=== block 1 ===
==> block_1/metal_stack.png <==
Scale: 4 px per um. Only two layers are drawn.
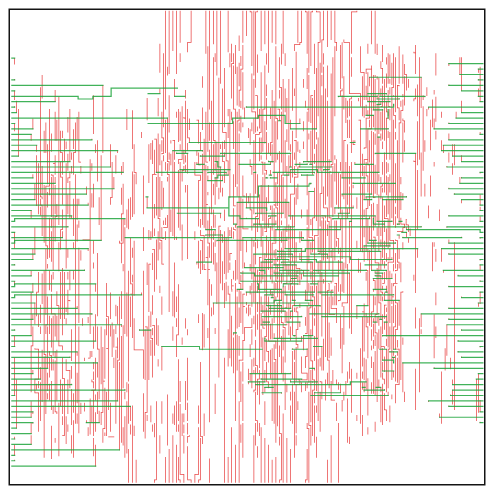
==> block_1/port_nets.png <==
Scale: 2 px per um.
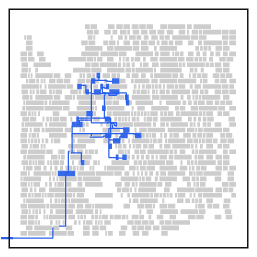
==> block_1/pins.png <==
Scale: 4 px per um. Pins as bars across the die edge, other pins in grey.
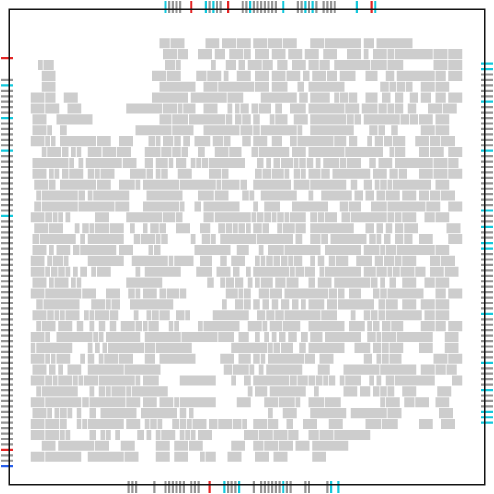
File: config.mk
export PLATFORM = sky130hd
export DESIGN_NAME = fetch_stage
export DESIGN_NICKNAME = d
export VERILOG_FILES = /design/src/rtl/fetch_stage_pkg.sv /design/src/rtl/fetch_stage_pc_next_sel.sv /design/src/rtl/fetch_stage.sv
export SDC_FILE = /design/constraint.sdc
export NUM_CORES = 1
export LEC_CHECK = 0
export CORE_MARGIN = 5
export CORE_UTILIZATION = 49
export DETAILED_ROUTE_END_ITERATION = 10
export GPL_TIMING_DRIVEN = 0
export PLACE_DENSITY = 0.87
export SYNTH_ARGS = -nofsm -noshare
export SYNTH_HDL_FRONTEND = slang
export SYNTH_SLANG_ARGS = --single-unit
File: constraint.sdc
create_clock -name clock -period 4.03 [get_ports clock]
set_input_delay 0.806 -clock clock [delete_from_list [all_inputs] [get_ports clock]]
set_output_delay 0.806 -clock clock [all_outputs]
set_load 0.005 [all_outputs]
File: src/rtl/fetch_stage_pkg.sv
// fetch_stage_pkg: shared constants and types for the fetch stage.
// Holds the reset/exception vectors, the exception bit index and FSM states.
package fetch_stage_pkg;

    localparam logic [31:0] RESET_VEC = 32'hBFC0_0000;
    localparam logic [31:0] EXC_VEC   = 32'hBFC0_0380;
    localparam int unsigned EX_ADEL   = 0;

    typedef enum logic [1:0] {
        REQ  = 2'd0,
        WAIT = 2'd1,
        HOLD = 2'd2
    } fetch_state_e;

endpackage

File: src/rtl/fetch_stage_pc_next_sel.sv
// pc_next_sel: next-PC priority mux for the fetch stage.
// Exception vector beats ERET, which beats a taken branch, which beats pc+4.
module pc_next_sel
    import fetch_stage_pkg::*;
(
    input  logic        exc_flush,
    input  logic        eret_flush,
    input  logic [31:0] epc,
    input  logic        br_pend,
    input  logic [31:0] br_tgt,
    input  logic [31:0] pc,
    output logic [31:0] pc_next
);

    // Priority select; pc+4 wraps naturally in 32 bits.
    always_comb begin
        pc_next = pc + 32'd4;
        if (exc_flush) begin
            pc_next = EXC_VEC;
        end else if (eret_flush) begin
            pc_next = epc;
        end else if (br_pend) begin
            pc_next = br_tgt;
        end
    end

endmodule

File: src/rtl/fetch_stage.sv
// fetch_stage: one-request-in-flight instruction fetch with delay-slot
// tracking, AdEL detection and flush redirect with stale-data discard.
module fetch_stage
    import fetch_stage_pkg::*;
(
    input  logic        clock,
    input  logic        resetn,
    input  logic        next_allow,
    output logic        valid,
    output logic        is_bd,
    output logic [5:0]  ex,
    output logic [31:0] pc,
    output logic [31:0] inst,
    input  logic        br_valid,
    input  logic        br_taken,
    input  logic [31:0] br_target,
    input  logic        exc_flush,
    input  logic        eret_flush,
    input  logic [31:0] epc,
    output logic        inst_req,
    output logic [31:0] inst_addr,
    input  logic        inst_addr_ok,
    input  logic        inst_data_ok,
    input  logic [31:0] inst_rdata
);

    fetch_state_e state_q, state_d;
    logic [31:0]  pc_q, pc_d, pc_nxt;
    logic [31:0]  inst_q, inst_d;
    logic [5:0]   ex_q, ex_d;
    logic [31:0]  pend_tgt_q, pend_tgt_d, br_tgt;
    logic         pend_q, pend_d;
    logic         disc_q, disc_d;
    logic         flush, misalign, handoff, take_now, br_pend;

    assign flush     = exc_flush | eret_flush;
    assign misalign  = pc_q[1:0] != 2'b00;
    assign valid     = (state_q == HOLD) & ~flush;
    assign handoff   = valid & next_allow;
    assign take_now  = handoff & br_valid & br_taken;
    assign br_pend   = take_now | pend_q;
    assign br_tgt    = take_now ? br_target : pend_tgt_q;
    assign is_bd     = valid & br_valid;
    assign inst_req  = (state_q == REQ) & ~misalign;
    assign inst_addr = pc_q;
    assign pc        = pc_q;
    assign inst      = inst_q;
    assign ex        = ex_q;

    pc_next_sel u_pc_sel (
        .exc_flush  (exc_flush),
        .eret_flush (eret_flush),
        .epc        (epc),
        .br_pend    (br_pend),
        .br_tgt     (br_tgt),
        .pc         (pc_q),
        .pc_next    (pc_nxt)
    );

    // Next-state, PC redirect, branch-pending and capture logic.
    always_comb begin
        state_d    = state_q;
        pc_d       = pc_q;
        inst_d     = inst_q;
        ex_d       = ex_q;
        pend_d     = pend_q;
        pend_tgt_d = pend_tgt_q;
        disc_d     = disc_q;

        if (flush | handoff) begin
            pc_d   = pc_nxt;
            pend_d = 1'b0;
        end else if (valid & br_valid & br_taken) begin
            pend_d     = 1'b1;
            pend_tgt_d = br_target;
        end

        unique case (state_q)
            REQ: begin
                if (misalign) begin
                    if (!flush) begin
                        state_d       = HOLD;
                        inst_d        = '0;
                        ex_d          = '0;
                        ex_d[EX_ADEL] = 1'b1;
                    end
                end else if (inst_addr_ok) begin
                    state_d = WAIT;
                    disc_d  = flush;
                end
            end
            WAIT: begin
                if (inst_data_ok) begin
                    disc_d = 1'b0;
                    if (disc_q | flush) begin
                        state_d = REQ;
                    end else begin
                        state_d = HOLD;
                        inst_d  = inst_rdata;
                        ex_d    = '0;
                    end
                end else if (flush) begin
                    disc_d = 1'b1;
                end
            end
            HOLD: begin
                if (flush | handoff) begin
                    state_d = REQ;
                end
            end
            default: state_d = REQ;
        endcase
    end

    // State and datapath registers.
    always_ff @(posedge clock or negedge resetn) begin
        if (!resetn) begin
            state_q    <= REQ;
            pc_q       <= RESET_VEC;
            inst_q     <= '0;
            ex_q       <= '0;
            pend_q     <= 1'b0;
            pend_tgt_q <= '0;
            disc_q     <= 1'b0;
        end else begin
            state_q    <= state_d;
            pc_q       <= pc_d;
            inst_q     <= inst_d;
            ex_q       <= ex_d;
            pend_q     <= pend_d;
            pend_tgt_q <= pend_tgt_d;
            disc_q     <= disc_d;
        end
    end

endmodule

==> flow_summary.toml <==
# synthesis and place-and-route metrics
[drt]
met2_length_mm = 9.72

[yosys]
yosys_area_um2 = 5770
compound_area_share_pct = 18.6
most_common_cell = "nand2_1"
syn_inst = 635
ys_top_cells_by_count = "105 x nand2_1, 92 x dfrtp_1, 66 x o21ai_0, 38 x buf_4, 34 x a21oi_1"

[layout]
lay_top_cells = "202 x clkdlybuf4s50_1, 105 x nand2_1, 92 x dfrtp_1, 66 x o21ai_0, 39 x buf_4"
final-comb-area_um2 = 2700
stdcell_count = 1002

[status]
status = "completed"

[worst_setup_path]
crit_slowest_cell = "nor4b_4"
critPathLaunchType = "input pin"

[power]
netSwitchingFraction_pct = 26.9

[timing]
period_minus_slack_ps = 3370
timing.setup.tns_ps = 0
fmax_mhz = 296
## Picture notes: block_1/metal_stack.png
green -> met3  # wire length 2630 um
red -> met2  # wire length 9720 um
Total Routed Length: 20.3 mm
DR vias: 6041
WL/cell: 20.3 um
Total GRT Usage: 28.1%

## Picture notes: block_1/port_nets.png
blue -> eret_flush  # direction input, edge west, end cells 29, buffers 4, wire 335 um
total I/O pin count: 210
number of port buffers: 203

## Picture notes: block_1/pins.png
cyan -> br_target  # pins 32, direction input, edge 14 east, 9 north, 5 south, 4 west
red -> ex  # pins 6, direction output, edge 3 north, 2 west, 1 south
blue -> eret_flush  # pins 1, direction input, edge west
Die Span X: 118 um
Die Y: 118 um


=== block 2 ===
[src/rtl/ham_decoder.sv]
// Hamming(7,4) single-error-correcting decoder with one register stage.
// Optional build macro HAM_ERR_COUNT_EN adds a saturating error counter output err_cnt.
module ham_decoder #(
  parameter bit CORRECT = 1'b1
) (
  input  logic       clk,
  input  logic       rst,
  input  logic       in_valid,
  input  logic [6:0] enc_ham_data,
  output logic       out_valid,
  output logic [3:0] data,
  output logic [2:0] pos_error,
  output logic       error
`ifdef HAM_ERR_COUNT_EN
  ,
  output logic [7:0] err_cnt
`endif
);

  // Each syndrome bit is the parity over the code positions whose index has that bit set.
  function automatic logic [2:0] calc_syndrome(input logic [6:0] word);
    logic [2:0] syn;
    syn[0] = ^(word & 7'b1010101);
    syn[1] = ^(word & 7'b1100110);
    syn[2] = ^(word & 7'b1111000);
    return syn;
  endfunction

  function automatic logic [3:0] extract_data(input logic [6:0] word);
    return {word[6], word[5], word[4], word[2]};
  endfunction

  logic [2:0] syndrome_s;
  logic [6:0] flip_mask_s;
  logic [6:0] corrected_s;
  logic [3:0] data_next_s;

  // Syndrome, single-bit correction mask and data extraction.
  always_comb begin
    syndrome_s  = calc_syndrome(enc_ham_data);
    flip_mask_s = 7'b0000000;
    if (CORRECT) begin
      for (int k = 0; k < 7; k++) begin
        flip_mask_s[k] = (syndrome_s == 3'(k + 1));
      end
    end else begin
      flip_mask_s = 7'b0000000;
    end
    corrected_s = enc_ham_data ^ flip_mask_s;
    data_next_s = extract_data(corrected_s);
  end

  // Output register stage; results hold while in_valid is low.
  always_ff @(posedge clk) begin
    if (rst) begin
      out_valid <= 1'b0;
      data      <= 4'b0000;
      pos_error <= 3'b000;
      error     <= 1'b0;
    end else begin
      out_valid <= in_valid;
      if (in_valid) begin
        data      <= data_next_s;
        pos_error <= syndrome_s;
        error     <= (syndrome_s != 3'b000);
      end
    end
  end

`ifdef HAM_ERR_COUNT_EN
  // Counts accepted words with a nonzero syndrome, saturating at 255.
  always_ff @(posedge clk) begin
    if (rst) begin
      err_cnt <= 8'd0;
    end else if (in_valid && (syndrome_s != 3'b000) && (err_cnt != 8'hFF)) begin
      err_cnt <= err_cnt + 8'd1;
    end
  end
`endif

endmodule

[config.mk]
export PLATFORM = sky130hd
export DESIGN_NAME = ham_decoder
export DESIGN_NICKNAME = d
export VERILOG_FILES = /design/src/rtl/ham_decoder.sv
export SDC_FILE = /design/constraint.sdc
export NUM_CORES = 1
export LEC_CHECK = 0
export ABC_AREA = 1
export CAP_MARGIN = 20
export CORE_UTILIZATION = 48
export CTS_CLUSTER_SIZE = 8
export DETAILED_ROUTE_END_ITERATION = 16
export GPL_TIMING_DRIVEN = 0
export PLACE_DENSITY_LB_ADDON = 0.2
export SLEW_MARGIN = 20
export SYNTH_ARGS = -nofsm -noshare
export SYNTH_HDL_FRONTEND = slang
export SYNTH_SLANG_ARGS = --single-unit
[constraint.sdc]
create_clock -name clk -period 2.8 [get_ports clk]
set_input_delay 0.56 -clock clk [delete_from_list [all_inputs] [get_ports clk]]
set_output_delay 0.56 -clock clk [all_outputs]
set_load 0.005 [all_outputs]
==> block_2/final_placement.png <==
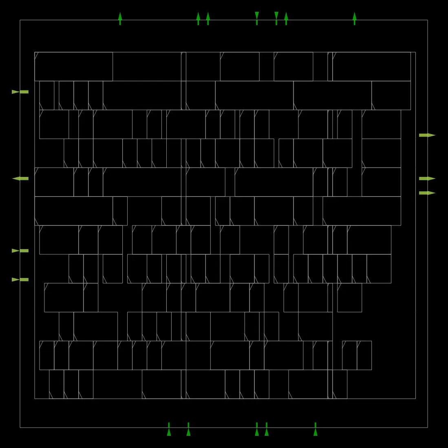
Rows: 12
Layout Cells excl Fill: 144
seq_cells: 9
flop share of the area: 21.0%
post-layout util: 73.4%

==> block_2/drive_strength.png <==
Scale: 12 px per um.
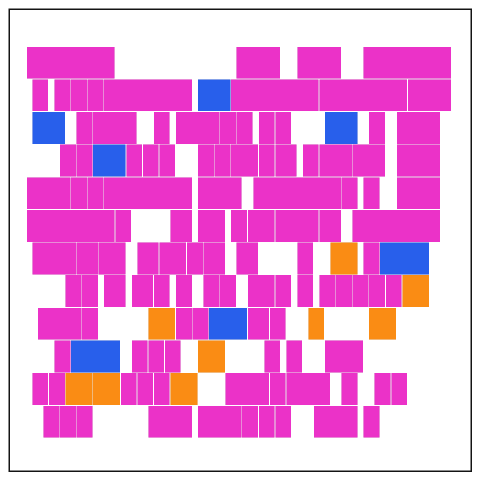
orange -> drive 2  # cells 9, share 6.9%, most used nand2_2
blue -> drive 3 to 4  # cells 7, share 5.4%, most used clkbuf_4
magenta -> drive 1 or less  # cells 114, share 88%, most used nand2_1
final instance area: 860 um^2
Non-clock buffers: 19
post-route setup slack: 1040 ps
area grow syn2layout: 35.2%

==> flow_summary.toml <==
# synthesis and place-and-route metrics
[status]
status = "completed"

[layout]
layout.cells.most_common = "nand2_1"
comb_share_pct = 43.2
inverters = 19
nonClkBufAreaFrac_pct = 21.8

[worst_setup_path]
rr_worst_depth = 3
max_stage_delay_ps = 570

[drt]
ant_nets = 0
num_vias = 697

[timing]
maxSlewViolCount = 0
tightestPinTransition_ps = 227
period_used_pct = 62.8
timing.setup.tns_ps = 0

[yosys]
adder_share_pct = 0
xor_share_pct = 1.38
netlist_top_cells_area = "dfxtp_1 28%, nand2_1 23%, inv_1 10%, nand2_2 6.9%, nor2_1 6.5%"

[clock_tree]
cts_hold_buf = 0
cts_inserted_buffers = 3

[power]
vdd_drop_max_mv = 0.324

[placement]
post-place-ws_ps = 762

[grt]
use_met2_pct = 39.0
==> block_2/port_nets.png <==
Scale: 8 px per um.
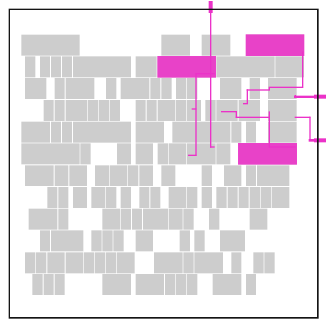
magenta -> pos_error  # direction output, edge 2 east, 1 north, end cells 3, buffers 3, wire 67.5 um
number of port buffers: 18
total I/O pin count: 19


=== block 3 ===
==> config.mk <==
export PLATFORM = sky130hd
export DESIGN_NAME = dest_tracking_pipeline
export DESIGN_NICKNAME = d
export VERILOG_FILES = /design/src/rtl/pipeline_pkg.sv /design/src/rtl/stage_ctrl_reg.sv /design/src/rtl/dest_tracking_pipeline.sv
export SDC_FILE = /design/constraint.sdc
export NUM_CORES = 1
export LEC_CHECK = 0
export ABC_AREA = 1
export CORE_MARGIN = 2
export CORE_UTILIZATION = 50
export DETAILED_ROUTE_END_ITERATION = 12
export GPL_TIMING_DRIVEN = 0
export HOLD_SLACK_MARGIN = 0.1
export PLACE_DENSITY = 0.8
export SYNTH_ARGS = -nofsm -noshare
export SYNTH_HDL_FRONTEND = slang
export SYNTH_HIERARCHICAL = 1
export SYNTH_SLANG_ARGS = --single-unit
export TNS_END_PERCENT = 100
==> constraint.sdc <==
create_clock -name clk -period 5 [get_ports clk]
set_input_delay 1 -clock clk [delete_from_list [all_inputs] [get_ports clk]]
set_output_delay 1 -clock clk [all_outputs]
set_load 0.05 [all_outputs]
==> src/rtl/pipeline_pkg.sv <==
// Shared types for the destination-tracking pipeline: the per-stage control
// record carried from EX to WB and the bubble value that empties a stage.
package pipeline_pkg;

  localparam int REG_ADDR_W = 5;

  typedef struct packed {
    logic [REG_ADDR_W-1:0] rd;
    logic                  rf_en;
    logic                  load;
  } stage_ctrl_t;

  localparam stage_ctrl_t BUBBLE = '0;

endpackage

==> src/rtl/stage_ctrl_reg.sv <==
// One pipeline register for a stage_ctrl_t record; asserting bubble loads the
// empty record instead of d on the next rising edge.
module stage_ctrl_reg
  import pipeline_pkg::*;
(
  input  logic        clk,
  input  logic        rst_n,
  input  stage_ctrl_t d,
  input  logic        bubble,
  output stage_ctrl_t q
);

  always_ff @(posedge clk or negedge rst_n) begin
    if (!rst_n) begin
      q <= BUBBLE;
    end else begin
      q <= bubble ? BUBBLE : d;
    end
  end

endmodule

==> src/rtl/dest_tracking_pipeline.sv <==
// Carries destination register / write-enable / load flag from ID through
// EX, MEM and WB for the hazard/forwarding unit. Optional perf counters are
// enabled with `define DTP_PERF_COUNTERS_EN.
module dest_tracking_pipeline
  import pipeline_pkg::*;
#(
  parameter int STALL_CNT_W = 16,
  parameter int STALL_LIMIT = 4
) (
  input  logic                  clk,
  input  logic                  rst_n,
  input  logic [REG_ADDR_W-1:0] ID_RD,
  input  logic                  ID_Register_File_Enable,
  input  logic                  ID_load_instr,
  input  logic                  ID_valid,
  input  logic                  IF_ID_LE,
  input  logic                  flush,
  output logic [REG_ADDR_W-1:0] EX_RD,
  output logic [REG_ADDR_W-1:0] MEM_RD,
  output logic [REG_ADDR_W-1:0] WB_RD,
  output logic                  EX_Register_File_Enable,
  output logic                  MEM_Register_File_Enable,
  output logic                  WB_Register_File_Enable,
  output logic                  EX_load_instr,
  output logic                  stall_timeout,
  output logic                  protocol_err
`ifdef DTP_PERF_COUNTERS_EN
  ,
  output logic [31:0]           bubble_count,
  output logic [31:0]           retire_count
`endif
);

  localparam logic [STALL_CNT_W-1:0] LIMIT = STALL_CNT_W'(STALL_LIMIT);

  // Handshake: ID offers an instruction when ID_valid=1; it is taken into EX
  // on the edge where IF_ID_LE=1 and flush=0, otherwise EX receives a bubble
  // and the caller's IF/ID register keeps re-presenting the instruction.
  stage_ctrl_t ex_d, ex_q, mem_q, wb_q;
  logic        stall;
  logic        ex_bubble;

  assign stall     = ~IF_ID_LE;
  assign ex_bubble = stall | flush | ~ID_valid;

  always_comb begin
    ex_d       = BUBBLE;
    ex_d.rd    = ID_RD;
    // $zero writes travel with enable cleared so they are never forwarded.
    ex_d.rf_en = ID_Register_File_Enable && (ID_RD != '0);
    ex_d.load  = ID_load_instr;
  end

  stage_ctrl_reg u_ex_reg (
    .clk    (clk),
    .rst_n  (rst_n),
    .d      (ex_d),
    .bubble (ex_bubble),
    .q      (ex_q)
  );

  stage_ctrl_reg u_mem_reg (
    .clk    (clk),
    .rst_n  (rst_n),
    .d      (ex_q),
    .bubble (1'b0),
    .q      (mem_q)
  );

  stage_ctrl_reg u_wb_reg (
    .clk    (clk),
    .rst_n  (rst_n),
    .d      (mem_q),
    .bubble (1'b0),
    .q      (wb_q)
  );

  assign EX_RD                    = ex_q.rd;
  assign EX_Register_File_Enable  = ex_q.rf_en;
  assign EX_load_instr            = ex_q.load;
  assign MEM_RD                   = mem_q.rd;
  assign MEM_Register_File_Enable = mem_q.rf_en;
  assign WB_RD                    = wb_q.rd;
  assign WB_Register_File_Enable  = wb_q.rf_en;

  logic unused_wb_load;
  assign unused_wb_load = wb_q.load;

  // Consecutive-stall watchdog; timeout is judged on the updated count so it
  // rises on the same edge the count reaches the limit.
  logic [STALL_CNT_W-1:0] stall_cnt;
  logic [STALL_CNT_W-1:0] stall_cnt_nxt;

  always_comb begin
    stall_cnt_nxt = '0;
    if (stall) begin
      stall_cnt_nxt = (stall_cnt == '1) ? stall_cnt : stall_cnt + 1'b1;
    end
  end

  always_ff @(posedge clk or negedge rst_n) begin
    if (!rst_n) begin
      stall_cnt     <= '0;
      stall_timeout <= 1'b0;
      protocol_err  <= 1'b0;
    end else begin
      stall_cnt <= stall_cnt_nxt;
      if (stall_cnt_nxt >= LIMIT) begin
        stall_timeout <= 1'b1;
      end
      // A stall is only legitimate while a load sits in EX.
      if (stall && !ex_q.load) begin
        protocol_err <= 1'b1;
      end
    end
  end

`ifdef DTP_PERF_COUNTERS_EN
  always_ff @(posedge clk or negedge rst_n) begin
    if (!rst_n) begin
      bubble_count <= '0;
      retire_count <= '0;
    end else begin
      if (stall || flush) begin
        bubble_count <= bubble_count + 32'd1;
      end
      if (wb_q.rf_en) begin
        retire_count <= retire_count + 32'd1;
      end
    end
  end
`endif

endmodule

==> block_3/drive_strength.png <==
Scale: 8 px per um.
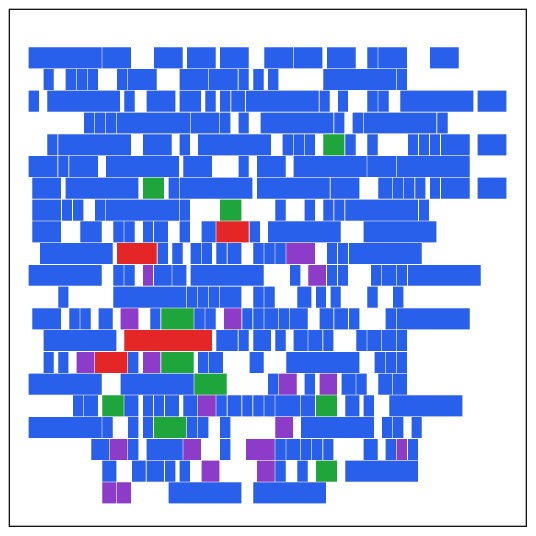
purple -> drive 2  # cells 19, share 6.8%, most used nor2_2
blue -> drive 1 or less  # cells 248, share 88%, most used nand2_1
green -> drive 3 to 4  # cells 10, share 3.6%, most used clkbuf_4
red -> drive 6 and up  # cells 4, share 1.4%, most used buf_6
final instance area: 2320 um^2
area grow syn2layout: 27.0%
post-route setup slack: 2460 ps
Non-clock buffers: 34

==> block_3/pins.png <==
Scale: 8 px per um. Pins as bars across the die edge, other pins in grey.
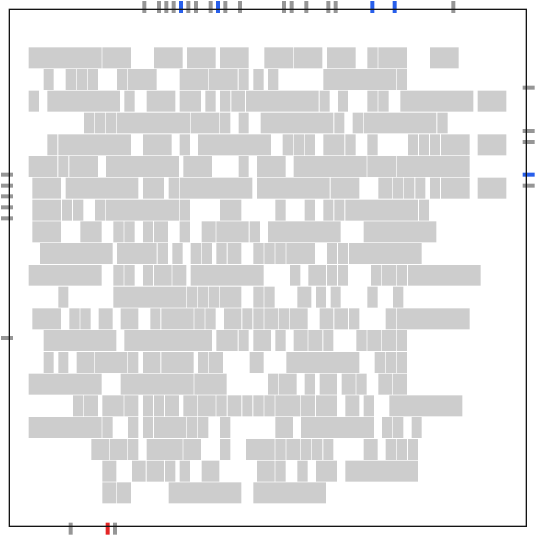
red -> IF_ID_LE  # pins 1, direction input, edge south
blue -> MEM_RD  # pins 5, direction output, edge 4 north, 1 east
all pins by edge = 19 north, 6 west, 5 east, 3 south
number of port buffers: 31
Die Span X: 64.4 um
Die Y: 64.4 um

==> flow_summary.toml <==
# synthesis and place-and-route metrics
[power]
leakage_nw = 1.14
power.total_w = 0.000574
clk-power_w = 0.000221
p_int_w = 0.000439

[layout]
comb.multi_input.count = 156
stdcell_count = 327
final_nets = 293
inverters = 46

[timing]
max_slew_margin_pct = 45.8
fmax_mhz = 394
tightestPinTransition_ps = 814

[clock_tree]
cts_root_buffer = "clkbuf_4"
cts_hold_buf = 0

[status]
status = "completed"

[drt]
met2_length_mm = 1.90

[placement]
gp_congestion = 0.866

[worst_setup_path]
path_buffers = 1
crit_path_end = "MEM_RD[3]"

=== block 4 ===
==> block_4/pins.png <==
Scale: 6 px per um. Pins as bars across the die edge, other pins in grey.
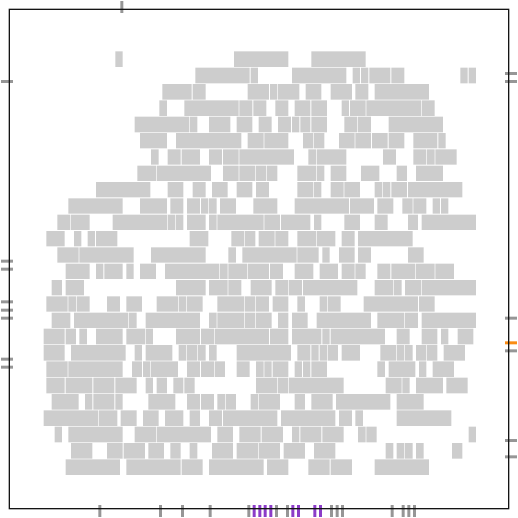
==> block_4/port_nets.png <==
Scale: 3 px per um.
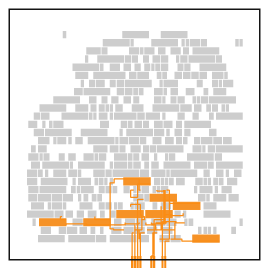
File: config.mk
export PLATFORM = sky130hd
export DESIGN_NAME = sccb_config_seq
export DESIGN_NICKNAME = d
export VERILOG_FILES = /design/src/rtl/sccb_config_seq.sv
export SDC_FILE = /design/constraint.sdc
export NUM_CORES = 1
export LEC_CHECK = 0
export CORE_MARGIN = 5
export CORE_UTILIZATION = 55
export DETAILED_ROUTE_END_ITERATION = 10
export HOLD_SLACK_MARGIN = 0.02
export PLACE_DENSITY = 0.8
export SLEW_MARGIN = 20
export SYNTH_ARGS = -nofsm -noshare
export SYNTH_HDL_FRONTEND = slang
export SYNTH_SLANG_ARGS = --single-unit
File: constraint.sdc
create_clock -name clk -period 2.96 [get_ports clk]
set_input_delay 0.888 -clock clk [delete_from_list [all_inputs] [get_ports clk]]
set_output_delay 0.888 -clock clk [all_outputs]
set_load 0.005 [all_outputs]
File: src/rtl/sccb_config_seq.sv
// sccb_config_seq: walks a {reg,value} ROM into the SCCB sender; CFG_DELAY_CMD_EN enables F0 delay commands
module sccb_config_seq #(
  parameter logic [7:0]  CAM_ID     = 8'h42,
  parameter int          ADDR_W     = 8,
  parameter logic [23:0] RESET_WAIT = 24'd1_000_000,
  parameter logic [15:0] DELAY_UNIT = 16'd50_000
) (
  input  logic              clk,
  input  logic              rst_n,
  input  logic              resend,
  input  logic              taken,
  output logic              send,
  output logic [7:0]        id,
  output logic [7:0]        regis,
  output logic [7:0]        value,
  output logic              done,
  output logic [ADDR_W-1:0] cfg_addr
);
  typedef enum logic [1:0] {FETCH, SEND, WAIT, DONE} state_t;
  state_t state, state_n;
  logic [23:0] cnt, cnt_n;
  logic [ADDR_W-1:0] addr_n;
  logic [7:0] regis_n, value_n;
  logic [15:0] rom;
`ifdef CFG_DELAY_CMD_EN
  logic [7:0] ticks;
  logic [23:0] dly;
  assign ticks = rom[7:0] == 8'd0 ? 8'd1 : rom[7:0];
  assign dly = 24'(ticks) * 24'(DELAY_UNIT) - 24'd1;
`endif
  assign id = CAM_ID;
  assign send = state == SEND;
  assign done = state == DONE;
  // configuration table, combinational on the current address
  always_comb begin
    rom = 16'hFFFF;
    case (32'(cfg_addr))
      0: rom = 16'h1280;
      1: rom = 16'h1204;
      2: rom = 16'h1180;
`ifdef CFG_DELAY_CMD_EN
      3: rom = 16'hF003;
      4: rom = 16'h0C00;
      5: rom = 16'h3E00;
      6: rom = 16'h0400;
      7: rom = 16'h40D0;
      8: rom = 16'h3A04;
      9: rom = 16'h1418;
`else
      3: rom = 16'h0C00;
      4: rom = 16'h3E00;
      5: rom = 16'h0400;
      6: rom = 16'h40D0;
      7: rom = 16'h3A04;
      8: rom = 16'h1418;
`endif
      default: rom = 16'hFFFF;
    endcase
  end
  // next state: fetch, hand to sender, settle after soft reset; resend overrides everything
  always_comb begin
    state_n = state;
    cnt_n = cnt;
    addr_n = cfg_addr;
    regis_n = regis;
    value_n = value;
    case (state)
      FETCH: begin
        regis_n = rom[15:8];
        value_n = rom[7:0];
        state_n = rom == 16'hFFFF ? DONE : SEND;
`ifdef CFG_DELAY_CMD_EN
        if (rom[15:8] == 8'hF0) begin
          state_n = WAIT;
          cnt_n = dly;
          addr_n = cfg_addr + 1'b1;
        end
`endif
      end
      SEND: if (taken) begin
        addr_n = cfg_addr + 1'b1;
        state_n = regis == 8'h12 && value[7] ? WAIT : FETCH;
        cnt_n = regis == 8'h12 && value[7] ? RESET_WAIT - 24'd1 : cnt;
      end
      WAIT: begin
        state_n = cnt == 24'd0 ? FETCH : WAIT;
        cnt_n = cnt == 24'd0 ? cnt : cnt - 24'd1;
      end
      default: ;
    endcase
    if (resend) begin
      state_n = FETCH;
      cnt_n = '0;
      addr_n = '0;
    end
  end
  // state and command registers
  always_ff @(posedge clk or negedge rst_n)
    if (!rst_n) begin
      state <= FETCH;
      cnt <= '0;
      cfg_addr <= '0;
      regis <= '0;
      value <= '0;
    end else begin
      state <= state_n;
      cnt <= cnt_n;
      cfg_addr <= addr_n;
      regis <= regis_n;
      value <= value_n;
    end
endmodule

==> flow_summary.toml <==
# synthesis and place-and-route metrics
[clock_tree]
path_clk_slew_ps = 90
cts_max_path_buffers = 2

[drt]
met2_length_mm = 3.09
wl_met1_mm = 3.23

[worst_setup_path]
r2r-end = "cnt[19]$_DFFE_PN0P_"
cp_max_fo = 12
rr_worst_depth = 6

[timing]
setup_viol = 0
tightestPinTransition_ps = 798
rsz0062_at_grt = "no"
maxSlewViolCount = 0

[job]
max_cap_viol_count = 0
tool_warnings = 35

[layout]
nFillCells = 445
final_util_pct = 65.3
nonClkBufAreaFrac_pct = 11.6
reg_top3 = "cnt: 24 flops, cfg_addr: 8 flops, regis: 7 flops"
design.seq.count = 46

[status]
status = "completed"

[yosys]
adder_share_pct = 5.12
top_cell_area_share_pct = 39.3

[power]
power_leader = "combinational logic"

[grt]
grt_pass1_wl_mm = 11.7

[placement]
post-place-ws_ps = -118
About block_4/pins.png:
orange -> send  # pins 1, direction output, edge east
purple -> regis  # pins 8, direction output, edge south
all pins by edge = 22 south, 8 west, 7 east, 1 north
Die Y: 83.0 um
Die Span X: 83.0 um
number of port buffers: 29

About block_4/port_nets.png:
orange -> regis  # direction output, edge south, end cells 8, buffers 8, wire 331 um
total I/O pin count: 38


=== block 5 ===
==> block_5/metal_stack.png <==
Scale: 4 px per um. Only two layers are drawn.
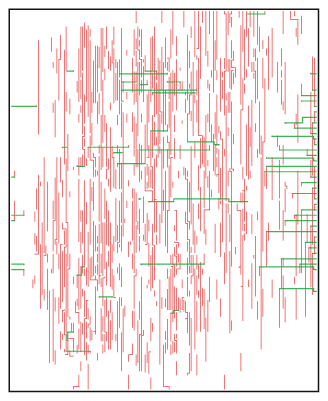
==> block_5/pins.png <==
Scale: 4 px per um. Pins as bars across the die edge, other pins in grey.
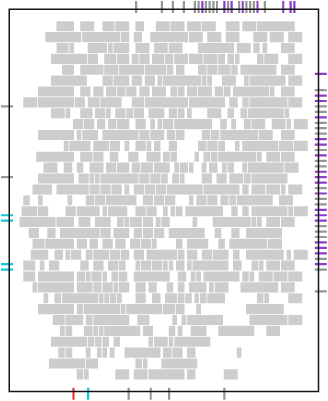
==> config.mk <==
export PLATFORM = sky130hd
export DESIGN_NAME = dpll_ctrl_v2
export DESIGN_NICKNAME = d
export VERILOG_FILES = /design/src/rtl/dpll_pkg.sv /design/src/rtl/dpll_ref_sync.sv /design/src/rtl/dpll_ctrl_v2.sv
export SDC_FILE = /design/constraint.sdc
export NUM_CORES = 1
export LEC_CHECK = 0
export CAP_MARGIN = 25
export CORE_ASPECT_RATIO = 1.25
export CORE_MARGIN = 2
export CORE_UTILIZATION = 47
export CTS_BUF_LIST = sky130_fd_sc_hd__clkbuf_4
export DETAILED_ROUTE_END_ITERATION = 8
export PLACE_DENSITY = 0.8
export RECOVER_POWER = 50
export SETUP_SLACK_MARGIN = 0.3
export SLEW_MARGIN = 30
export SYNTH_ARGS = -nofsm -noshare
export SYNTH_HDL_FRONTEND = slang
export SYNTH_SLANG_ARGS = --single-unit
==> constraint.sdc <==
create_clock -name clock -period 4.31 [get_ports clock]
set_input_delay 0.862 -clock clock [delete_from_list [all_inputs] [get_ports clock]]
set_output_delay 0.862 -clock clock [all_outputs]
set_load 0.05 [all_outputs]
==> src/rtl/dpll_pkg.sv <==
// Shared widths, reset constants and encoding helpers for the DPLL controller family.
package dpll_pkg;

  typedef enum logic {
    STEP_FINE   = 1'b0,
    STEP_COARSE = 1'b1
  } step_sel_e;

  function automatic int unsigned tv_width(input int unsigned trim_w, input int unsigned frac_w);
    return $clog2(trim_w + 1) + frac_w;
  endfunction

  function automatic int unsigned cnt_width(input int unsigned div_w);
    return div_w + 2;
  endfunction

  function automatic int unsigned mid_code(input int unsigned trim_w, input int unsigned frac_w);
    return (trim_w / 2) << frac_w;
  endfunction

  // Coarse moves one whole trim tap, fine moves one fractional LSB
  function automatic int unsigned step_size(input step_sel_e sel, input int unsigned frac_w);
    return (sel == STEP_COARSE) ? (32'd1 << frac_w) : 32'd1;
  endfunction

  // Thermometer tap idx is on when the integer trim level exceeds it
  function automatic logic therm_bit(input int unsigned level, input int unsigned idx);
    return level > idx;
  endfunction

endpackage

==> src/rtl/dpll_ref_sync.sv <==
// Two-flop synchronizer for an asynchronous reference plus a one-cycle rising-edge pulse.
module dpll_ref_sync (
  input  logic clk,
  input  logic rst_n,
  input  logic async_in,
  output logic rise_c
);

  logic [2:0] sync_q;
  logic [2:0] sync_d;

  always_comb begin
    sync_d = {sync_q[1:0], async_in};
  end

  always_ff @(posedge clk or negedge rst_n) begin
    if (!rst_n) begin
      sync_q <= '0;
    end else begin
      sync_q <= sync_d;
    end
  end

  assign rise_c = sync_q[1] & ~sync_q[2];

endmodule

==> src/rtl/dpll_ctrl_v2.sv <==
// DPLL/FLL controller: measures DCO cycles per reference period and steers a
// fractional trim accumulator with coarse/fine gain, lock and reference-loss detection.
module dpll_ctrl_v2
  import dpll_pkg::*;
#(
  parameter int unsigned DIV_W      = 5,
  parameter int unsigned TRIM_W     = 26,
  parameter int unsigned FRAC_W     = 3,
  parameter int unsigned TOL        = 0,
  parameter int unsigned COARSE_THR = 2,
  parameter int unsigned LOCK_CNT   = 4
) (
  input  logic                                 clock,
  input  logic                                 resetb,
  input  logic                                 enable,
  input  logic                                 osc,
  input  logic [DIV_W-1:0]                     div,
  input  logic                                 ext_trim_en,
  input  logic [TRIM_W-1:0]                    ext_trim,
  output logic [TRIM_W-1:0]                    trim,
  output logic [tv_width(TRIM_W, FRAC_W)-1:0]  tval,
  output logic                                 locked,
  output logic                                 ref_lost
);

  localparam int unsigned TV_W  = tv_width(TRIM_W, FRAC_W);
  localparam int unsigned TV1_W = TV_W + 1;
  localparam int unsigned CNT_W = cnt_width(DIV_W);
  localparam int unsigned ERR_W = CNT_W + 1;
  localparam int unsigned LK_W  = $clog2(LOCK_CNT + 1);

  localparam logic [TV_W-1:0]   TV_MID   = TV_W'(mid_code(TRIM_W, FRAC_W));
  localparam logic [TV1_W-1:0]  TV_MAX   = TV1_W'(TRIM_W << FRAC_W);
  localparam logic [TRIM_W-1:0] TRIM_RST = TRIM_W'((64'd1 << (TRIM_W / 2)) - 64'd1);
  localparam logic [CNT_W-1:0]  CNT_SAT  = '1;
  localparam logic [LK_W-1:0]   LK_FULL  = LK_W'(LOCK_CNT);
  localparam logic [ERR_W-1:0]  TOL_E    = ERR_W'(TOL);
  localparam logic [ERR_W-1:0]  COARSE_E = ERR_W'(COARSE_THR);

  logic ref_edge_c;

  logic [CNT_W-1:0]  cnt_q, cnt_d;
  logic              primed_q, primed_d;
  logic [LK_W-1:0]   lock_q, lock_d;
  logic [TV_W-1:0]   tval_q, tval_d;
  logic [TRIM_W-1:0] trim_q, trim_d;
  logic              locked_q, locked_d;
  logic              ref_lost_q, ref_lost_d;

  logic signed [ERR_W-1:0] err_c;
  logic [ERR_W-1:0]        err_abs_c;
  logic                    in_tol_c;
  step_sel_e               step_sel_c;
  logic [TV1_W-1:0]        step_c;
  logic [TV1_W-1:0]        tv_up_c;
  logic [TRIM_W-1:0]       therm_c;

  dpll_ref_sync u_ref_sync (
    .clk      (clock),
    .rst_n    (resetb),
    .async_in (osc),
    .rise_c   (ref_edge_c)
  );

  // Period error, its magnitude, and the resulting accumulator step
  always_comb begin
    err_c      = ERR_W'({1'b0, cnt_q}) - ERR_W'(div);
    err_abs_c  = err_c[ERR_W-1] ? ERR_W'(-err_c) : ERR_W'(err_c);
    in_tol_c   = err_abs_c <= TOL_E;
    step_sel_c = (err_abs_c > COARSE_E) ? STEP_COARSE : STEP_FINE;
    step_c     = TV1_W'(step_size(step_sel_c, FRAC_W));
    tv_up_c    = {1'b0, tval_q} + step_c;
    therm_c    = '0;
    for (int unsigned i = 0; i < TRIM_W; i++) begin
      therm_c[i] = therm_bit(32'(tval_q >> FRAC_W), i);
    end
  end

  always_comb begin
    cnt_d      = cnt_q;
    primed_d   = primed_q;
    lock_d     = lock_q;
    tval_d     = tval_q;
    ref_lost_d = ref_lost_q;

    if (!enable) begin
      cnt_d      = '0;
      primed_d   = 1'b0;
      lock_d     = '0;
      ref_lost_d = 1'b0;
    end else if (ref_edge_c) begin
      cnt_d      = CNT_W'(1);
      ref_lost_d = 1'b0;
      if (!primed_q) begin
        primed_d = 1'b1;
      end else if (!ext_trim_en) begin
        if (in_tol_c) begin
          lock_d = (lock_q == LK_FULL) ? lock_q : lock_q + LK_W'(1);
        end else begin
          lock_d = '0;
          if (!err_c[ERR_W-1]) begin
            tval_d = (tv_up_c > TV_MAX) ? TV_MAX[TV_W-1:0] : tv_up_c[TV_W-1:0];
          end else begin
            tval_d = ({1'b0, tval_q} < step_c) ? '0 : TV_W'({1'b0, tval_q} - step_c);
          end
        end
      end
    end else if (cnt_q == CNT_SAT) begin
      ref_lost_d = 1'b1;
      primed_d   = 1'b0;
      lock_d     = '0;
    end else begin
      cnt_d = cnt_q + CNT_W'(1);
    end

    // Override freezes the loop; the next edge after release re-primes it
    if (ext_trim_en) begin
      primed_d = 1'b0;
      lock_d   = '0;
    end

    locked_d = (lock_d == LK_FULL);
    trim_d   = ext_trim_en ? ext_trim : therm_c;
  end

  always_ff @(posedge clock or negedge resetb) begin
    if (!resetb) begin
      cnt_q      <= '0;
      primed_q   <= 1'b0;
      lock_q     <= '0;
      tval_q     <= TV_MID;
      trim_q     <= TRIM_RST;
      locked_q   <= 1'b0;
      ref_lost_q <= 1'b0;
    end else begin
      cnt_q      <= cnt_d;
      primed_q   <= primed_d;
      lock_q     <= lock_d;
      tval_q     <= tval_d;
      trim_q     <= trim_d;
      locked_q   <= locked_d;
      ref_lost_q <= ref_lost_d;
    end
  end

  assign trim     = trim_q;
  assign tval     = tval_q;
  assign locked   = locked_q;
  assign ref_lost = ref_lost_q;

endmodule

==> flow_summary.toml <==
# synthesis and place-and-route metrics
[status]
status = "finished with violations"
violations = "max-capacitance violations, max-slew violations"

[timing]
fin_skew_ps = 14.1
fmax_mhz = 235
maxSlewViolCount = 96
period_used_pct = 98.7
max_slew_margin_pct = -79.7

[yosys]
ys_async_sr_fraction_pct = 100
xor_share_pct = 3.12

[power]
power.switching_w = 0.000536
clk-power_w = 0.000277

[drt]
wl_met1_mm = 3.61
route.detailed.drc = 0

[floorplanning]
fp_util_pct = 48.2

[placement]
place_inst = 531
hpwl_mm = 6.10

[job]
max_cap_viol_count = 2

[worst_setup_path]
r2r_setup_slack_ps = 90
crit_slowest_cell = "or4b_4"

[grt]
grt-ovfl-total = 0
grt_pass1_wl_mm = 14.1

[layout]
design.seq.count = 50
comb_share_pct = 42.3
Notes on block_5/metal_stack.png above:
red -> met2  # wire length 4540 um
green -> met3  # wire length 364 um
WL/cell: 15.7 um
DR vias: 3037
Total GRT Usage: 23.9%

Notes on block_5/pins.png above:
red -> resetb  # pins 1, direction input, edge south
purple -> trim  # pins 26, direction output, edge 18 east, 8 north
cyan -> div  # pins 5, direction input, edge 4 west, 1 south
Die Span X: 76.9 um
Die Y: 95.2 um
number of port buffers: 71


=== block 6 ===
==> block_6/drive_strength.png <==
Scale: 4 px per um.
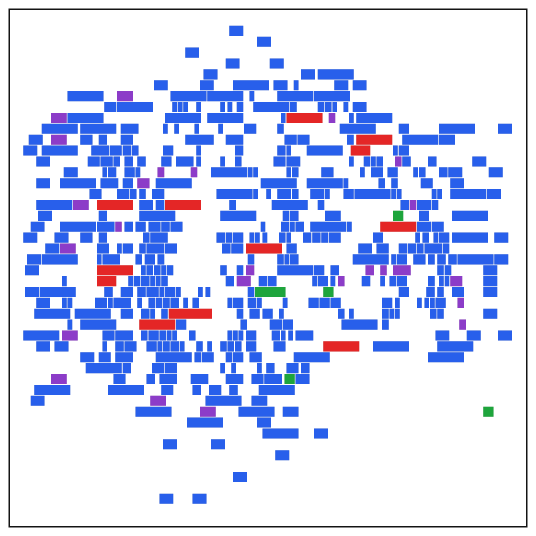
==> block_6/final_placement.png <==
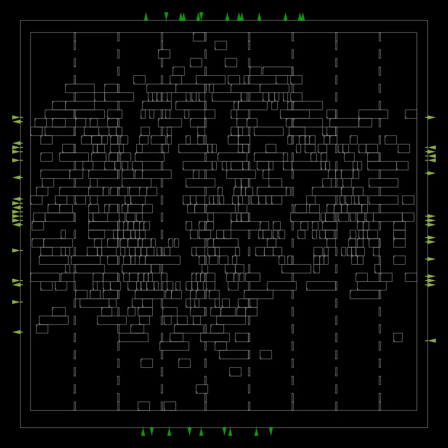
==> block_6/pins.png <==
Scale: 4 px per um. Pins as bars across the die edge, other pins in grey.
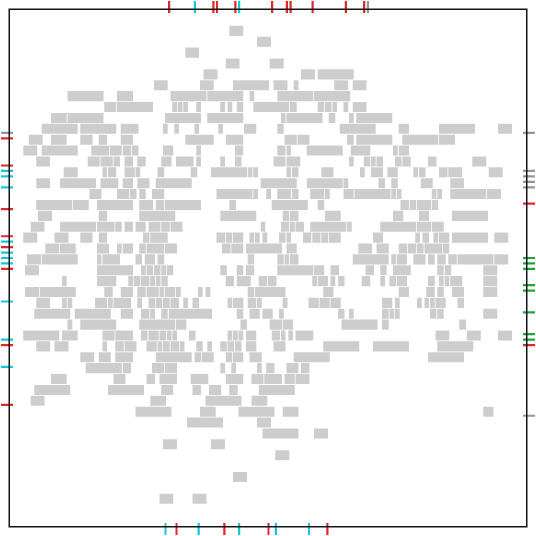
[config.mk]
export PLATFORM = sky130hd
export DESIGN_NAME = product_accumulator
export DESIGN_NICKNAME = d
export VERILOG_FILES = /design/src/rtl/product_accumulator.sv
export SDC_FILE = /design/constraint.sdc
export NUM_CORES = 1
export LEC_CHECK = 0
export CAP_MARGIN = 20
export CORE_MARGIN = 3
export CORE_UTILIZATION = 25
export CTS_CLUSTER_DIAMETER = 150
export DETAILED_ROUTE_END_ITERATION = 10
export GPL_TIMING_DRIVEN = 0
export PLACE_DENSITY = 0.53
export SYNTH_ARGS = -nofsm -noshare
export SYNTH_HDL_FRONTEND = slang
export SYNTH_SLANG_ARGS = --single-unit
export TNS_END_PERCENT = 1
[constraint.sdc]
create_clock -name clk -period 4.1 [get_ports clk]
set_input_delay 0.615 -clock clk [delete_from_list [all_inputs] [get_ports clk]]
set_output_delay 0.615 -clock clk [all_outputs]
set_load 0.05 [all_outputs]
[src/rtl/product_accumulator.sv]
// Accumulate stage of a dot-product datapath: sums TERMS unsigned products behind a
// valid/ready input and holds each sum on a valid/ready result port.
// Build option: define SATURATE_EN to clamp on overflow; otherwise the sum wraps.
module product_accumulator #(
  parameter int N     = 8,
  parameter int ACC_W = 2*N+8,
  parameter int TERMS = 4
) (
  input  logic             clk,
  input  logic             rst_n,
  input  logic             in_valid,
  output logic             in_ready,
  input  logic [2*N:0]     product,
  input  logic             clear,
  output logic             out_valid,
  input  logic             out_ready,
  output logic [ACC_W-1:0] sum,
  output logic             overflow,
  output logic [7:0]       term_cnt
);

  typedef enum logic [1:0] {
    S_IDLE,
    S_ACCUM,
    S_DONE
  } state_e;

  localparam logic [7:0]       TERMS_C = 8'(TERMS);
  localparam logic [ACC_W-1:0] ACC_MAX = '1;

  state_e           state_q, state_d;
  logic [ACC_W-1:0] acc_q, acc_d;
  logic [ACC_W-1:0] sum_q, sum_d;
  logic             ovf_q, ovf_d;
  logic             out_valid_q, out_valid_d;
  logic [7:0]       cnt_q, cnt_d;

  logic             accept;
  logic [ACC_W:0]   add_full;
  logic [ACC_W-1:0] acc_base;
  logic [ACC_W-1:0] acc_next;
  logic             ovf_next;

  // in_ready is gated by rst_n so the block refuses products while reset is held,
  // yet is ready on the very first cycle back in IDLE.
  assign in_ready = rst_n && (state_q != S_DONE);
  assign accept   = in_valid && in_ready;

  // The adder is one bit wider than the accumulator; its top bit is the carry
  // that flags overflow.
  assign acc_base = (state_q == S_IDLE) ? '0 : acc_q;
  assign add_full = {1'b0, acc_base} + (ACC_W+1)'(product);
  assign ovf_next = ovf_q | add_full[ACC_W];

`ifdef SATURATE_EN
  assign acc_next = ovf_next ? ACC_MAX : add_full[ACC_W-1:0];
`else
  assign acc_next = add_full[ACC_W-1:0];
`endif

  always_comb begin
    // NOTE: every signal gets a default first so no path leaves it unassigned,
    // which would infer a latch.
    state_d = state_q;
    acc_d   = acc_q;
    sum_d   = sum_q;
    ovf_d   = ovf_q;
    cnt_d   = cnt_q;

    unique case (state_q)
      S_IDLE, S_ACCUM: begin
        if (clear) begin
          state_d = S_IDLE;
          acc_d   = '0;
          ovf_d   = 1'b0;
          cnt_d   = 8'd0;
        end else if (accept) begin
          acc_d = acc_next;
          ovf_d = ovf_next;
          cnt_d = (state_q == S_IDLE) ? 8'd1 : cnt_q + 8'd1;
          if (cnt_d == TERMS_C) begin
            state_d = S_DONE;
            sum_d   = acc_next;
          end else begin
            state_d = S_ACCUM;
          end
        end
      end
      S_DONE: begin
        // clear is deliberately ignored here so a finished sum cannot be lost.
        if (out_ready) begin
          state_d = S_IDLE;
          acc_d   = '0;
          ovf_d   = 1'b0;
          cnt_d   = 8'd0;
        end
      end
      default: state_d = S_IDLE;
    endcase

    out_valid_d = (state_d == S_DONE);
  end

  // NOTE: sequential state uses non-blocking assignments so every flop samples
  // the pre-edge values, independent of statement order.
  always_ff @(posedge clk or negedge rst_n) begin
    if (!rst_n) begin
      state_q     <= S_IDLE;
      acc_q       <= '0;
      sum_q       <= '0;
      ovf_q       <= 1'b0;
      out_valid_q <= 1'b0;
      cnt_q       <= 8'd0;
    end else begin
      state_q     <= state_d;
      acc_q       <= acc_d;
      sum_q       <= sum_d;
      ovf_q       <= ovf_d;
      out_valid_q <= out_valid_d;
      cnt_q       <= cnt_d;
    end
  end

  assign out_valid = out_valid_q;
  assign sum       = sum_q;
  assign overflow  = ovf_q;
  assign term_cnt  = cnt_q;

endmodule

==> flow_summary.toml <==
# synthesis and place-and-route metrics
[status]
status = "completed"

[grt]
groute.layer.met1.usage_pct = 18.6
grt.total_usage_pct = 13.7

[drt]
wl_met3_um = 556
routed_wl_mm = 10.9

[worst_setup_path]
crit_chain = "buf_2 -> or2_1 -> clkbuf_4 -> clkbuf_2 -> and2_1 -> ha_1 -> clkbuf_1 -> nand4_1 -> or4_1 -> a21oi_1 -> o21ai_0 -> a32o_1"
path_buffers = 4

[yosys]
synth_cell_types = 54
synth_area_per_cell_um2 = 9.11
xor_share_pct = 4.86
ys_top_cells_by_count = "61 x nand2_1, 60 x dfrtp_1, 29 x o21ai_0, 25 x a21oi_1, 19 x nor2_1"
synth_flops = 60
ys_sh_simple_pct = 19.5
largest_area_cell = "dfrtp_1"

[layout]
diodes = 0
clockBufferCount = 12
final_nets = 522
flop_area_um2 = 1500

[clock_tree]
path_clk_slew_ps = 50

[timing]
fmax_mhz = 267
maxSlewViolCount = 0

[placement]
place_inst = 655
gp_congestion = 0.889

[hold_path]
hp-class = "input pin to async pin"

[floorplanning]
n_tap_cell = 184

[power]
netSwitchingFraction_pct = 24.6
Notes on block_6/drive_strength.png above:
blue -> drive 1 or less  # cells 444, share 91%, most used nand2_1
red -> drive 6 and up  # cells 12, share 2.5%, most used clkbuf_16
green -> drive 3 to 4  # cells 5, share 1.0%, most used buf_4
purple -> drive 2  # cells 25, share 5.1%, most used mux2_2
final instance area: 4880 um^2
post-route setup slack: 353 ps
Non-clock buffers: 75
area grow syn2layout: 29.0%

Notes on block_6/final_placement.png above:
Fillers: 1543
Layout Cells excl Fill: 670
post-layout util: 33.3%
flop share of the area: 30.8%
seq_cells: 60

Notes on block_6/pins.png above:
red -> sum  # pins 24, direction output, edge 10 north, 8 west, 4 south, 2 east
green -> term_cnt  # pins 8, direction output, edge east
cyan -> product  # pins 17, direction input, edge 10 west, 5 south, 2 north
all pins by edge = 19 west, 16 east, 13 north, 9 south
Die Span X: 129 um
Die Y: 129 um


=== block 7 ===
### config.mk
export PLATFORM = sky130hd
export DESIGN_NAME = status_event_bank
export DESIGN_NICKNAME = d
export VERILOG_FILES = /design/src/rtl/bpg_status_pkg.sv /design/src/rtl/bpg_sync_edge.sv /design/src/rtl/status_event_bank.sv
export SDC_FILE = /design/constraint.sdc
export NUM_CORES = 1
export LEC_CHECK = 0
export ABC_AREA = 0
export CAP_MARGIN = 5
export CORE_UTILIZATION = 43
export CTS_BUF_LIST = sky130_fd_sc_hd__clkbuf_4 sky130_fd_sc_hd__clkbuf_8
export DETAILED_ROUTE_END_ITERATION = 8
export PLACE_DENSITY = 0.77
export SYNTH_ARGS = -nofsm -noshare
export SYNTH_HDL_FRONTEND = slang
export SYNTH_SLANG_ARGS = --single-unit
### constraint.sdc
create_clock -name clk -period 1.6 [get_ports clk]
set_input_delay 0.16 -clock clk [delete_from_list [all_inputs] [get_ports clk]]
set_output_delay 0.16 -clock clk [all_outputs]
set_load 0.05 [all_outputs]
### src/rtl/bpg_status_pkg.sv
// Shared defaults and status-word bit map for the BPG status/event bank.
// Host driver code and benches use the same offsets to decode the status word.
package bpg_status_pkg;

  localparam int DEF_NUM_LEVEL     = 6;
  localparam int DEF_NUM_STICKY    = 4;
  localparam int DEF_WIDTH         = 16;
  localparam int DEF_SYNC_STAGES   = 2;
  localparam int DEF_CLEAR_ON_READ = 1;
  localparam int DEF_CNT_W         = 8;

  localparam int LEVEL_LSB  = 0;
  localparam int STICKY_LSB = DEF_NUM_LEVEL;

  // The sticky field sits directly above the level field for any level count.
  function automatic int sticky_lsb(input int num_level);
    return LEVEL_LSB + num_level;
  endfunction

endpackage

### src/rtl/bpg_sync_edge.sv
// Multi-bit synchroniser followed by a rising-edge detector.
// q is the synchronised level; rise is a registered one-cycle pulse per 0->1 transition.
module bpg_sync_edge #(
  parameter int W      = 1,
  parameter int STAGES = 2
) (
  input  logic         clk,
  input  logic         reset,
  input  logic [W-1:0] d,
  output logic [W-1:0] q,
  output logic [W-1:0] rise
);

  logic [W-1:0] chain [STAGES];
  logic [W-1:0] s_d;

  // NOTE: synchroniser flops are ordinary registers, not a memory, so every
  // stage is cleared by reset; no stale level can leak out after release.
  always_ff @(posedge clk or negedge reset) begin
    if (!reset) begin
      for (int i = 0; i < STAGES; i++) chain[i] <= '0;
      s_d  <= '0;
      rise <= '0;
    end else begin
      // NOTE: non-blocking assignments make every stage sample the previous
      // stage's old value, which is what turns this loop into a shift chain.
      chain[0] <= d;
      for (int i = 1; i < STAGES; i++) chain[i] <= chain[i-1];
      s_d  <= chain[STAGES-1];
      rise <= chain[STAGES-1] & ~s_d;
    end
  end

  assign q = chain[STAGES-1];

endmodule

### src/rtl/status_event_bank.sv
// Host-readable status word: synchronised live levels plus sticky edge events
// with clear-on-read / write-1-to-clear, maskable irq and a saturating overrun count.
module status_event_bank
  import bpg_status_pkg::*;
#(
  parameter int NUM_LEVEL     = DEF_NUM_LEVEL,
  parameter int NUM_STICKY    = DEF_NUM_STICKY,
  parameter int WIDTH         = DEF_WIDTH,
  parameter int SYNC_STAGES   = DEF_SYNC_STAGES,
  parameter int CLEAR_ON_READ = DEF_CLEAR_ON_READ,
  parameter int CNT_W         = DEF_CNT_W
) (
  input  logic                  clk,
  input  logic                  reset,
  input  logic [NUM_LEVEL-1:0]  level_in,
  input  logic [NUM_STICKY-1:0] event_in,
  input  logic                  hold,
  input  logic                  rd_strobe,
  input  logic                  wr_en,
  input  logic [NUM_STICKY-1:0] wr_data,
  input  logic                  cnt_clr,
  input  logic [NUM_STICKY-1:0] irq_mask,
  output logic [WIDTH-1:0]      status,
  output logic                  irq,
  output logic [CNT_W-1:0]      overrun_count
);

  localparam int STICKY_OFF = sticky_lsb(NUM_LEVEL);

  if (NUM_LEVEL + NUM_STICKY > WIDTH) begin : g_bad_width
    $error("status_event_bank: NUM_LEVEL+NUM_STICKY exceeds WIDTH");
  end
  if (SYNC_STAGES < 2) begin : g_bad_sync
    $error("status_event_bank: SYNC_STAGES must be at least 2");
  end

  logic [NUM_LEVEL-1:0]  level_s;
  logic [NUM_STICKY-1:0] event_s;
  logic [NUM_STICKY-1:0] event_rise;

  bpg_sync_edge #(.W(NUM_LEVEL), .STAGES(SYNC_STAGES)) u_level_sync (
    .clk  (clk),
    .reset(reset),
    .d    (level_in),
    .q    (level_s),
    .rise ()
  );

  bpg_sync_edge #(.W(NUM_STICKY), .STAGES(SYNC_STAGES)) u_event_sync (
    .clk  (clk),
    .reset(reset),
    .d    (event_in),
    .q    (event_s),
    .rise (event_rise)
  );

  logic [NUM_LEVEL-1:0]  level_q;
  logic [NUM_STICKY-1:0] sticky;
  logic [NUM_STICKY-1:0] clr;
  logic [NUM_STICKY-1:0] sticky_next;
  logic                  overrun_hit;
  logic                  irq_q;
  logic [CNT_W-1:0]      cnt_q;

  // NOTE: every signal driven here gets a default first, so no path through
  // the block can leave one unassigned and infer a latch.
  always_comb begin
    clr         = '0;
    sticky_next = sticky;
    overrun_hit = 1'b0;
    if (wr_en) clr = clr | wr_data;
    // Read-clear covers only what the host saw: sticky is the presented field.
    if ((CLEAR_ON_READ != 0) && rd_strobe) clr = clr | sticky;
    sticky_next = (sticky & ~clr) | event_rise;
    overrun_hit = |(event_rise & sticky & ~clr);
  end

  always_ff @(posedge clk or negedge reset) begin
    if (!reset) begin
      level_q <= '0;
      sticky  <= '0;
      irq_q   <= 1'b0;
      cnt_q   <= '0;
    end else begin
      if (!hold) level_q <= level_s;
      sticky <= sticky_next;
      irq_q  <= |(sticky_next & irq_mask);
      if (cnt_clr)
        cnt_q <= '0;
      else if (overrun_hit && (cnt_q != {CNT_W{1'b1}}))
        cnt_q <= cnt_q + CNT_W'(1);
    end
  end

  always_comb begin
    status = '0;
    status[LEVEL_LSB +: NUM_LEVEL]   = level_q;
    status[STICKY_OFF +: NUM_STICKY] = sticky;
  end

  assign irq           = irq_q;
  assign overrun_count = cnt_q;

endmodule
==> block_7/final_placement.png <==
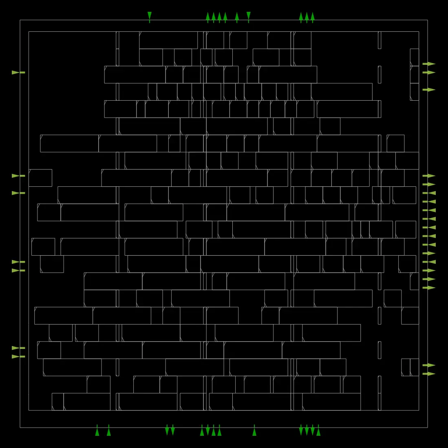
post-layout util: 64.8%
core area: 3690 um^2

==> flow_summary.toml <==
# synthesis and place-and-route metrics
[status]
status = "finished with violations"
violations = "negative setup slack"

[job]
tool_warnings = 29

[worst_setup_path]
r2r-end = "overrun_count[5]$_DFFE_PN0P_"
rr_worst_depth = 5
end_kind = "flop"
cp_num_cells = 5

[layout]
drive_above_1_share_pct = 44.5
final_cell_area_um2 = 2390
nFillCells = 281
nonClkBufAreaFrac_pct = 22.6
sh_seq_area_pct = 49.7

[timing]
period_minus_slack_ps = 1650
setup_viol = 5
setup_slack_ps = -53.2

[placement]
hpwl_mm = 2.16

[power]
power.total_w = 0.00252
combPwrFrac_pct = 15.1
pwr-share-clk_pct = 33.9

[clock_tree]
cts_tree = "done"

[floorplanning]
die_h_um = 64.4
n_tap_cell = 48

[yosys]
netlist_top_cells_area = "dfrtp_1 70%, mux2_2 4.0%, buf_4 2.7%, a31o_2 2.1%, or3_1 1.9%"

[hold_path]
min_path_cells = 1
whs_endpoint = "u_level_sync.chain[6]$_DFF_PN0_"

[drt]
top_layer = "met4"

=== block 8 ===
===== src/rtl/shift_count_register.sv =====
// shift_count_register: WIDTH-bit accumulator/operand register with clear, load,
// inc/dec, 1-bit shifts and a multi-cycle shift-by-N command (busy/done handshake).
// Carry reports overflow/borrow/last bit shifted out; zero tracks out == 0.
// Optional build macro REG_SATURATE_EN: inc/dec saturate instead of wrapping.
module shift_count_register #(
    parameter int WIDTH   = 4,
    parameter int SHAMT_W = 3
) (
    input  logic               clk,
    input  logic               rst_n,
    input  logic               cl,
    input  logic               ld,
    input  logic               inc,
    input  logic               dec,
    input  logic               sr,
    input  logic               ir,
    input  logic               sl,
    input  logic               il,
    input  logic [WIDTH-1:0]   in,
    input  logic               start,
    input  logic [SHAMT_W-1:0] shamt,
    input  logic               dir,
    output logic [WIDTH-1:0]   out,
    output logic               carry,
    output logic               zero,
    output logic               busy,
    output logic               done
);

    localparam int CNT_W = $clog2(WIDTH + 1);

    typedef enum logic {
        IDLE,
        SHIFT
    } state_t;

    state_t             state_q, state_d;
    logic [WIDTH-1:0]   out_q, out_d;
    logic               carry_q, carry_d;
    logic               done_q, done_d;
    logic [CNT_W-1:0]   cnt_q, cnt_d;
    logic               fill_q, fill_d;
    logic               dir_q, dir_d;
    logic [CNT_W-1:0]   shamt_clamped;
    logic               all_ones;
    logic               all_zero;

    // Shift amounts beyond the register width collapse to a full-width shift.
    always_comb begin
        if (32'(shamt) > 32'(WIDTH)) begin
            shamt_clamped = CNT_W'(WIDTH);
        end else begin
            shamt_clamped = CNT_W'(shamt);
        end
    end

    assign all_ones = &out_q;
    assign all_zero = ~|out_q;

    // Next-state and datapath: prioritised single op in IDLE, one bit per edge in SHIFT.
    always_comb begin
        state_d = state_q;
        out_d   = out_q;
        carry_d = carry_q;
        cnt_d   = cnt_q;
        fill_d  = fill_q;
        dir_d   = dir_q;
        done_d  = 1'b0;
        case (state_q)
            IDLE: begin
                if (cl) begin
                    out_d   = '0;
                    carry_d = 1'b0;
                end else if (ld) begin
                    out_d   = in;
                    carry_d = 1'b0;
                end else if (start) begin
                    if (shamt_clamped == '0) begin
                        done_d = 1'b1;
                    end else begin
                        state_d = SHIFT;
                        cnt_d   = shamt_clamped;
                        dir_d   = dir;
                        fill_d  = dir ? il : ir;
                    end
                end else if (inc) begin
                    carry_d = all_ones;
`ifdef REG_SATURATE_EN
                    if (!all_ones) out_d = out_q + WIDTH'(1);
`else
                    out_d = out_q + WIDTH'(1);
`endif
                end else if (dec) begin
                    carry_d = all_zero;
`ifdef REG_SATURATE_EN
                    if (!all_zero) out_d = out_q - WIDTH'(1);
`else
                    out_d = out_q - WIDTH'(1);
`endif
                end else if (sr) begin
                    out_d   = {ir, out_q[WIDTH-1:1]};
                    carry_d = out_q[0];
                end else if (sl) begin
                    out_d   = {out_q[WIDTH-2:0], il};
                    carry_d = out_q[WIDTH-1];
                end
            end
            SHIFT: begin
                if (cl) begin
                    out_d   = '0;
                    carry_d = 1'b0;
                    cnt_d   = '0;
                    state_d = IDLE;
                end else begin
                    if (dir_q) begin
                        out_d   = {out_q[WIDTH-2:0], fill_q};
                        carry_d = out_q[WIDTH-1];
                    end else begin
                        out_d   = {fill_q, out_q[WIDTH-1:1]};
                        carry_d = out_q[0];
                    end
                    cnt_d = cnt_q - CNT_W'(1);
                    if (cnt_q == CNT_W'(1)) begin
                        state_d = IDLE;
                        done_d  = 1'b1;
                    end
                end
            end
        endcase
    end

    // State and datapath registers; reset aborts any shift in progress.
    always_ff @(posedge clk or negedge rst_n) begin
        if (!rst_n) begin
            state_q <= IDLE;
            out_q   <= '0;
            carry_q <= 1'b0;
            done_q  <= 1'b0;
            cnt_q   <= '0;
            fill_q  <= 1'b0;
            dir_q   <= 1'b0;
        end else begin
            state_q <= state_d;
            out_q   <= out_d;
            carry_q <= carry_d;
            done_q  <= done_d;
            cnt_q   <= cnt_d;
            fill_q  <= fill_d;
            dir_q   <= dir_d;
        end
    end

    assign out   = out_q;
    assign carry = carry_q;
    assign done  = done_q;
    assign busy  = (state_q == SHIFT);
    assign zero  = (out_q == '0);

endmodule


===== config.mk =====
export PLATFORM = sky130hd
export DESIGN_NAME = shift_count_register
export DESIGN_NICKNAME = d
export VERILOG_FILES = /design/src/rtl/shift_count_register.sv
export SDC_FILE = /design/constraint.sdc
export NUM_CORES = 1
export LEC_CHECK = 0
export ABC_AREA = 0
export CAP_MARGIN = 20
export CORE_MARGIN = 3
export CORE_UTILIZATION = 44
export DETAILED_ROUTE_END_ITERATION = 6
export HOLD_SLACK_MARGIN = 0.08
export PLACE_DENSITY_LB_ADDON = 0.05
export RECOVER_POWER = 50
export SLEW_MARGIN = 30
export SYNTH_ARGS = -nofsm -noshare
export SYNTH_HDL_FRONTEND = slang
export SYNTH_SLANG_ARGS = --single-unit

===== constraint.sdc =====
create_clock -name clk -period 1.5 [get_ports clk]
set_input_delay 0.3 -clock clk [delete_from_list [all_inputs] [get_ports clk]]
set_output_delay 0.3 -clock clk [all_outputs]
set_load 0.02 [all_outputs]

==> block_8/pins.png <==
Scale: 8 px per um. Pins as bars across the die edge, other pins in grey.
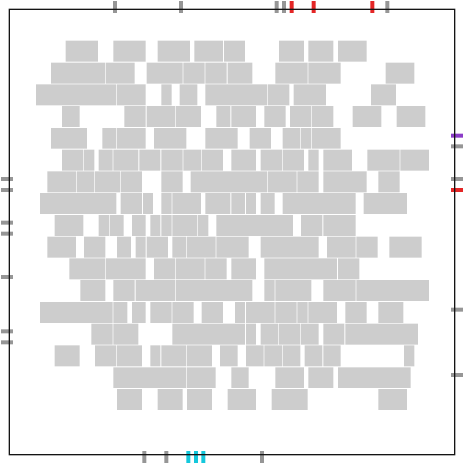
red -> out  # pins 4, direction output, edge 3 north, 1 east
cyan -> shamt  # pins 3, direction input, edge south
purple -> ir  # pins 1, direction input, edge east
number of port buffers: 26
Die Span X: 55.5 um
Die Y: 55.5 um

==> block_8/metal_stack.png <==
Scale: 8 px per um. Only two layers are drawn.
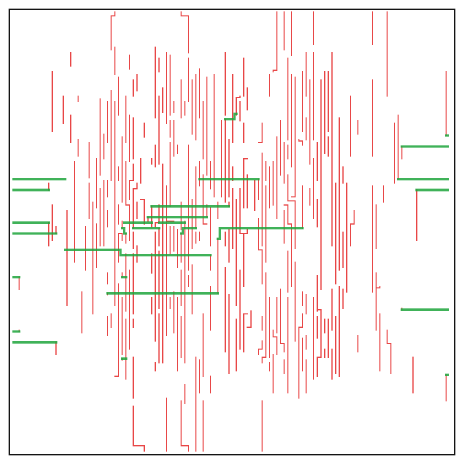
red -> met2  # wire length 1530 um
green -> met3  # wire length 134 um
Total GRT Usage: 20.8%
Total Routed Length: 3.15 mm
DR vias: 1126
WL/cell: 16.1 um

==> block_8/final_placement.png <==
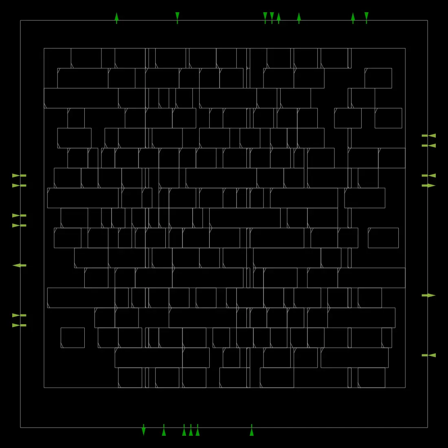
flop share of the area: 18.6%
Fillers: 176
Rows: 17

==> flow_summary.toml <==
# synthesis and place-and-route metrics
[clock_tree]
post_cts_buffers = 1
clock_sinks = 12

[layout]
final_nets = 192
area_growth_pct = 52.6
flop_area_um2 = 305
num-nonclk-buffers = 58
comb.multi_input.count = 85
design.seq.count = 12
inverters = 8

[timing]
setup_viol = 4
fin_skew_ps = 2.92
setup_slack_ps = -205

[worst_setup_path]
r2r_setup_slack_ps = -200
crit_chain = "buf_6 -> and4_1 -> or4_1 -> o2111a_1 -> o31a_1"
r2r_start = "out[0]$_DFFE_PN0P_"
end_kind = "flop"

[drt]
top_layer = "met4"
route.detailed.drc = 0

[yosys]
compound_area_share_pct = 18.0
synth_cell_types = 43
edf_count = 0

[placement]
placed_area_um2 = 1540
place_inst = 188

[power]
power_density_nw_per_um2 = 898

[status]
violations = "negative setup slack"
status = "finished with violations"

[hold_path]
hp-class = "input pin to flop"

[job]
max_cap_viol_count = 0

=== block 9 ===
==> block_9/pins.png <==
Scale: 6 px per um. Pins as bars across the die edge, other pins in grey.
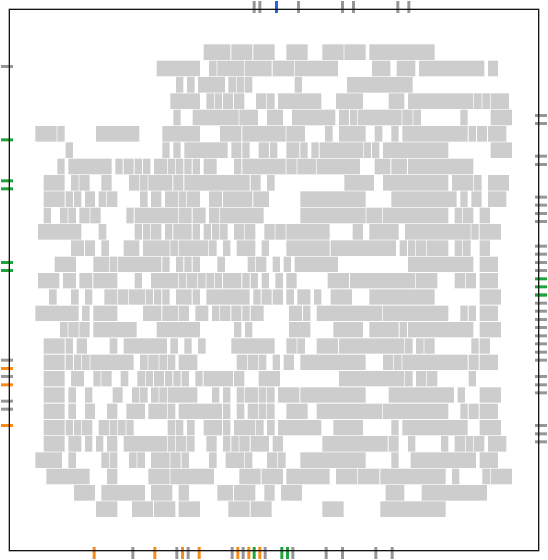
==> block_9/metal_stack.png <==
Scale: 6 px per um. Only two layers are drawn.
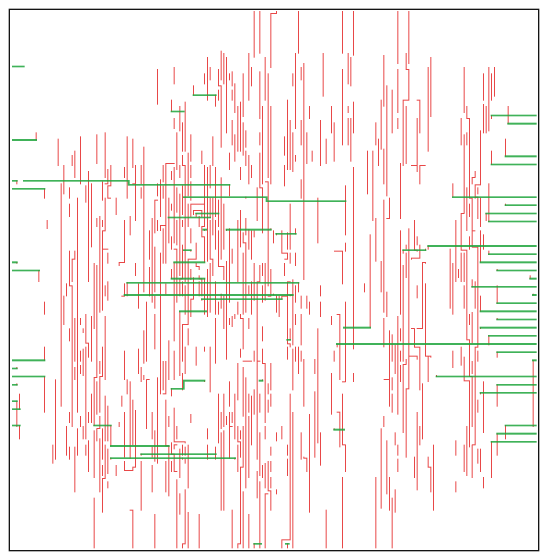
==> block_9/drive_strength.png <==
Scale: 6 px per um.
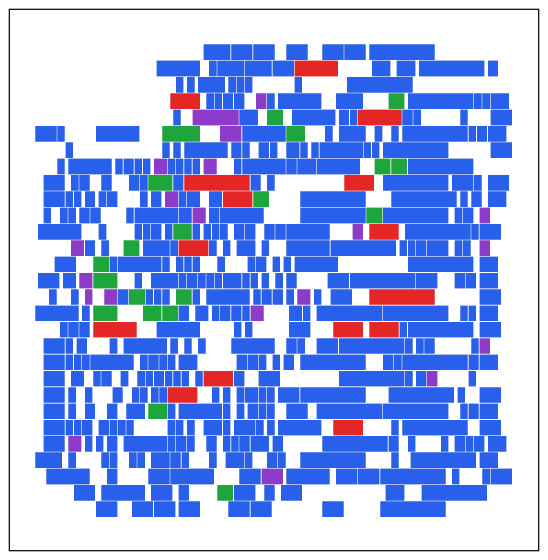
<file path="config.mk">
export PLATFORM = sky130hd
export DESIGN_NAME = mem_burst_reader
export DESIGN_NICKNAME = d
export VERILOG_FILES = /design/src/rtl/mem_rd_pkg.sv /design/src/rtl/rd_skid_fifo.sv /design/src/rtl/mem_burst_reader.sv
export SDC_FILE = /design/constraint.sdc
export NUM_CORES = 1
export LEC_CHECK = 0
export ABC_AREA = 1
export CAP_MARGIN = 20
export CORE_AREA = 4 4 84 86
export CTS_BUF_LIST = sky130_fd_sc_hd__clkbuf_8
export DETAILED_ROUTE_END_ITERATION = 6
export DIE_AREA = 0 0 88 90
export MAX_ROUTING_LAYER = met4
export PLACE_DENSITY_LB_ADDON = 0.2
export SLEW_MARGIN = 20
export SYNTH_ARGS = -nofsm -noshare
export SYNTH_HDL_FRONTEND = slang
export SYNTH_SLANG_ARGS = --single-unit
</file>
<file path="constraint.sdc">
create_clock -name i_clk -period 2.05 [get_ports i_clk]
set_input_delay 0.41 -clock i_clk [delete_from_list [all_inputs] [get_ports i_clk]]
set_output_delay 0.41 -clock i_clk [all_outputs]
set_load 0.01 [all_outputs]
</file>
<file path="src/rtl/mem_rd_pkg.sv">
// mem_rd_pkg: shared state encoding and default sizes for the burst reader
package mem_rd_pkg;
    localparam int ADDR_W_DEF = 10;
    localparam int DATA_W_DEF = 16;
    localparam int BUF_DEPTH  = 2;
    typedef enum logic [1:0] {IDLE = 2'd0, RUN = 2'd1, DRAIN = 2'd2} state_t;
endpackage

</file>
<file path="src/rtl/rd_skid_fifo.sv">
// rd_skid_fifo: 2-entry buffer of read words plus last tag, head gated to zero when empty
module rd_skid_fifo import mem_rd_pkg::*; #(
    parameter int W = DATA_W_DEF + 1
) (
    input  logic         i_clk,
    input  logic         i_rst_n,
    input  logic         push,
    input  logic [W-1:0] push_data,
    input  logic         pop,
    output logic [W-1:0] head,
    output logic [1:0]   count
);
    logic [W-1:0] mem [BUF_DEPTH];
    logic rd_ptr, wr_ptr;
    always_ff @(posedge i_clk)
        if (push) mem[wr_ptr] <= push_data;
    always_ff @(posedge i_clk)
        if (!i_rst_n) begin
            rd_ptr <= 1'b0;
            wr_ptr <= 1'b0;
            count  <= 2'd0;
        end else begin
            wr_ptr <= wr_ptr ^ push;
            rd_ptr <= rd_ptr ^ pop;
            count  <= count + {1'b0, push} - {1'b0, pop};
        end
    assign head = (count != 2'd0) ? mem[rd_ptr] : '0;
endmodule

</file>
<file path="src/rtl/mem_burst_reader.sv">
// mem_burst_reader: streams a contiguous RAM burst out through a 2-entry valid/ready buffer
module mem_burst_reader import mem_rd_pkg::*; #(
    parameter int ADDR_W = ADDR_W_DEF,
    parameter int DATA_W = DATA_W_DEF
) (
    input  logic              i_clk,
    input  logic              i_rst_n,
    input  logic              i_start,
    input  logic [ADDR_W-1:0] i_base_addr,
    input  logic [ADDR_W:0]   i_len,
    output logic              o_busy,
    output logic              o_done,
    output logic [ADDR_W-1:0] o_r_addr,
    input  logic [DATA_W-1:0] i_r_data,
    output logic [DATA_W-1:0] o_m_data,
    output logic              o_m_valid,
    output logic              o_m_last,
    input  logic              i_m_ready
);
    localparam logic [ADDR_W:0]   LEN_ONE  = 1;
    localparam logic [ADDR_W-1:0] ADDR_ONE = 1;
    state_t state, state_nx;
    logic [ADDR_W:0] remaining;
    logic inflight, inflight_last, pop, credit, issue, go, fin;
    logic [1:0] count;
    always_comb begin
        pop      = o_m_valid & i_m_ready;
        // a slot freed by this cycle's pop can be reused by this cycle's issue
        credit   = {1'b0, count} + {2'b0, inflight} < 3'd2 + {2'b0, pop};
        issue    = state == RUN && remaining != '0 && credit;
        go       = state == IDLE && i_start && i_len != '0;
        fin      = state == DRAIN && pop && o_m_last;
        state_nx = go ? RUN : (issue && remaining == LEN_ONE) ? DRAIN : fin ? IDLE : state;
    end
    always_ff @(posedge i_clk)
        if (!i_rst_n) begin
            state         <= IDLE;
            o_r_addr      <= '0;
            remaining     <= '0;
            inflight      <= 1'b0;
            inflight_last <= 1'b0;
            o_done        <= 1'b0;
        end else begin
            state         <= state_nx;
            inflight      <= issue;
            inflight_last <= issue && remaining == LEN_ONE;
            o_done        <= fin || (state == IDLE && i_start && i_len == '0);
            if (go) begin
                o_r_addr  <= i_base_addr;
                remaining <= i_len;
            end else if (issue) begin
                o_r_addr  <= o_r_addr + ADDR_ONE;
                remaining <= remaining - LEN_ONE;
            end
        end
    assign o_busy    = state != IDLE;
    assign o_m_valid = count != 2'd0;
    rd_skid_fifo #(.W(DATA_W + 1)) u_fifo (
        .i_clk     (i_clk),
        .i_rst_n   (i_rst_n),
        .push      (inflight),
        .push_data ({inflight_last, i_r_data}),
        .pop       (pop),
        .head      ({o_m_last, o_m_data}),
        .count     (count)
    );
endmodule

</file>
==> flow_summary.toml <==
# synthesis and place-and-route metrics
[status]
status = "completed"

[grt]
grt.total_usage_pct = 19.5

[worst_setup_path]
crit_slowest_cell = "dfxtp_2"
r2r_setup_slack_ps = 250
end_kind = "output pin"

[layout]
reg_top3 = "u_fifo.mem: 34 flops, remaining: 11 flops, o_r_addr: 10 flops"
largest_reg_flops = 34
comb.multi_input.count = 275

[floorplanning]
die-area_um2 = 7920

[timing]
fmax_mhz = 516

[power]
netSwitchingFraction_pct = 34.8
power_density_nw_per_um2 = 1080
power_leader = "combinational logic"

[yosys]
ys_top_cells_by_count = "108 x nand2_1, 45 x nor2_1, 35 x inv_1, 34 x edfxtp_1, 31 x dfxtp_1"
netlist_top_cells_area = "edfxtp_1 31%, dfxtp_1 19%, nand2_1 13%, nor2_1 5.2%, a21oi_1 4.3%"
top_cell_area_share_pct = 31.5

[drt]
wl_met1_mm = 3.15
About block_9/pins.png:
green -> i_len  # pins 11, direction input, edge 5 west, 3 south, 3 east
blue -> i_start  # pins 1, direction input, edge north
orange -> o_r_addr  # pins 10, direction output, edge 7 south, 3 west
all pins by edge = 29 east, 21 south, 13 west, 8 north
Die Span X: 88 um
Die Y: 90 um
number of port buffers: 70

About block_9/metal_stack.png:
red -> met2  # wire length 3510 um
green -> met3  # wire length 513 um
DR vias: 2804
WL/cell: 13.2 um
Total Routed Length: 7.35 mm

About block_9/drive_strength.png:
blue -> drive 1 or less  # cells 423, share 88%, most used nand2_1
purple -> drive 2  # cells 20, share 4.2%
green -> drive 3 to 4  # cells 20, share 4.2%, most used buf_4
red -> drive 6 and up  # cells 15, share 3.1%, most used clkbuf_8
area grow syn2layout: 32.0%
final instance area: 4280 um^2
post-route setup slack: 110 ps
Non-clock buffers: 84


=== block 10 ===
==> block_10/metal_stack.png <==
Scale: 4 px per um. Only two layers are drawn.
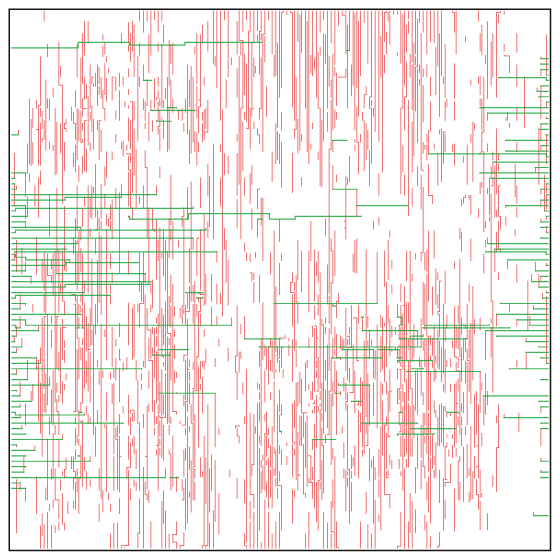
--- config.mk ---
export PLATFORM = sky130hd
export DESIGN_NAME = ysyx_25030093_lsu_axi_master_flat
export DESIGN_NICKNAME = d
export VERILOG_FILES = /design/src/rtl/ysyx_25030093_lsu_axi_master_if.sv /design/src/rtl/ysyx_25030093_lsu_axi_master.sv /design/src/flat_wrapper.sv
export SDC_FILE = /design/constraint.sdc
export NUM_CORES = 1
export LEC_CHECK = 0
export ABC_AREA = 1
export CAP_MARGIN = 25
export CORE_UTILIZATION = 42
export DETAILED_ROUTE_END_ITERATION = 8
export HOLD_SLACK_MARGIN = 0.08
export PLACE_DENSITY_LB_ADDON = 0.08
export SYNTH_ARGS = -nofsm -noshare
export SYNTH_HDL_FRONTEND = slang
export SYNTH_SLANG_ARGS = --single-unit
--- constraint.sdc ---
create_clock -name clk -period 1.6 [get_ports clk]
set_input_delay 0.48 -clock clk [delete_from_list [all_inputs] [get_ports clk]]
set_output_delay 0.48 -clock clk [all_outputs]
set_load 0.1 [all_outputs]
--- src/rtl/ysyx_25030093_lsu_axi_master_if.sv ---
// AXI-lite style bus between the LSU master and the SRAM responder.
interface ysyx_25030093_lsu_axi_master_if #(
    parameter int WSTRB_W = 8
);
    logic [31:0]        M_araddr;
    logic               M_arvalid;
    logic               M_arready;
    logic [31:0]        M_rdata;
    logic               M_rvalid;
    logic               M_rready;
    logic [31:0]        M_awaddr;
    logic               M_awvalid;
    logic               M_awready;
    logic [31:0]        M_wdata;
    logic [WSTRB_W-1:0] M_wstrb;
    logic               M_wvalid;
    logic               M_wready;
    logic               M_bvalid;
    logic               M_bready;

    modport master (
        output M_araddr, M_arvalid, M_rready,
        output M_awaddr, M_awvalid, M_wdata, M_wstrb, M_wvalid, M_bready,
        input  M_arready, M_rdata, M_rvalid,
        input  M_awready, M_wready, M_bvalid
    );

    modport slave (
        input  M_araddr, M_arvalid, M_rready,
        input  M_awaddr, M_awvalid, M_wdata, M_wstrb, M_wvalid, M_bready,
        output M_arready, M_rdata, M_rvalid,
        output M_awready, M_wready, M_bvalid
    );
endinterface

--- src/rtl/ysyx_25030093_lsu_axi_master.sv ---
// LSU to AXI-lite bus master, one transaction at a time, with watchdog.
// Define LSU_MISALIGN_CHECK_EN to reject misaligned half/word accesses.
module ysyx_25030093_lsu_axi_master #(
    parameter int WSTRB_W  = 8,
    parameter int MAX_WAIT = 255
) (
    input  logic        clk,
    input  logic        rst_n,
    input  logic        req_valid,
    output logic        req_ready,
    input  logic        req_wen,
    input  logic [31:0] req_addr,
    input  logic [31:0] req_wdata,
    input  logic [1:0]  req_size,
    input  logic        req_unsigned,
    output logic        resp_valid,
    output logic [31:0] resp_rdata,
    output logic        resp_err,
    ysyx_25030093_lsu_axi_master_if.master bus
);
    typedef enum logic [2:0] {IDLE, AR, R, WR, B, RESP} state_t;

    state_t      state, state_nxt;
    logic [31:0] addr_q, wdata_q, rdata_q, lane, load_ext;
    logic [1:0]  size_q;
    logic [3:0]  strb_q, strb_calc;
    logic        uns_q, wen_q, err_q, err_set;
    logic        aw_done, w_done;
    logic [7:0]  cnt;
    logic        accept, misalign, timeout, busy;
    logic        ar_hs, r_hs, aw_hs, w_hs, b_hs;

    assign req_ready      = (state == IDLE);
    assign bus.M_arvalid  = (state == AR);
    assign bus.M_rready   = (state == R);
    assign bus.M_awvalid  = (state == WR) && !aw_done;
    assign bus.M_wvalid   = (state == WR) && !w_done;
    assign bus.M_bready   = (state == B);
    assign bus.M_araddr   = {addr_q[31:2], 2'b00};
    assign bus.M_awaddr   = {addr_q[31:2], 2'b00};
    assign bus.M_wdata    = wdata_q;
    assign bus.M_wstrb    = {{(WSTRB_W-4){1'b0}}, strb_q};

    assign ar_hs   = bus.M_arvalid & bus.M_arready;
    assign r_hs    = bus.M_rvalid & bus.M_rready;
    assign aw_hs   = bus.M_awvalid & bus.M_awready;
    assign w_hs    = bus.M_wvalid & bus.M_wready;
    assign b_hs    = bus.M_bvalid & bus.M_bready;
    assign accept  = req_valid && (state == IDLE);
    assign busy    = (state == AR) || (state == R) ||
                     (state == WR) || (state == B);
    assign timeout = busy && (cnt == 8'(MAX_WAIT));

`ifdef LSU_MISALIGN_CHECK_EN
    assign misalign = ((req_size == 2'd1) && req_addr[0]) ||
                      (req_size[1] && (req_addr[1:0] != 2'b00));
`else
    assign misalign = 1'b0;
`endif

    // Lanes pushed past byte 3 fall off the 4-bit strobe.
    always_comb begin
        unique case (req_size)
            2'd0:    strb_calc = 4'b0001 << req_addr[1:0];
            2'd1:    strb_calc = 4'b0011 << req_addr[1:0];
            default: strb_calc = 4'b1111;
        endcase
    end

    always_comb begin
        lane = rdata_q >> {addr_q[1:0], 3'b000};
        unique case (size_q)
            2'd0:    load_ext = {{24{~uns_q & lane[7]}}, lane[7:0]};
            2'd1:    load_ext = {{16{~uns_q & lane[15]}}, lane[15:0]};
            default: load_ext = lane;
        endcase
    end

    always_comb begin
        state_nxt = state;
        err_set   = 1'b0;
        case (state)
            IDLE: if (req_valid) begin
                if (misalign) begin
                    state_nxt = RESP;
                    err_set   = 1'b1;
                end else if (req_wen) begin
                    state_nxt = WR;
                end else begin
                    state_nxt = AR;
                end
            end
            AR: if (timeout) begin
                state_nxt = RESP;
                err_set   = 1'b1;
            end else if (ar_hs) begin
                state_nxt = R;
            end
            R: if (timeout) begin
                state_nxt = RESP;
                err_set   = 1'b1;
            end else if (r_hs) begin
                state_nxt = RESP;
            end
            WR: if (timeout) begin
                state_nxt = RESP;
                err_set   = 1'b1;
            end else if ((aw_done | aw_hs) && (w_done | w_hs)) begin
                state_nxt = B;
            end
            B: if (timeout) begin
                state_nxt = RESP;
                err_set   = 1'b1;
            end else if (b_hs) begin
                state_nxt = RESP;
            end
            RESP:    state_nxt = IDLE;
            default: state_nxt = IDLE;
        endcase
    end

    always_ff @(posedge clk or negedge rst_n) begin
        if (!rst_n) begin
            state <= IDLE;
        end else begin
            state <= state_nxt;
        end
    end

    always_ff @(posedge clk or negedge rst_n) begin
        if (!rst_n) begin
            cnt        <= 8'd0;
            aw_done    <= 1'b0;
            w_done     <= 1'b0;
            addr_q     <= 32'd0;
            wdata_q    <= 32'd0;
            strb_q     <= 4'd0;
            rdata_q    <= 32'd0;
            size_q     <= 2'd0;
            uns_q      <= 1'b0;
            wen_q      <= 1'b0;
            err_q      <= 1'b0;
            resp_valid <= 1'b0;
            resp_err   <= 1'b0;
            resp_rdata <= 32'd0;
        end else begin
            cnt <= (state_nxt != state || !busy) ? 8'd0 : cnt + 8'd1;
            aw_done <= (state == WR) && (aw_done | aw_hs);
            w_done  <= (state == WR) && (w_done | w_hs);
            if (accept) begin
                addr_q  <= req_addr;
                size_q  <= req_size;
                uns_q   <= req_unsigned;
                wen_q   <= req_wen;
                wdata_q <= req_wdata << {req_addr[1:0], 3'b000};
                strb_q  <= strb_calc;
                err_q   <= err_set;
            end else if (err_set) begin
                err_q <= 1'b1;
            end
            if (r_hs) begin
                rdata_q <= bus.M_rdata;
            end
            resp_valid <= (state == RESP);
            resp_err   <= (state == RESP) && err_q;
            resp_rdata <= (state == RESP && !err_q && !wen_q) ?
                          load_ext : 32'd0;
        end
    end
endmodule

--- src/flat_wrapper.sv ---
// flat-port wrapper written by rule: the top's interface ports become plain ports
module ysyx_25030093_lsu_axi_master_flat 
#(
    parameter int WSTRB_W  = 8,
    parameter int MAX_WAIT = 255
)
  (clk, rst_n, req_valid, req_ready, req_wen, req_addr, req_wdata, req_size, req_unsigned, resp_valid, resp_rdata, resp_err, bus_M_araddr, bus_M_arvalid, bus_M_rready, bus_M_awaddr, bus_M_awvalid, bus_M_wdata, bus_M_wstrb, bus_M_wvalid, bus_M_bready, bus_M_arready, bus_M_rdata, bus_M_rvalid, bus_M_awready, bus_M_wready, bus_M_bvalid);
  ysyx_25030093_lsu_axi_master_if #(.WSTRB_W(WSTRB_W)) bus_i ();
  input  logic clk;
  input  logic rst_n;
  input  logic req_valid;
  output logic req_ready;
  input  logic req_wen;
  input  logic [31:0] req_addr;
  input  logic [31:0] req_wdata;
  input  logic [1:0] req_size;
  input  logic req_unsigned;
  output logic resp_valid;
  output logic [31:0] resp_rdata;
  output logic resp_err;
  output wire logic [$bits(bus_i.M_araddr)-1:0] bus_M_araddr;
  output wire logic [$bits(bus_i.M_arvalid)-1:0] bus_M_arvalid;
  output wire logic [$bits(bus_i.M_rready)-1:0] bus_M_rready;
  output wire logic [$bits(bus_i.M_awaddr)-1:0] bus_M_awaddr;
  output wire logic [$bits(bus_i.M_awvalid)-1:0] bus_M_awvalid;
  output wire logic [$bits(bus_i.M_wdata)-1:0] bus_M_wdata;
  output wire logic [$bits(bus_i.M_wstrb)-1:0] bus_M_wstrb;
  output wire logic [$bits(bus_i.M_wvalid)-1:0] bus_M_wvalid;
  output wire logic [$bits(bus_i.M_bready)-1:0] bus_M_bready;
  input wire logic [$bits(bus_i.M_arready)-1:0] bus_M_arready;
  input wire logic [$bits(bus_i.M_rdata)-1:0] bus_M_rdata;
  input wire logic [$bits(bus_i.M_rvalid)-1:0] bus_M_rvalid;
  input wire logic [$bits(bus_i.M_awready)-1:0] bus_M_awready;
  input wire logic [$bits(bus_i.M_wready)-1:0] bus_M_wready;
  input wire logic [$bits(bus_i.M_bvalid)-1:0] bus_M_bvalid;
  assign bus_M_araddr = bus_i.M_araddr;
  assign bus_M_arvalid = bus_i.M_arvalid;
  assign bus_M_rready = bus_i.M_rready;
  assign bus_M_awaddr = bus_i.M_awaddr;
  assign bus_M_awvalid = bus_i.M_awvalid;
  assign bus_M_wdata = bus_i.M_wdata;
  assign bus_M_wstrb = bus_i.M_wstrb;
  assign bus_M_wvalid = bus_i.M_wvalid;
  assign bus_M_bready = bus_i.M_bready;
  assign bus_i.M_arready = bus_M_arready;
  assign bus_i.M_rdata = bus_M_rdata;
  assign bus_i.M_rvalid = bus_M_rvalid;
  assign bus_i.M_awready = bus_M_awready;
  assign bus_i.M_wready = bus_M_wready;
  assign bus_i.M_bvalid = bus_M_bvalid;
  ysyx_25030093_lsu_axi_master #(.WSTRB_W(WSTRB_W), .MAX_WAIT(MAX_WAIT)) u_core (.clk(clk), .rst_n(rst_n), .req_valid(req_valid), .req_ready(req_ready), .req_wen(req_wen), .req_addr(req_addr), .req_wdata(req_wdata), .req_size(req_size), .req_unsigned(req_unsigned), .resp_valid(resp_valid), .resp_rdata(resp_rdata), .resp_err(resp_err), .bus(bus_i));
endmodule
==> flow_summary.toml <==
# synthesis and place-and-route metrics
[status]
status = "finished with violations"
violations = "negative setup slack"

[timing]
setup_viol = 105
fmax_mhz = 517
setup_slack_ps = -336

[hold_path]
hp-class = "input pin to async pin"

[job]
max_cap_viol_count = 0

[layout]
sh_seq_area_pct = 30.1
final_cell_area_um2 = 12800

[worst_setup_path]
crit_chain = "buf_6 -> nor3_4 -> buf_12"

[floorplanning]
ios = 252

[clock_tree]
post_cts_buffers = 10
path_clk_slew_ps = 60

[yosys]
synth_cell_types = 36
xor_share_pct = 0.590
ys_seq_share_pct = 51.3
Notes on block_10/metal_stack.png above:
red -> met2  # wire length 10800 um
green -> met3  # wire length 1690 um
DR vias: 6484
Total GRT Usage: 23.2%
Total Routed Length: 21.4 mm
WL/cell: 16.4 um


=== block 11 ===
`config.mk`:
```
export PLATFORM = sky130hd
export DESIGN_NAME = d_bch_serial_encoder
export DESIGN_NICKNAME = d
export VERILOG_FILES = /design/src/rtl/d_bch_serial_encoder_pkg.sv /design/src/rtl/d_bch_serial_encoder_lfs_xor_gen.sv /design/src/rtl/d_bch_serial_encoder.sv
export SDC_FILE = /design/constraint.sdc
export NUM_CORES = 1
export LEC_CHECK = 0
export ABC_AREA = 1
export CORE_ASPECT_RATIO = 0.5
export CORE_MARGIN = 5
export CORE_UTILIZATION = 60
export DETAILED_ROUTE_END_ITERATION = 8
export PLACE_DENSITY = 0.75
export SLEW_MARGIN = 30
export SYNTH_ARGS = -nofsm -noshare
export SYNTH_HDL_FRONTEND = slang
export SYNTH_SLANG_ARGS = --single-unit
export TNS_END_PERCENT = 20
```
`constraint.sdc`:
```
create_clock -name i_clk -period 2.1 [get_ports i_clk]
set_clock_uncertainty 0.05 [all_clocks]
set_input_delay 0.21 -clock i_clk [delete_from_list [all_inputs] [get_ports i_clk]]
set_output_delay 0.21 -clock i_clk [all_outputs]
set_load 0.05 [all_outputs]
```
`src/rtl/d_bch_serial_encoder_pkg.sv`:
```
// BCH(8191) code constants for the serial encoder: field, strength, frame size and g(x).
// g(x) is built once at elaboration from the minimal polynomials of alpha^1, alpha^3 .. alpha^(2t-1).
package d_bch_serial_encoder_pkg;

    localparam int D_BCH_GF_ORDER    = 13;
    localparam int D_BCH_ECC_T       = 14;
    localparam int D_BCH_PARITY_BITS = D_BCH_GF_ORDER * D_BCH_ECC_T;
    localparam int D_BCH_MSG_BITS    = 4096;

    // x^13 + x^4 + x^3 + x + 1, the same field the syndrome calculator uses
    localparam logic [D_BCH_GF_ORDER:0] D_BCH_PRIM_POLY = 14'h201B;

    function automatic logic [D_BCH_GF_ORDER-1:0] gf_mul(
        input logic [D_BCH_GF_ORDER-1:0] a,
        input logic [D_BCH_GF_ORDER-1:0] b
    );
        logic [D_BCH_GF_ORDER-1:0] acc;
        logic [D_BCH_GF_ORDER-1:0] sh;
        acc = '0;
        sh  = a;
        for (int k = 0; k < D_BCH_GF_ORDER; k++) begin
            if (b[k]) acc = acc ^ sh;
            if (sh[D_BCH_GF_ORDER-1]) sh = (sh << 1) ^ D_BCH_PRIM_POLY[D_BCH_GF_ORDER-1:0];
            else                      sh = sh << 1;
        end
        return acc;
    endfunction

    // 2^13-1 is prime, so every conjugacy class used here has exactly GF_ORDER members.
    function automatic logic [D_BCH_PARITY_BITS:0] calc_gen_poly();
        logic [D_BCH_PARITY_BITS:0]                     g;
        logic [D_BCH_PARITY_BITS:0]                     prod;
        logic [(D_BCH_GF_ORDER+1)*D_BCH_GF_ORDER-1:0]   mpoly;
        logic [D_BCH_GF_ORDER-1:0]                      alpha_i;
        logic [D_BCH_GF_ORDER-1:0]                      root;
        logic [D_BCH_GF_ORDER-1:0]                      c;
        g       = '0;
        g[0]    = 1'b1;
        alpha_i = D_BCH_GF_ORDER'(1);
        for (int i = 1; i < 2 * D_BCH_ECC_T; i++) begin
            alpha_i = gf_mul(alpha_i, D_BCH_GF_ORDER'(2));
            if (i % 2 == 1) begin
                mpoly = '0;
                mpoly[0 +: D_BCH_GF_ORDER] = D_BCH_GF_ORDER'(1);
                root = alpha_i;
                for (int j = 0; j < D_BCH_GF_ORDER; j++) begin
                    for (int k = D_BCH_GF_ORDER; k >= 0; k--) begin
                        c = gf_mul(root, mpoly[k*D_BCH_GF_ORDER +: D_BCH_GF_ORDER]);
                        if (k > 0) c = c ^ mpoly[(k-1)*D_BCH_GF_ORDER +: D_BCH_GF_ORDER];
                        mpoly[k*D_BCH_GF_ORDER +: D_BCH_GF_ORDER] = c;
                    end
                    root = gf_mul(root, root);
                end
                prod = '0;
                for (int k = 0; k <= D_BCH_GF_ORDER; k++) begin
                    if (mpoly[k*D_BCH_GF_ORDER]) prod = prod ^ (g << k);
                end
                g = prod;
            end
        end
        return g;
    endfunction

    localparam logic [D_BCH_PARITY_BITS:0] D_BCH_GEN_POLY = calc_gen_poly();

endpackage

```
`src/rtl/d_bch_serial_encoder_lfs_xor_gen.sv`:
```
// One-step serial divider: next remainder after shifting one message bit into r(x) mod g(x).
// Latency: combinational.
// Backpressure: none; the caller decides when the step is committed.
module d_bch_serial_encoder_lfs_xor_gen
    import d_bch_serial_encoder_pkg::*;
#(
    parameter int                     PARITY_BITS = D_BCH_PARITY_BITS,
    parameter logic [PARITY_BITS:0]   GEN_POLY    = D_BCH_GEN_POLY
) (
    input  logic                      i_message,
    input  logic [PARITY_BITS-1:0]    i_cur_remainder,
    output logic [PARITY_BITS-1:0]    o_nxt_remainder
);

    logic fb;

    assign fb = i_message ^ i_cur_remainder[PARITY_BITS-1];

    genvar i;
    generate
        for (i = 0; i < PARITY_BITS; i++) begin : g_tap
            if (i == 0) begin : g_lsb
                if (GEN_POLY[0]) begin : g_xor
                    assign o_nxt_remainder[0] = fb;
                end else begin : g_zero
                    assign o_nxt_remainder[0] = 1'b0;
                end
            end else begin : g_upper
                if (GEN_POLY[i]) begin : g_xor
                    assign o_nxt_remainder[i] = i_cur_remainder[i-1] ^ fb;
                end else begin : g_pass
                    assign o_nxt_remainder[i] = i_cur_remainder[i-1];
                end
            end
        end
    endgenerate

endmodule

```
`src/rtl/d_bch_serial_encoder.sv`:
```
// Bit-serial systematic BCH encoder: message bits pass through, then the 182 parity bits MSB first.
// Latency: an accepted bit is on o_codeword the next cycle; 1 bit/cycle sustained.
// Backpressure: single output register; i_codeword_ready low stalls both message intake and parity shift.
module d_bch_serial_encoder
    import d_bch_serial_encoder_pkg::*;
#(
    parameter int                         GF_ORDER = D_BCH_GF_ORDER,
    parameter int                         ECC_T    = D_BCH_ECC_T,
    parameter int                         MSG_BITS = D_BCH_MSG_BITS,
    parameter logic [GF_ORDER*ECC_T:0]    GEN_POLY = D_BCH_GEN_POLY
) (
    input  logic i_clk,
    input  logic i_nRESET,
    input  logic i_message_valid,
    input  logic i_message,
    output logic o_message_ready,
    output logic o_codeword_valid,
    output logic o_codeword,
    output logic o_codeword_last,
    input  logic i_codeword_ready,
    output logic o_busy
);

    localparam int PARITY_BITS = GF_ORDER * ECC_T;
    localparam int MSG_CNT_W   = $clog2(MSG_BITS);
    localparam int PAR_CNT_W   = $clog2(PARITY_BITS);

    localparam logic [MSG_CNT_W-1:0] MSG_LAST = MSG_CNT_W'(MSG_BITS - 1);
    localparam logic [PAR_CNT_W-1:0] PAR_LAST = PAR_CNT_W'(PARITY_BITS - 1);

    localparam logic [0:0] ST_MSG    = 1'b0;
    localparam logic [0:0] ST_PARITY = 1'b1;

    generate
        if (MSG_BITS + PARITY_BITS > (1 << GF_ORDER) - 1) begin : g_len_check
            $error("codeword length exceeds 2^GF_ORDER-1");
        end
        if (!(GEN_POLY[PARITY_BITS] && GEN_POLY[0])) begin : g_poly_check
            $error("GEN_POLY must have its top and constant coefficients set");
        end
    endgenerate

    logic [0:0]             state_q,    state_d;
    logic [PARITY_BITS-1:0] rem_q,      rem_d;
    logic [PARITY_BITS-1:0] rem_step;
    logic [MSG_CNT_W-1:0]   msg_cnt_q,  msg_cnt_d;
    logic [PAR_CNT_W-1:0]   par_cnt_q,  par_cnt_d;
    logic                   out_v_q,    out_v_d;
    logic                   out_d_q,    out_d_d;
    logic                   out_last_q, out_last_d;

    logic can_load;
    logic msg_fire;
    logic par_load;

    d_bch_serial_encoder_lfs_xor_gen #(
        .PARITY_BITS     (PARITY_BITS),
        .GEN_POLY        (GEN_POLY)
    ) u_lfs_xor_gen (
        .i_message       (i_message),
        .i_cur_remainder (rem_q),
        .o_nxt_remainder (rem_step)
    );

    assign can_load = ~out_v_q | i_codeword_ready;
    assign msg_fire = (state_q == ST_MSG) & i_message_valid & can_load;
    assign par_load = (state_q == ST_PARITY) & can_load;

    always_comb begin
        state_d    = state_q;
        rem_d      = rem_q;
        msg_cnt_d  = msg_cnt_q;
        par_cnt_d  = par_cnt_q;
        out_v_d    = out_v_q;
        out_d_d    = out_d_q;
        out_last_d = out_last_q;
        if (msg_fire) begin
            rem_d      = rem_step;
            out_v_d    = 1'b1;
            out_d_d    = i_message;
            out_last_d = 1'b0;
            if (msg_cnt_q == MSG_LAST) begin
                msg_cnt_d = '0;
                state_d   = ST_PARITY;
            end else begin
                msg_cnt_d = msg_cnt_q + MSG_CNT_W'(1);
            end
        end else if (par_load) begin
            // remainder drains MSB first; after the last shift it is all zero again
            rem_d      = {rem_q[PARITY_BITS-2:0], 1'b0};
            out_v_d    = 1'b1;
            out_d_d    = rem_q[PARITY_BITS-1];
            out_last_d = (par_cnt_q == PAR_LAST);
            if (par_cnt_q == PAR_LAST) begin
                par_cnt_d = '0;
                state_d   = ST_MSG;
            end else begin
                par_cnt_d = par_cnt_q + PAR_CNT_W'(1);
            end
        end else if (i_codeword_ready) begin
            out_v_d    = 1'b0;
            out_last_d = 1'b0;
        end
    end

    always_ff @(posedge i_clk or negedge i_nRESET) begin
        if (!i_nRESET) begin
            state_q    <= ST_MSG;
            rem_q      <= '0;
            msg_cnt_q  <= '0;
            par_cnt_q  <= '0;
            out_v_q    <= 1'b0;
            out_d_q    <= 1'b0;
            out_last_q <= 1'b0;
        end else begin
            state_q    <= state_d;
            rem_q      <= rem_d;
            msg_cnt_q  <= msg_cnt_d;
            par_cnt_q  <= par_cnt_d;
            out_v_q    <= out_v_d;
            out_d_q    <= out_d_d;
            out_last_q <= out_last_d;
        end
    end

    assign o_message_ready  = (state_q == ST_MSG) & can_load;
    assign o_codeword_valid = out_v_q;
    assign o_codeword       = out_d_q;
    assign o_codeword_last  = out_last_q;
    assign o_busy           = (state_q == ST_PARITY) | out_v_q | (msg_cnt_q != '0);

endmodule

```
==> flow_summary.toml <==
# synthesis and place-and-route metrics
[timing]
setup_viol = 0

[drt]
top_layer = "met4"
route.detailed.drc = 0
drtPass1Iterations = 7
met2_length_mm = 8.10

[placement]
gp_congestion = 0.807
post-place-ws_ps = 149

[yosys]
syn_nets = 1160
synthFlopType = "dfrtp_1"
ys_top_cells_by_count = "568 x nand2_1, 206 x dfrtp_1, 101 x nand3_1, 100 x inv_1, 49 x o21ai_0"

[layout]
diodes = 0
final_nets = 1164
num-nonclk-buffers = 40
nFillCells = 1117
layout.cells.most_common = "nand2_1"
comb_share_pct = 32.1

[power]
power_density_nw_per_um2 = 1030
pwr-share-clk_pct = 33.8

[grt]
antenna_found_initial = 0
grt.total_usage_pct = 19.9

[status]
status = "completed"
==> block_11/metal_stack.png <==
Scale: 3 px per um. Only two layers are drawn.
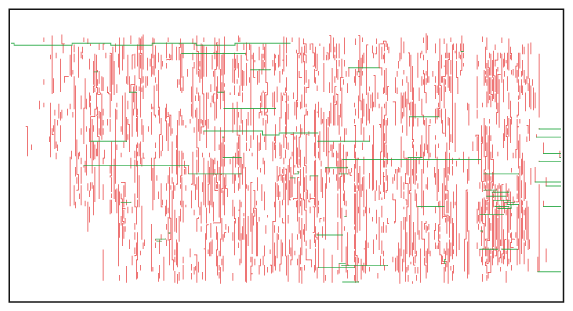
green -> met3  # wire length 550 um
red -> met2  # wire length 8100 um
Total Routed Length: 17.0 mm
DR vias: 7017
WL/cell: 12.5 um


=== block 12 ===
==> block_12/metal_stack.png <==
Scale: 6 px per um. Only two layers are drawn.
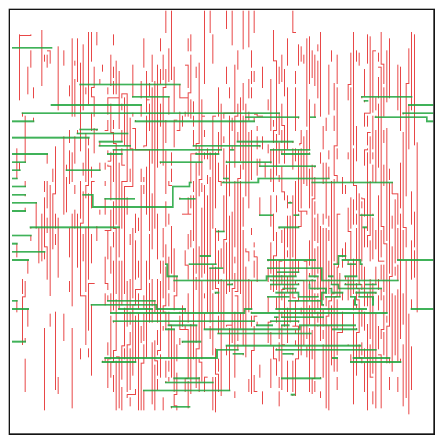
==> block_12/pins.png <==
Scale: 6 px per um. Pins as bars across the die edge, other pins in grey.
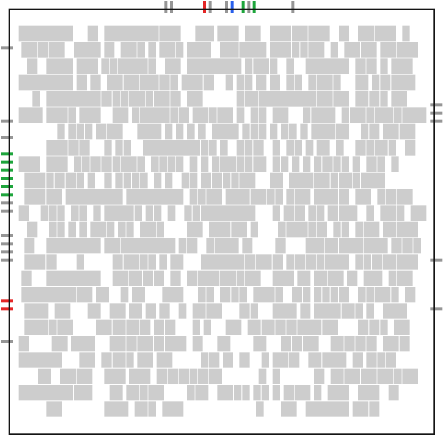
==> block_12/final_placement.png <==
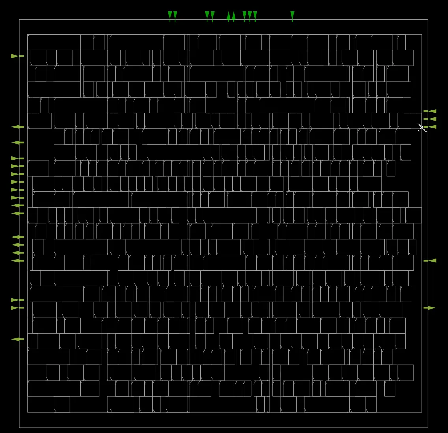
### src/rtl/shift_reg_univ.sv
// Parametrised universal shift register: load, logical/arithmetic shifts and rotates by a
// variable amount, plus an autonomous LSB-first serialiser with a START/BUSY/DONE handshake.
module shift_reg_univ #(
    parameter int WIDTH   = 8,
    parameter int SHAMT_W = 3
) (
    input  logic               CLK,
    input  logic               CLEAR_N,
    input  logic               CLR,
    input  logic               EN,
    input  logic [2:0]         MODE,
    input  logic [SHAMT_W-1:0] SHAMT,
    input  logic [WIDTH-1:0]   P_IN,
    input  logic               S_IN_L,
    input  logic               S_IN_R,
    input  logic               START,
    output logic [WIDTH-1:0]   P_OUT,
    output logic               S_OUT_L,
    output logic               S_OUT_R,
    output logic               BUSY,
    output logic               DONE
);

    localparam int CNT_W = $clog2(WIDTH);
    localparam logic [WIDTH-1:0] ONES = '1;

    typedef enum logic {
        IDLE,
        SER
    } state_t;

    typedef enum logic [2:0] {
        MODE_HOLD = 3'b000,
        MODE_SRL  = 3'b001,
        MODE_SLL  = 3'b010,
        MODE_LOAD = 3'b011,
        MODE_ROR  = 3'b100,
        MODE_ROL  = 3'b101,
        MODE_SRA  = 3'b110,
        MODE_RSVD = 3'b111
    } mode_t;

    state_t             state_q, state_n;
    logic [WIDTH-1:0]   data_q, data_n;
    logic [CNT_W-1:0]   count_q, count_n;
    logic               done_q, done_n;

    logic [WIDTH-1:0]   srl_res, sll_res, sra_res, ror_res, rol_res;
    int unsigned        rot_amt;

    // The fill masks make any amount >= WIDTH collapse to an all-fill word without extra compares.
    assign rot_amt = 32'(SHAMT) % WIDTH;
    assign srl_res = (data_q >> SHAMT) | (S_IN_R ? ~(ONES >> SHAMT) : '0);
    assign sra_res = (data_q >> SHAMT) | (data_q[WIDTH-1] ? ~(ONES >> SHAMT) : '0);
    assign sll_res = (data_q << SHAMT) | (S_IN_L ? ~(ONES << SHAMT) : '0);
    assign ror_res = (data_q >> rot_amt) | (data_q << (WIDTH - rot_amt));
    assign rol_res = (data_q << rot_amt) | (data_q >> (WIDTH - rot_amt));

    // NOTE: every variable gets a default first so no path through the block infers a latch.
    always_comb begin
        data_n  = data_q;
        state_n = state_q;
        count_n = count_q;
        done_n  = 1'b0;
        if (CLR) begin
            data_n  = '0;
            state_n = IDLE;
            count_n = '0;
        end else if (EN) begin
            if (state_q == SER) begin
                data_n = {S_IN_R, data_q[WIDTH-1:1]};
                if (count_q == '0) begin
                    state_n = IDLE;
                    done_n  = 1'b1;
                end else begin
                    count_n = count_q - 1'b1;
                end
            end else if (START) begin
                data_n  = P_IN;
                count_n = CNT_W'(WIDTH - 1);
                state_n = SER;
            end else begin
                case (mode_t'(MODE))
                    MODE_SRL:  data_n = srl_res;
                    MODE_SLL:  data_n = sll_res;
                    MODE_LOAD: data_n = P_IN;
                    MODE_ROR:  data_n = ror_res;
                    MODE_ROL:  data_n = rol_res;
                    MODE_SRA:  data_n = sra_res;
                    MODE_HOLD, MODE_RSVD: data_n = data_q;
                    default:   data_n = data_q;
                endcase
            end
        end
    end

    // NOTE: sequential state uses non-blocking assignments so all registers update together.
    always_ff @(posedge CLK or negedge CLEAR_N) begin
        if (!CLEAR_N) begin
            data_q  <= '0;
            state_q <= IDLE;
            count_q <= '0;
            done_q  <= 1'b0;
        end else begin
            data_q  <= data_n;
            state_q <= state_n;
            count_q <= count_n;
            done_q  <= done_n;
        end
    end

    assign P_OUT   = data_q;
    assign S_OUT_L = data_q[WIDTH-1];
    assign S_OUT_R = data_q[0];
    assign BUSY    = (state_q == SER);
    assign DONE    = done_q;

endmodule

### config.mk
export PLATFORM = sky130hd
export DESIGN_NAME = shift_reg_univ
export DESIGN_NICKNAME = d
export VERILOG_FILES = /design/src/rtl/shift_reg_univ.sv
export SDC_FILE = /design/constraint.sdc
export NUM_CORES = 1
export LEC_CHECK = 0
export ABC_AREA = 1
export CAP_MARGIN = 20
export CORE_UTILIZATION = 45
export DETAILED_ROUTE_END_ITERATION = 8
export PLACE_DENSITY = 0.71
export SLEW_MARGIN = 25
export SYNTH_ARGS = -nofsm -noshare
export SYNTH_HDL_FRONTEND = slang
export SYNTH_SLANG_ARGS = --single-unit
### constraint.sdc
create_clock -name CLK -period 1.3 [get_ports CLK]
set_input_delay 0.195 -clock CLK [delete_from_list [all_inputs] [get_ports CLK]]
set_output_delay 0.195 -clock CLK [all_outputs]
set_load 0.02 [all_outputs]
==> flow_summary.toml <==
# synthesis and place-and-route metrics
[layout]
design.seq.count = 13
clkCellAreaFrac_pct = 1.32
flop_area_um2 = 330

[status]
violations = "design-rule violations, negative setup slack"
status = "finished with violations"

[drt]
viasPerCell = 5.59
route.detailed.drc = 2

[timing]
setup_viol = 8
fmax_mhz = 652
setup_slack_ps = -234
period_used_pct = 118
tightestPinTransition_ps = 316

[power]
p_seq_w = 0.000517

[yosys]
syn_area_um2 = 2120

[job]
max_cap_viol_count = 0
## Picture notes: block_12/metal_stack.png
green -> met3  # wire length 849 um
red -> met2  # wire length 4030 um
DR vias: 3166
Total Routed Length: 8.87 mm
Total GRT Usage: 36.7%
WL/cell: 15.7 um

## Picture notes: block_12/pins.png
red -> SHAMT  # pins 3, direction input, edge 2 west, 1 north
blue -> DONE  # pins 1, direction output, edge north
green -> P_IN  # pins 8, direction input, edge 6 west, 2 north
all pins by edge = 18 west, 10 north, 5 east
Die Span X: 70.6 um
number of port buffers: 32
Die Y: 70.6 um

## Picture notes: block_12/final_placement.png
n_taps: 52
flop share of the area: 9.67%


=== block 13 ===
==> block_13/port_nets.png <==
Scale: 2 px per um.
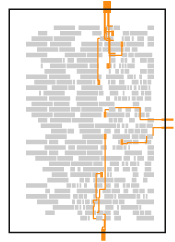
==> block_13/drive_strength.png <==
Scale: 4 px per um.
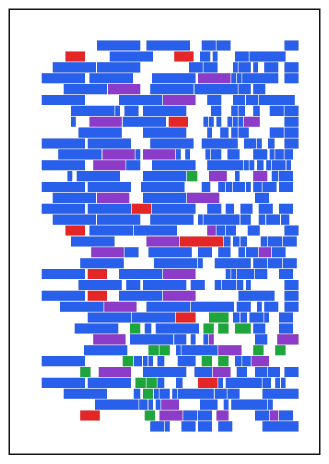
### src/rtl/instruction_sequencer_pkg.sv
// Shared opcode values, instruction field positions and sequencer state encodings.
// Used by the ROM sequencer and by anything that builds or decodes its instructions.
package instruction_sequencer_pkg;

    localparam int INSTR_W = 28;
    localparam int ADDR_W  = 8;

    localparam int OP_MSB = 27;
    localparam int OP_LSB = 24;
    localparam int A_MSB  = 23;
    localparam int A_LSB  = 16;
    localparam int B_MSB  = 15;
    localparam int B_LSB  = 8;
    localparam int C_MSB  = 7;
    localparam int C_LSB  = 0;

    typedef logic [OP_MSB-OP_LSB:0] opcode_t;

    localparam opcode_t OP_NOP  = 4'h0;
    localparam opcode_t OP_JMP  = 4'h1;
    localparam opcode_t OP_BEQ  = 4'h2;
    localparam opcode_t OP_BLE  = 4'h3;
    localparam opcode_t OP_CALL = 4'h4;
    localparam opcode_t OP_RET  = 4'h5;

    typedef enum logic {
        ST_RUN   = 1'b0,
        ST_FAULT = 1'b1
    } seq_state_e;

endpackage

### src/rtl/return_stack.sv
// Return-address LIFO: push writes mem[count], pop reads mem[count-1]; single cycle.
// Push while full and pop while empty are ignored; the caller decides what that means.
module return_stack #(
    parameter int DEPTH = 8,
    parameter int W     = 8,
    localparam int CW   = $clog2(DEPTH) + 1
) (
    input  logic          clk_i,
    input  logic          rst_i,
    input  logic          push_i,
    input  logic          pop_i,
    input  logic [W-1:0]  push_dat_i,
    output logic          full_o,
    output logic          empty_o,
    output logic [W-1:0]  top_o,
    output logic [CW-1:0] count_o
);

    localparam int            AW       = $clog2(DEPTH);
    localparam logic [CW-1:0] ONE      = CW'(1);
    localparam logic [CW-1:0] FULL_CNT = CW'(DEPTH);

    logic [W-1:0]  mem_q [DEPTH];
    logic [CW-1:0] count_q, count_d;
    logic [CW-1:0] top_cnt;
    logic [AW-1:0] wr_idx, top_idx;

    assign full_o  = (count_q == FULL_CNT);
    assign empty_o = (count_q == '0);
    assign count_o = count_q;
    assign wr_idx  = count_q[AW-1:0];
    assign top_cnt = count_q - ONE;
    assign top_idx = top_cnt[AW-1:0];
    assign top_o   = empty_o ? '0 : mem_q[top_idx];

    always_comb begin
        count_d = count_q;
        if (push_i && !full_o) begin
            count_d = count_q + ONE;
        end else if (pop_i && !empty_o) begin
            count_d = count_q - ONE;
        end
    end

    always_ff @(posedge clk_i or posedge rst_i) begin
        if (rst_i) begin
            count_q <= '0;
        end else begin
            count_q <= count_d;
        end
    end

    // Contents are only visible through count, so they need no reset.
    always_ff @(posedge clk_i) begin
        if (push_i && !full_o) begin
            mem_q[wr_idx] <= push_dat_i;
        end
    end

endmodule

### src/rtl/instruction_sequencer.sv
// PC, call stack and next-address mux in front of the instruction ROM; one instruction per cycle.
// iStall freezes everything; stack overflow/underflow locks into FAULT until Reset.
module instruction_sequencer
    import instruction_sequencer_pkg::*;
#(
    parameter int              STACK_DEPTH = 8,
    parameter logic [ADDR_W-1:0] RESET_ADDR = 8'd0,
    localparam int             CW          = $clog2(STACK_DEPTH) + 1
) (
    input  logic               Clock,
    input  logic               Reset,
    input  logic [INSTR_W-1:0] iInstruction,
    input  logic               iBranchTaken,
    input  logic               iStall,
    output logic [ADDR_W-1:0]  oAddress,
    output logic [ADDR_W-1:0]  oReturnTop,
    output logic [CW-1:0]      oStackCount,
    output logic               oFault
);

    seq_state_e        state_q;
    logic [ADDR_W-1:0] pc_q, pc_d;
    logic              fault_q;
    logic              go_fault;
    logic              push, pop;
    logic              stk_full, stk_empty;
    logic [ADDR_W-1:0] pc_plus1;
    opcode_t           op;
    logic [ADDR_W-1:0] fld_a, fld_b;
    logic              unused_c;

    assign op       = iInstruction[OP_MSB:OP_LSB];
    assign fld_a    = iInstruction[A_MSB:A_LSB];
    assign fld_b    = iInstruction[B_MSB:B_LSB];
    assign unused_c = ^iInstruction[C_MSB:C_LSB];
    assign pc_plus1 = pc_q + 8'd1;

    always_comb begin
        pc_d     = pc_q;
        push     = 1'b0;
        pop      = 1'b0;
        go_fault = 1'b0;
        if (state_q == ST_RUN && !iStall) begin
            case (op)
                OP_JMP: pc_d = fld_a;
                OP_BEQ,
                OP_BLE: pc_d = iBranchTaken ? fld_a : pc_plus1;
                OP_CALL: begin
                    if (stk_full) begin
                        go_fault = 1'b1;
                    end else begin
                        push = 1'b1;
                        pc_d = fld_b;
                    end
                end
                OP_RET: begin
                    if (stk_empty) begin
                        go_fault = 1'b1;
                    end else begin
                        pop  = 1'b1;
                        pc_d = oReturnTop;
                    end
                end
                default: pc_d = pc_plus1;
            endcase
        end
    end

    always_ff @(posedge Clock or posedge Reset) begin
        if (Reset) begin
            state_q <= ST_RUN;
            pc_q    <= RESET_ADDR;
            fault_q <= 1'b0;
        end else begin
            case (state_q)
                ST_RUN: begin
                    if (go_fault) begin
                        state_q <= ST_FAULT;
                        fault_q <= 1'b1;
                    end else begin
                        pc_q <= pc_d;
                    end
                end
                default: begin
                    state_q <= ST_FAULT;
                    fault_q <= 1'b1;
                end
            endcase
        end
    end

    return_stack #(
        .DEPTH (STACK_DEPTH),
        .W     (ADDR_W)
    ) u_stack (
        .clk_i      (Clock),
        .rst_i      (Reset),
        .push_i     (push),
        .pop_i      (pop),
        .push_dat_i (pc_plus1),
        .full_o     (stk_full),
        .empty_o    (stk_empty),
        .top_o      (oReturnTop),
        .count_o    (oStackCount)
    );

    assign oAddress = pc_q;
    assign oFault   = fault_q;

endmodule

### config.mk
export PLATFORM = sky130hd
export DESIGN_NAME = instruction_sequencer
export DESIGN_NICKNAME = d
export VERILOG_FILES = /design/src/rtl/instruction_sequencer_pkg.sv /design/src/rtl/return_stack.sv /design/src/rtl/instruction_sequencer.sv
export SDC_FILE = /design/constraint.sdc
export NUM_CORES = 1
export LEC_CHECK = 0
export CAP_MARGIN = 30
export CORE_ASPECT_RATIO = 1.5
export CORE_MARGIN = 5
export CORE_UTILIZATION = 54
export CTS_CLUSTER_DIAMETER = 30
export DETAILED_ROUTE_END_ITERATION = 10
export PLACE_DENSITY_LB_ADDON = 0.3
export SLEW_MARGIN = 0
export SYNTH_ARGS = -nofsm -noshare
export SYNTH_HDL_FRONTEND = slang
export SYNTH_SLANG_ARGS = --single-unit
### constraint.sdc
create_clock -name Clock -period 4.65 [get_ports Clock]
set_clock_uncertainty 0.1 [all_clocks]
set_input_delay 1.1625 -clock Clock [delete_from_list [all_inputs] [get_ports Clock]]
set_output_delay 1.1625 -clock Clock [all_outputs]
set_load 0.005 [all_outputs]
==> flow_summary.toml <==
# synthesis and place-and-route metrics
[yosys]
edf_count = 64
ys_cells = 250
syn_nets = 286
mux_share_pct = 12.0

[floorplanning]
fp_util_pct = 55.7
die_h_um = 111
die-area_um2 = 8570
die_w_um = 77.3

[clock_tree]
cts_root_buffer = "clkbuf_8"
cts_max_path_buffers = 2
path_clk_slew_ps = 70
cts_inserted_buffers = 9

[worst_setup_path]
r2r_setup_slack_ps = 1950
cp-startpoint = "u_stack.count_o[1]$_DFFE_PP0P_"
rr_worst_depth = 8

[status]
status = "completed"

[layout]
largest_reg_flops = 64
design.seq.count = 78

[drt]
route.detailed.drc = 0
top_layer = "met4"

[timing]
fmax_mhz = 228
final-hold-violation-count = 0
max_slew_margin_pct = 42.2

[power]
clk-power_w = 0.000497
pg_comb_w = 0.000108
## Picture notes: block_13/port_nets.png
orange -> oReturnTop  # direction output, edge 4 north, 2 east, 2 south, end cells 8, buffers 8, wire 273 um
number of port buffers: 44
total I/O pin count: 53

## Picture notes: block_13/drive_strength.png
blue -> drive 1 or less  # cells 254, share 81%, most used edfxtp_1
green -> drive 3 to 4  # cells 18, share 5.8%, most used buf_4
purple -> drive 2  # cells 30, share 9.6%, most used mux4_2
red -> drive 6 and up  # cells 11, share 3.5%, most used clkbuf_8
final instance area: 4440 um^2
area grow syn2layout: 21.2%
post-route setup slack: 259 ps
Non-clock buffers: 58


=== block 14 ===
$ cat src/rtl/mt6835_read_scheduler_if.sv
// SPI angle-reader handshake between the read scheduler and the MT6835 reader.
// Signal names follow the scheduler's point of view (o_ = driven by scheduler).
interface mt6835_read_scheduler_if;
    logic        o_spi_start;
    logic        i_spi_ready;
    logic [15:0] i_spi_data;

    // Scheduler side
    modport master (
        output o_spi_start,
        input  i_spi_ready,
        input  i_spi_data
    );

    // Reader side
    modport slave (
        input  o_spi_start,
        output i_spi_ready,
        output i_spi_data
    );
endinterface

$ cat src/rtl/mt6835_read_scheduler.sv
// MT6835 read scheduler: issues SPI read requests from a periodic timer or an
// external sync trigger, waits for the reader's ready edge, publishes the angle
// and a wrap-safe angle delta, and keeps timeout/overrun diagnostics.
module mt6835_read_scheduler #(
    parameter int unsigned PERIOD       = 5000,
    parameter int unsigned START_CYCLES = 10,
    parameter int unsigned TIMEOUT      = 2048
) (
    input  logic                            i_clk,
    input  logic                            i_rst,
    input  logic                            i_enable,
    input  logic                            i_ext_trig,
    mt6835_read_scheduler_if.master         spi,
    output logic [15:0]                     o_angle,
    output logic [15:0]                     o_delta,
    output logic                            o_angle_valid,
    output logic                            o_delta_valid,
    output logic                            o_busy,
    output logic                            o_timeout_err,
    output logic [7:0]                      o_err_cnt,
    output logic [7:0]                      o_overrun_cnt
);

    localparam int unsigned SC_W = (START_CYCLES > 1) ? $clog2(START_CYCLES) : 1;
    localparam int unsigned WD_W = $clog2(TIMEOUT);

    localparam logic [15:0]     TIMER_LAST = 16'(PERIOD - 1);
    localparam logic [SC_W-1:0] START_LAST = SC_W'(START_CYCLES - 1);
    localparam logic [WD_W-1:0] WD_LAST    = WD_W'(TIMEOUT - 1);

    typedef enum logic [1:0] {
        S_IDLE,
        S_START,
        S_BUSY,
        S_DONE
    } state_t;

    state_t          r_state;
    state_t          w_state_next;

    logic [15:0]     r_timer;
    logic [SC_W-1:0] r_start_cnt;
    logic [WD_W-1:0] r_wd;
    logic            r_pending;
    logic            r_ready_q;
    logic            r_have_prev;
    logic            r_spi_start;

    logic [15:0]     r_angle;
    logic [15:0]     r_delta;
    logic            r_angle_valid;
    logic            r_delta_valid;
    logic            r_timeout_err;
    logic [7:0]      r_err_cnt;
    logic [7:0]      r_overrun_cnt;

    logic            w_tick;
    logic            w_req;
    logic            w_rdy_rise;
    logic            w_launch;
    logic            w_done;
    logic            w_timeout;
    logic            w_overrun;

    assign w_tick     = i_enable && (r_timer == TIMER_LAST);
    assign w_req      = i_enable && (w_tick || i_ext_trig);
    assign w_rdy_rise = spi.i_spi_ready && !r_ready_q;
    assign w_overrun  = w_req && (r_state != S_IDLE);

    // Periodic timer: free-running 0..PERIOD-1 while enabled, parked at 0 otherwise
    always_ff @(posedge i_clk) begin
        if (i_rst || !i_enable || (r_timer == TIMER_LAST)) begin
            r_timer <= '0;
        end else begin
            r_timer <= r_timer + 16'd1;
        end
    end

    // Ready edge detector history
    always_ff @(posedge i_clk) begin
        if (i_rst) begin
            r_ready_q <= 1'b0;
        end else begin
            r_ready_q <= spi.i_spi_ready;
        end
    end

    // FSM state register
    always_ff @(posedge i_clk) begin
        if (i_rst) begin
            r_state <= S_IDLE;
        end else begin
            r_state <= w_state_next;
        end
    end

    // FSM next-state and transaction strobes
    always_comb begin
        w_state_next = r_state;
        w_launch     = 1'b0;
        w_done       = 1'b0;
        w_timeout    = 1'b0;
        case (r_state)
            S_IDLE: begin
                // A pending request is only honoured while still enabled
                if (w_req || (r_pending && i_enable)) begin
                    w_state_next = S_START;
                    w_launch     = 1'b1;
                end
            end
            S_START: begin
                if (r_start_cnt == START_LAST) begin
                    w_state_next = S_BUSY;
                end
            end
            S_BUSY: begin
                if (w_rdy_rise) begin
                    w_state_next = S_DONE;
                    w_done       = 1'b1;
                end else if (r_wd == WD_LAST) begin
                    w_state_next = S_IDLE;
                    w_timeout    = 1'b1;
                end
            end
            S_DONE: begin
                w_state_next = S_IDLE;
            end
            default: begin
                w_state_next = S_IDLE;
            end
        endcase
    end

    // Start-pulse length counter and registered spi_start
    always_ff @(posedge i_clk) begin
        if (i_rst) begin
            r_start_cnt <= '0;
            r_spi_start <= 1'b0;
        end else begin
            r_spi_start <= (w_state_next == S_START);
            if (r_state == S_START) begin
                r_start_cnt <= r_start_cnt + 1'b1;
            end else begin
                r_start_cnt <= '0;
            end
        end
    end

    // BUSY watchdog: zero on entry, counts every BUSY cycle without a ready edge
    always_ff @(posedge i_clk) begin
        if (i_rst || (r_state != S_BUSY)) begin
            r_wd <= '0;
        end else begin
            r_wd <= r_wd + 1'b1;
        end
    end

    // Single-deep pending request and saturating overrun counter
    always_ff @(posedge i_clk) begin
        if (i_rst) begin
            r_pending     <= 1'b0;
            r_overrun_cnt <= '0;
        end else begin
            if (!i_enable) begin
                r_pending <= 1'b0;
            end else if (w_overrun) begin
                r_pending <= 1'b1;
            end else if (w_launch) begin
                r_pending <= 1'b0;
            end
            if (w_overrun && (r_overrun_cnt != 8'hFF)) begin
                r_overrun_cnt <= r_overrun_cnt + 8'd1;
            end
        end
    end

    // Result publication: angle/delta are captured on the BUSY->DONE edge so
    // they, and the angle_valid pulse, are presented during the DONE cycle.
    always_ff @(posedge i_clk) begin
        if (i_rst) begin
            r_angle       <= '0;
            r_delta       <= '0;
            r_angle_valid <= 1'b0;
            r_delta_valid <= 1'b0;
            r_have_prev   <= 1'b0;
        end else begin
            r_angle_valid <= w_done;
            if (w_done) begin
                r_angle       <= spi.i_spi_data;
                r_delta       <= r_have_prev ? (spi.i_spi_data - r_angle) : 16'd0;
                r_delta_valid <= r_have_prev;
                r_have_prev   <= 1'b1;
            end else if (w_timeout) begin
                r_delta_valid <= 1'b0;
                r_have_prev   <= 1'b0;
            end
        end
    end

    // Timeout pulse and saturating error counter
    always_ff @(posedge i_clk) begin
        if (i_rst) begin
            r_timeout_err <= 1'b0;
            r_err_cnt     <= '0;
        end else begin
            r_timeout_err <= w_timeout;
            if (w_timeout && (r_err_cnt != 8'hFF)) begin
                r_err_cnt <= r_err_cnt + 8'd1;
            end
        end
    end

    assign spi.o_spi_start = r_spi_start;
    assign o_angle         = r_angle;
    assign o_delta         = r_delta;
    assign o_angle_valid   = r_angle_valid;
    assign o_delta_valid   = r_delta_valid;
    assign o_busy          = (r_state == S_START) || (r_state == S_BUSY);
    assign o_timeout_err   = r_timeout_err;
    assign o_err_cnt       = r_err_cnt;
    assign o_overrun_cnt   = r_overrun_cnt;

endmodule
$ cat src/flat_wrapper.sv
// flat-port wrapper written by rule: the top's interface ports become plain ports
module mt6835_read_scheduler_flat 
#(
    parameter int unsigned PERIOD       = 5000,
    parameter int unsigned START_CYCLES = 10,
    parameter int unsigned TIMEOUT      = 2048
)
  (i_clk, i_rst, i_enable, i_ext_trig, o_angle, o_delta, o_angle_valid, o_delta_valid, o_busy, o_timeout_err, o_err_cnt, o_overrun_cnt, spi_o_spi_start, spi_i_spi_ready, spi_i_spi_data);
  mt6835_read_scheduler_if spi_i ();
  input  logic i_clk;
  input  logic i_rst;
  input  logic i_enable;
  input  logic i_ext_trig;
  output logic [15:0] o_angle;
  output logic [15:0] o_delta;
  output logic o_angle_valid;
  output logic o_delta_valid;
  output logic o_busy;
  output logic o_timeout_err;
  output logic [7:0] o_err_cnt;
  output logic [7:0] o_overrun_cnt;
  output wire logic [$bits(spi_i.o_spi_start)-1:0] spi_o_spi_start;
  input wire logic [$bits(spi_i.i_spi_ready)-1:0] spi_i_spi_ready;
  input wire logic [$bits(spi_i.i_spi_data)-1:0] spi_i_spi_data;
  assign spi_o_spi_start = spi_i.o_spi_start;
  assign spi_i.i_spi_ready = spi_i_spi_ready;
  assign spi_i.i_spi_data = spi_i_spi_data;
  mt6835_read_scheduler #(.PERIOD(PERIOD), .START_CYCLES(START_CYCLES), .TIMEOUT(TIMEOUT)) u_core (.i_clk(i_clk), .i_rst(i_rst), .i_enable(i_enable), .i_ext_trig(i_ext_trig), .spi(spi_i), .o_angle(o_angle), .o_delta(o_delta), .o_angle_valid(o_angle_valid), .o_delta_valid(o_delta_valid), .o_busy(o_busy), .o_timeout_err(o_timeout_err), .o_err_cnt(o_err_cnt), .o_overrun_cnt(o_overrun_cnt));
endmodule
$ cat config.mk
export PLATFORM = sky130hd
export DESIGN_NAME = mt6835_read_scheduler_flat
export DESIGN_NICKNAME = d
export VERILOG_FILES = /design/src/rtl/mt6835_read_scheduler_if.sv /design/src/rtl/mt6835_read_scheduler.sv /design/src/flat_wrapper.sv
export SDC_FILE = /design/constraint.sdc
export NUM_CORES = 1
export LEC_CHECK = 0
export CORE_MARGIN = 3
export CORE_UTILIZATION = 50
export DETAILED_ROUTE_END_ITERATION = 10
export GPL_TIMING_DRIVEN = 0
export PLACE_DENSITY = 0.72
export SLEW_MARGIN = 20
export SYNTH_ARGS = -nofsm -noshare
export SYNTH_HDL_FRONTEND = slang
export SYNTH_SLANG_ARGS = --single-unit
export TNS_END_PERCENT = 30
$ cat constraint.sdc
create_clock -name i_clk -period 3.2 [get_ports i_clk]
set_input_delay 0.64 -clock i_clk [delete_from_list [all_inputs] [get_ports i_clk]]
set_output_delay 0.64 -clock i_clk [all_outputs]
set_load 0.02 [all_outputs]
==> block_14/metal_stack.png <==
Scale: 4 px per um. Only two layers are drawn.
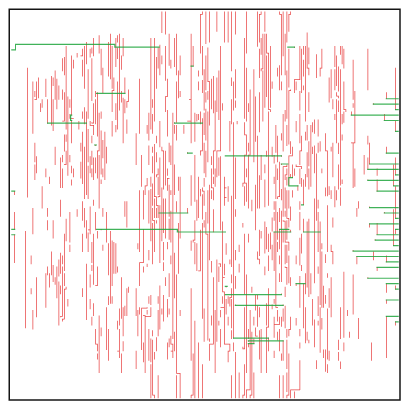
green -> met3  # wire length 326 um
red -> met2  # wire length 4660 um
Total GRT Usage: 20.6%
Total Routed Length: 9.45 mm
DR vias: 3614
WL/cell: 13.9 um

==> block_14/final_placement.png <==
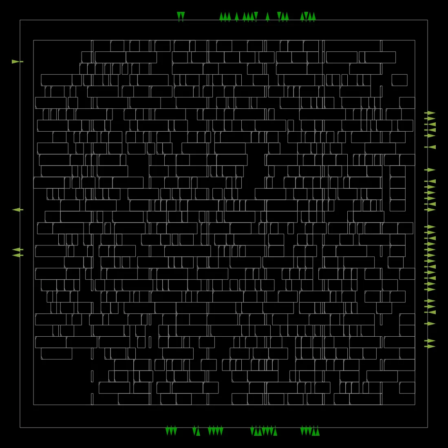
Rows: 32
seq_cells: 88
Fillers: 700
flop share of the area: 33.5%
core area: 7930 um^2

==> flow_summary.toml <==
# synthesis and place-and-route metrics
[layout]
clockBufferCount = 9
lay_top_cells = "88 x dfxtp_1, 73 x clkdlybuf4s50_1, 61 x nor2_1, 57 x nand2_1, 33 x a21oi_1"
final_util_pct = 66.3
diodes = 0

[timing]
final-hold-violation-count = 0
fin_skew_ps = 11.6

[floorplanning]
die_h_um = 97.3
ios = 74

[yosys]
syn_area_um2 = 4170
ys_async_sr_fraction_pct = 0
synth_cell_types = 48
edf_count = 0
syn_nets = 536
ys_top_cells_by_count = "88 x dfxtp_1, 61 x nor2_1, 57 x nand2_1, 33 x a21oi_1, 26 x inv_1"
top_cell_area_share_pct = 42.2
netlist_top_cells_area = "dfxtp_1 42%, ha_1 7.2%, nor2_1 5.5%, nand2_1 5.1%, xnor2_1 4.4%"

[grt]
busiest_layer = "met2"
grt_use_met3_pct = 5.03
groute.layer.met1.usage_pct = 25.1
grt_start_max_net_pins = 16

[clock_tree]
cts_inserted_buffers = 9
post_cts_buffers = 0
htreeDepth = 3

[placement]
placed_area_um2 = 5030

[power]
power.switching_w = 0.000490

[status]
status = "completed"

=== block 15 ===
File: src/rtl/ntt_job_arbiter.sv
// ntt_job_arbiter: shares one NTT wrapper between two requesters.
// Grants are round-robin. A job keeps the unit from ntt_start until the
// wrapper finishes (or the run watchdog expires). Two idle gap cycles
// follow before the unit can be granted again. Memory traffic is routed
// combinationally between the wrapper and the current owner.
module ntt_job_arbiter #(
  parameter int LOGQ        = 64,
  parameter int LOGN        = 12,
  parameter int AW          = ((LOGN < 9) ? 10 : LOGN),
  parameter int TIMEOUT_CYC = 2**20
) (
  input  logic            clk,
  input  logic            rst,
  input  logic [1:0]      req_valid,
  input  logic [1:0]      req_intt,
  output logic [1:0]      req_grant,
  output logic [1:0]      req_done,
  output logic [AW-1:0]   req_rd_addr,
  output logic [AW-1:0]   req_wr_addr,
  output logic [1:0]      req_wea,
  input  logic [LOGQ-1:0] req_din0,
  input  logic [LOGQ-1:0] req_din1,
  output logic [LOGQ-1:0] req_dout,
  output logic            ntt_start,
  output logic            ntt_intt,
  input  logic [AW-1:0]   ntt_rd_addr,
  input  logic [AW-1:0]   ntt_wr_addr,
  input  logic            ntt_wea,
  input  logic [LOGQ-1:0] ntt_dout,
  input  logic            ntt_finish,
  output logic [LOGQ-1:0] ntt_din,
  output logic            busy,
  output logic            timeout_err
);

  typedef enum logic [1:0] {
    IDLE = 2'd0,
    RUN  = 2'd1,
    GAP  = 2'd2
  } state_t;

  // Last RUN cycle index; reaching it without a finish edge aborts the job.
  localparam logic [31:0] RUN_LAST = 32'(TIMEOUT_CYC - 1);

  state_t      state;
  logic [1:0]  grant_q;
  logic [1:0]  done_q;
  logic        start_q;
  logic        intt_q;
  logic        busy_q;
  logic        tmo_q;
  logic        rr_pri;     // requester index that wins a tie
  logic [31:0] run_cnt;
  logic        gap_cnt;
  logic        fin_q;      // previous-cycle ntt_finish, for edge detection

  logic        pick_idx;
  logic        fin_rise;
  logic        run_expired;

  // Tie-break toward rr_pri; otherwise take whichever requester is valid.
  always_comb begin
    pick_idx = rr_pri;
    if (!req_valid[rr_pri]) begin
      pick_idx = ~rr_pri;
    end
  end

  // A finish that was already high on RUN entry has fin_q set, so it never
  // looks like a fresh edge.
  assign fin_rise    = ntt_finish & ~fin_q;
  assign run_expired = (run_cnt == RUN_LAST);

  // Job sequencing: IDLE grants, RUN waits for finish or watchdog, GAP holds
  // the owner for two quiet cycles before releasing the unit.
  always_ff @(posedge clk) begin
    if (!rst) begin
      state   <= IDLE;
      grant_q <= 2'b00;
      done_q  <= 2'b00;
      start_q <= 1'b0;
      intt_q  <= 1'b0;
      busy_q  <= 1'b0;
      tmo_q   <= 1'b0;
      rr_pri  <= 1'b0;
      run_cnt <= '0;
      gap_cnt <= 1'b0;
      fin_q   <= 1'b0;
    end else begin
      fin_q  <= ntt_finish;
      done_q <= 2'b00;
      case (state)
        IDLE: begin
          if (|req_valid) begin
            state   <= RUN;
            grant_q <= {pick_idx, ~pick_idx};
            start_q <= 1'b1;
            intt_q  <= req_intt[pick_idx];
            busy_q  <= 1'b1;
            run_cnt <= '0;
          end
        end
        RUN: begin
          if (fin_rise || run_expired) begin
            state   <= GAP;
            start_q <= 1'b0;
            done_q  <= grant_q;
            rr_pri  <= ~grant_q[1];
            gap_cnt <= 1'b0;
            if (!fin_rise) begin
              tmo_q <= 1'b1;
            end
          end else begin
            run_cnt <= run_cnt + 32'd1;
          end
        end
        GAP: begin
          if (gap_cnt) begin
            state   <= IDLE;
            grant_q <= 2'b00;
            busy_q  <= 1'b0;
          end else begin
            gap_cnt <= 1'b1;
          end
        end
        default: begin
          state <= IDLE;
        end
      endcase
    end
  end

  // Read data back to the wrapper comes from the owner only.
  always_comb begin
    case (grant_q)
      2'b01:   ntt_din = req_din0;
      2'b10:   ntt_din = req_din1;
      default: ntt_din = '0;
    endcase
  end

  // Write strobes reach the owner only while the job is actually running.
  always_comb begin
    req_wea = 2'b00;
    if (state == RUN) begin
      req_wea = grant_q & {2{ntt_wea}};
    end
  end

  assign req_rd_addr = ntt_rd_addr;
  assign req_wr_addr = ntt_wr_addr;
  assign req_dout    = ntt_dout;

  assign req_grant   = grant_q;
  assign req_done    = done_q;
  assign ntt_start   = start_q;
  assign ntt_intt    = intt_q;
  assign busy        = busy_q;
  assign timeout_err = tmo_q;

endmodule

File: config.mk
export PLATFORM = sky130hd
export DESIGN_NAME = ntt_job_arbiter
export DESIGN_NICKNAME = d
export VERILOG_FILES = /design/src/rtl/ntt_job_arbiter.sv
export SDC_FILE = /design/constraint.sdc
export NUM_CORES = 1
export LEC_CHECK = 0
export CAP_MARGIN = 20
export CORE_AREA = 3 3 151 153
export DETAILED_ROUTE_END_ITERATION = 16
export DIE_AREA = 0 0 154 156
export GPL_ROUTABILITY_DRIVEN = 0
export RECOVER_POWER = 25
export SLEW_MARGIN = 20
export SYNTH_ARGS = -nofsm -noshare
export SYNTH_HDL_FRONTEND = slang
export SYNTH_SLANG_ARGS = --single-unit
File: constraint.sdc
create_clock -name clk -period 2.7 [get_ports clk]
set_input_delay 0.81 -clock clk [delete_from_list [all_inputs] [get_ports clk]]
set_output_delay 0.81 -clock clk [all_outputs]
set_load 0.02 [all_outputs]
==> block_15/final_placement.png <==
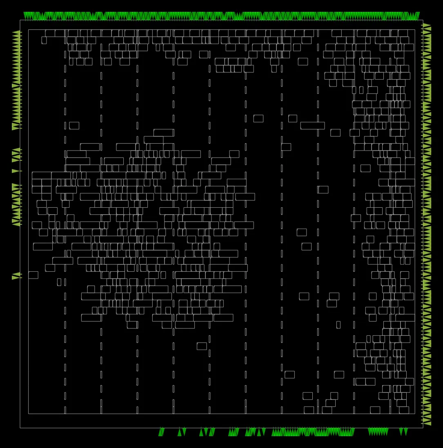
Fillers: 2365
flop share of the area: 15.3%
n_taps: 280
core area: 21700 um^2
seq_cells: 45

==> block_15/drive_strength.png <==
Scale: 3 px per um.
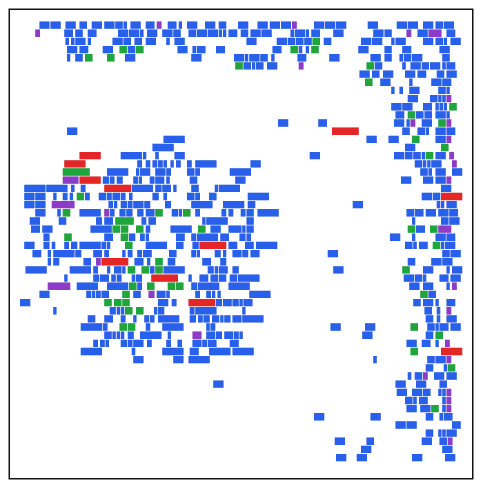
green -> drive 3 to 4  # cells 55, share 8.2%, most used buf_4
purple -> drive 2  # cells 30, share 4.5%, most used clkbuf_2
blue -> drive 1 or less  # cells 571, share 86%, most used clkdlybuf4s50_1
red -> drive 6 and up  # cells 11, share 1.6%, most used clkbuf_16
Non-clock buffers: 266
final instance area: 5920 um^2
post-route setup slack: 21.0 ps
area grow syn2layout: 57.0%

==> flow_summary.toml <==
# synthesis and place-and-route metrics
[drt]
ant_nets = 0

[hold_path]
hp-start = "run_cnt[10]$_SDFFE_PN0P_"

[clock_tree]
cts_hold_buf = 0
cts_max_path_buffers = 2

[yosys]
ys_seq_share_pct = 23.9
synthFlopType = "dfxtp_1"
ys_top_cells_by_count = "91 x buf_4, 82 x nor2_1, 65 x a22oi_1, 45 x dfxtp_1, 26 x nand2_1"
netlist_top_cells_area = "dfxtp_1 24%, buf_4 18%, a22oi_1 13%, nor2_1 8.2%, a21oi_1 2.9%"
largest_area_cell = "dfxtp_1"
mux_share_pct = 1.06

[worst_setup_path]
cp_num_cells = 4
end_kind = "output pin"
path_buffers = 2
cp-startpoint = "req_din1[6]"
cp_max_fo = 1

[power]
p_seq_w = 0.000693
power.switching_w = 0.000723
power.total_w = 0.00220
power_leader = "combinational logic"

[status]
status = "completed"

[timing]
fmax_mhz = 373

[grt]
busiest_layer = "met2"
grt_pass1_vias = 4135

[layout]
flop_area_um2 = 903
largest_class = "non-clock buffers"

[floorplanning]
fp_util_pct = 17.4
rows = 54

[placement]
place_inst = 938

=== block 16 ===
==> block_16/metal_stack.png <==
Scale: 8 px per um. Only two layers are drawn.
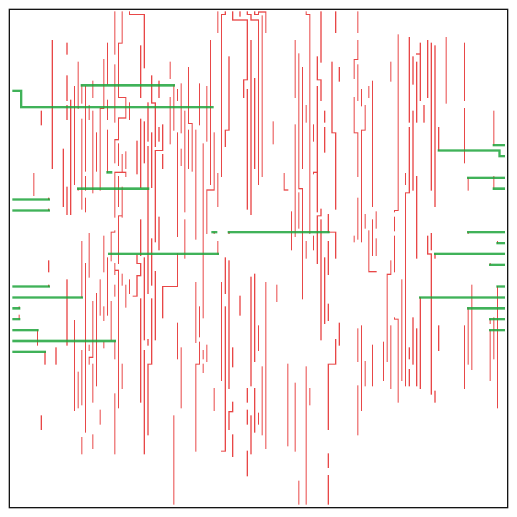
==> block_16/final_placement.png <==
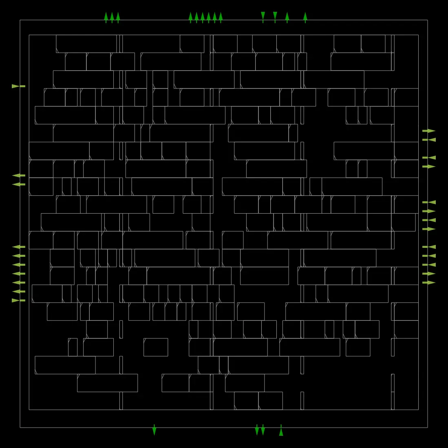
==> block_16/pins.png <==
Scale: 8 px per um. Pins as bars across the die edge, other pins in grey.
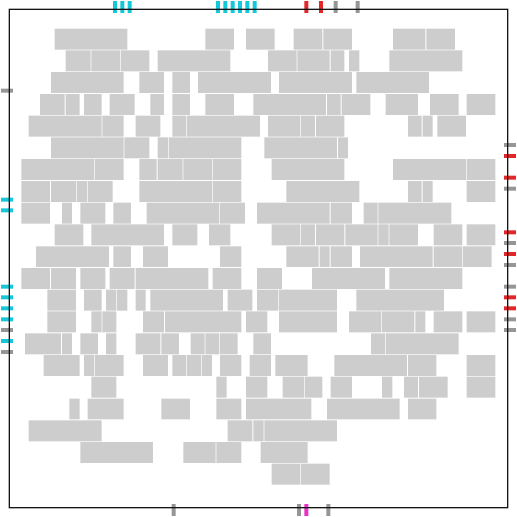
--- src/rtl/b1_scfifo_reader_if.sv ---
// Downstream valid/ready stream carried between the b1 FIFO reader and its consumer.
// master = the reader (drives data/valid), slave = the consumer (drives ready).
interface b1_scfifo_reader_if #(
    parameter int DWIDTH = 8
);
    logic [DWIDTH-1:0] data_o;
    logic              valid_o;
    logic              ready_i;

    modport master (
        output data_o,
        output valid_o,
        input  ready_i
    );

    modport slave (
        input  data_o,
        input  valid_o,
        output ready_i
    );
endinterface

--- src/rtl/b1_scfifo_reader.sv ---
// Read-side consumer for the b1 single-clock FIFO (normal mode): issues credit-limited
// read requests, absorbs the one-cycle read latency in a 2-entry buffer, streams out.
module b1_scfifo_reader #(
    parameter int DWIDTH = 8,
    parameter int CWIDTH = 16
) (
    input  logic                 clk_i,
    input  logic                 arstn_i,
    input  logic                 fifo_empty_i,
    input  logic [DWIDTH-1:0]    fifo_q_i,
    output logic                 fifo_rdreq_o,
    b1_scfifo_reader_if.master   strm,
    output logic [1:0]           level_o,
    output logic [CWIDTH-1:0]    words_o
);
    localparam logic [1:0] ST_EMPTY = 2'd0;
    localparam logic [1:0] ST_ONE   = 2'd1;
    localparam logic [1:0] ST_TWO   = 2'd2;

    logic [1:0]        state_q;
    logic [1:0]        state_d;
    logic              inflight_q;
    logic [DWIDTH-1:0] head_q;
    logic [DWIDTH-1:0] tail_q;
    logic [CWIDTH-1:0] words_q;
    logic              pop;
    logic [2:0]        occ_next;
    logic              cap_head;

    assign strm.valid_o = (state_q != ST_EMPTY);
    assign strm.data_o  = head_q;
    assign level_o      = state_q;
    assign words_o      = words_q;

    assign pop = strm.valid_o && strm.ready_i;

    // Occupancy after this cycle counting the word in flight; a read is only issued
    // when that still leaves a free slot for the data returning next cycle.
    assign occ_next     = {1'b0, state_q} + {2'b00, inflight_q} - {2'b00, pop};
    assign fifo_rdreq_o = arstn_i && !fifo_empty_i && (occ_next < 3'd2);

    // Incoming word lands in head only if the buffer drains to nothing this cycle.
    assign cap_head = (state_q == ST_EMPTY) || ((state_q == ST_ONE) && pop);

    always_comb begin
        state_d = state_q;
        case (state_q)
            ST_EMPTY: begin
                if (inflight_q) state_d = ST_ONE;
            end
            ST_ONE: begin
                if (inflight_q && !pop)      state_d = ST_TWO;
                else if (pop && !inflight_q) state_d = ST_EMPTY;
            end
            ST_TWO: begin
                if (pop && !inflight_q) state_d = ST_ONE;
            end
            default: state_d = ST_EMPTY;
        endcase
    end

    always_ff @(posedge clk_i or negedge arstn_i) begin
        if (!arstn_i) begin
            state_q    <= ST_EMPTY;
            inflight_q <= 1'b0;
            head_q     <= '0;
            tail_q     <= '0;
            words_q    <= '0;
        end else begin
            state_q    <= state_d;
            inflight_q <= fifo_rdreq_o;
            if (pop) words_q <= words_q + CWIDTH'(1);
            if (pop && (state_q == ST_TWO)) head_q <= tail_q;
            if (inflight_q) begin
                if (cap_head) head_q <= fifo_q_i;
                else          tail_q <= fifo_q_i;
            end
        end
    end
endmodule

--- src/flat_wrapper.sv ---
// flat-port wrapper written by rule: the top's interface ports become plain ports
module b1_scfifo_reader_flat 
#(
    parameter int DWIDTH = 8,
    parameter int CWIDTH = 16
)
  (clk_i, arstn_i, fifo_empty_i, fifo_q_i, fifo_rdreq_o, level_o, words_o, strm_data_o, strm_valid_o, strm_ready_i);
  b1_scfifo_reader_if #(.DWIDTH(DWIDTH)) strm_i ();
  input  logic clk_i;
  input  logic arstn_i;
  input  logic fifo_empty_i;
  input  logic [DWIDTH-1:0] fifo_q_i;
  output logic fifo_rdreq_o;
  output logic [1:0] level_o;
  output logic [CWIDTH-1:0] words_o;
  output wire logic [$bits(strm_i.data_o)-1:0] strm_data_o;
  output wire logic [$bits(strm_i.valid_o)-1:0] strm_valid_o;
  input wire logic [$bits(strm_i.ready_i)-1:0] strm_ready_i;
  assign strm_data_o = strm_i.data_o;
  assign strm_valid_o = strm_i.valid_o;
  assign strm_i.ready_i = strm_ready_i;
  b1_scfifo_reader #(.DWIDTH(DWIDTH), .CWIDTH(CWIDTH)) u_core (.clk_i(clk_i), .arstn_i(arstn_i), .fifo_empty_i(fifo_empty_i), .fifo_q_i(fifo_q_i), .fifo_rdreq_o(fifo_rdreq_o), .strm(strm_i), .level_o(level_o), .words_o(words_o));
endmodule
--- config.mk ---
export PLATFORM = sky130hd
export DESIGN_NAME = b1_scfifo_reader_flat
export DESIGN_NICKNAME = d
export VERILOG_FILES = /design/src/rtl/b1_scfifo_reader_if.sv /design/src/rtl/b1_scfifo_reader.sv /design/src/flat_wrapper.sv
export SDC_FILE = /design/constraint.sdc
export NUM_CORES = 1
export LEC_CHECK = 0
export CORE_UTILIZATION = 43
export DETAILED_ROUTE_END_ITERATION = 7
export PLACE_DENSITY = 0.84
export SKIP_CTS_REPAIR_TIMING = 1
export SLEW_MARGIN = 0
export SYNTH_ARGS = -nofsm -noshare
export SYNTH_HDL_FRONTEND = slang
export SYNTH_SLANG_ARGS = --single-unit
export TNS_END_PERCENT = 50
--- constraint.sdc ---
create_clock -name clk_i -period 2.3 [get_ports clk_i]
set_clock_uncertainty 0.1 [all_clocks]
set_input_delay 0.46 -clock clk_i [delete_from_list [all_inputs] [get_ports clk_i]]
set_output_delay 0.46 -clock clk_i [all_outputs]
set_load 0.02 [all_outputs]
==> flow_summary.toml <==
# synthesis and place-and-route metrics
[worst_setup_path]
r2r_start = "u_core.level_o[0]$_DFFE_PN0P_"
crit_path_end = "fifo_rdreq_o"
r2r-end = "u_core.inflight_q$_DFF_PN0_"
crit_arrival_ps = 2020
end_kind = "output pin"

[timing]
setup_viol = 1
setup_slack_ps = -283

[job]
tool_warnings = 28

[yosys]
ys_sh_simple_pct = 14.2
most_common_cell = "dfrtp_1"
ys_warn_count = 0
synth_area_per_cell_um2 = 11.7
synthFlopType = "dfrtp_1"
largest_area_cell = "dfrtp_1"

[grt]
grt_pass1_wl_mm = 5.66

[status]
status = "finished with violations"
violations = "negative setup slack"

[power]
power_leader = "registers"
vdd_drop_max_mv = 0.607

[clock_tree]
clock_sinks = 35
## Picture notes: block_16/metal_stack.png
green -> met3  # wire length 166 um
red -> met2  # wire length 1800 um
Total Routed Length: 3.29 mm
Total GRT Usage: 19.1%
WL/cell: 14.2 um
DR vias: 1182

## Picture notes: block_16/final_placement.png
Fillers: 259
Layout Cells excl Fill: 232
flop share of the area: 40.0%
post-layout util: 64.7%
n_taps: 46

## Picture notes: block_16/pins.png
magenta -> fifo_rdreq_o  # pins 1, direction output, edge south
red -> fifo_q_i  # pins 8, direction input, edge 6 east, 2 north
cyan -> words_o  # pins 16, direction output, edge 9 north, 7 west
all pins by edge = 13 east, 13 north, 10 west, 4 south
Die Span X: 62.1 um
number of port buffers: 39
Die Y: 62.1 um


=== block 17 ===
==> block_17/drive_strength.png <==
Scale: 4 px per um.
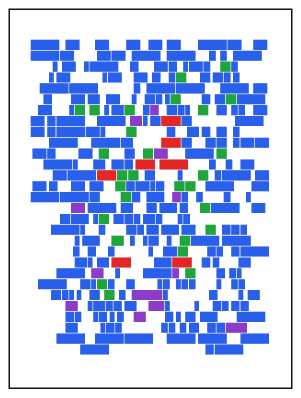
==> block_17/pins.png <==
Scale: 4 px per um. Pins as bars across the die edge, other pins in grey.
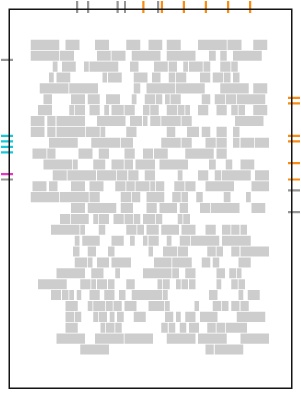
--- src/rtl/key_code_decoder_12.sv ---
//------------------------------------------------------------------------------
// Module      : key_code_decoder_12
// Description : Debounces a 4-bit key code and regenerates a held one-hot
//               12-line key bus plus a one-cycle confirmation strobe.
// Revision    : 1.0 - initial release
//------------------------------------------------------------------------------
`default_nettype none

module key_code_decoder_12 #(
    parameter int DEBOUNCE_CYCLES = 4,
    parameter int HOLD_CYCLES     = 16,
    parameter int CNT_W           = 8
) (
    input  logic        clk,
    input  logic        rst,
    input  logic [3:0]  in_binary,
    input  logic        chk,
    output logic [11:0] out_onehot,
    output logic [3:0]  key_code,
    output logic        key_strobe,
    output logic        busy,
    output logic        err_invalid
);

    localparam logic [3:0]       c_num_keys = 4'd12;
    localparam logic [CNT_W-1:0] c_one      = CNT_W'(1);
    localparam logic [CNT_W-1:0] c_deb_last = CNT_W'(DEBOUNCE_CYCLES - 1);
    localparam logic [CNT_W-1:0] c_hold     = CNT_W'(HOLD_CYCLES);

    typedef enum logic [1:0] {
        S_IDLE     = 2'd0,
        S_DEBOUNCE = 2'd1,
        S_HOLD     = 2'd2
    } state_t;

    state_t           r_state;
    state_t           w_state_nxt;
    logic [3:0]       r_code;
    logic             r_chk;
    logic [3:0]       r_cand;
    logic [3:0]       w_cand_nxt;
    logic [CNT_W-1:0] r_dcnt;
    logic [CNT_W-1:0] w_dcnt_nxt;
    logic [CNT_W-1:0] r_hcnt;
    logic [CNT_W-1:0] w_hcnt_nxt;
    logic [11:0]      r_onehot;
    logic [11:0]      w_onehot_nxt;
    logic [3:0]       r_key_code;
    logic [3:0]       w_key_code_nxt;
    logic             r_strobe;
    logic             w_strobe_nxt;
    logic             r_err;

    logic             w_valid;
    logic             w_invalid;
    logic             w_match;

    // Codes 12..15 with chk set count as no key for the FSM; they only flag an error.
    assign w_valid   = r_chk && (r_code < c_num_keys);
    assign w_invalid = r_chk && (r_code >= c_num_keys);
    assign w_match   = w_valid && (r_code == r_cand);

    always_ff @(posedge clk) begin
        if (rst) begin
            r_state    <= S_IDLE;
            r_code     <= 4'd0;
            r_chk      <= 1'b0;
            r_cand     <= 4'd0;
            r_dcnt     <= '0;
            r_hcnt     <= '0;
            r_onehot   <= 12'd0;
            r_key_code <= 4'd0;
            r_strobe   <= 1'b0;
            r_err      <= 1'b0;
        end else begin
            r_state    <= w_state_nxt;
            r_code     <= in_binary;
            r_chk      <= chk;
            r_cand     <= w_cand_nxt;
            r_dcnt     <= w_dcnt_nxt;
            r_hcnt     <= w_hcnt_nxt;
            r_onehot   <= w_onehot_nxt;
            r_key_code <= w_key_code_nxt;
            r_strobe   <= w_strobe_nxt;
            r_err      <= w_invalid;
        end
    end

    always_comb begin
        w_state_nxt    = r_state;
        w_cand_nxt     = r_cand;
        w_dcnt_nxt     = r_dcnt;
        w_hcnt_nxt     = r_hcnt;
        w_onehot_nxt   = r_onehot;
        w_key_code_nxt = r_key_code;
        w_strobe_nxt   = 1'b0;

        case (r_state)
            S_IDLE: begin
                w_onehot_nxt = 12'd0;
                if (w_valid) begin
                    w_cand_nxt  = r_code;
                    w_dcnt_nxt  = c_one;
                    w_state_nxt = S_DEBOUNCE;
                end
            end

            S_DEBOUNCE: begin
                if (w_match) begin
                    if (r_dcnt == c_deb_last) begin
                        w_state_nxt    = S_HOLD;
                        w_onehot_nxt   = 12'b1 << r_cand;
                        w_key_code_nxt = r_cand;
                        w_strobe_nxt   = 1'b1;
                        w_hcnt_nxt     = c_hold;
                    end else begin
                        w_dcnt_nxt = r_dcnt + c_one;
                    end
                end else if (w_valid) begin
                    w_cand_nxt = r_code;
                    w_dcnt_nxt = c_one;
                end else begin
                    w_dcnt_nxt  = '0;
                    w_state_nxt = S_IDLE;
                end
            end

            S_HOLD: begin
                if (w_match) begin
                    w_hcnt_nxt = c_hold;
                end else if (w_valid) begin
                    // key_code keeps the old key until the new one is confirmed
                    w_onehot_nxt = 12'd0;
                    w_cand_nxt   = r_code;
                    w_dcnt_nxt   = c_one;
                    w_state_nxt  = S_DEBOUNCE;
                end else begin
                    w_hcnt_nxt = r_hcnt - c_one;
                    if (r_hcnt == c_one) begin
                        w_onehot_nxt = 12'd0;
                        w_state_nxt  = S_IDLE;
                    end
                end
            end

            default: begin
                w_onehot_nxt = 12'd0;
                w_state_nxt  = S_IDLE;
            end
        endcase
    end

    assign out_onehot  = r_onehot;
    assign key_code    = r_key_code;
    assign key_strobe  = r_strobe;
    assign busy        = (r_state != S_IDLE);
    assign err_invalid = r_err;

endmodule

`default_nettype wire

--- config.mk ---
export PLATFORM = sky130hd
export DESIGN_NAME = key_code_decoder_12
export DESIGN_NICKNAME = d
export VERILOG_FILES = /design/src/rtl/key_code_decoder_12.sv
export SDC_FILE = /design/constraint.sdc
export NUM_CORES = 1
export LEC_CHECK = 0
export CAP_MARGIN = 5
export CORE_ASPECT_RATIO = 1.4
export CORE_MARGIN = 5
export CORE_UTILIZATION = 44
export CTS_BUF_LIST = sky130_fd_sc_hd__clkbuf_4 sky130_fd_sc_hd__clkbuf_8
export DETAILED_ROUTE_END_ITERATION = 10
export PLACE_DENSITY_LB_ADDON = 0.12
export SYNTH_ARGS = -nofsm -noshare
export SYNTH_HDL_FRONTEND = slang
export SYNTH_SLANG_ARGS = --single-unit
--- constraint.sdc ---
create_clock -name clk -period 2.43 [get_ports clk]
set_input_delay 0.729 -clock clk [delete_from_list [all_inputs] [get_ports clk]]
set_output_delay 0.729 -clock clk [all_outputs]
set_load 0.01 [all_outputs]
==> flow_summary.toml <==
# synthesis and place-and-route metrics
[status]
status = "completed"

[timing]
max_slew_margin_pct = 44.6
timing.setup.tns_ps = 0

[drt]
route.detailed.drc = 0
wl_met3_um = 187
ant_nets = 0
met2_length_mm = 2.53

[yosys]
syn_area_um2 = 2240
synth_area_per_cell_um2 = 8.64
ys_async_sr_fraction_pct = 0
most_common_cell = "dfxtp_1"
logic_family = "simple AND/OR/NAND/NOR gates"
top_cell_area_share_pct = 40.2
syn_inst = 259
ys_seq_share_pct = 40.2
yosys_area_um2 = 2240

[layout]
inverters = 7
flop_area_um2 = 902
final_util_pct = 58.1
nFillCells = 466

[clock_tree]
cts_max_path_buffers = 2
cts_hold_buf = 0

[grt]
antenna_found_initial = 0
groute.layer.met1.usage_pct = 19.2
grt.total_usage_pct = 15.6

[worst_setup_path]
crit_family = "simple AND/OR/NAND/NOR gates"
cp-startpoint = "r_cand[3]$_SDFFE_PP0P_"

[power]
power.total_w = 0.00140

[floorplanning]
fp_util_pct = 45.9
Notes on block_17/drive_strength.png above:
green -> drive 3 to 4  # cells 28, share 9.2%, most used buf_4
purple -> drive 2  # cells 12, share 3.9%, most used a31o_2
red -> drive 6 and up  # cells 7, share 2.3%, most used clkbuf_8
blue -> drive 1 or less  # cells 258, share 85%, most used dfxtp_1
final instance area: 2830 um^2
Non-clock buffers: 53
area grow syn2layout: 26.6%
post-route setup slack: 150 ps

Notes on block_17/pins.png above:
orange -> out_onehot  # pins 12, direction output, edge 6 north, 6 east
magenta -> err_invalid  # pins 1, direction output, edge west
cyan -> in_binary  # pins 4, direction input, edge west
all pins by edge = 11 north, 8 east, 7 west
Die Span X: 70.3 um
number of port buffers: 25
Die Y: 94.4 um


=== block 18 ===
`config.mk`:
```
export PLATFORM = sky130hd
export DESIGN_NAME = mem_dump
export DESIGN_NICKNAME = d
export VERILOG_FILES = /design/src/rtl/mem_dump_pkg.sv /design/src/rtl/mem_dump.sv
export SDC_FILE = /design/constraint.sdc
export NUM_CORES = 1
export LEC_CHECK = 0
export ABC_CLOCK_PERIOD_IN_PS = 3350
export CAP_MARGIN = 20
export CORE_MARGIN = 3
export CORE_UTILIZATION = 40
export DETAILED_ROUTE_END_ITERATION = 8
export GPL_TIMING_DRIVEN = 0
export HOLD_SLACK_MARGIN = 0.12
export PLACE_DENSITY = 0.61
export SYNTH_ARGS = -nofsm -noshare
export SYNTH_HDL_FRONTEND = slang
export SYNTH_SLANG_ARGS = --single-unit
```
`constraint.sdc`:
```
create_clock -name clk -period 3.35 [get_ports clk]
set_input_delay 0.5025 -clock clk [delete_from_list [all_inputs] [get_ports clk]]
set_output_delay 0.5025 -clock clk [all_outputs]
set_load 0.01 [all_outputs]
```
`src/rtl/mem_dump_pkg.sv`:
```
// rtl/mem_dump_pkg.sv - shared FSM states and byte-order constants for the bank dump engine
//
// Purpose: types and constants shared by mem_dump and the program loader.
// Ports: none (package).
package mem_dump_pkg;

  typedef enum logic [2:0] {
    IDLE,
    RD,
    CAP,
    OUT,
    CKS,
    FIN
  } state_e;

  localparam int BYTES_PER_WORD = 4;

  // Byte emit order within a word, first slot in the top two bits: 3,2,1,0.
  // The loader stores file byte i+3 at bank[i], so walking 3..0 restores file order.
  localparam logic [7:0] BYTE_ORDER     = 8'b11_10_01_00;
  localparam logic [1:0] FIRST_BYTE_IDX = BYTE_ORDER[7:6];
  localparam logic [1:0] LAST_BYTE_IDX  = BYTE_ORDER[1:0];

endpackage

```
`src/rtl/mem_dump.sv`:
```
// rtl/mem_dump.sv - streams a word-aligned range of a byte-wide bank out as raw.out-ordered bytes
//
// Purpose: debug/readback master on the cache spare read port. For each word a it
//   emits bank[a+3], bank[a+2], bank[a+1], bank[a] over a valid/ready byte port.
// Ports:
//   clk, rst_n            - clock (rising edge), asynchronous active-low reset
//   start, base_addr,     - request: single-cycle start, 4-aligned byte address,
//   word_count              number of 32-bit words
//   busy, done, err       - status: busy while transferring, done pulse, err pulse on reject
//   mem_rd_en, mem_addr,  - bank read port; mem_rdata is valid one cycle after mem_rd_en
//   mem_rdata
//   out_valid, out_data,  - byte stream; a byte moves when out_valid && out_ready
//   out_ready
// Configuration: define MEM_DUMP_CKSUM_EN to append an 8-bit running sum byte
//   after the last data byte of a non-empty accepted request.
module mem_dump
  import mem_dump_pkg::*;
#(
  parameter int ADDR_W = 12,
  parameter int CNT_W  = 11
) (
  input  logic              clk,
  input  logic              rst_n,
  input  logic              start,
  input  logic [ADDR_W-1:0] base_addr,
  input  logic [CNT_W-1:0]  word_count,
  output logic              busy,
  output logic              done,
  output logic              err,
  output logic              mem_rd_en,
  output logic [ADDR_W-1:0] mem_addr,
  input  logic [7:0]        mem_rdata,
  output logic              out_valid,
  output logic [7:0]        out_data,
  input  logic              out_ready
);

  localparam logic [ADDR_W-1:0] WORD_STEP = ADDR_W'(BYTES_PER_WORD);

  state_e            state_q, state_d;
  logic [ADDR_W-1:0] word_addr_q, word_addr_d;
  logic [ADDR_W-1:0] mem_addr_q, mem_addr_d;
  logic [1:0]        byte_idx_q, byte_idx_d;
  logic [CNT_W-1:0]  cnt_q, cnt_d;
  logic              busy_q, busy_d;
  logic              done_q, done_d;
  logic              err_q, err_d;
  logic              rd_en_q, rd_en_d;
  logic              out_valid_q, out_valid_d;
  logic [7:0]        out_data_q, out_data_d;
`ifdef MEM_DUMP_CKSUM_EN
  logic [7:0]        sum_q, sum_d;
`endif

  always_comb begin
    state_d     = state_q;
    word_addr_d = word_addr_q;
    byte_idx_d  = byte_idx_q;
    cnt_d       = cnt_q;
    done_d      = 1'b0;
    err_d       = 1'b0;
    out_valid_d = out_valid_q;
    out_data_d  = out_data_q;
`ifdef MEM_DUMP_CKSUM_EN
    sum_d       = sum_q;
`endif

    case (state_q)
      IDLE: begin
        if (start) begin
          if (base_addr[1:0] != 2'b00) begin
            state_d = FIN;
            done_d  = 1'b1;
            err_d   = 1'b1;
          end else if (word_count == '0) begin
            state_d = FIN;
            done_d  = 1'b1;
          end else begin
            word_addr_d = base_addr;
            cnt_d       = word_count;
            byte_idx_d  = FIRST_BYTE_IDX;
            state_d     = RD;
`ifdef MEM_DUMP_CKSUM_EN
            sum_d       = 8'h00;
`endif
          end
        end
      end
      RD: state_d = CAP;
      CAP: begin
        out_data_d  = mem_rdata;
        out_valid_d = 1'b1;
        state_d     = OUT;
      end
      OUT: begin
        if (out_ready) begin
          out_valid_d = 1'b0;
`ifdef MEM_DUMP_CKSUM_EN
          sum_d       = sum_q + out_data_q;
`endif
          if (byte_idx_q != LAST_BYTE_IDX) begin
            byte_idx_d = byte_idx_q - 2'd1;
            state_d    = RD;
          end else if (cnt_q > CNT_W'(1)) begin
            // Address wraps modulo the bank size on purpose.
            word_addr_d = word_addr_q + WORD_STEP;
            byte_idx_d  = FIRST_BYTE_IDX;
            cnt_d       = cnt_q - CNT_W'(1);
            state_d     = RD;
          end else begin
`ifdef MEM_DUMP_CKSUM_EN
            state_d     = CKS;
            out_valid_d = 1'b1;
            out_data_d  = sum_q + out_data_q;
`else
            state_d     = FIN;
            done_d      = 1'b1;
`endif
          end
        end
      end
`ifdef MEM_DUMP_CKSUM_EN
      CKS: begin
        if (out_ready) begin
          out_valid_d = 1'b0;
          state_d     = FIN;
          done_d      = 1'b1;
        end
      end
`endif
      FIN:     state_d = IDLE;
      default: state_d = IDLE;
    endcase

    // Read strobe and address are registered on entry to RD, so the address only moves there.
    rd_en_d    = (state_d == RD);
    mem_addr_d = (state_d == RD) ? (word_addr_d + ADDR_W'(byte_idx_d)) : mem_addr_q;
    // A rejected or empty request passes through FIN without ever raising busy.
    busy_d     = (state_d != IDLE) && !((state_q == IDLE) && (state_d == FIN));
  end

  always_ff @(posedge clk or negedge rst_n) begin
    if (!rst_n) begin
      state_q     <= IDLE;
      word_addr_q <= '0;
      mem_addr_q  <= '0;
      byte_idx_q  <= 2'd0;
      cnt_q       <= '0;
      busy_q      <= 1'b0;
      done_q      <= 1'b0;
      err_q       <= 1'b0;
      rd_en_q     <= 1'b0;
      out_valid_q <= 1'b0;
      out_data_q  <= 8'h00;
`ifdef MEM_DUMP_CKSUM_EN
      sum_q       <= 8'h00;
`endif
    end else begin
      state_q     <= state_d;
      word_addr_q <= word_addr_d;
      mem_addr_q  <= mem_addr_d;
      byte_idx_q  <= byte_idx_d;
      cnt_q       <= cnt_d;
      busy_q      <= busy_d;
      done_q      <= done_d;
      err_q       <= err_d;
      rd_en_q     <= rd_en_d;
      out_valid_q <= out_valid_d;
      out_data_q  <= out_data_d;
`ifdef MEM_DUMP_CKSUM_EN
      sum_q       <= sum_d;
`endif
    end
  end

  assign busy      = busy_q;
  assign done      = done_q;
  assign err       = err_q;
  assign mem_rd_en = rd_en_q;
  assign mem_addr  = mem_addr_q;
  assign out_valid = out_valid_q;
  assign out_data  = out_data_q;

endmodule

```
==> flow_summary.toml <==
# synthesis and place-and-route metrics
[grt]
antenna_found_initial = 0
grt_use_met3_pct = 3.82
grt.total_usage_pct = 18.3

[layout]
drive_above_1_share_pct = 17.3
comb_share_pct = 41.1
inverters = 12
nFillCells = 722
clockBufferCount = 6
largest_class = "combinational gates"
clkCellAreaFrac_pct = 2.99
comb.multi_input.count = 230

[drt]
route.detailed.drc = 0
met2_length_mm = 3.72

[power]
vdd_drop_max_mv = 0.316
clk-power_w = 0.000463
pwr-share-clk_pct = 14.5

[yosys]
synth_area_per_cell_um2 = 9.76
synth_cell_types = 69
syn_area_um2 = 3020

[worst_setup_path]
crit_family = "simple AND/OR/NAND/NOR gates"

[timing]
final-hold-violation-count = 0

[clock_tree]
clock_sinks = 53

[status]
status = "completed"

[placement]
placed_area_um2 = 3750

[job]
max_cap_viol_count = 0
==> block_18/final_placement.png <==
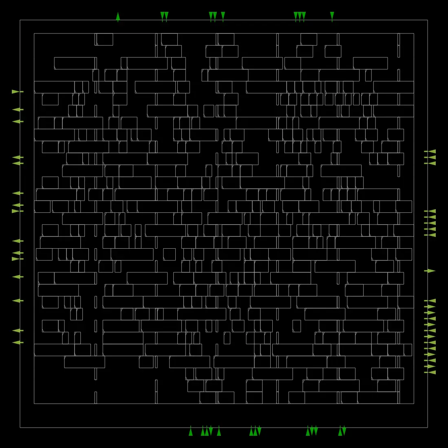
Rows: 31
Layout Cells excl Fill: 486
n_taps: 99
post-layout util: 55.1%

==> block_18/metal_stack.png <==
Scale: 4 px per um. Only two layers are drawn.
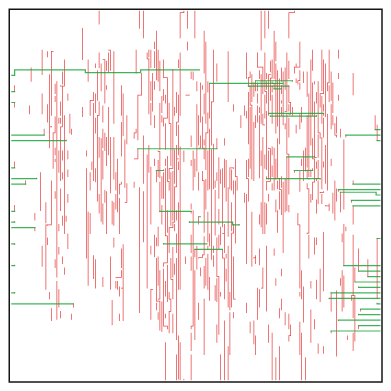
green -> met3  # wire length 402 um
red -> met2  # wire length 3720 um
WL/cell: 15.7 um
Total Routed Length: 7.61 mm


=== block 19 ===
==> block_19/drive_strength.png <==
Scale: 8 px per um.
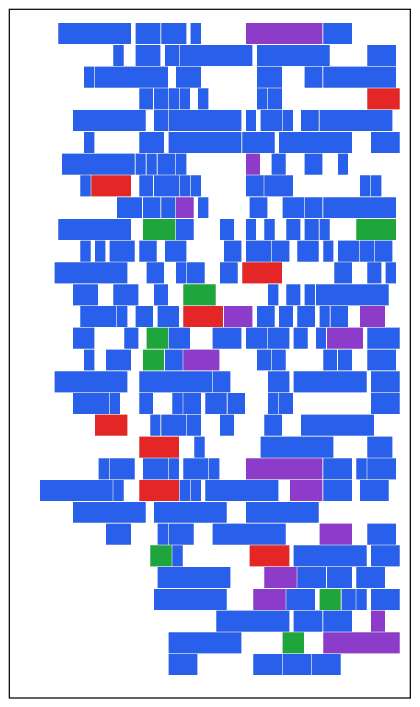
==> block_19/metal_stack.png <==
Scale: 8 px per um. Only two layers are drawn.
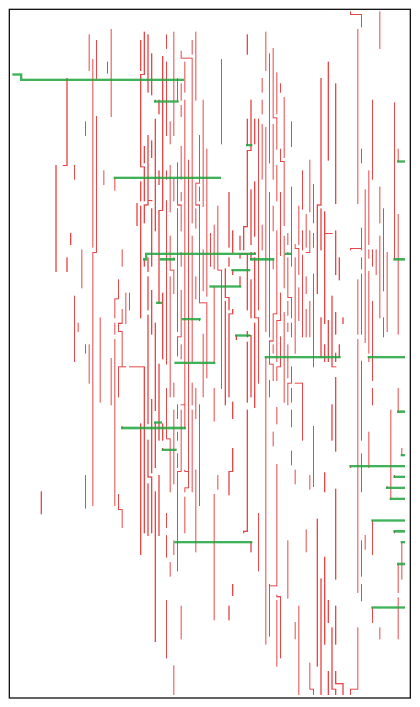
==> block_19/final_placement.png <==
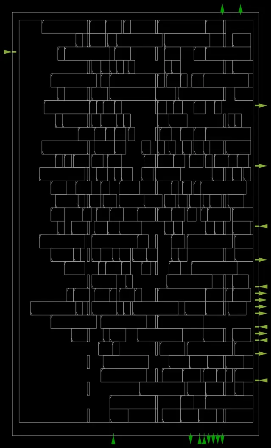
===== src/rtl/pll_phase_ctrl.sv =====
// Reset, lock qualification and dynamic phase/duty sequencing for the PSRAM rPLL.
// Runs entirely on the free-running reference clock; pll_lock is treated as asynchronous.
module pll_phase_ctrl #(
  parameter int RESET_CYCLES        = 16,
  parameter int LOCK_STABLE_CYCLES  = 1024,
  parameter int LOCK_TIMEOUT_CYCLES = 65535,
  parameter int SETTLE_CYCLES       = 64,
  parameter int MAX_RETRIES         = 3,
  parameter int DEFAULT_PHASE       = 4,
  parameter int DUTY_OFFSET         = 4
) (
  input  logic                               clk,
  input  logic                               resetn,
  input  logic                               pll_lock,
  input  logic                               restart,
  input  logic                               phase_valid,
  input  logic [3:0]                         phase_val,
  output logic                               phase_ready,
  output logic                               phase_done,
  output logic                               pll_reset,
  output logic [3:0]                         psda,
  output logic [3:0]                         dutyda,
  output logic                               ready,
  output logic                               fault,
  output logic                               lock_lost,
  output logic [$clog2(MAX_RETRIES+1)-1:0]   retries
);

  function automatic int max2(input int a, input int b);
    if (a > b) begin
      max2 = a;
    end else begin
      max2 = b;
    end
  endfunction

  localparam int CNT_MAX = max2(max2(RESET_CYCLES, LOCK_STABLE_CYCLES),
                                max2(LOCK_TIMEOUT_CYCLES, SETTLE_CYCLES));
  localparam int CNT_W   = $clog2(CNT_MAX + 1);
  localparam int RET_W   = $clog2(MAX_RETRIES + 1);

  localparam logic [CNT_W-1:0] RESET_LAST   = CNT_W'(RESET_CYCLES - 1);
  localparam logic [CNT_W-1:0] STABLE_LAST  = CNT_W'(LOCK_STABLE_CYCLES - 1);
  localparam logic [CNT_W-1:0] TIMEOUT_LAST = CNT_W'(LOCK_TIMEOUT_CYCLES - 1);
  localparam logic [CNT_W-1:0] SETTLE_LAST  = CNT_W'(SETTLE_CYCLES - 1);
  localparam logic [CNT_W-1:0] CNT_SAT      = CNT_W'(CNT_MAX);
  localparam logic [CNT_W-1:0] CNT_ZERO     = CNT_W'(0);
  localparam logic [RET_W-1:0] RET_MAX      = RET_W'(MAX_RETRIES);
  localparam logic [RET_W-1:0] RET_ZERO     = RET_W'(0);
  localparam logic [3:0]       PHASE_RST    = 4'(DEFAULT_PHASE);
  localparam logic [3:0]       DUTY_OFS     = 4'(DUTY_OFFSET);

  typedef enum logic [2:0] {
    ST_RESET_PLL = 3'd0,
    ST_WAIT_LOCK = 3'd1,
    ST_STABLE    = 3'd2,
    ST_READY     = 3'd3,
    ST_SETTLE    = 3'd4,
    ST_FAULT     = 3'd5
  } state_t;

  // The 4-bit sum wraps modulo 16, matching the PLL's DUTYDA encoding.
  function automatic logic [3:0] duty_of(input logic [3:0] phase);
    duty_of = phase + DUTY_OFS;
  endfunction

  function automatic logic [CNT_W-1:0] cnt_inc(input logic [CNT_W-1:0] c);
    if (c == CNT_SAT) begin
      cnt_inc = c;
    end else begin
      cnt_inc = c + CNT_W'(1);
    end
  endfunction

  function automatic logic [RET_W-1:0] ret_inc(input logic [RET_W-1:0] r);
    if (r == RET_MAX) begin
      ret_inc = r;
    end else begin
      ret_inc = r + RET_W'(1);
    end
  endfunction

  logic             lock_meta_r;
  logic             lock_s_r;
  state_t           state_r;
  state_t           state_nxt_s;
  logic [CNT_W-1:0] cnt_r;
  logic [CNT_W-1:0] cnt_nxt_s;
  logic [RET_W-1:0] retries_r;
  logic [RET_W-1:0] retries_nxt_s;
  logic [RET_W-1:0] retries_inc_s;

  logic             pll_reset_r;
  logic             ready_r;
  logic             fault_r;
  logic             lock_lost_r;
  logic             phase_done_r;
  logic [3:0]       psda_r;
  logic [3:0]       dutyda_r;

  logic             pll_reset_nxt_s;
  logic             ready_nxt_s;
  logic             fault_nxt_s;
  logic             lock_lost_nxt_s;
  logic             phase_done_nxt_s;
  logic [3:0]       psda_nxt_s;
  logic [3:0]       dutyda_nxt_s;

  logic             phase_ready_s;
  logic             accept_s;
  logic             lost_s;

  assign phase_ready_s = (state_r == ST_READY) && lock_s_r && !restart;
  assign accept_s      = phase_valid && phase_ready_s;
  assign lost_s        = !restart && !lock_s_r &&
                         ((state_r == ST_READY) || (state_r == ST_SETTLE));
  assign retries_inc_s = ret_inc(retries_r);

  // Two-flop synchroniser for the asynchronous LOCK input.
  always_ff @(posedge clk or negedge resetn) begin
    if (!resetn) begin
      lock_meta_r <= 1'b0;
      lock_s_r    <= 1'b0;
    end else begin
      lock_meta_r <= pll_lock;
      lock_s_r    <= lock_meta_r;
    end
  end

  // State, shared sequencing counter and retry count.
  always_ff @(posedge clk or negedge resetn) begin
    if (!resetn) begin
      state_r   <= ST_RESET_PLL;
      cnt_r     <= CNT_ZERO;
      retries_r <= RET_ZERO;
    end else begin
      state_r   <= state_nxt_s;
      cnt_r     <= cnt_nxt_s;
      retries_r <= retries_nxt_s;
    end
  end

  // Next-state, counter and retry decisions; restart overrides every state.
  always_comb begin
    state_nxt_s   = state_r;
    cnt_nxt_s     = cnt_r;
    retries_nxt_s = retries_r;
    if (restart) begin
      state_nxt_s   = ST_RESET_PLL;
      cnt_nxt_s     = CNT_ZERO;
      retries_nxt_s = RET_ZERO;
    end else begin
      case (state_r)
        ST_RESET_PLL: begin
          if (cnt_r == RESET_LAST) begin
            state_nxt_s = ST_WAIT_LOCK;
            cnt_nxt_s   = CNT_ZERO;
          end else begin
            cnt_nxt_s   = cnt_inc(cnt_r);
          end
        end
        ST_WAIT_LOCK: begin
          if (lock_s_r) begin
            state_nxt_s = ST_STABLE;
            cnt_nxt_s   = CNT_ZERO;
          end else if (cnt_r == TIMEOUT_LAST) begin
            retries_nxt_s = retries_inc_s;
            cnt_nxt_s     = CNT_ZERO;
            if (retries_inc_s == RET_MAX) begin
              state_nxt_s = ST_FAULT;
            end else begin
              state_nxt_s = ST_RESET_PLL;
            end
          end else begin
            cnt_nxt_s = cnt_inc(cnt_r);
          end
        end
        ST_STABLE: begin
          // A single low sample restarts the lock wait without costing a retry.
          if (!lock_s_r) begin
            state_nxt_s = ST_WAIT_LOCK;
            cnt_nxt_s   = CNT_ZERO;
          end else if (cnt_r == STABLE_LAST) begin
            state_nxt_s   = ST_READY;
            cnt_nxt_s     = CNT_ZERO;
            retries_nxt_s = RET_ZERO;
          end else begin
            cnt_nxt_s = cnt_inc(cnt_r);
          end
        end
        ST_READY: begin
          if (!lock_s_r) begin
            state_nxt_s = ST_RESET_PLL;
            cnt_nxt_s   = CNT_ZERO;
          end else if (accept_s) begin
            state_nxt_s = ST_SETTLE;
            cnt_nxt_s   = CNT_ZERO;
          end else begin
            state_nxt_s = ST_READY;
          end
        end
        ST_SETTLE: begin
          if (!lock_s_r) begin
            state_nxt_s = ST_RESET_PLL;
            cnt_nxt_s   = CNT_ZERO;
          end else if (cnt_r == SETTLE_LAST) begin
            state_nxt_s = ST_READY;
            cnt_nxt_s   = CNT_ZERO;
          end else begin
            cnt_nxt_s = cnt_inc(cnt_r);
          end
        end
        ST_FAULT: begin
          state_nxt_s = ST_FAULT;
        end
        default: begin
          state_nxt_s = ST_RESET_PLL;
          cnt_nxt_s   = CNT_ZERO;
        end
      endcase
    end
  end

  // Next values of the registered outputs, derived from the state being entered.
  always_comb begin
    pll_reset_nxt_s  = 1'b0;
    ready_nxt_s      = 1'b0;
    fault_nxt_s      = 1'b0;
    case (state_nxt_s)
      ST_RESET_PLL: pll_reset_nxt_s = 1'b1;
      ST_FAULT: begin
        pll_reset_nxt_s = 1'b1;
        fault_nxt_s     = 1'b1;
      end
      ST_READY:     ready_nxt_s     = 1'b1;
      default:      ready_nxt_s     = 1'b0;
    endcase
    lock_lost_nxt_s  = lost_s;
    phase_done_nxt_s = !restart && lock_s_r && (state_r == ST_SETTLE) &&
                       (cnt_r == SETTLE_LAST);
    if (accept_s) begin
      psda_nxt_s   = phase_val;
      dutyda_nxt_s = duty_of(phase_val);
    end else begin
      psda_nxt_s   = psda_r;
      dutyda_nxt_s = dutyda_r;
    end
  end

  // Output registers.
  always_ff @(posedge clk or negedge resetn) begin
    if (!resetn) begin
      pll_reset_r  <= 1'b1;
      ready_r      <= 1'b0;
      fault_r      <= 1'b0;
      lock_lost_r  <= 1'b0;
      phase_done_r <= 1'b0;
      psda_r       <= PHASE_RST;
      dutyda_r     <= duty_of(PHASE_RST);
    end else begin
      pll_reset_r  <= pll_reset_nxt_s;
      ready_r      <= ready_nxt_s;
      fault_r      <= fault_nxt_s;
      lock_lost_r  <= lock_lost_nxt_s;
      phase_done_r <= phase_done_nxt_s;
      psda_r       <= psda_nxt_s;
      dutyda_r     <= dutyda_nxt_s;
    end
  end

  assign phase_ready = phase_ready_s;
  assign phase_done  = phase_done_r;
  assign pll_reset   = pll_reset_r;
  assign psda        = psda_r;
  assign dutyda      = dutyda_r;
  assign ready       = ready_r;
  assign fault       = fault_r;
  assign lock_lost   = lock_lost_r;
  assign retries     = retries_r;

endmodule


===== config.mk =====
export PLATFORM = sky130hd
export DESIGN_NAME = pll_phase_ctrl
export DESIGN_NICKNAME = d
export VERILOG_FILES = /design/src/rtl/pll_phase_ctrl.sv
export SDC_FILE = /design/constraint.sdc
export NUM_CORES = 1
export LEC_CHECK = 0
export ABC_CLOCK_PERIOD_IN_PS = 3000
export CORE_ASPECT_RATIO = 1.75
export CORE_UTILIZATION = 45
export CTS_CLUSTER_SIZE = 30
export DETAILED_ROUTE_END_ITERATION = 8
export GPL_TIMING_DRIVEN = 0
export PLACE_DENSITY = 0.79
export SETUP_SLACK_MARGIN = 0.3
export SLEW_MARGIN = 10
export SYNTH_ARGS = -nofsm -noshare
export SYNTH_HDL_FRONTEND = slang
export SYNTH_SLANG_ARGS = --single-unit
export TNS_END_PERCENT = 20

===== constraint.sdc =====
create_clock -name clk -period 3 [get_ports clk]
set_clock_uncertainty 0.05 [all_clocks]
set_input_delay 0.9 -clock clk [delete_from_list [all_inputs] [get_ports clk]]
set_output_delay 0.9 -clock clk [all_outputs]
set_load 0.05 [all_outputs]

==> flow_summary.toml <==
# synthesis and place-and-route metrics
[status]
status = "completed"

[layout]
clockBufferCount = 7
design.seq.count = 34

[grt]
grt_start_max_net_pins = 35
busiest_layer = "met2"
antenna_found_initial = 0
grt-ovfl-total = 0

[power]
vdd_drop_max_mv = 0.289
seqPwrFrac_pct = 53.4

[worst_setup_path]
required_ps = 2050
critPathLaunchType = "input pin"
path_buffers = 2

[floorplanning]
core_um2 = 3870
fp_util_pct = 46.8

[drt]
met2_length_mm = 2.19
wl_met1_mm = 1.50

[timing]
final-hold-violation-count = 0
period_minus_slack_ps = 2690
period_used_pct = 89.7

[yosys]
ys_top_cells_by_count = "31 x dfrtp_1, 26 x nor2_1, 15 x xnor2_1, 11 x nand3_1"
netlist_top_cells_area = "dfrtp_1 43%, xnor2_1 7.3%, nor2_1 5.4%, dfstp_2 4.4%, nor4_1 3.1%"
synth_area_per_cell_um2 = 9.58

[clock_tree]
cts_hold_buf = 0
cts_inserted_buffers = 5
## Picture notes: block_19/drive_strength.png
red -> drive 6 and up  # cells 8, share 3.6%, most used clkbuf_8
green -> drive 3 to 4  # cells 8, share 3.6%, most used buf_4
blue -> drive 1 or less  # cells 194, share 87%, most used dfrtp_1
purple -> drive 2  # cells 14, share 6.3%, most used mux2_2
area grow syn2layout: 23.8%
Non-clock buffers: 32
post-route setup slack: 308 ps
final instance area: 2240 um^2

## Picture notes: block_19/metal_stack.png
green -> met3  # wire length 129 um
red -> met2  # wire length 2190 um
Total Routed Length: 3.95 mm
Total GRT Usage: 21.1%

## Picture notes: block_19/final_placement.png
Fillers: 355
post-layout util: 58.0%
Layout Cells excl Fill: 272
n_taps: 48
flop share of the area: 38.1%


=== block 20 ===
==> block_20/metal_stack.png <==
Scale: 8 px per um. Only two layers are drawn.
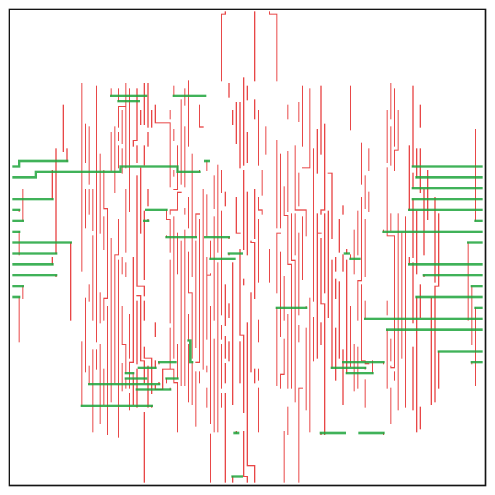
==> block_20/pins.png <==
Scale: 8 px per um. Pins as bars across the die edge, other pins in grey.
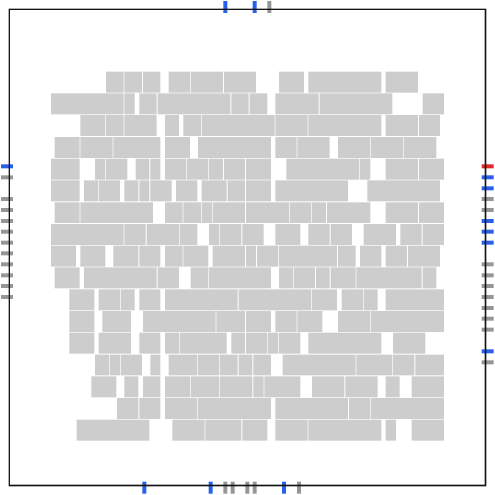
==> block_20/final_placement.png <==
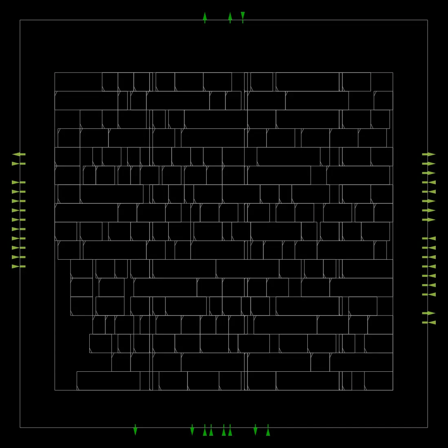
### src/rtl/design_22.sv
// design_22: one-cycle registered adder with a start/valid strobe.
// DESIGN_22_SAT_EN selects a saturating sum and adds the ovf output.
module design_22 #(
  parameter int W = 12
) (
  input  logic         clk,
  input  logic         rst_n,
  input  logic         start,
  input  logic [W-1:0] a,
  input  logic [W-1:0] b,
`ifdef DESIGN_22_SAT_EN
  output logic         ovf,
`endif
  output logic [W-1:0] y,
  output logic         valid
);

  logic [W:0]   sum_full;
  logic         carry;
  logic [W-1:0] sum;

  logic [W-1:0] y_q, y_d;
  logic         valid_q, valid_d;
  logic         ovf_q, ovf_d;

  assign sum_full = {1'b0, a} + {1'b0, b};
  assign carry    = sum_full[W];

`ifdef DESIGN_22_SAT_EN
  assign sum = carry ? {W{1'b1}} : sum_full[W-1:0];
`else
  assign sum = sum_full[W-1:0];
`endif

  always_comb begin
    y_d     = y_q;
    valid_d = 1'b0;
    ovf_d   = 1'b0;
    if (start) begin
      y_d     = sum;
      valid_d = 1'b1;
      ovf_d   = carry;
    end
  end

  always_ff @(posedge clk or negedge rst_n) begin
    if (!rst_n) begin
      y_q     <= '0;
      valid_q <= 1'b0;
      ovf_q   <= 1'b0;
    end else begin
      y_q     <= y_d;
      valid_q <= valid_d;
      ovf_q   <= ovf_d;
    end
  end

  assign y     = y_q;
  assign valid = valid_q;

`ifdef DESIGN_22_SAT_EN
  assign ovf = ovf_q;
`else
  logic unused_ovf;
  assign unused_ovf = ovf_q;
`endif

endmodule

### config.mk
export PLATFORM = sky130hd
export DESIGN_NAME = design_22
export DESIGN_NICKNAME = d
export VERILOG_FILES = /design/src/rtl/design_22.sv
export SDC_FILE = /design/constraint.sdc
export NUM_CORES = 1
export LEC_CHECK = 0
export CAP_MARGIN = 30
export CORE_MARGIN = 5
export CORE_UTILIZATION = 44
export DETAILED_ROUTE_END_ITERATION = 8
export GPL_TIMING_DRIVEN = 1
export PLACE_DENSITY = 0.89
export SETUP_SLACK_MARGIN = 0.15
export SYNTH_ARGS = -nofsm -noshare
export SYNTH_HDL_FRONTEND = slang
export SYNTH_SLANG_ARGS = --single-unit
### constraint.sdc
create_clock -name clk -period 1.2 [get_ports clk]
set_clock_uncertainty 0.1 [all_clocks]
set_input_delay 0.24 -clock clk [delete_from_list [all_inputs] [get_ports clk]]
set_output_delay 0.24 -clock clk [all_outputs]
set_load 0.02 [all_outputs]
==> flow_summary.toml <==
# synthesis and place-and-route metrics
[yosys]
synthFlopType = "dfrtp_1"
largest_area_cell = "dfrtp_1"

[timing]
setup_viol = 10
final-hold-violation-count = 0
max_slew_margin_pct = 71.8
setup_slack_ps = -371
timing.hold.ws_ps = 194
maxSlewViolCount = 0

[grt]
antenna_found_initial = 0

[status]
status = "finished with violations"
violations = "negative setup slack"

[worst_setup_path]
cp_num_cells = 6
crit_slowest_cell = "o32a_1"

[layout]
sh_seq_area_pct = 16.3
lay_top_cells = "27 x buf_6, 27 x buf_4, 13 x dfrtp_1, 12 x dlygate4sd2_1, 11 x ha_4"

[power]
power.total_w = 0.00200
combPwrFrac_pct = 56.9
power.switching_w = 0.000724
clk-power_w = 0.000279

[clock_tree]
post_cts_resized = 175
About block_20/metal_stack.png:
red -> met2  # wire length 2020 um
green -> met3  # wire length 265 um
DR vias: 1245
Total GRT Usage: 23.3%

About block_20/pins.png:
blue -> y  # pins 12, direction output, edge 6 east, 3 south, 2 north, 1 west
red -> valid  # pins 1, direction output, edge east
all pins by edge = 17 east, 12 west, 8 south, 3 north
Die Span X: 59.3 um
Die Y: 59.3 um
number of port buffers: 39

About block_20/final_placement.png:
Fillers: 105
Layout Cells excl Fill: 212


=== block 21 ===
==> block_21/port_nets.png <==
Scale: 2 px per um.
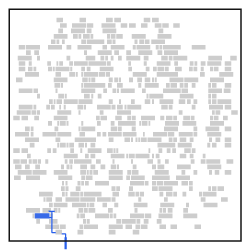
==> block_21/final_placement.png <==
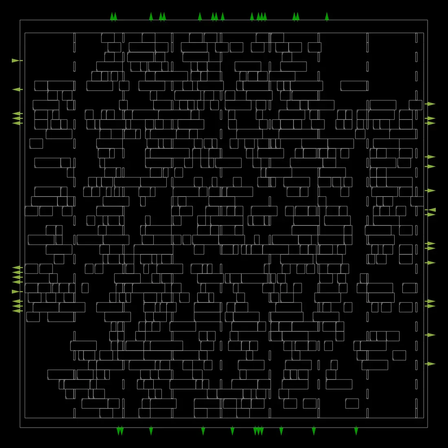
==> block_21/pins.png <==
Scale: 4 px per um. Pins as bars across the die edge, other pins in grey.
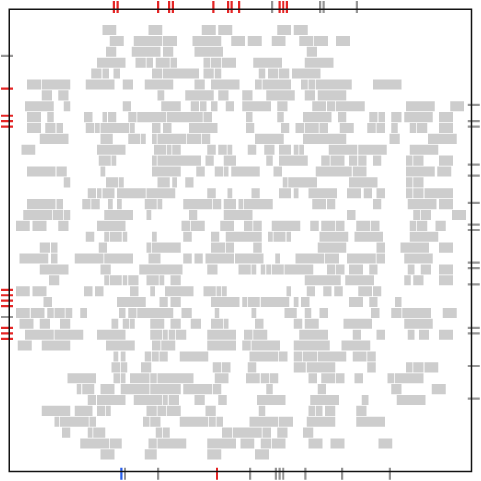
<file path="src/rtl/i2s2_rx_deserializer.sv">
`default_nettype none
// ============================================================================
//  Module      : i2s2_rx_deserializer
//  Description : Clock generator and I2S receiver for the PMOD-I2S2 ADC path
//                (CS5343). Derives MCLK/SCLK/LRCK from the system clock by a
//                single free-running counter. It deserializes SDIN into
//                DATA_BITS-wide left/right words and presents one l/r pair
//                plus a one-cycle valid strobe per frame.
//  Ports       : clk          - system clock, single clock domain
//                reset        - synchronous, active-high
//                mclk         - ADC master clock  (clk / 2^MCLK_DIV_LOG2)
//                lrck         - word select, 0 = left, 1 = right (mclk/256)
//                sclk         - serial bit clock, 64*Fs (mclk/4)
//                sdin         - ADC serial data, I2S format
//                l_channel    - last complete left sample
//                r_channel    - last complete right sample
//                sample_valid - 1-cycle pulse when l/r_channel update
//  Revision    : 1.0 - initial release
// ============================================================================
module i2s2_rx_deserializer #(
  parameter int MCLK_DIV_LOG2 = 2,
  parameter int DATA_BITS     = 24
) (
  input  logic                 clk,
  input  logic                 reset,
  output logic                 mclk,
  output logic                 lrck,
  output logic                 sclk,
  input  logic                 sdin,
  output logic [DATA_BITS-1:0] l_channel,
  output logic [DATA_BITS-1:0] r_channel,
  output logic                 sample_valid
);

  localparam int         c_N        = MCLK_DIV_LOG2;
  localparam int         c_CNT_W    = c_N + 8;
  localparam logic [4:0] c_LAST_BIT = 5'(DATA_BITS);

  // One counter generates every clock and all frame timing, so the pins are
  // plain register bits and the capture point is fixed relative to them.
  logic [c_CNT_W-1:0]   r_div_cnt;
  logic                 r_sdin_q;
  // Only DATA_BITS-1 bits are kept: the newest bit comes straight from
  // r_sdin_q when the word is assembled.
  logic [DATA_BITS-2:0] r_shift;
  logic [DATA_BITS-1:0] r_left_hold;
  logic [DATA_BITS-1:0] r_l_channel;
  logic [DATA_BITS-1:0] r_r_channel;
  logic                 r_sample_valid;

  logic [4:0]           w_bit_idx;
  logic                 w_strobe;
  logic                 w_in_word;
  logic                 w_last_bit;
  logic                 w_lrck;
  logic [DATA_BITS-1:0] w_word;

  assign w_lrck     = r_div_cnt[c_N+7];
  assign w_bit_idx  = r_div_cnt[c_N+6:c_N+2];
  // Last clk of the sclk-high phase: sdin_q holds the bit the ADC launched
  // on the previous sclk fall, well settled.
  assign w_strobe   = &r_div_cnt[c_N+1:0];
  // Bit 0 is the I2S one-bit delay slot; bits past DATA_BITS are padding.
  assign w_in_word  = (w_bit_idx != 5'd0) && (w_bit_idx <= c_LAST_BIT);
  assign w_last_bit = (w_bit_idx == c_LAST_BIT);
  assign w_word     = {r_shift, r_sdin_q};

  always_ff @(posedge clk) begin
    if (reset) begin
      // Counter restarts at a left-frame boundary, so any partial word is
      // simply discarded and the next frame is captured cleanly.
      r_div_cnt      <= '0;
      r_sdin_q       <= 1'b0;
      r_shift        <= '0;
      r_left_hold    <= '0;
      r_l_channel    <= '0;
      r_r_channel    <= '0;
      r_sample_valid <= 1'b0;
    end else begin
      r_div_cnt      <= r_div_cnt + 1'b1;
      r_sdin_q       <= sdin;
      r_sample_valid <= 1'b0;
      if (w_strobe && w_in_word) begin
        r_shift <= w_word[DATA_BITS-2:0];
        if (w_last_bit) begin
          if (!w_lrck) begin
            r_left_hold <= w_word;
          end else begin
            // Publish the pair together so the consumer never sees a
            // left sample from one frame with a right from another.
            r_l_channel    <= r_left_hold;
            r_r_channel    <= w_word;
            r_sample_valid <= 1'b1;
          end
        end
      end
    end
  end

  assign mclk         = r_div_cnt[c_N-1];
  assign sclk         = r_div_cnt[c_N+1];
  assign lrck         = w_lrck;
  assign l_channel    = r_l_channel;
  assign r_channel    = r_r_channel;
  assign sample_valid = r_sample_valid;

endmodule
`default_nettype wire

</file>
<file path="config.mk">
export PLATFORM = sky130hd
export DESIGN_NAME = i2s2_rx_deserializer
export DESIGN_NICKNAME = d
export VERILOG_FILES = /design/src/rtl/i2s2_rx_deserializer.sv
export SDC_FILE = /design/constraint.sdc
export NUM_CORES = 1
export LEC_CHECK = 0
export CELL_PAD_IN_SITES_DETAIL_PLACEMENT = 0
export CELL_PAD_IN_SITES_GLOBAL_PLACEMENT = 1
export CORE_UTILIZATION = 35
export DETAILED_ROUTE_END_ITERATION = 7
export HOLD_SLACK_MARGIN = 0.02
export PLACE_DENSITY = 0.66
export SYNTH_ARGS = -nofsm -noshare
export SYNTH_HDL_FRONTEND = slang
export SYNTH_SLANG_ARGS = --single-unit
</file>
<file path="constraint.sdc">
create_clock -name clk -period 2.4 [get_ports clk]
set_clock_uncertainty 0.2 [all_clocks]
set_input_delay 0.72 -clock clk [delete_from_list [all_inputs] [get_ports clk]]
set_output_delay 0.72 -clock clk [all_outputs]
set_load 0.03 [all_outputs]
</file>
==> flow_summary.toml <==
# synthesis and place-and-route metrics
[worst_setup_path]
cp-startpoint = "r_div_cnt[1]$_SDFF_PP0_"

[status]
status = "completed"

[drt]
wl_met1_mm = 5.68
met2_length_mm = 5.26
wl_per_cell_um = 16.4

[layout]
final_nets = 524
nonClkBufAreaFrac_pct = 12.8
drive_above_1_share_pct = 7.24
sh_seq_area_pct = 38.7

[yosys]
netlist_top_cells_area = "dfxtp_1 48%, o31ai_1 8.2%, nand4_1 7.0%, nand2b_1 6.7%, a21oi_1 6.1%"
xor_share_pct = 0.391
synth_cell_types = 29
ys_sh_simple_pct = 19.3
synthFlopType = "dfxtp_1"
ys_cells = 496

[clock_tree]
cts_tree = "done"

[power]
netSwitchingFraction_pct = 20.2
power_leader = "registers"

[timing]
period_used_pct = 96.9
maxSlewViolCount = 0
fmax_mhz = 430

[grt]
grt_start_max_net_pins = 78

[placement]
post-place-ws_ps = 321
About block_21/port_nets.png:
blue -> mclk  # direction output, edge south, end cells 1, buffers 1, wire 21.6 um
total I/O pin count: 55
number of port buffers: 54

About block_21/final_placement.png:
Fillers: 1230
Rows: 40
post-layout util: 45.1%
seq_cells: 107
n_taps: 168

About block_21/pins.png:
blue -> mclk  # pins 1, direction output, edge south
red -> r_channel  # pins 24, direction output, edge 12 north, 11 west, 1 south
Die Y: 115 um
Die Span X: 115 um


=== block 22 ===
--- src/rtl/ika2151_timer_ctrl.sv ---
// Timer-control register stage: CPU write capture, 64-tick busy window, timer register commit.
// Optional CSM key-on generation is built when IKA2151_TIMER_CTRL_CSM_EN is defined.
module ika2151_timer_ctrl (
    input  logic       i_EMUCLK,
    input  logic       i_MRST_n,
    input  logic       i_phi1_PCEN_n,
    input  logic       i_phi1_NCEN_n,
    input  logic       i_CYCLE_31,
    input  logic       i_CS_n,
    input  logic       i_WR_n,
    input  logic       i_A0,
    input  logic [7:0] i_D,
    input  logic       i_TIMERA_FLAG,
    input  logic       i_TIMERB_FLAG,
    input  logic       i_TIMERA_OVFL,
    output logic [7:0] o_CLKA1,
    output logic [1:0] o_CLKA2,
    output logic [7:0] o_CLKB,
    output logic       o_TIMERA_RUN,
    output logic       o_TIMERB_RUN,
    output logic       o_TIMERA_IRQ_EN,
    output logic       o_TIMERB_IRQ_EN,
    output logic       o_TIMERA_FRST,
    output logic       o_TIMERB_FRST,
    output logic       o_CSM_KEYON,
    output logic       o_BUSY,
    output logic [7:0] o_STATUS
);

    logic       tick_s, strobe_s, wr_s, data_wr_s, commit_s;
    logic       strb_q, strb_d;
    logic [7:0] addr_q, addr_d, data_q, data_d;
    logic       pending_q, pending_d, busy_q, busy_d;
    logic [5:0] cnt_q, cnt_d;
    logic [7:0] clka1_q, clka1_d, clkb_q, clkb_d;
    logic [1:0] clka2_q, clka2_d;
    logic       runa_q, runa_d, runb_q, runb_d, irqa_q, irqa_d, irqb_q, irqb_d;
    logic       frsta_q, frsta_d, frstb_q, frstb_d, csm_q, csm_d;

    assign tick_s    = ~i_phi1_PCEN_n;
    assign strobe_s  = i_CS_n | i_WR_n;
    assign wr_s      = strb_q & ~strobe_s;
    assign data_wr_s = wr_s & i_A0 & ~busy_q;
    assign commit_s  = tick_s & i_CYCLE_31 & pending_q;

    // Next-state logic for bus capture, busy window and register commit
    always_comb begin
        strb_d    = strobe_s;
        addr_d    = addr_q;
        data_d    = data_q;
        pending_d = pending_q;
        busy_d    = busy_q;
        cnt_d     = cnt_q;
        clka1_d   = clka1_q;
        clka2_d   = clka2_q;
        clkb_d    = clkb_q;
        runa_d    = runa_q;
        runb_d    = runb_q;
        irqa_d    = irqa_q;
        irqb_d    = irqb_q;
        frsta_d   = frsta_q;
        frstb_d   = frstb_q;
        csm_d     = csm_q;

        if (wr_s && !i_A0) begin
            addr_d = i_D;
        end else begin
            addr_d = addr_q;
        end

        // A data write that opens the busy window swallows a coincident tick
        if (data_wr_s) begin
            data_d    = i_D;
            pending_d = 1'b1;
            busy_d    = 1'b1;
            cnt_d     = 6'd0;
        end else if (busy_q && tick_s) begin
            if (cnt_q == 6'd63) begin
                busy_d = 1'b0;
                cnt_d  = 6'd0;
            end else begin
                cnt_d = cnt_q + 6'd1;
            end
        end else begin
            cnt_d = cnt_q;
        end

        if (tick_s) begin
            frsta_d = 1'b0;
            frstb_d = 1'b0;
        end else begin
            frsta_d = frsta_q;
        end

        if (commit_s) begin
            pending_d = 1'b0;
            case (addr_q)
                8'h10: clka1_d = data_q;
                8'h11: clka2_d = data_q[1:0];
                8'h12: clkb_d  = data_q;
                8'h14: begin
                    csm_d   = data_q[7];
                    frstb_d = data_q[5];
                    frsta_d = data_q[4];
                    irqb_d  = data_q[3];
                    irqa_d  = data_q[2];
                    runb_d  = data_q[1];
                    runa_d  = data_q[0];
                end
                default: pending_d = 1'b0;
            endcase
        end else begin
            pending_d = pending_d;
        end
    end

    // State registers
    always_ff @(posedge i_EMUCLK or negedge i_MRST_n) begin
        if (!i_MRST_n) begin
            strb_q    <= 1'b0;
            addr_q    <= 8'h00;
            data_q    <= 8'h00;
            pending_q <= 1'b0;
            busy_q    <= 1'b0;
            cnt_q     <= 6'd0;
            clka1_q   <= 8'h00;
            clka2_q   <= 2'b00;
            clkb_q    <= 8'h00;
            runa_q    <= 1'b0;
            runb_q    <= 1'b0;
            irqa_q    <= 1'b0;
            irqb_q    <= 1'b0;
            frsta_q   <= 1'b0;
            frstb_q   <= 1'b0;
            csm_q     <= 1'b0;
        end else begin
            strb_q    <= strb_d;
            addr_q    <= addr_d;
            data_q    <= data_d;
            pending_q <= pending_d;
            busy_q    <= busy_d;
            cnt_q     <= cnt_d;
            clka1_q   <= clka1_d;
            clka2_q   <= clka2_d;
            clkb_q    <= clkb_d;
            runa_q    <= runa_d;
            runb_q    <= runb_d;
            irqa_q    <= irqa_d;
            irqb_q    <= irqb_d;
            frsta_q   <= frsta_d;
            frstb_q   <= frstb_d;
            csm_q     <= csm_d;
        end
    end

`ifdef IKA2151_TIMER_CTRL_CSM_EN
    logic       csm_req_q, csm_req_d, keyon_q, keyon_d;
    logic [4:0] kcnt_q, kcnt_d;
    logic       unused_s;

    assign unused_s = &{1'b0, i_phi1_NCEN_n};

    // Key-on window: armed by overflow, opened at the next sample-cycle end, 32 ticks long
    always_comb begin
        csm_req_d = csm_req_q;
        keyon_d   = keyon_q;
        kcnt_d    = kcnt_q;
        if (tick_s) begin
            if (keyon_q) begin
                if (kcnt_q == 5'd31) begin
                    keyon_d = 1'b0;
                    kcnt_d  = 5'd0;
                end else begin
                    kcnt_d = kcnt_q + 5'd1;
                end
            end else if (csm_req_q && i_CYCLE_31) begin
                keyon_d   = 1'b1;
                kcnt_d    = 5'd0;
                csm_req_d = 1'b0;
            end else if (csm_q && i_TIMERA_OVFL) begin
                csm_req_d = 1'b1;
            end else begin
                csm_req_d = csm_req_q;
            end
        end else begin
            keyon_d = keyon_q;
        end
    end

    // CSM registers
    always_ff @(posedge i_EMUCLK or negedge i_MRST_n) begin
        if (!i_MRST_n) begin
            csm_req_q <= 1'b0;
            keyon_q   <= 1'b0;
            kcnt_q    <= 5'd0;
        end else begin
            csm_req_q <= csm_req_d;
            keyon_q   <= keyon_d;
            kcnt_q    <= kcnt_d;
        end
    end

    assign o_CSM_KEYON = keyon_q;
`else
    logic unused_s;

    assign unused_s    = &{1'b0, i_phi1_NCEN_n, csm_q, i_TIMERA_OVFL};
    assign o_CSM_KEYON = 1'b0;
`endif

    assign o_CLKA1         = clka1_q;
    assign o_CLKA2         = clka2_q;
    assign o_CLKB          = clkb_q;
    assign o_TIMERA_RUN    = runa_q;
    assign o_TIMERB_RUN    = runb_q;
    assign o_TIMERA_IRQ_EN = irqa_q;
    assign o_TIMERB_IRQ_EN = irqb_q;
    assign o_TIMERA_FRST   = frsta_q;
    assign o_TIMERB_FRST   = frstb_q;
    assign o_BUSY          = busy_q;
    assign o_STATUS        = {busy_q, 5'b00000, i_TIMERB_FLAG, i_TIMERA_FLAG};

endmodule

--- config.mk ---
export PLATFORM = sky130hd
export DESIGN_NAME = ika2151_timer_ctrl
export DESIGN_NICKNAME = d
export VERILOG_FILES = /design/src/rtl/ika2151_timer_ctrl.sv
export SDC_FILE = /design/constraint.sdc
export NUM_CORES = 1
export LEC_CHECK = 0
export CAP_MARGIN = 40
export CELL_PAD_IN_SITES_DETAIL_PLACEMENT = 1
export CELL_PAD_IN_SITES_GLOBAL_PLACEMENT = 1
export CORE_MARGIN = 2
export CORE_UTILIZATION = 42
export CTS_CLUSTER_DIAMETER = 120
export DETAILED_ROUTE_END_ITERATION = 6
export GPL_ROUTABILITY_DRIVEN = 0
export PLACE_DENSITY_LB_ADDON = 0.1
export SETUP_SLACK_MARGIN = 0.05
export SYNTH_ARGS = -nofsm -noshare
export SYNTH_HDL_FRONTEND = slang
export SYNTH_SLANG_ARGS = --single-unit
--- constraint.sdc ---
create_clock -name i_EMUCLK -period 3.6 [get_ports i_EMUCLK]
set_input_delay 0.72 -clock i_EMUCLK [delete_from_list [all_inputs] [get_ports i_EMUCLK]]
set_output_delay 0.72 -clock i_EMUCLK [all_outputs]
set_load 0.005 [all_outputs]
==> flow_summary.toml <==
# synthesis and place-and-route metrics
[layout]
nonClkBufAreaFrac_pct = 16.4
comb_share_pct = 30.9

[drt]
top_layer = "met4"
drtPass1Iterations = 4
num_vias = 1349

[clock_tree]
cts_tree = "done"

[power]
p_int_w = 0.000926
pwr-share-clk_pct = 24.4

[worst_setup_path]
crit_chain = "clkdlybuf4s50_1 -> nand4bb_1 -> nor4b_4 -> mux2_2"
end_kind = "flop"
crit_slowest_cell = "nor4b_4"
path_buffers = 1
r2r_start = "addr_q[5]$_DFFE_PN0P_"

[status]
status = "completed"

[grt]
grt_start_max_net_pins = 30
==> block_22/metal_stack.png <==
Scale: 6 px per um. Only two layers are drawn.
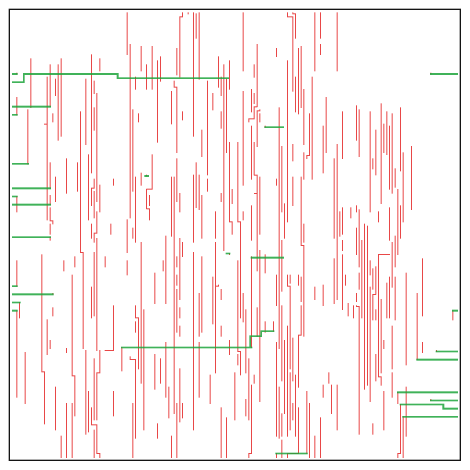
green -> met3  # wire length 167 um
red -> met2  # wire length 2410 um
Total Routed Length: 4.47 mm
Total GRT Usage: 18.2%

==> block_22/final_placement.png <==
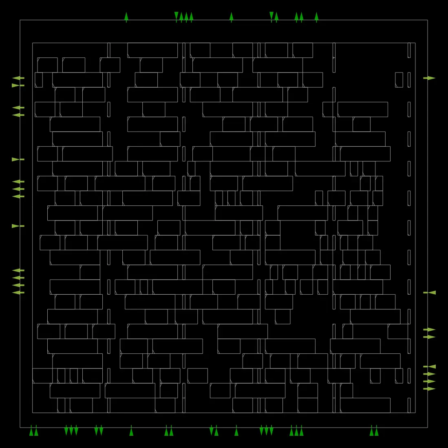
seq_cells: 49
flop share of the area: 46.0%
Fillers: 487
core area: 4790 um^2

==> block_22/pins.png <==
Scale: 6 px per um. Pins as bars across the die edge, other pins in grey.
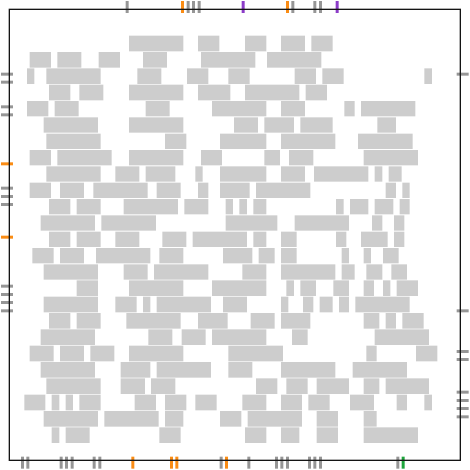
green -> i_TIMERA_FLAG  # pins 1, direction input, edge south
orange -> i_D  # pins 8, direction input, edge 4 south, 2 north, 2 west
purple -> o_CLKA2  # pins 2, direction output, edge north
all pins by edge = 21 south, 13 west, 11 north, 8 east
Die Span X: 74.9 um
number of port buffers: 40


=== block 23 ===
==> config.mk <==
export PLATFORM = sky130hd
export DESIGN_NAME = iencoder_loader
export DESIGN_NICKNAME = d
export VERILOG_FILES = /design/src/rtl/isa_pkg.sv /design/src/rtl/iencoder_loader_iencode.sv /design/src/rtl/iencoder_loader.sv
export SDC_FILE = /design/constraint.sdc
export NUM_CORES = 1
export LEC_CHECK = 0
export ABC_AREA = 1
export CAP_MARGIN = 30
export CORE_MARGIN = 3
export CORE_UTILIZATION = 40
export DETAILED_ROUTE_END_ITERATION = 10
export GPL_TIMING_DRIVEN = 0
export PLACE_DENSITY = 0.73
export SYNTH_ARGS = -nofsm -noshare
export SYNTH_HDL_FRONTEND = slang
export SYNTH_SLANG_ARGS = --single-unit
==> constraint.sdc <==
create_clock -name clk_i -period 1.8 [get_ports clk_i]
set_input_delay 0.18 -clock clk_i [delete_from_list [all_inputs] [get_ports clk_i]]
set_output_delay 0.18 -clock clk_i [all_outputs]
set_load 0.02 [all_outputs]
==> src/rtl/isa_pkg.sv <==
// Shared ISA definitions for the 16-bit RISC program loader: mnemonic
// classes, opcode/op-field constants, loader states and the imm5 range rule.
package isa_pkg;

  typedef enum logic [3:0] {
    MOV_IMM = 4'd0,
    MOV_REG = 4'd1,
    ADD     = 4'd2,
    CMP     = 4'd3,
    AND     = 4'd4,
    MVN     = 4'd5,
    LDR     = 4'd6,
    STR     = 4'd7,
    HALT    = 4'd8
  } enc_op_e;

  localparam logic [2:0] OPC_MOV  = 3'b110;
  localparam logic [2:0] OPC_ALU  = 3'b101;
  localparam logic [2:0] OPC_LDR  = 3'b011;
  localparam logic [2:0] OPC_STR  = 3'b100;
  localparam logic [2:0] OPC_HALT = 3'b111;

  localparam logic [1:0] ALU_ADD = 2'b00;
  localparam logic [1:0] ALU_CMP = 2'b01;
  localparam logic [1:0] ALU_AND = 2'b10;
  localparam logic [1:0] ALU_MVN = 2'b11;

  localparam logic [1:0] MOV_OP_REG = 2'b00;
  localparam logic [1:0] MOV_OP_IMM = 2'b10;

  typedef enum logic [1:0] {
    ST_IDLE = 2'd0,
    ST_RUN  = 2'd1,
    ST_DONE = 2'd2
  } ld_state_e;

  // An 8-bit immediate is a valid imm5 only if it is the sign extension of its low 5 bits.
  function automatic logic imm5_fits(input logic [7:0] imm);
    return (imm[7:5] == {3{imm[4]}});
  endfunction

endpackage

==> src/rtl/iencoder_loader_iencode.sv <==
// Combinational packer: instruction description -> 16-bit core encoding
// plus a legality flag.
module iencode
  import isa_pkg::*;
(
  input  logic [3:0]  enc_op_i,
  input  logic [2:0]  rn_i,
  input  logic [2:0]  rd_i,
  input  logic [2:0]  rm_i,
  input  logic [1:0]  shift_i,
  input  logic [7:0]  imm_i,
  output logic [15:0] word_o,
  output logic        legal_o
);

  // Field packing per mnemonic class; unknown classes are illegal.
  always_comb begin
    word_o  = 16'h0000;
    legal_o = 1'b0;
    case (enc_op_e'(enc_op_i))
      MOV_IMM: begin
        word_o  = {OPC_MOV, MOV_OP_IMM, rn_i, imm_i};
        legal_o = 1'b1;
      end
      MOV_REG: begin
        word_o  = {OPC_MOV, MOV_OP_REG, 3'b000, rd_i, shift_i, rm_i};
        legal_o = 1'b1;
      end
      ADD: begin
        word_o  = {OPC_ALU, ALU_ADD, rn_i, rd_i, shift_i, rm_i};
        legal_o = 1'b1;
      end
      CMP: begin
        word_o  = {OPC_ALU, ALU_CMP, rn_i, 3'b000, shift_i, rm_i};
        legal_o = 1'b1;
      end
      AND: begin
        word_o  = {OPC_ALU, ALU_AND, rn_i, rd_i, shift_i, rm_i};
        legal_o = 1'b1;
      end
      MVN: begin
        word_o  = {OPC_ALU, ALU_MVN, 3'b000, rd_i, shift_i, rm_i};
        legal_o = 1'b1;
      end
      LDR: begin
        word_o  = {OPC_LDR, 2'b00, rn_i, rd_i, imm_i[4:0]};
        legal_o = imm5_fits(imm_i);
      end
      STR: begin
        word_o  = {OPC_STR, 2'b00, rn_i, rd_i, imm_i[4:0]};
        legal_o = imm5_fits(imm_i);
      end
      HALT: begin
        word_o  = {OPC_HALT, 13'h0000};
        legal_o = 1'b1;
      end
      default: begin
        word_o  = 16'h0000;
        legal_o = 1'b0;
      end
    endcase
  end

endmodule

==> src/rtl/iencoder_loader.sv <==
// Sequential program loader: encodes one description per handshake and writes
// it to instruction RAM at consecutive addresses until HALT or memory full.
module iencoder_loader
  import isa_pkg::*;
#(
  parameter int          ADDR_W    = 8,
  parameter int unsigned BASE_ADDR = 0
) (
  input  logic              clk_i,
  input  logic              rst_i,
  input  logic              start_i,
  input  logic              in_valid_i,
  output logic              in_ready_o,
  input  logic [3:0]        enc_op_i,
  input  logic [2:0]        rn_i,
  input  logic [2:0]        rd_i,
  input  logic [2:0]        rm_i,
  input  logic [1:0]        shift_i,
  input  logic [7:0]        imm_i,
  output logic              mem_write_o,
  output logic [ADDR_W-1:0] mem_addr_o,
  output logic [15:0]       mem_wdata_o,
  output logic              done_o,
  output logic              full_o,
  output logic              err_o,
  output logic [ADDR_W:0]   count_o
);

  ld_state_e         state_q;
  logic [ADDR_W-1:0] addr_q;
  logic [ADDR_W-1:0] addr_d;
  logic [ADDR_W:0]   count_q;
  logic [ADDR_W-1:0] mem_addr_q;
  logic [15:0]       mem_wdata_q;
  logic              mem_write_q;
  logic              in_ready_q;
  logic              done_q;
  logic              full_q;
  logic              err_q;
  logic [15:0]       word_s;
  logic              legal_s;
  logic              is_halt_s;

  iencode u_iencode (
    .enc_op_i (enc_op_i),
    .rn_i     (rn_i),
    .rd_i     (rd_i),
    .rm_i     (rm_i),
    .shift_i  (shift_i),
    .imm_i    (imm_i),
    .word_o   (word_s),
    .legal_o  (legal_s)
  );

  assign is_halt_s = (enc_op_i == HALT);
  assign addr_d    = addr_q + ADDR_W'(1);

  // Session FSM with address/count bookkeeping and the registered write port.
  always_ff @(posedge clk_i) begin
    if (rst_i) begin
      state_q     <= ST_IDLE;
      addr_q      <= {ADDR_W{1'b0}};
      count_q     <= {(ADDR_W+1){1'b0}};
      mem_addr_q  <= {ADDR_W{1'b0}};
      mem_wdata_q <= 16'h0000;
      mem_write_q <= 1'b0;
      in_ready_q  <= 1'b0;
      done_q      <= 1'b0;
      full_q      <= 1'b0;
      err_q       <= 1'b0;
    end else begin
      mem_write_q <= 1'b0;
      case (state_q)
        ST_IDLE, ST_DONE: begin
          if (start_i) begin
            state_q    <= ST_RUN;
            addr_q     <= ADDR_W'(BASE_ADDR);
            count_q    <= {(ADDR_W+1){1'b0}};
            err_q      <= 1'b0;
            full_q     <= 1'b0;
            done_q     <= 1'b0;
            in_ready_q <= 1'b1;
          end
        end
        ST_RUN: begin
          if (in_valid_i && in_ready_q) begin
            if (legal_s) begin
              mem_write_q <= 1'b1;
              mem_addr_q  <= addr_q;
              mem_wdata_q <= word_s;
              addr_q      <= addr_d;
              count_q     <= count_q + {{ADDR_W{1'b0}}, 1'b1};
              // HALT on the last address ends the session without flagging full.
              if (is_halt_s) begin
                state_q    <= ST_DONE;
                done_q     <= 1'b1;
                in_ready_q <= 1'b0;
              end else if (&addr_q) begin
                state_q    <= ST_DONE;
                done_q     <= 1'b1;
                full_q     <= 1'b1;
                in_ready_q <= 1'b0;
              end
            end else begin
              err_q <= 1'b1;
            end
          end
        end
        default: begin
          state_q    <= ST_IDLE;
          in_ready_q <= 1'b0;
          done_q     <= 1'b0;
        end
      endcase
    end
  end

  assign in_ready_o  = in_ready_q;
  assign mem_write_o = mem_write_q;
  assign mem_addr_o  = mem_addr_q;
  assign mem_wdata_o = mem_wdata_q;
  assign done_o      = done_q;
  assign full_o      = full_q;
  assign err_o       = err_q;
  assign count_o     = count_q;

endmodule

==> block_23/drive_strength.png <==
Scale: 6 px per um.
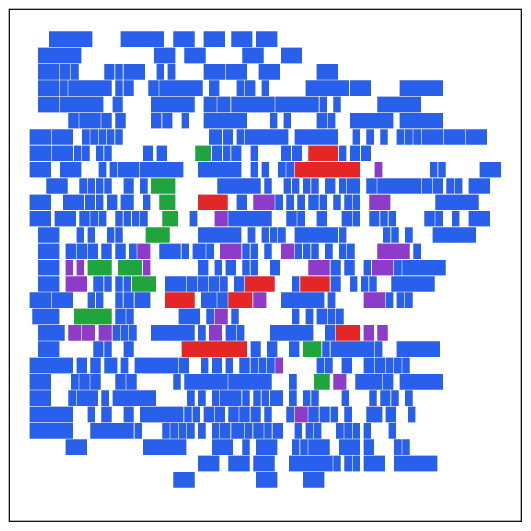
blue -> drive 1 or less  # cells 413, share 90%, most used nand2_1
purple -> drive 2  # cells 26, share 5.7%, most used nand3_2
green -> drive 3 to 4  # cells 11, share 2.4%
red -> drive 6 and up  # cells 9, share 2.0%, most used clkbuf_8
Non-clock buffers: 77
final instance area: 3400 um^2

==> flow_summary.toml <==
# synthesis and place-and-route metrics
[worst_setup_path]
path_buffers = 4
end_kind = "flop"
cp_num_cells = 12
required_ps = 2000

[hold_path]
whs_endpoint = "full_o$_SDFFE_PP0P_"

[layout]
largest_reg_flops = 16
nonClkBufAreaFrac_pct = 21.4
stdcell_count = 534

[power]
p_seq_w = 0.00114
seqPwrFrac_pct = 42.7
power_density_nw_per_um2 = 782

[timing]
max_slew_margin_pct = 65.0
fin_skew_ps = 10.4
maxSlewViolCount = 0

[clock_tree]
cts_hold_buf = 0

[status]
status = "completed"

[drt]
top_layer = "met4"
viasPerCell = 5.07

[yosys]
ys_cells = 387

[placement]
place_inst = 526

[grt]
grt_use_met3_pct = 4.47
==> block_23/final_placement.png <==
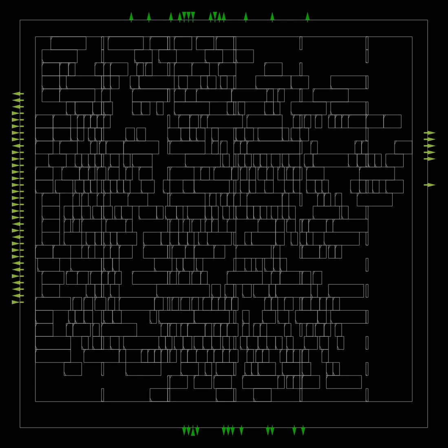
n_taps: 75
Rows: 28
flop share of the area: 27.1%
Fillers: 570


=== block 24 ===
==> block_24/pins.png <==
Scale: 4 px per um. Pins as bars across the die edge, other pins in grey.
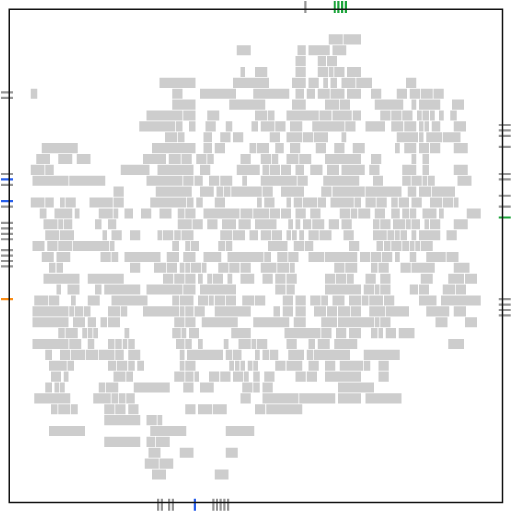
==> block_24/drive_strength.png <==
Scale: 4 px per um.
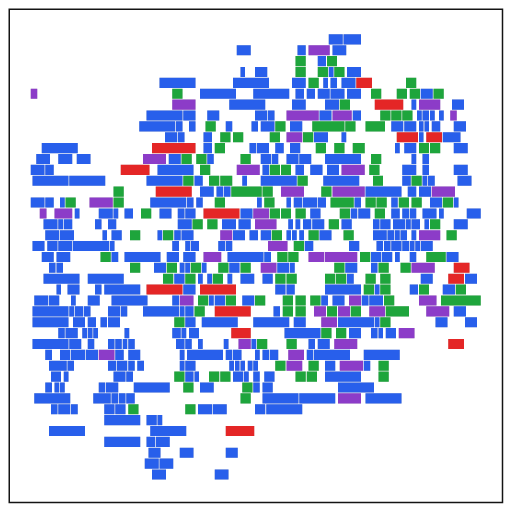
`src/rtl/pipe_ctrl_pkg.sv`:
```
// pipe_ctrl_pkg: shared definitions for the 5-stage RV64 pipeline control unit.
//   NREGS / ADDR_W : architectural integer register file geometry
//   REG_X0         : index of the hard-wired zero register (never tracked)
//   pipe_state_e   : control FSM state encoding, exported on state_o
package pipe_ctrl_pkg;

    localparam int NREGS  = 32;
    localparam int ADDR_W = 5;

    localparam logic [ADDR_W-1:0] REG_X0 = '0;

    typedef enum logic [2:0] {
        ST_RUN       = 3'd0,
        ST_INTERLOCK = 3'd1,
        ST_HOLD      = 3'd2,
        ST_DRAIN     = 3'd3,
        ST_FLUSH     = 3'd4
    } pipe_state_e;

    function automatic logic is_x0(input logic [ADDR_W-1:0] r);
        return r == REG_X0;
    endfunction

endpackage

```
`src/rtl/pipe_ctrl_if.sv`:
```
// pipe_ctrl_if: bundle between the core datapath and pipe_ctrl.
//   ID instruction fields, WB retire, stage events (inputs to pipe_ctrl) and
//   per-stage stall/bubble/flush controls plus debug state (outputs).
//   master : core side (drives events, receives controls)
//   slave  : pipe_ctrl side
interface pipe_ctrl_if;
    import pipe_ctrl_pkg::*;

    logic              id_valid;
    logic              id_rs1_en;
    logic              id_rs2_en;
    logic [ADDR_W-1:0] id_rs1;
    logic [ADDR_W-1:0] id_rs2;
    logic              id_rd_en;
    logic [ADDR_W-1:0] id_rd;
    logic              id_is_load;
    logic              wb_valid;
    logic [ADDR_W-1:0] wb_rd;
    logic              mem_stall;
    logic              ex_busy;
    logic              branch_taken_ex;

    logic              stall_if;
    logic              stall_id;
    logic              stall_ex;
    logic              stall_mem;
    logic              bubble_ex;
    logic              bubble_mem;
    logic              flush_if_id;
    logic              flush_id_ex;
    logic              id_issue;
    logic              stall_timeout;
    logic [2:0]        state_o;

    modport master (
        output id_valid, id_rs1_en, id_rs2_en, id_rs1, id_rs2, id_rd_en, id_rd,
               id_is_load, wb_valid, wb_rd, mem_stall, ex_busy, branch_taken_ex,
        input  stall_if, stall_id, stall_ex, stall_mem, bubble_ex, bubble_mem,
               flush_if_id, flush_id_ex, id_issue, stall_timeout, state_o
    );

    modport slave (
        input  id_valid, id_rs1_en, id_rs2_en, id_rs1, id_rs2, id_rd_en, id_rd,
               id_is_load, wb_valid, wb_rd, mem_stall, ex_busy, branch_taken_ex,
        output stall_if, stall_id, stall_ex, stall_mem, bubble_ex, bubble_mem,
               flush_if_id, flush_id_ex, id_issue, stall_timeout, state_o
    );

endinterface

```
`src/rtl/pipe_scoreboard.sv`:
```
// pipe_scoreboard: pending-write scoreboard for long-latency (load) results.
//   set_en/set_rd   : mark set_rd pending (load issued from ID)
//   clr_en/clr_rd   : WB retires clr_rd
//   id_*            : register usage of the instruction currently in ID
//   hazard          : ID touches a register whose load has not yet written back
module pipe_scoreboard
    import pipe_ctrl_pkg::*;
(
    input  logic              clk,
    input  logic              rst_n,
    input  logic              set_en,
    input  logic [ADDR_W-1:0] set_rd,
    input  logic              clr_en,
    input  logic [ADDR_W-1:0] clr_rd,
    input  logic              id_valid,
    input  logic              id_rs1_en,
    input  logic [ADDR_W-1:0] id_rs1,
    input  logic              id_rs2_en,
    input  logic [ADDR_W-1:0] id_rs2,
    input  logic              id_rd_en,
    input  logic [ADDR_W-1:0] id_rd,
    output logic              hazard
);

    logic [NREGS-1:1] pending_q;
    logic [NREGS-1:1] pending_d;
    logic [NREGS-1:0] clr_vec;
    logic [NREGS-1:0] eff;

    always_comb begin
        clr_vec = '0;
        if (clr_en && !is_x0(clr_rd)) begin
            clr_vec[clr_rd] = 1'b1;
        end

        // The register file is write-first, so a register retiring this
        // cycle is already readable by ID; bit 0 is always clear.
        eff    = {pending_q, 1'b0} & ~clr_vec;
        eff[0] = 1'b0;

        hazard = id_valid && ((id_rs1_en && eff[id_rs1]) ||
                              (id_rs2_en && eff[id_rs2]) ||
                              (id_rd_en  && eff[id_rd]));

        // Clear first, then set: a new load to the same register wins.
        pending_d = pending_q & ~clr_vec[NREGS-1:1];
        if (set_en && !is_x0(set_rd)) begin
            pending_d[set_rd] = 1'b1;
        end
    end

    always_ff @(posedge clk or negedge rst_n) begin
        if (!rst_n) begin
            pending_q <= '0;
        end else begin
            pending_q <= pending_d;
        end
    end

endmodule

```
`src/rtl/pipe_ctrl.sv`:
```
// pipe_ctrl: pipeline control for the IF/ID/EX/MEM/WB core.
//   clk, rst_n : core clock, asynchronous active-low reset
//   pc         : pipe_ctrl_if.slave (ID/WB/event inputs, stage controls out)
//   perf_*     : stall-cycle and flush counters, present only when the
//                PIPE_CTRL_PERF_EN macro is defined
// Priority each cycle: mem_stall > ex_busy > flush > load-use/WAW interlock.
// state_o shows the cause of the previous cycle.
module pipe_ctrl
    import pipe_ctrl_pkg::*;
#(
    parameter int STALL_TIMEOUT = 1024
`ifdef PIPE_CTRL_PERF_EN
    , parameter int CNT_W = 32
`endif
) (
    input  logic clk,
    input  logic rst_n,
    pipe_ctrl_if.slave pc
`ifdef PIPE_CTRL_PERF_EN
    , output logic [CNT_W-1:0] perf_stall_cycles
    , output logic [CNT_W-1:0] perf_flushes
`endif
);

    localparam int              WD_W   = $clog2(STALL_TIMEOUT + 1);
    localparam logic [WD_W-1:0] WD_MAX = WD_W'(STALL_TIMEOUT);

    pipe_state_e     state_q, state_d;
    logic            flush_pend_q, flush_pend_d;
    logic            br_prev_q, br_prev_d;
    logic [WD_W-1:0] wd_q, wd_d;
    logic            timeout_q, timeout_d;

    logic hazard;
    logic set_load;
    logic branch_new;
    logic flush_now;
    logic s_if, s_id, s_ex, s_mem, b_ex, b_mem, f_if_id, f_id_ex, issue;
    logic stalled;

    pipe_scoreboard u_sb (
        .clk       (clk),
        .rst_n     (rst_n),
        .set_en    (set_load),
        .set_rd    (pc.id_rd),
        .clr_en    (pc.wb_valid),
        .clr_rd    (pc.wb_rd),
        .id_valid  (pc.id_valid),
        .id_rs1_en (pc.id_rs1_en),
        .id_rs1    (pc.id_rs1),
        .id_rs2_en (pc.id_rs2_en),
        .id_rs2    (pc.id_rs2),
        .id_rd_en  (pc.id_rd_en),
        .id_rd     (pc.id_rd),
        .hazard    (hazard)
    );

    always_comb begin
        s_if         = 1'b0;
        s_id         = 1'b0;
        s_ex         = 1'b0;
        s_mem        = 1'b0;
        b_ex         = 1'b0;
        b_mem        = 1'b0;
        f_if_id      = 1'b0;
        f_id_ex      = 1'b0;
        state_d      = ST_RUN;
        flush_pend_d = flush_pend_q;
        br_prev_d    = pc.branch_taken_ex;

        // A branch held high across several cycles is one event: only its
        // first cycle counts, so it is flushed exactly once.
        branch_new = pc.branch_taken_ex && !br_prev_q;
        flush_now  = branch_new || flush_pend_q;

        if (pc.mem_stall) begin
            {s_if, s_id, s_ex, s_mem} = 4'b1111;
            state_d      = ST_DRAIN;
            flush_pend_d = flush_pend_q || branch_new;
        end else if (pc.ex_busy) begin
            {s_if, s_id, s_ex} = 3'b111;
            b_mem        = 1'b1;
            state_d      = ST_HOLD;
            flush_pend_d = flush_pend_q || branch_new;
        end else if (flush_now) begin
            f_if_id      = 1'b1;
            f_id_ex      = 1'b1;
            state_d      = ST_FLUSH;
            flush_pend_d = 1'b0;
        end else if (hazard) begin
            s_if    = 1'b1;
            s_id    = 1'b1;
            b_ex    = 1'b1;
            state_d = ST_INTERLOCK;
        end

        // Outputs are held low while reset is asserted.
        if (!rst_n) begin
            {s_if, s_id, s_ex, s_mem, b_ex, b_mem, f_if_id, f_id_ex} = '0;
        end

        issue    = rst_n && pc.id_valid && !s_id && !f_id_ex;
        set_load = issue && pc.id_rd_en && pc.id_is_load;

        stalled = (state_d == ST_DRAIN) || (state_d == ST_HOLD) ||
                  (state_d == ST_INTERLOCK);
        if (!stalled) begin
            wd_d = '0;
        end else if (wd_q == WD_MAX) begin
            wd_d = wd_q;
        end else begin
            wd_d = wd_q + 1'b1;
        end
        timeout_d = timeout_q || (wd_d == WD_MAX);
    end

    always_ff @(posedge clk or negedge rst_n) begin
        if (!rst_n) begin
            state_q      <= ST_RUN;
            flush_pend_q <= 1'b0;
            br_prev_q    <= 1'b0;
            wd_q         <= '0;
            timeout_q    <= 1'b0;
        end else begin
            state_q      <= state_d;
            flush_pend_q <= flush_pend_d;
            br_prev_q    <= br_prev_d;
            wd_q         <= wd_d;
            timeout_q    <= timeout_d;
        end
    end

    assign pc.stall_if      = s_if;
    assign pc.stall_id      = s_id;
    assign pc.stall_ex      = s_ex;
    assign pc.stall_mem     = s_mem;
    assign pc.bubble_ex     = b_ex;
    assign pc.bubble_mem    = b_mem;
    assign pc.flush_if_id   = f_if_id;
    assign pc.flush_id_ex   = f_id_ex;
    assign pc.id_issue      = issue;
    assign pc.stall_timeout = timeout_q;
    assign pc.state_o       = state_q;

`ifdef PIPE_CTRL_PERF_EN
    logic [CNT_W-1:0] stall_cnt_q, stall_cnt_d;
    logic [CNT_W-1:0] flush_cnt_q, flush_cnt_d;

    always_comb begin
        stall_cnt_d = stall_cnt_q + CNT_W'(s_if | s_id | s_ex | s_mem);
        flush_cnt_d = flush_cnt_q + CNT_W'(f_id_ex);
    end

    always_ff @(posedge clk or negedge rst_n) begin
        if (!rst_n) begin
            stall_cnt_q <= '0;
            flush_cnt_q <= '0;
        end else begin
            stall_cnt_q <= stall_cnt_d;
            flush_cnt_q <= flush_cnt_d;
        end
    end

    assign perf_stall_cycles = stall_cnt_q;
    assign perf_flushes      = flush_cnt_q;
`endif

endmodule
```
`src/flat_wrapper.sv`:
```
// flat-port wrapper written by rule: the top's interface ports become plain ports
module pipe_ctrl_flat import pipe_ctrl_pkg::*;
#(
    parameter int STALL_TIMEOUT = 1024

)
  (clk, rst_n, pc_id_valid, pc_id_rs1_en, pc_id_rs2_en, pc_id_rs1, pc_id_rs2, pc_id_rd_en, pc_id_rd, pc_id_is_load, pc_wb_valid, pc_wb_rd, pc_mem_stall, pc_ex_busy, pc_branch_taken_ex, pc_stall_if, pc_stall_id, pc_stall_ex, pc_stall_mem, pc_bubble_ex, pc_bubble_mem, pc_flush_if_id, pc_flush_id_ex, pc_id_issue, pc_stall_timeout, pc_state_o);
  pipe_ctrl_if pc_i ();
  input  logic clk;
  input  logic rst_n;
  input wire logic [$bits(pc_i.id_valid)-1:0] pc_id_valid;
  input wire logic [$bits(pc_i.id_rs1_en)-1:0] pc_id_rs1_en;
  input wire logic [$bits(pc_i.id_rs2_en)-1:0] pc_id_rs2_en;
  input wire logic [$bits(pc_i.id_rs1)-1:0] pc_id_rs1;
  input wire logic [$bits(pc_i.id_rs2)-1:0] pc_id_rs2;
  input wire logic [$bits(pc_i.id_rd_en)-1:0] pc_id_rd_en;
  input wire logic [$bits(pc_i.id_rd)-1:0] pc_id_rd;
  input wire logic [$bits(pc_i.id_is_load)-1:0] pc_id_is_load;
  input wire logic [$bits(pc_i.wb_valid)-1:0] pc_wb_valid;
  input wire logic [$bits(pc_i.wb_rd)-1:0] pc_wb_rd;
  input wire logic [$bits(pc_i.mem_stall)-1:0] pc_mem_stall;
  input wire logic [$bits(pc_i.ex_busy)-1:0] pc_ex_busy;
  input wire logic [$bits(pc_i.branch_taken_ex)-1:0] pc_branch_taken_ex;
  output wire logic [$bits(pc_i.stall_if)-1:0] pc_stall_if;
  output wire logic [$bits(pc_i.stall_id)-1:0] pc_stall_id;
  output wire logic [$bits(pc_i.stall_ex)-1:0] pc_stall_ex;
  output wire logic [$bits(pc_i.stall_mem)-1:0] pc_stall_mem;
  output wire logic [$bits(pc_i.bubble_ex)-1:0] pc_bubble_ex;
  output wire logic [$bits(pc_i.bubble_mem)-1:0] pc_bubble_mem;
  output wire logic [$bits(pc_i.flush_if_id)-1:0] pc_flush_if_id;
  output wire logic [$bits(pc_i.flush_id_ex)-1:0] pc_flush_id_ex;
  output wire logic [$bits(pc_i.id_issue)-1:0] pc_id_issue;
  output wire logic [$bits(pc_i.stall_timeout)-1:0] pc_stall_timeout;
  output wire logic [$bits(pc_i.state_o)-1:0] pc_state_o;
  assign pc_i.id_valid = pc_id_valid;
  assign pc_i.id_rs1_en = pc_id_rs1_en;
  assign pc_i.id_rs2_en = pc_id_rs2_en;
  assign pc_i.id_rs1 = pc_id_rs1;
  assign pc_i.id_rs2 = pc_id_rs2;
  assign pc_i.id_rd_en = pc_id_rd_en;
  assign pc_i.id_rd = pc_id_rd;
  assign pc_i.id_is_load = pc_id_is_load;
  assign pc_i.wb_valid = pc_wb_valid;
  assign pc_i.wb_rd = pc_wb_rd;
  assign pc_i.mem_stall = pc_mem_stall;
  assign pc_i.ex_busy = pc_ex_busy;
  assign pc_i.branch_taken_ex = pc_branch_taken_ex;
  assign pc_stall_if = pc_i.stall_if;
  assign pc_stall_id = pc_i.stall_id;
  assign pc_stall_ex = pc_i.stall_ex;
  assign pc_stall_mem = pc_i.stall_mem;
  assign pc_bubble_ex = pc_i.bubble_ex;
  assign pc_bubble_mem = pc_i.bubble_mem;
  assign pc_flush_if_id = pc_i.flush_if_id;
  assign pc_flush_id_ex = pc_i.flush_id_ex;
  assign pc_id_issue = pc_i.id_issue;
  assign pc_stall_timeout = pc_i.stall_timeout;
  assign pc_state_o = pc_i.state_o;
  pipe_ctrl #(.STALL_TIMEOUT(STALL_TIMEOUT)) u_core (.clk(clk), .rst_n(rst_n), .pc(pc_i));
endmodule
```
`config.mk`:
```
export PLATFORM = sky130hd
export DESIGN_NAME = pipe_ctrl_flat
export DESIGN_NICKNAME = d
export VERILOG_FILES = /design/src/rtl/pipe_ctrl_pkg.sv /design/src/rtl/pipe_ctrl_if.sv /design/src/rtl/pipe_scoreboard.sv /design/src/rtl/pipe_ctrl.sv /design/src/flat_wrapper.sv
export SDC_FILE = /design/constraint.sdc
export NUM_CORES = 1
export LEC_CHECK = 0
export CAP_MARGIN = 20
export CORE_MARGIN = 5
export CORE_UTILIZATION = 30
export DETAILED_ROUTE_END_ITERATION = 6
export GPL_ROUTABILITY_DRIVEN = 0
export PLACE_DENSITY = 0.56
export SETUP_SLACK_MARGIN = 0.05
export SLEW_MARGIN = 20
export SYNTH_ARGS = -nofsm -noshare
export SYNTH_HDL_FRONTEND = slang
export SYNTH_SLANG_ARGS = --single-unit
```
`constraint.sdc`:
```
create_clock -name clk -period 5 [get_ports clk]
set_clock_uncertainty 0.15 [all_clocks]
set_input_delay 1 -clock clk [delete_from_list [all_inputs] [get_ports clk]]
set_output_delay 1 -clock clk [all_outputs]
set_load 0.01 [all_outputs]
```
==> flow_summary.toml <==
# synthesis and place-and-route metrics
[yosys]
synth_cell_types = 69
ys_top_cells_by_count = "48 x dfrtp_1, 39 x nor2_1, 29 x o21ai_0, 25 x nand2_1, 19 x a21oi_1"
syn_inst = 439

[drt]
drt_iter0_markers = 354
route.detailed.drc = 0
met2_length_mm = 6.69
wl_met1_mm = 6.05

[timing]
tightestPinTransition_ps = 571
fmax_mhz = 207

[power]
combPwrFrac_pct = 28.1
pg_comb_w = 0.000328
seqPwrFrac_pct = 37.4

[floorplanning]
ios = 44
fp_util_pct = 30.4
n_tap_cell = 172
rows = 41

[status]
status = "completed"

[hold_path]
whs_endpoint = "u_core.pc.stall_timeout$_DFF_PN0_"
min_path_cells = 2

[worst_setup_path]
end_kind = "output pin"

[clock_tree]
insertion_delay_ps = 290

[layout]
diodes = 0

[placement]
placed_area_um2 = 5270
place_inst = 744
About block_24/pins.png:
green -> pc_id_rs1  # pins 5, direction input, edge 4 north, 1 east
orange -> pc_stall_timeout  # pins 1, direction output, edge west
blue -> pc_state_o  # pins 3, direction output, edge 2 west, 1 south
Die Y: 123 um
Die Span X: 123 um
number of port buffers: 43

About block_24/drive_strength.png:
green -> drive 3 to 4  # cells 136, share 23%, most used buf_4
blue -> drive 1 or less  # cells 393, share 67%, most used dfrtp_1
red -> drive 6 and up  # cells 16, share 2.7%
purple -> drive 2  # cells 43, share 7.3%, most used mux2_2
Non-clock buffers: 179
area grow syn2layout: 48.2%


=== block 25 ===
File: config.mk
export PLATFORM = sky130hd
export DESIGN_NAME = apb_regfile_completer
export DESIGN_NICKNAME = d
export VERILOG_FILES = /design/src/rtl/apb_regfile_completer.sv
export SDC_FILE = /design/constraint.sdc
export NUM_CORES = 1
export LEC_CHECK = 0
export ABC_AREA = 1
export CAP_MARGIN = 25
export CORE_AREA = 2 2 437 439
export CTS_CLUSTER_DIAMETER = 50
export DETAILED_ROUTE_END_ITERATION = 6
export DIE_AREA = 0 0 439 441
export MAX_ROUTING_LAYER = met4
export SKIP_LAST_GASP = 1
export SLEW_MARGIN = 10
export SYNTH_ARGS = -nofsm -noshare
export SYNTH_HDL_FRONTEND = slang
export SYNTH_SLANG_ARGS = --single-unit
File: constraint.sdc
create_clock -name pclk -period 2.6 [get_ports pclk]
set_input_delay 0.52 -clock pclk [delete_from_list [all_inputs] [get_ports pclk]]
set_output_delay 0.52 -clock pclk [all_outputs]
set_load 0.01 [all_outputs]
File: src/rtl/apb_regfile_completer.sv
// apb_regfile_completer: APB4 completer over a byte-strobed register file with wait states and RO status slots.
// All bus outputs are registered and valid only during the single DONE cycle.
module apb_regfile_completer #(
    parameter int ADDR_WIDTH = 12,
    parameter int DATA_WIDTH = 32,
    parameter int NUM_REGS = 16,
    parameter int WAIT_STATES = 0,
    parameter logic [NUM_REGS-1:0] RO_MASK = '0
) (
    input  logic                           pclk,
    input  logic                           preset,
    input  logic                           psel,
    input  logic                           penable,
    input  logic [ADDR_WIDTH-1:0]          paddr,
    input  logic                           pwrite,
    input  logic [DATA_WIDTH-1:0]          pwdata,
    input  logic [DATA_WIDTH/8-1:0]        pstrb,
    output logic [DATA_WIDTH-1:0]          prdata,
    output logic                           pready,
    output logic                           pslverr,
    input  logic [NUM_REGS*DATA_WIDTH-1:0] hw_status,
    output logic [NUM_REGS*DATA_WIDTH-1:0] reg_out
);
    localparam int BW = DATA_WIDTH / 8;
    localparam int OFF = $clog2(BW);
    localparam int IW = ADDR_WIDTH - OFF;
    localparam int SW = NUM_REGS > 1 ? $clog2(NUM_REGS) : 1;

    typedef enum logic [1:0] {IDLE, WAIT, DONE} state_t;

    state_t                state_q;
    logic [3:0]            cnt_q;
    logic [DATA_WIDTH-1:0] regs_q [NUM_REGS];
    logic [DATA_WIDTH-1:0] prdata_q;
    logic                  pready_q;
    logic                  pslverr_q;
    logic [DATA_WIDTH-1:0] hw_arr [NUM_REGS];
    logic [IW-1:0]         idx;
    logic [SW-1:0]         sel;
    logic [NUM_REGS-1:0]   ro_sh;
    logic                  err_addr;
    logic                  err;
    logic                  done_d;
    logic [DATA_WIDTH-1:0] rd_d;

    assign idx = paddr[ADDR_WIDTH-1:OFF];
    assign sel = SW'(idx);
    assign ro_sh = RO_MASK >> idx;
    assign err_addr = (|(paddr & ADDR_WIDTH'(BW - 1))) || ({1'b0, idx} >= (IW+1)'(NUM_REGS));
    assign err = err_addr || (pwrite && ro_sh[0]);
    assign rd_d = ro_sh[0] ? hw_arr[sel] : regs_q[sel];
    // The edge that enters DONE is the one that commits writes and captures read data.
    assign done_d = psel && (state_q == IDLE ? !penable && WAIT_STATES == 0
                                             : state_q == WAIT && penable && cnt_q == 4'd1);

    always_ff @(posedge pclk) begin
        if (preset) begin
            state_q <= IDLE;
            cnt_q <= '0;
            prdata_q <= '0;
            pready_q <= 1'b0;
            pslverr_q <= 1'b0;
            for (int r = 0; r < NUM_REGS; r++) regs_q[r] <= '0;
        end else begin
            pready_q <= done_d;
            pslverr_q <= done_d && err;
            prdata_q <= (done_d && !pwrite && !err) ? rd_d : '0;
            if (done_d && pwrite && !err)
                for (int b = 0; b < BW; b++)
                    if (pstrb[b]) regs_q[sel][8*b +: 8] <= pwdata[8*b +: 8];
            case (state_q)
                IDLE: if (psel && !penable) begin
                    state_q <= WAIT_STATES == 0 ? DONE : WAIT;
                    cnt_q <= 4'(WAIT_STATES);
                end
                WAIT: if (!psel) state_q <= IDLE;
                      else if (penable) begin
                          state_q <= cnt_q == 4'd1 ? DONE : WAIT;
                          cnt_q <= cnt_q - 4'd1;
                      end
                default: state_q <= IDLE;
            endcase
        end
    end

    for (genvar i = 0; i < NUM_REGS; i++) begin : g_slice
        assign hw_arr[i] = hw_status[i*DATA_WIDTH +: DATA_WIDTH];
        assign reg_out[i*DATA_WIDTH +: DATA_WIDTH] = RO_MASK[i] ? '0 : regs_q[i];
    end

    assign prdata = prdata_q;
    assign pready = pready_q;
    assign pslverr = pslverr_q;
endmodule

==> block_25/port_nets.png <==
Scale: 1 px per um.
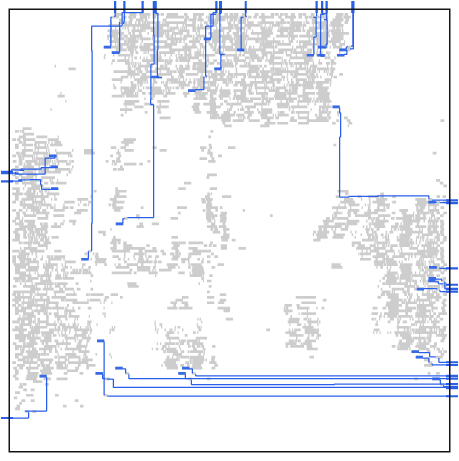
blue -> prdata  # direction output, edge 14 north, 14 east, 4 west, end cells 32, buffers 32, wire 3420 um
number of port buffers: 598
total I/O pin count: 1111

==> block_25/final_placement.png <==
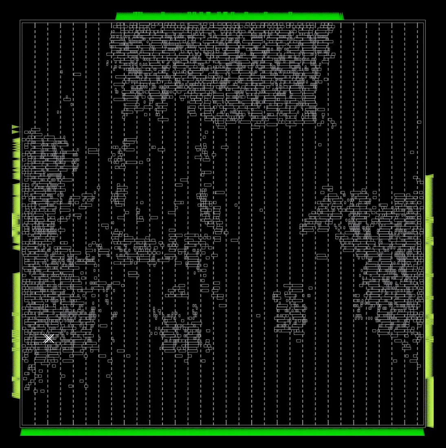
flop share of the area: 40.2%
seq_cells: 552
Fillers: 20658
core area: 189000 um^2

==> flow_summary.toml <==
# synthesis and place-and-route metrics
[layout]
largest_class = "sequential cells"
flop_area_um2 = 16200
comb_share_pct = 22.9

[yosys]
mux_share_pct = 0
top_cell_area_share_pct = 58.5
ys_async_sr_fraction_pct = 0
adder_share_pct = 0.0953
synth_area_per_cell_um2 = 9.13
ys_seq_share_pct = 61.6
edf_count = 512

[grt]
grt_use_met3_pct = 7.35
grt_pass1_wl_mm = 191
grt-ovfl-total = 0

[status]
violations = "design-rule violations"
status = "finished with violations"

[timing]
rsz0062_at_grt = "no"
fin_skew_ps = 45.2
setup_slack_ps = 108

[hold_path]
hp-class = "flop to flop"

[worst_setup_path]
r2r_start = "cnt_q[1]$_SDFFE_PP0P_"

[drt]
wl_met1_mm = 55.7
route.detailed.drc = 10

=== block 26 ===
$ cat config.mk
export PLATFORM = sky130hd
export DESIGN_NAME = incr_arbiter_2
export DESIGN_NICKNAME = d
export VERILOG_FILES = /design/src/rtl/incr_arbiter_2.sv
export SDC_FILE = /design/constraint.sdc
export NUM_CORES = 1
export LEC_CHECK = 0
export ABC_AREA = 1
export CAP_MARGIN = 10
export CORE_ASPECT_RATIO = 1.75
export CORE_UTILIZATION = 38
export CTS_BUF_LIST = sky130_fd_sc_hd__clkbuf_4 sky130_fd_sc_hd__clkbuf_8
export DETAILED_ROUTE_END_ITERATION = 10
export PLACE_DENSITY_LB_ADDON = 0.2
export REMOVE_ABC_BUFFERS = 1
export SETUP_SLACK_MARGIN = 0.5
export SYNTH_ARGS = -nofsm -noshare
export SYNTH_HDL_FRONTEND = slang
export SYNTH_SLANG_ARGS = --single-unit
$ cat constraint.sdc
create_clock -name clk_i -period 1.5 [get_ports clk_i]
set_input_delay 0.3 -clock clk_i [delete_from_list [all_inputs] [get_ports clk_i]]
set_output_delay 0.3 -clock clk_i [all_outputs]
set_load 0.05 [all_outputs]
$ cat src/rtl/incr_arbiter_2.sv
// Two-requester round-robin arbiter in front of one shared ripple incrementor.
// The winning operand is latched, incremented with carry-in 1 through a chain of
// NAND-built half adders, and the result is offered on a valid/ready port tagged
// with the requester ID. The ripple result is registered once inside CALC before
// it is presented, so a transaction accepted at edge N shows out_valid from N+2.
module incr_arbiter_2 #(
    parameter int unsigned Width = 4
) (
    input  logic             clk_i,
    input  logic             rst_ni,
    input  logic             req0_i,
    input  logic [Width-1:0] din0_i,
    output logic             gnt0_o,
    input  logic             req1_i,
    input  logic [Width-1:0] din1_i,
    output logic             gnt1_o,
    output logic             busy_o,
    output logic             out_valid_o,
    input  logic             out_ready_i,
    output logic             out_id_o,
    output logic [Width-1:0] out_sum_o,
    output logic             out_carry_o
);

    typedef enum logic [1:0] {StIdle, StCalc, StHold} state_e;

    state_e           state_q, state_d;
    logic             calc_ph_q, calc_ph_d;   // 0: ripple settling, 1: present result
    logic             prio_q, prio_d;
    logic [Width-1:0] op_q, op_d;
    logic             id_q, id_d;
    logic             gnt0_q, gnt0_d;
    logic             gnt1_q, gnt1_d;
    logic [Width-1:0] res_sum_q, res_sum_d;
    logic             res_carry_q, res_carry_d;
    logic             out_id_q, out_id_d;
    logic [Width-1:0] out_sum_q, out_sum_d;
    logic             out_carry_q, out_carry_d;

    logic [Width-1:0] inc_s;
    logic             inc_co;
    logic             inc_c;
    logic             inc_n;
    logic             pick;

    // Shared incrementor: ripple of NAND-only half adders, carry-in fixed at 1.
    always_comb begin
        inc_s  = '0;
        inc_c  = 1'b1;
        inc_n  = 1'b1;
        for (int i = 0; i < Width; i++) begin
            inc_n    = ~(op_q[i] & inc_c);
            inc_s[i] = ~(~(op_q[i] & inc_n) & ~(inc_c & inc_n));
            inc_c    = ~inc_n;
        end
        inc_co = inc_c;
    end

    // Next-state and arbitration decisions.
    always_comb begin
        state_d     = state_q;
        calc_ph_d   = calc_ph_q;
        prio_d      = prio_q;
        op_d        = op_q;
        id_d        = id_q;
        gnt0_d      = 1'b0;
        gnt1_d      = 1'b0;
        res_sum_d   = res_sum_q;
        res_carry_d = res_carry_q;
        out_id_d    = out_id_q;
        out_sum_d   = out_sum_q;
        out_carry_d = out_carry_q;
        pick        = 1'b0;

        unique case (state_q)
            StIdle: begin
                if (req0_i || req1_i) begin
                    // Tie goes to prio; otherwise the lone requester wins.
                    pick      = (req0_i && req1_i) ? prio_q : req1_i;
                    op_d      = pick ? din1_i : din0_i;
                    id_d      = pick;
                    gnt0_d    = ~pick;
                    gnt1_d    = pick;
                    calc_ph_d = 1'b0;
                    state_d   = StCalc;
                end
            end
            StCalc: begin
                if (!calc_ph_q) begin
                    res_sum_d   = inc_s;
                    res_carry_d = inc_co;
                    calc_ph_d   = 1'b1;
                end else begin
                    out_sum_d   = res_sum_q;
                    out_carry_d = res_carry_q;
                    out_id_d    = id_q;
                    state_d     = StHold;
                end
            end
            StHold: begin
                if (out_ready_i) begin
                    prio_d  = ~out_id_q;
                    state_d = StIdle;
                end
            end
            default: state_d = StIdle;
        endcase
    end

    // State registers with synchronous active-low reset.
    always_ff @(posedge clk_i) begin
        if (!rst_ni) begin
            state_q     <= StIdle;
            calc_ph_q   <= 1'b0;
            prio_q      <= 1'b0;
            op_q        <= '0;
            id_q        <= 1'b0;
            gnt0_q      <= 1'b0;
            gnt1_q      <= 1'b0;
            res_sum_q   <= '0;
            res_carry_q <= 1'b0;
            out_id_q    <= 1'b0;
            out_sum_q   <= '0;
            out_carry_q <= 1'b0;
        end else begin
            state_q     <= state_d;
            calc_ph_q   <= calc_ph_d;
            prio_q      <= prio_d;
            op_q        <= op_d;
            id_q        <= id_d;
            gnt0_q      <= gnt0_d;
            gnt1_q      <= gnt1_d;
            res_sum_q   <= res_sum_d;
            res_carry_q <= res_carry_d;
            out_id_q    <= out_id_d;
            out_sum_q   <= out_sum_d;
            out_carry_q <= out_carry_d;
        end
    end

    assign gnt0_o      = gnt0_q;
    assign gnt1_o      = gnt1_q;
    assign busy_o      = (state_q != StIdle);
    assign out_valid_o = (state_q == StHold);
    assign out_id_o    = out_id_q;
    assign out_sum_o   = out_sum_q;
    assign out_carry_o = out_carry_q;

endmodule

==> block_26/port_nets.png <==
Scale: 6 px per um.
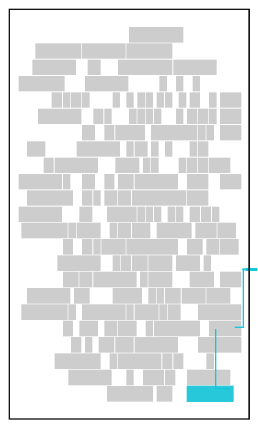
cyan -> gnt1_o  # direction output, edge east, end cells 1, buffers 1, wire 23.5 um
total I/O pin count: 23
number of port buffers: 22

==> flow_summary.toml <==
# synthesis and place-and-route metrics
[status]
status = "completed"

[clock_tree]
cts_max_path_buffers = 2

[power]
leakage_nw = 0.673
combPwrFrac_pct = 29.1

[worst_setup_path]
worstSetupPathType = "flop to output pin"
crit_slowest_cell = "dfxtp_2"
r2r-end = "out_sum_o[1]$_SDFFE_PN0P_"

[layout]
nonClkBufAreaFrac_pct = 25.3
design.seq.count = 22
final-comb-area_um2 = 564
nFillCells = 189
stdcell_count = 188
comb.multi_input.count = 89

[drt]
wl_met3_um = 69
viasPerCell = 4.79
routed_wl_mm = 2.24
wl_per_cell_um = 11.9

[placement]
gp_congestion = 0.781

[timing]
maxSlewViolCount = 0
period_used_pct = 81.0
rsz0062_at_grt = "yes"
fin_skew_ps = 1.35

[hold_path]
whs_endpoint = "out_id_o$_SDFFE_PN0P_"

[yosys]
ys_seq_share_pct = 46.5

[floorplanning]
fp_util_pct = 40.6

=== block 27 ===
## src/rtl/if_fetch_ctrl.sv

```systemverilog
// ============================================================================
// if_fetch_ctrl
// ----------------------------------------------------------------------------
// Instruction-fetch controller. This block is the initiator side of the
// instruction-memory read port. It owns the program counter and drives a
// word address into a synchronous instruction memory, which returns the
// addressed word one clock later. The block also tracks which PC the
// returned word belongs to. It presents PC, instruction and valid to the
// IF/ID register.
//
// Stalls keep the in-flight word by capturing it into a hold register.
// Branch redirects squash the wrong-path word that is currently being
// fetched, which costs one bubble.
//
// Optional feature macro: FETCH_MISALIGN_TRAP_EN
//   Defined   : a redirect to a target with [1:0] != 0 enters a TRAP state.
//               In TRAP, FETCH_EXC is raised, IF_VALID is held low, the PC is
//               frozen and STALL is ignored. Only an aligned redirect leaves
//               TRAP.
//   Undefined : the low two target bits are dropped and FETCH_EXC is tied 0.
//
// Parameters
//   RESET_PC       PC loaded on reset (bits [1:0] must be 0)
//
// Ports
//   CLK            clock, all state changes on the rising edge
//   RESET_N        asynchronous active-low reset
//   IMEM_ADDR      registered word-aligned fetch address to instruction memory
//   IMEM_INSTR     memory read data for the address sampled at the last edge
//   STALL          hazard-unit hold request
//   BRANCH_TAKEN   redirect request from EX
//   BRANCH_TARGET  redirect address
//   IF_PC          PC of the word on IF_INSTR
//   IF_INSTR       fetched instruction to IF/ID
//   IF_VALID       IF_PC/IF_INSTR are a live, correct-path instruction
//   FETCH_EXC      misaligned-target trap flag (0 unless the trap is enabled)
// ============================================================================
module if_fetch_ctrl #(
    parameter logic [31:0] RESET_PC = 32'h0000_0000
) (
    input  logic        CLK,
    input  logic        RESET_N,
    output logic [31:0] IMEM_ADDR,
    input  logic [31:0] IMEM_INSTR,
    input  logic        STALL,
    input  logic        BRANCH_TAKEN,
    input  logic [31:0] BRANCH_TARGET,
    output logic [31:0] IF_PC,
    output logic [31:0] IF_INSTR,
    output logic        IF_VALID,
    output logic        FETCH_EXC
);

    localparam logic [1:0] S_IDLE = 2'd0;
    localparam logic [1:0] S_RUN  = 2'd1;
    localparam logic [1:0] S_HOLD = 2'd2;
`ifdef FETCH_MISALIGN_TRAP_EN
    localparam logic [1:0] S_TRAP = 2'd3;
`endif

    // Sequential PC step; wraps modulo 2^32 so 32'hFFFF_FFFC is followed by 0.
    function automatic logic [31:0] pc_incr(input logic [31:0] pc);
        return pc + 32'd4;
    endfunction

    // The memory is word addressed, so the low two target bits never reach it.
    function automatic logic [31:0] align_target(input logic [31:0] tgt);
        return {tgt[31:2], 2'b00};
    endfunction

    logic [1:0]  state_q,       state_d;
    logic [31:0] pc_p0,         pc_d;
    logic [31:0] pend_pc_p1,    pend_pc_d;
    logic        vld_p1,        vld_d;
    logic [31:0] hold_instr_p1, hold_instr_d;
    logic        hold_vld_p1,   hold_vld_d;
    logic        trap_target;
    logic        in_trap;

`ifdef FETCH_MISALIGN_TRAP_EN
    logic        exc_q, exc_d;

    assign trap_target = (BRANCH_TARGET[1:0] != 2'b00);
    assign in_trap     = (state_q == S_TRAP);
    assign FETCH_EXC   = exc_q;
`else
    // The low target bits are intentionally discarded in this build.
    logic unused_target_lsbs;

    assign unused_target_lsbs = ^BRANCH_TARGET[1:0];
    assign trap_target        = 1'b0;
    assign in_trap            = 1'b0;
    assign FETCH_EXC          = 1'b0;
`endif

    // ---- Next-state decision, evaluated in redirect > stall > advance order
    always_comb begin
        state_d      = state_q;
        pc_d         = pc_p0;
        pend_pc_d    = pend_pc_p1;
        vld_d        = vld_p1;
        hold_instr_d = hold_instr_p1;
        hold_vld_d   = hold_vld_p1;
`ifdef FETCH_MISALIGN_TRAP_EN
        exc_d        = exc_q;
`endif

        if (BRANCH_TAKEN) begin
            // The word arriving at this edge was fetched down the wrong path.
            vld_d      = 1'b0;
            hold_vld_d = 1'b0;
            if (trap_target) begin
`ifdef FETCH_MISALIGN_TRAP_EN
                state_d = S_TRAP;
                exc_d   = 1'b1;
`endif
            end else begin
                pc_d    = align_target(BRANCH_TARGET);
                state_d = S_RUN;
`ifdef FETCH_MISALIGN_TRAP_EN
                exc_d   = 1'b0;
`endif
            end
        end else if (in_trap) begin
            // Frozen until an aligned redirect arrives; STALL has no effect.
            vld_d = 1'b0;
        end else if (STALL) begin
            // The memory re-samples the unchanged PC at this edge and will
            // overwrite IMEM_INSTR, so the live word must be captured first.
            // Only the first stalled edge captures; HOLD keeps that copy.
            if (vld_p1 && (state_q != S_HOLD)) begin
                hold_instr_d = IMEM_INSTR;
                hold_vld_d   = 1'b1;
                state_d      = S_HOLD;
            end
        end else begin
            pend_pc_d  = pc_p0;
            vld_d      = 1'b1;
            pc_d       = pc_incr(pc_p0);
            hold_vld_d = 1'b0;
            state_d    = S_RUN;
        end
    end

    // ---- Fetch-address (p0) and returned-word (p1) registers
    always_ff @(posedge CLK or negedge RESET_N) begin
        if (!RESET_N) begin
            state_q       <= S_IDLE;
            pc_p0         <= RESET_PC;
            pend_pc_p1    <= RESET_PC;
            vld_p1        <= 1'b0;
            hold_instr_p1 <= 32'h0000_0000;
            hold_vld_p1   <= 1'b0;
`ifdef FETCH_MISALIGN_TRAP_EN
            exc_q         <= 1'b0;
`endif
        end else begin
            state_q       <= state_d;
            pc_p0         <= pc_d;
            pend_pc_p1    <= pend_pc_d;
            vld_p1        <= vld_d;
            hold_instr_p1 <= hold_instr_d;
            hold_vld_p1   <= hold_vld_d;
`ifdef FETCH_MISALIGN_TRAP_EN
            exc_q         <= exc_d;
`endif
        end
    end

    assign IMEM_ADDR = pc_p0;
    assign IF_PC     = pend_pc_p1;
    assign IF_VALID  = vld_p1;
    assign IF_INSTR  = hold_vld_p1 ? hold_instr_p1 : IMEM_INSTR;

endmodule

```

## config.mk

```make
export PLATFORM = sky130hd
export DESIGN_NAME = if_fetch_ctrl
export DESIGN_NICKNAME = d
export VERILOG_FILES = /design/src/rtl/if_fetch_ctrl.sv
export SDC_FILE = /design/constraint.sdc
export NUM_CORES = 1
export LEC_CHECK = 0
export CORE_ASPECT_RATIO = 2
export CORE_MARGIN = 1.5
export CORE_UTILIZATION = 45
export DETAILED_ROUTE_END_ITERATION = 12
export PLACE_DENSITY = 0.8
export SYNTH_ARGS = -nofsm -noshare
export SYNTH_HDL_FRONTEND = slang
export SYNTH_SLANG_ARGS = --single-unit
```

## constraint.sdc

```tcl
create_clock -name CLK -period 2.1 [get_ports CLK]
set_input_delay 0.42 -clock CLK [delete_from_list [all_inputs] [get_ports CLK]]
set_output_delay 0.42 -clock CLK [all_outputs]
set_load 0.1 [all_outputs]
```

==> block_27/pins.png <==
Scale: 4 px per um. Pins as bars across the die edge, other pins in grey.
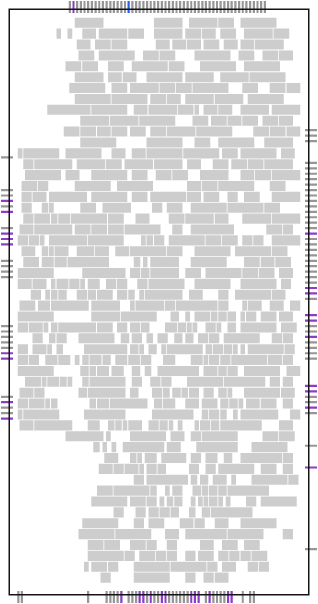
purple -> IMEM_ADDR  # pins 32, direction output, edge 12 south, 10 east, 9 west, 1 north
blue -> STALL  # pins 1, direction input, edge north
all pins by edge = 54 north, 47 east, 39 south, 26 west
Die Span X: 74.5 um
number of port buffers: 158
Die Y: 146 um

==> block_27/metal_stack.png <==
Scale: 4 px per um. Only two layers are drawn.
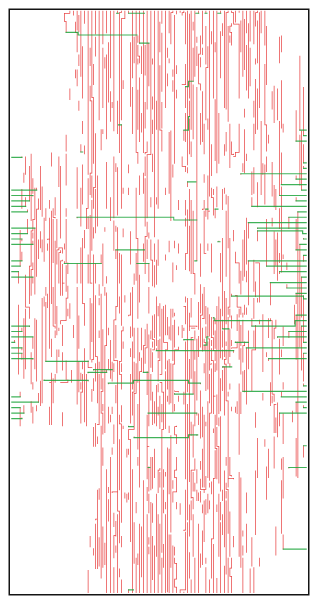
green -> met3  # wire length 595 um
red -> met2  # wire length 7150 um
WL/cell: 18.1 um
Total Routed Length: 12.6 mm
Total GRT Usage: 23.8%
DR vias: 3714

==> flow_summary.toml <==
# synthesis and place-and-route metrics
[yosys]
xor_share_pct = 2.28
synth_cell_types = 45
ys_sh_simple_pct = 12.1
syn_area_um2 = 4600

[drt]
drtPass1Iterations = 4
wl_met1_mm = 4.39
ant_nets = 0
wl_met3_um = 595

[floorplanning]
die-area_um2 = 10900

[timing]
period_used_pct = 94.7
maxSlewViolCount = 0

[power]
power.switching_w = 0.00301

[status]
status = "completed"

[worst_setup_path]
crit_family = "flip-flops"
crit_arrival_ps = 1570
required_ps = 1680
r2r_start = "IMEM_ADDR[16]$_DFFE_PN0N_"

[layout]
clkCellAreaFrac_pct = 5.12
final_cell_area_um2 = 7060
comb.multi_input.count = 262
lay_top_cells = "94 x mux2_2, 78 x buf_4, 69 x dfrtp_1, 64 x clkdlybuf4s50_1, 37 x buf_12"
largest_class = "sequential cells"
final_util_pct = 70.4
stdcell_count = 695

[placement]
gp_congestion = 0.824


==> notes/layouts.md <==
Pictures saved along the way, in no particular order.

Pin placement.
(a)
Scale: 4 px per um. Pins as bars across the die edge, other pins in grey.
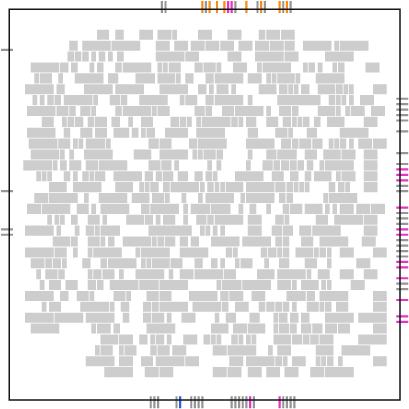
(b)
Scale: 4 px per um. Pins as bars across the die edge, other pins in grey.
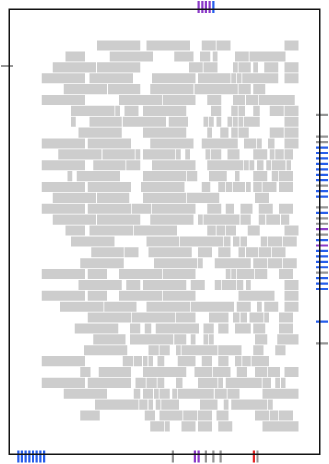
(c)
Scale: 12 px per um. Pins as bars across the die edge, other pins in grey.
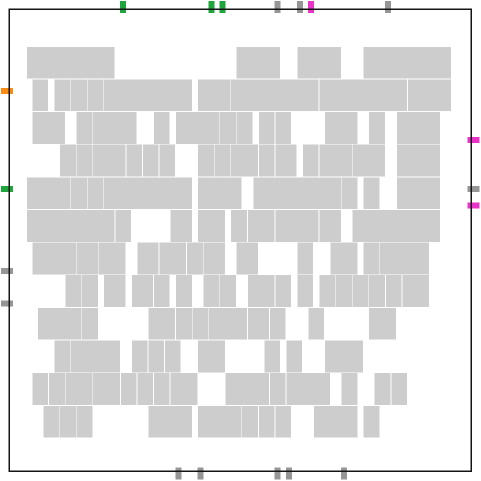
(d)
Scale: 3 px per um. Pins as bars across the die edge, other pins in grey.
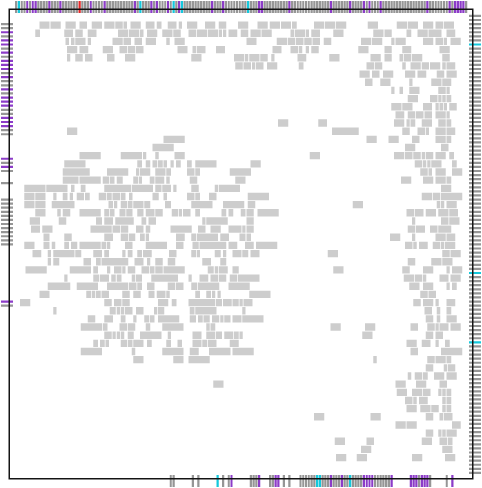
(e)
Scale: 8 px per um. Pins as bars across the die edge, other pins in grey.
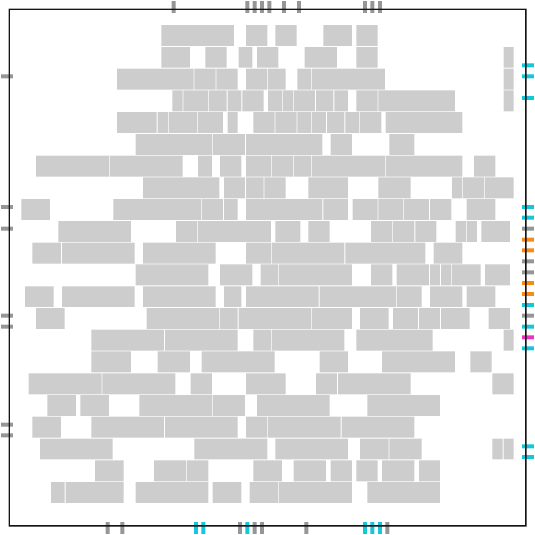
(f)
Scale: 4 px per um. Pins as bars across the die edge, other pins in grey.
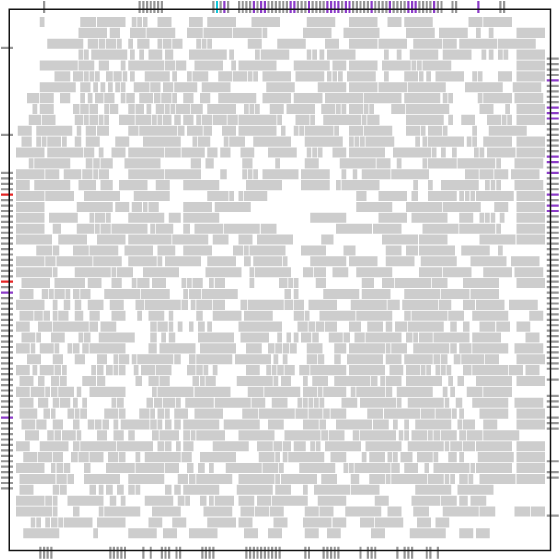
block 15 -> (d)
block 13 -> (b)
block 2 -> (c)
block 7 -> (e)
block 14 -> (a)
block 10 -> (f)

Key to (c):
magenta -> pos_error  # pins 3, direction output, edge 2 east, 1 north
green -> data  # pins 4, direction output, edge 3 north, 1 west
orange -> clk  # pins 1, direction input, edge west


==> layout pictures side by side <==
Pin placement.
Plate I
Scale: 8 px per um. Pins as bars across the die edge, other pins in grey.
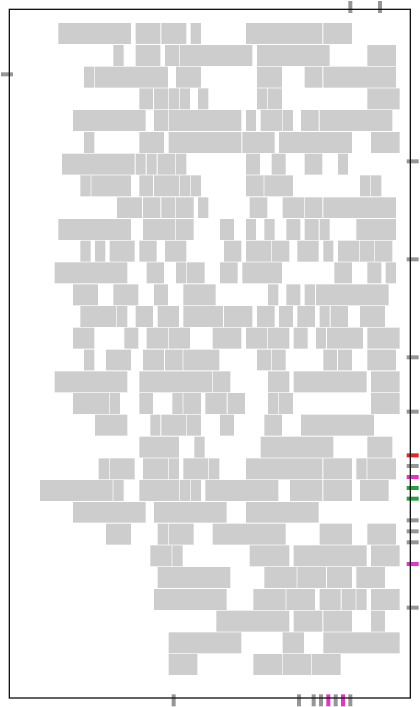
Plate II
Scale: 1 px per um. Pins as bars across the die edge, other pins in grey.
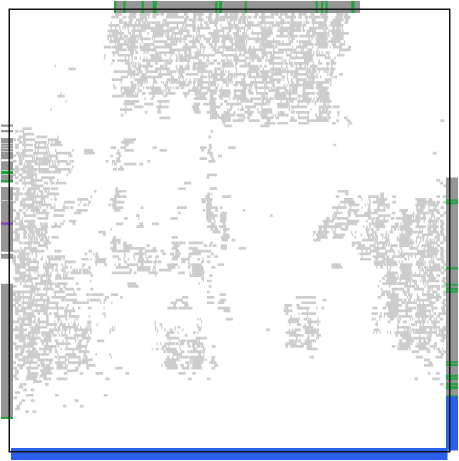
Plate III
Scale: 4 px per um. Pins as bars across the die edge, other pins in grey.
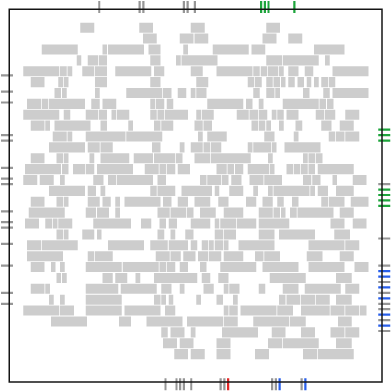
Plate IV
Scale: 6 px per um. Pins as bars across the die edge, other pins in grey.
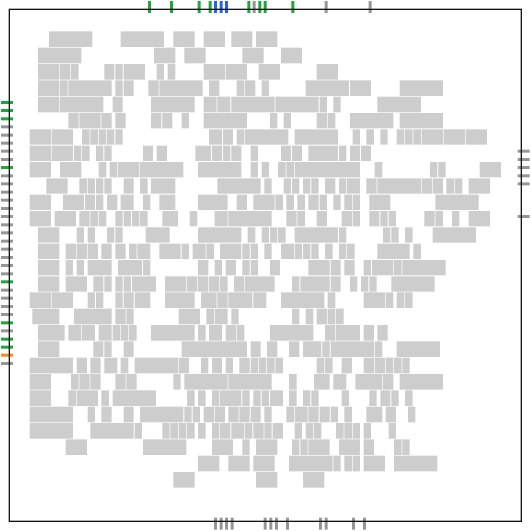
Plate V
Scale: 10 px per um. Pins as bars across the die edge, other pins in grey.
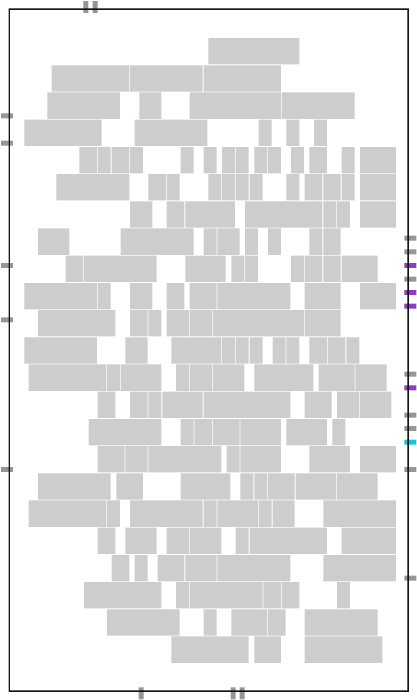
- smallest die: Plate V
- largest die: Plate II
Plate II: block 25
Plate V: block 26
Plate I: block 19
Plate III: block 18
Plate IV: block 23

Power is estimated from default activity; no workload was simulated.
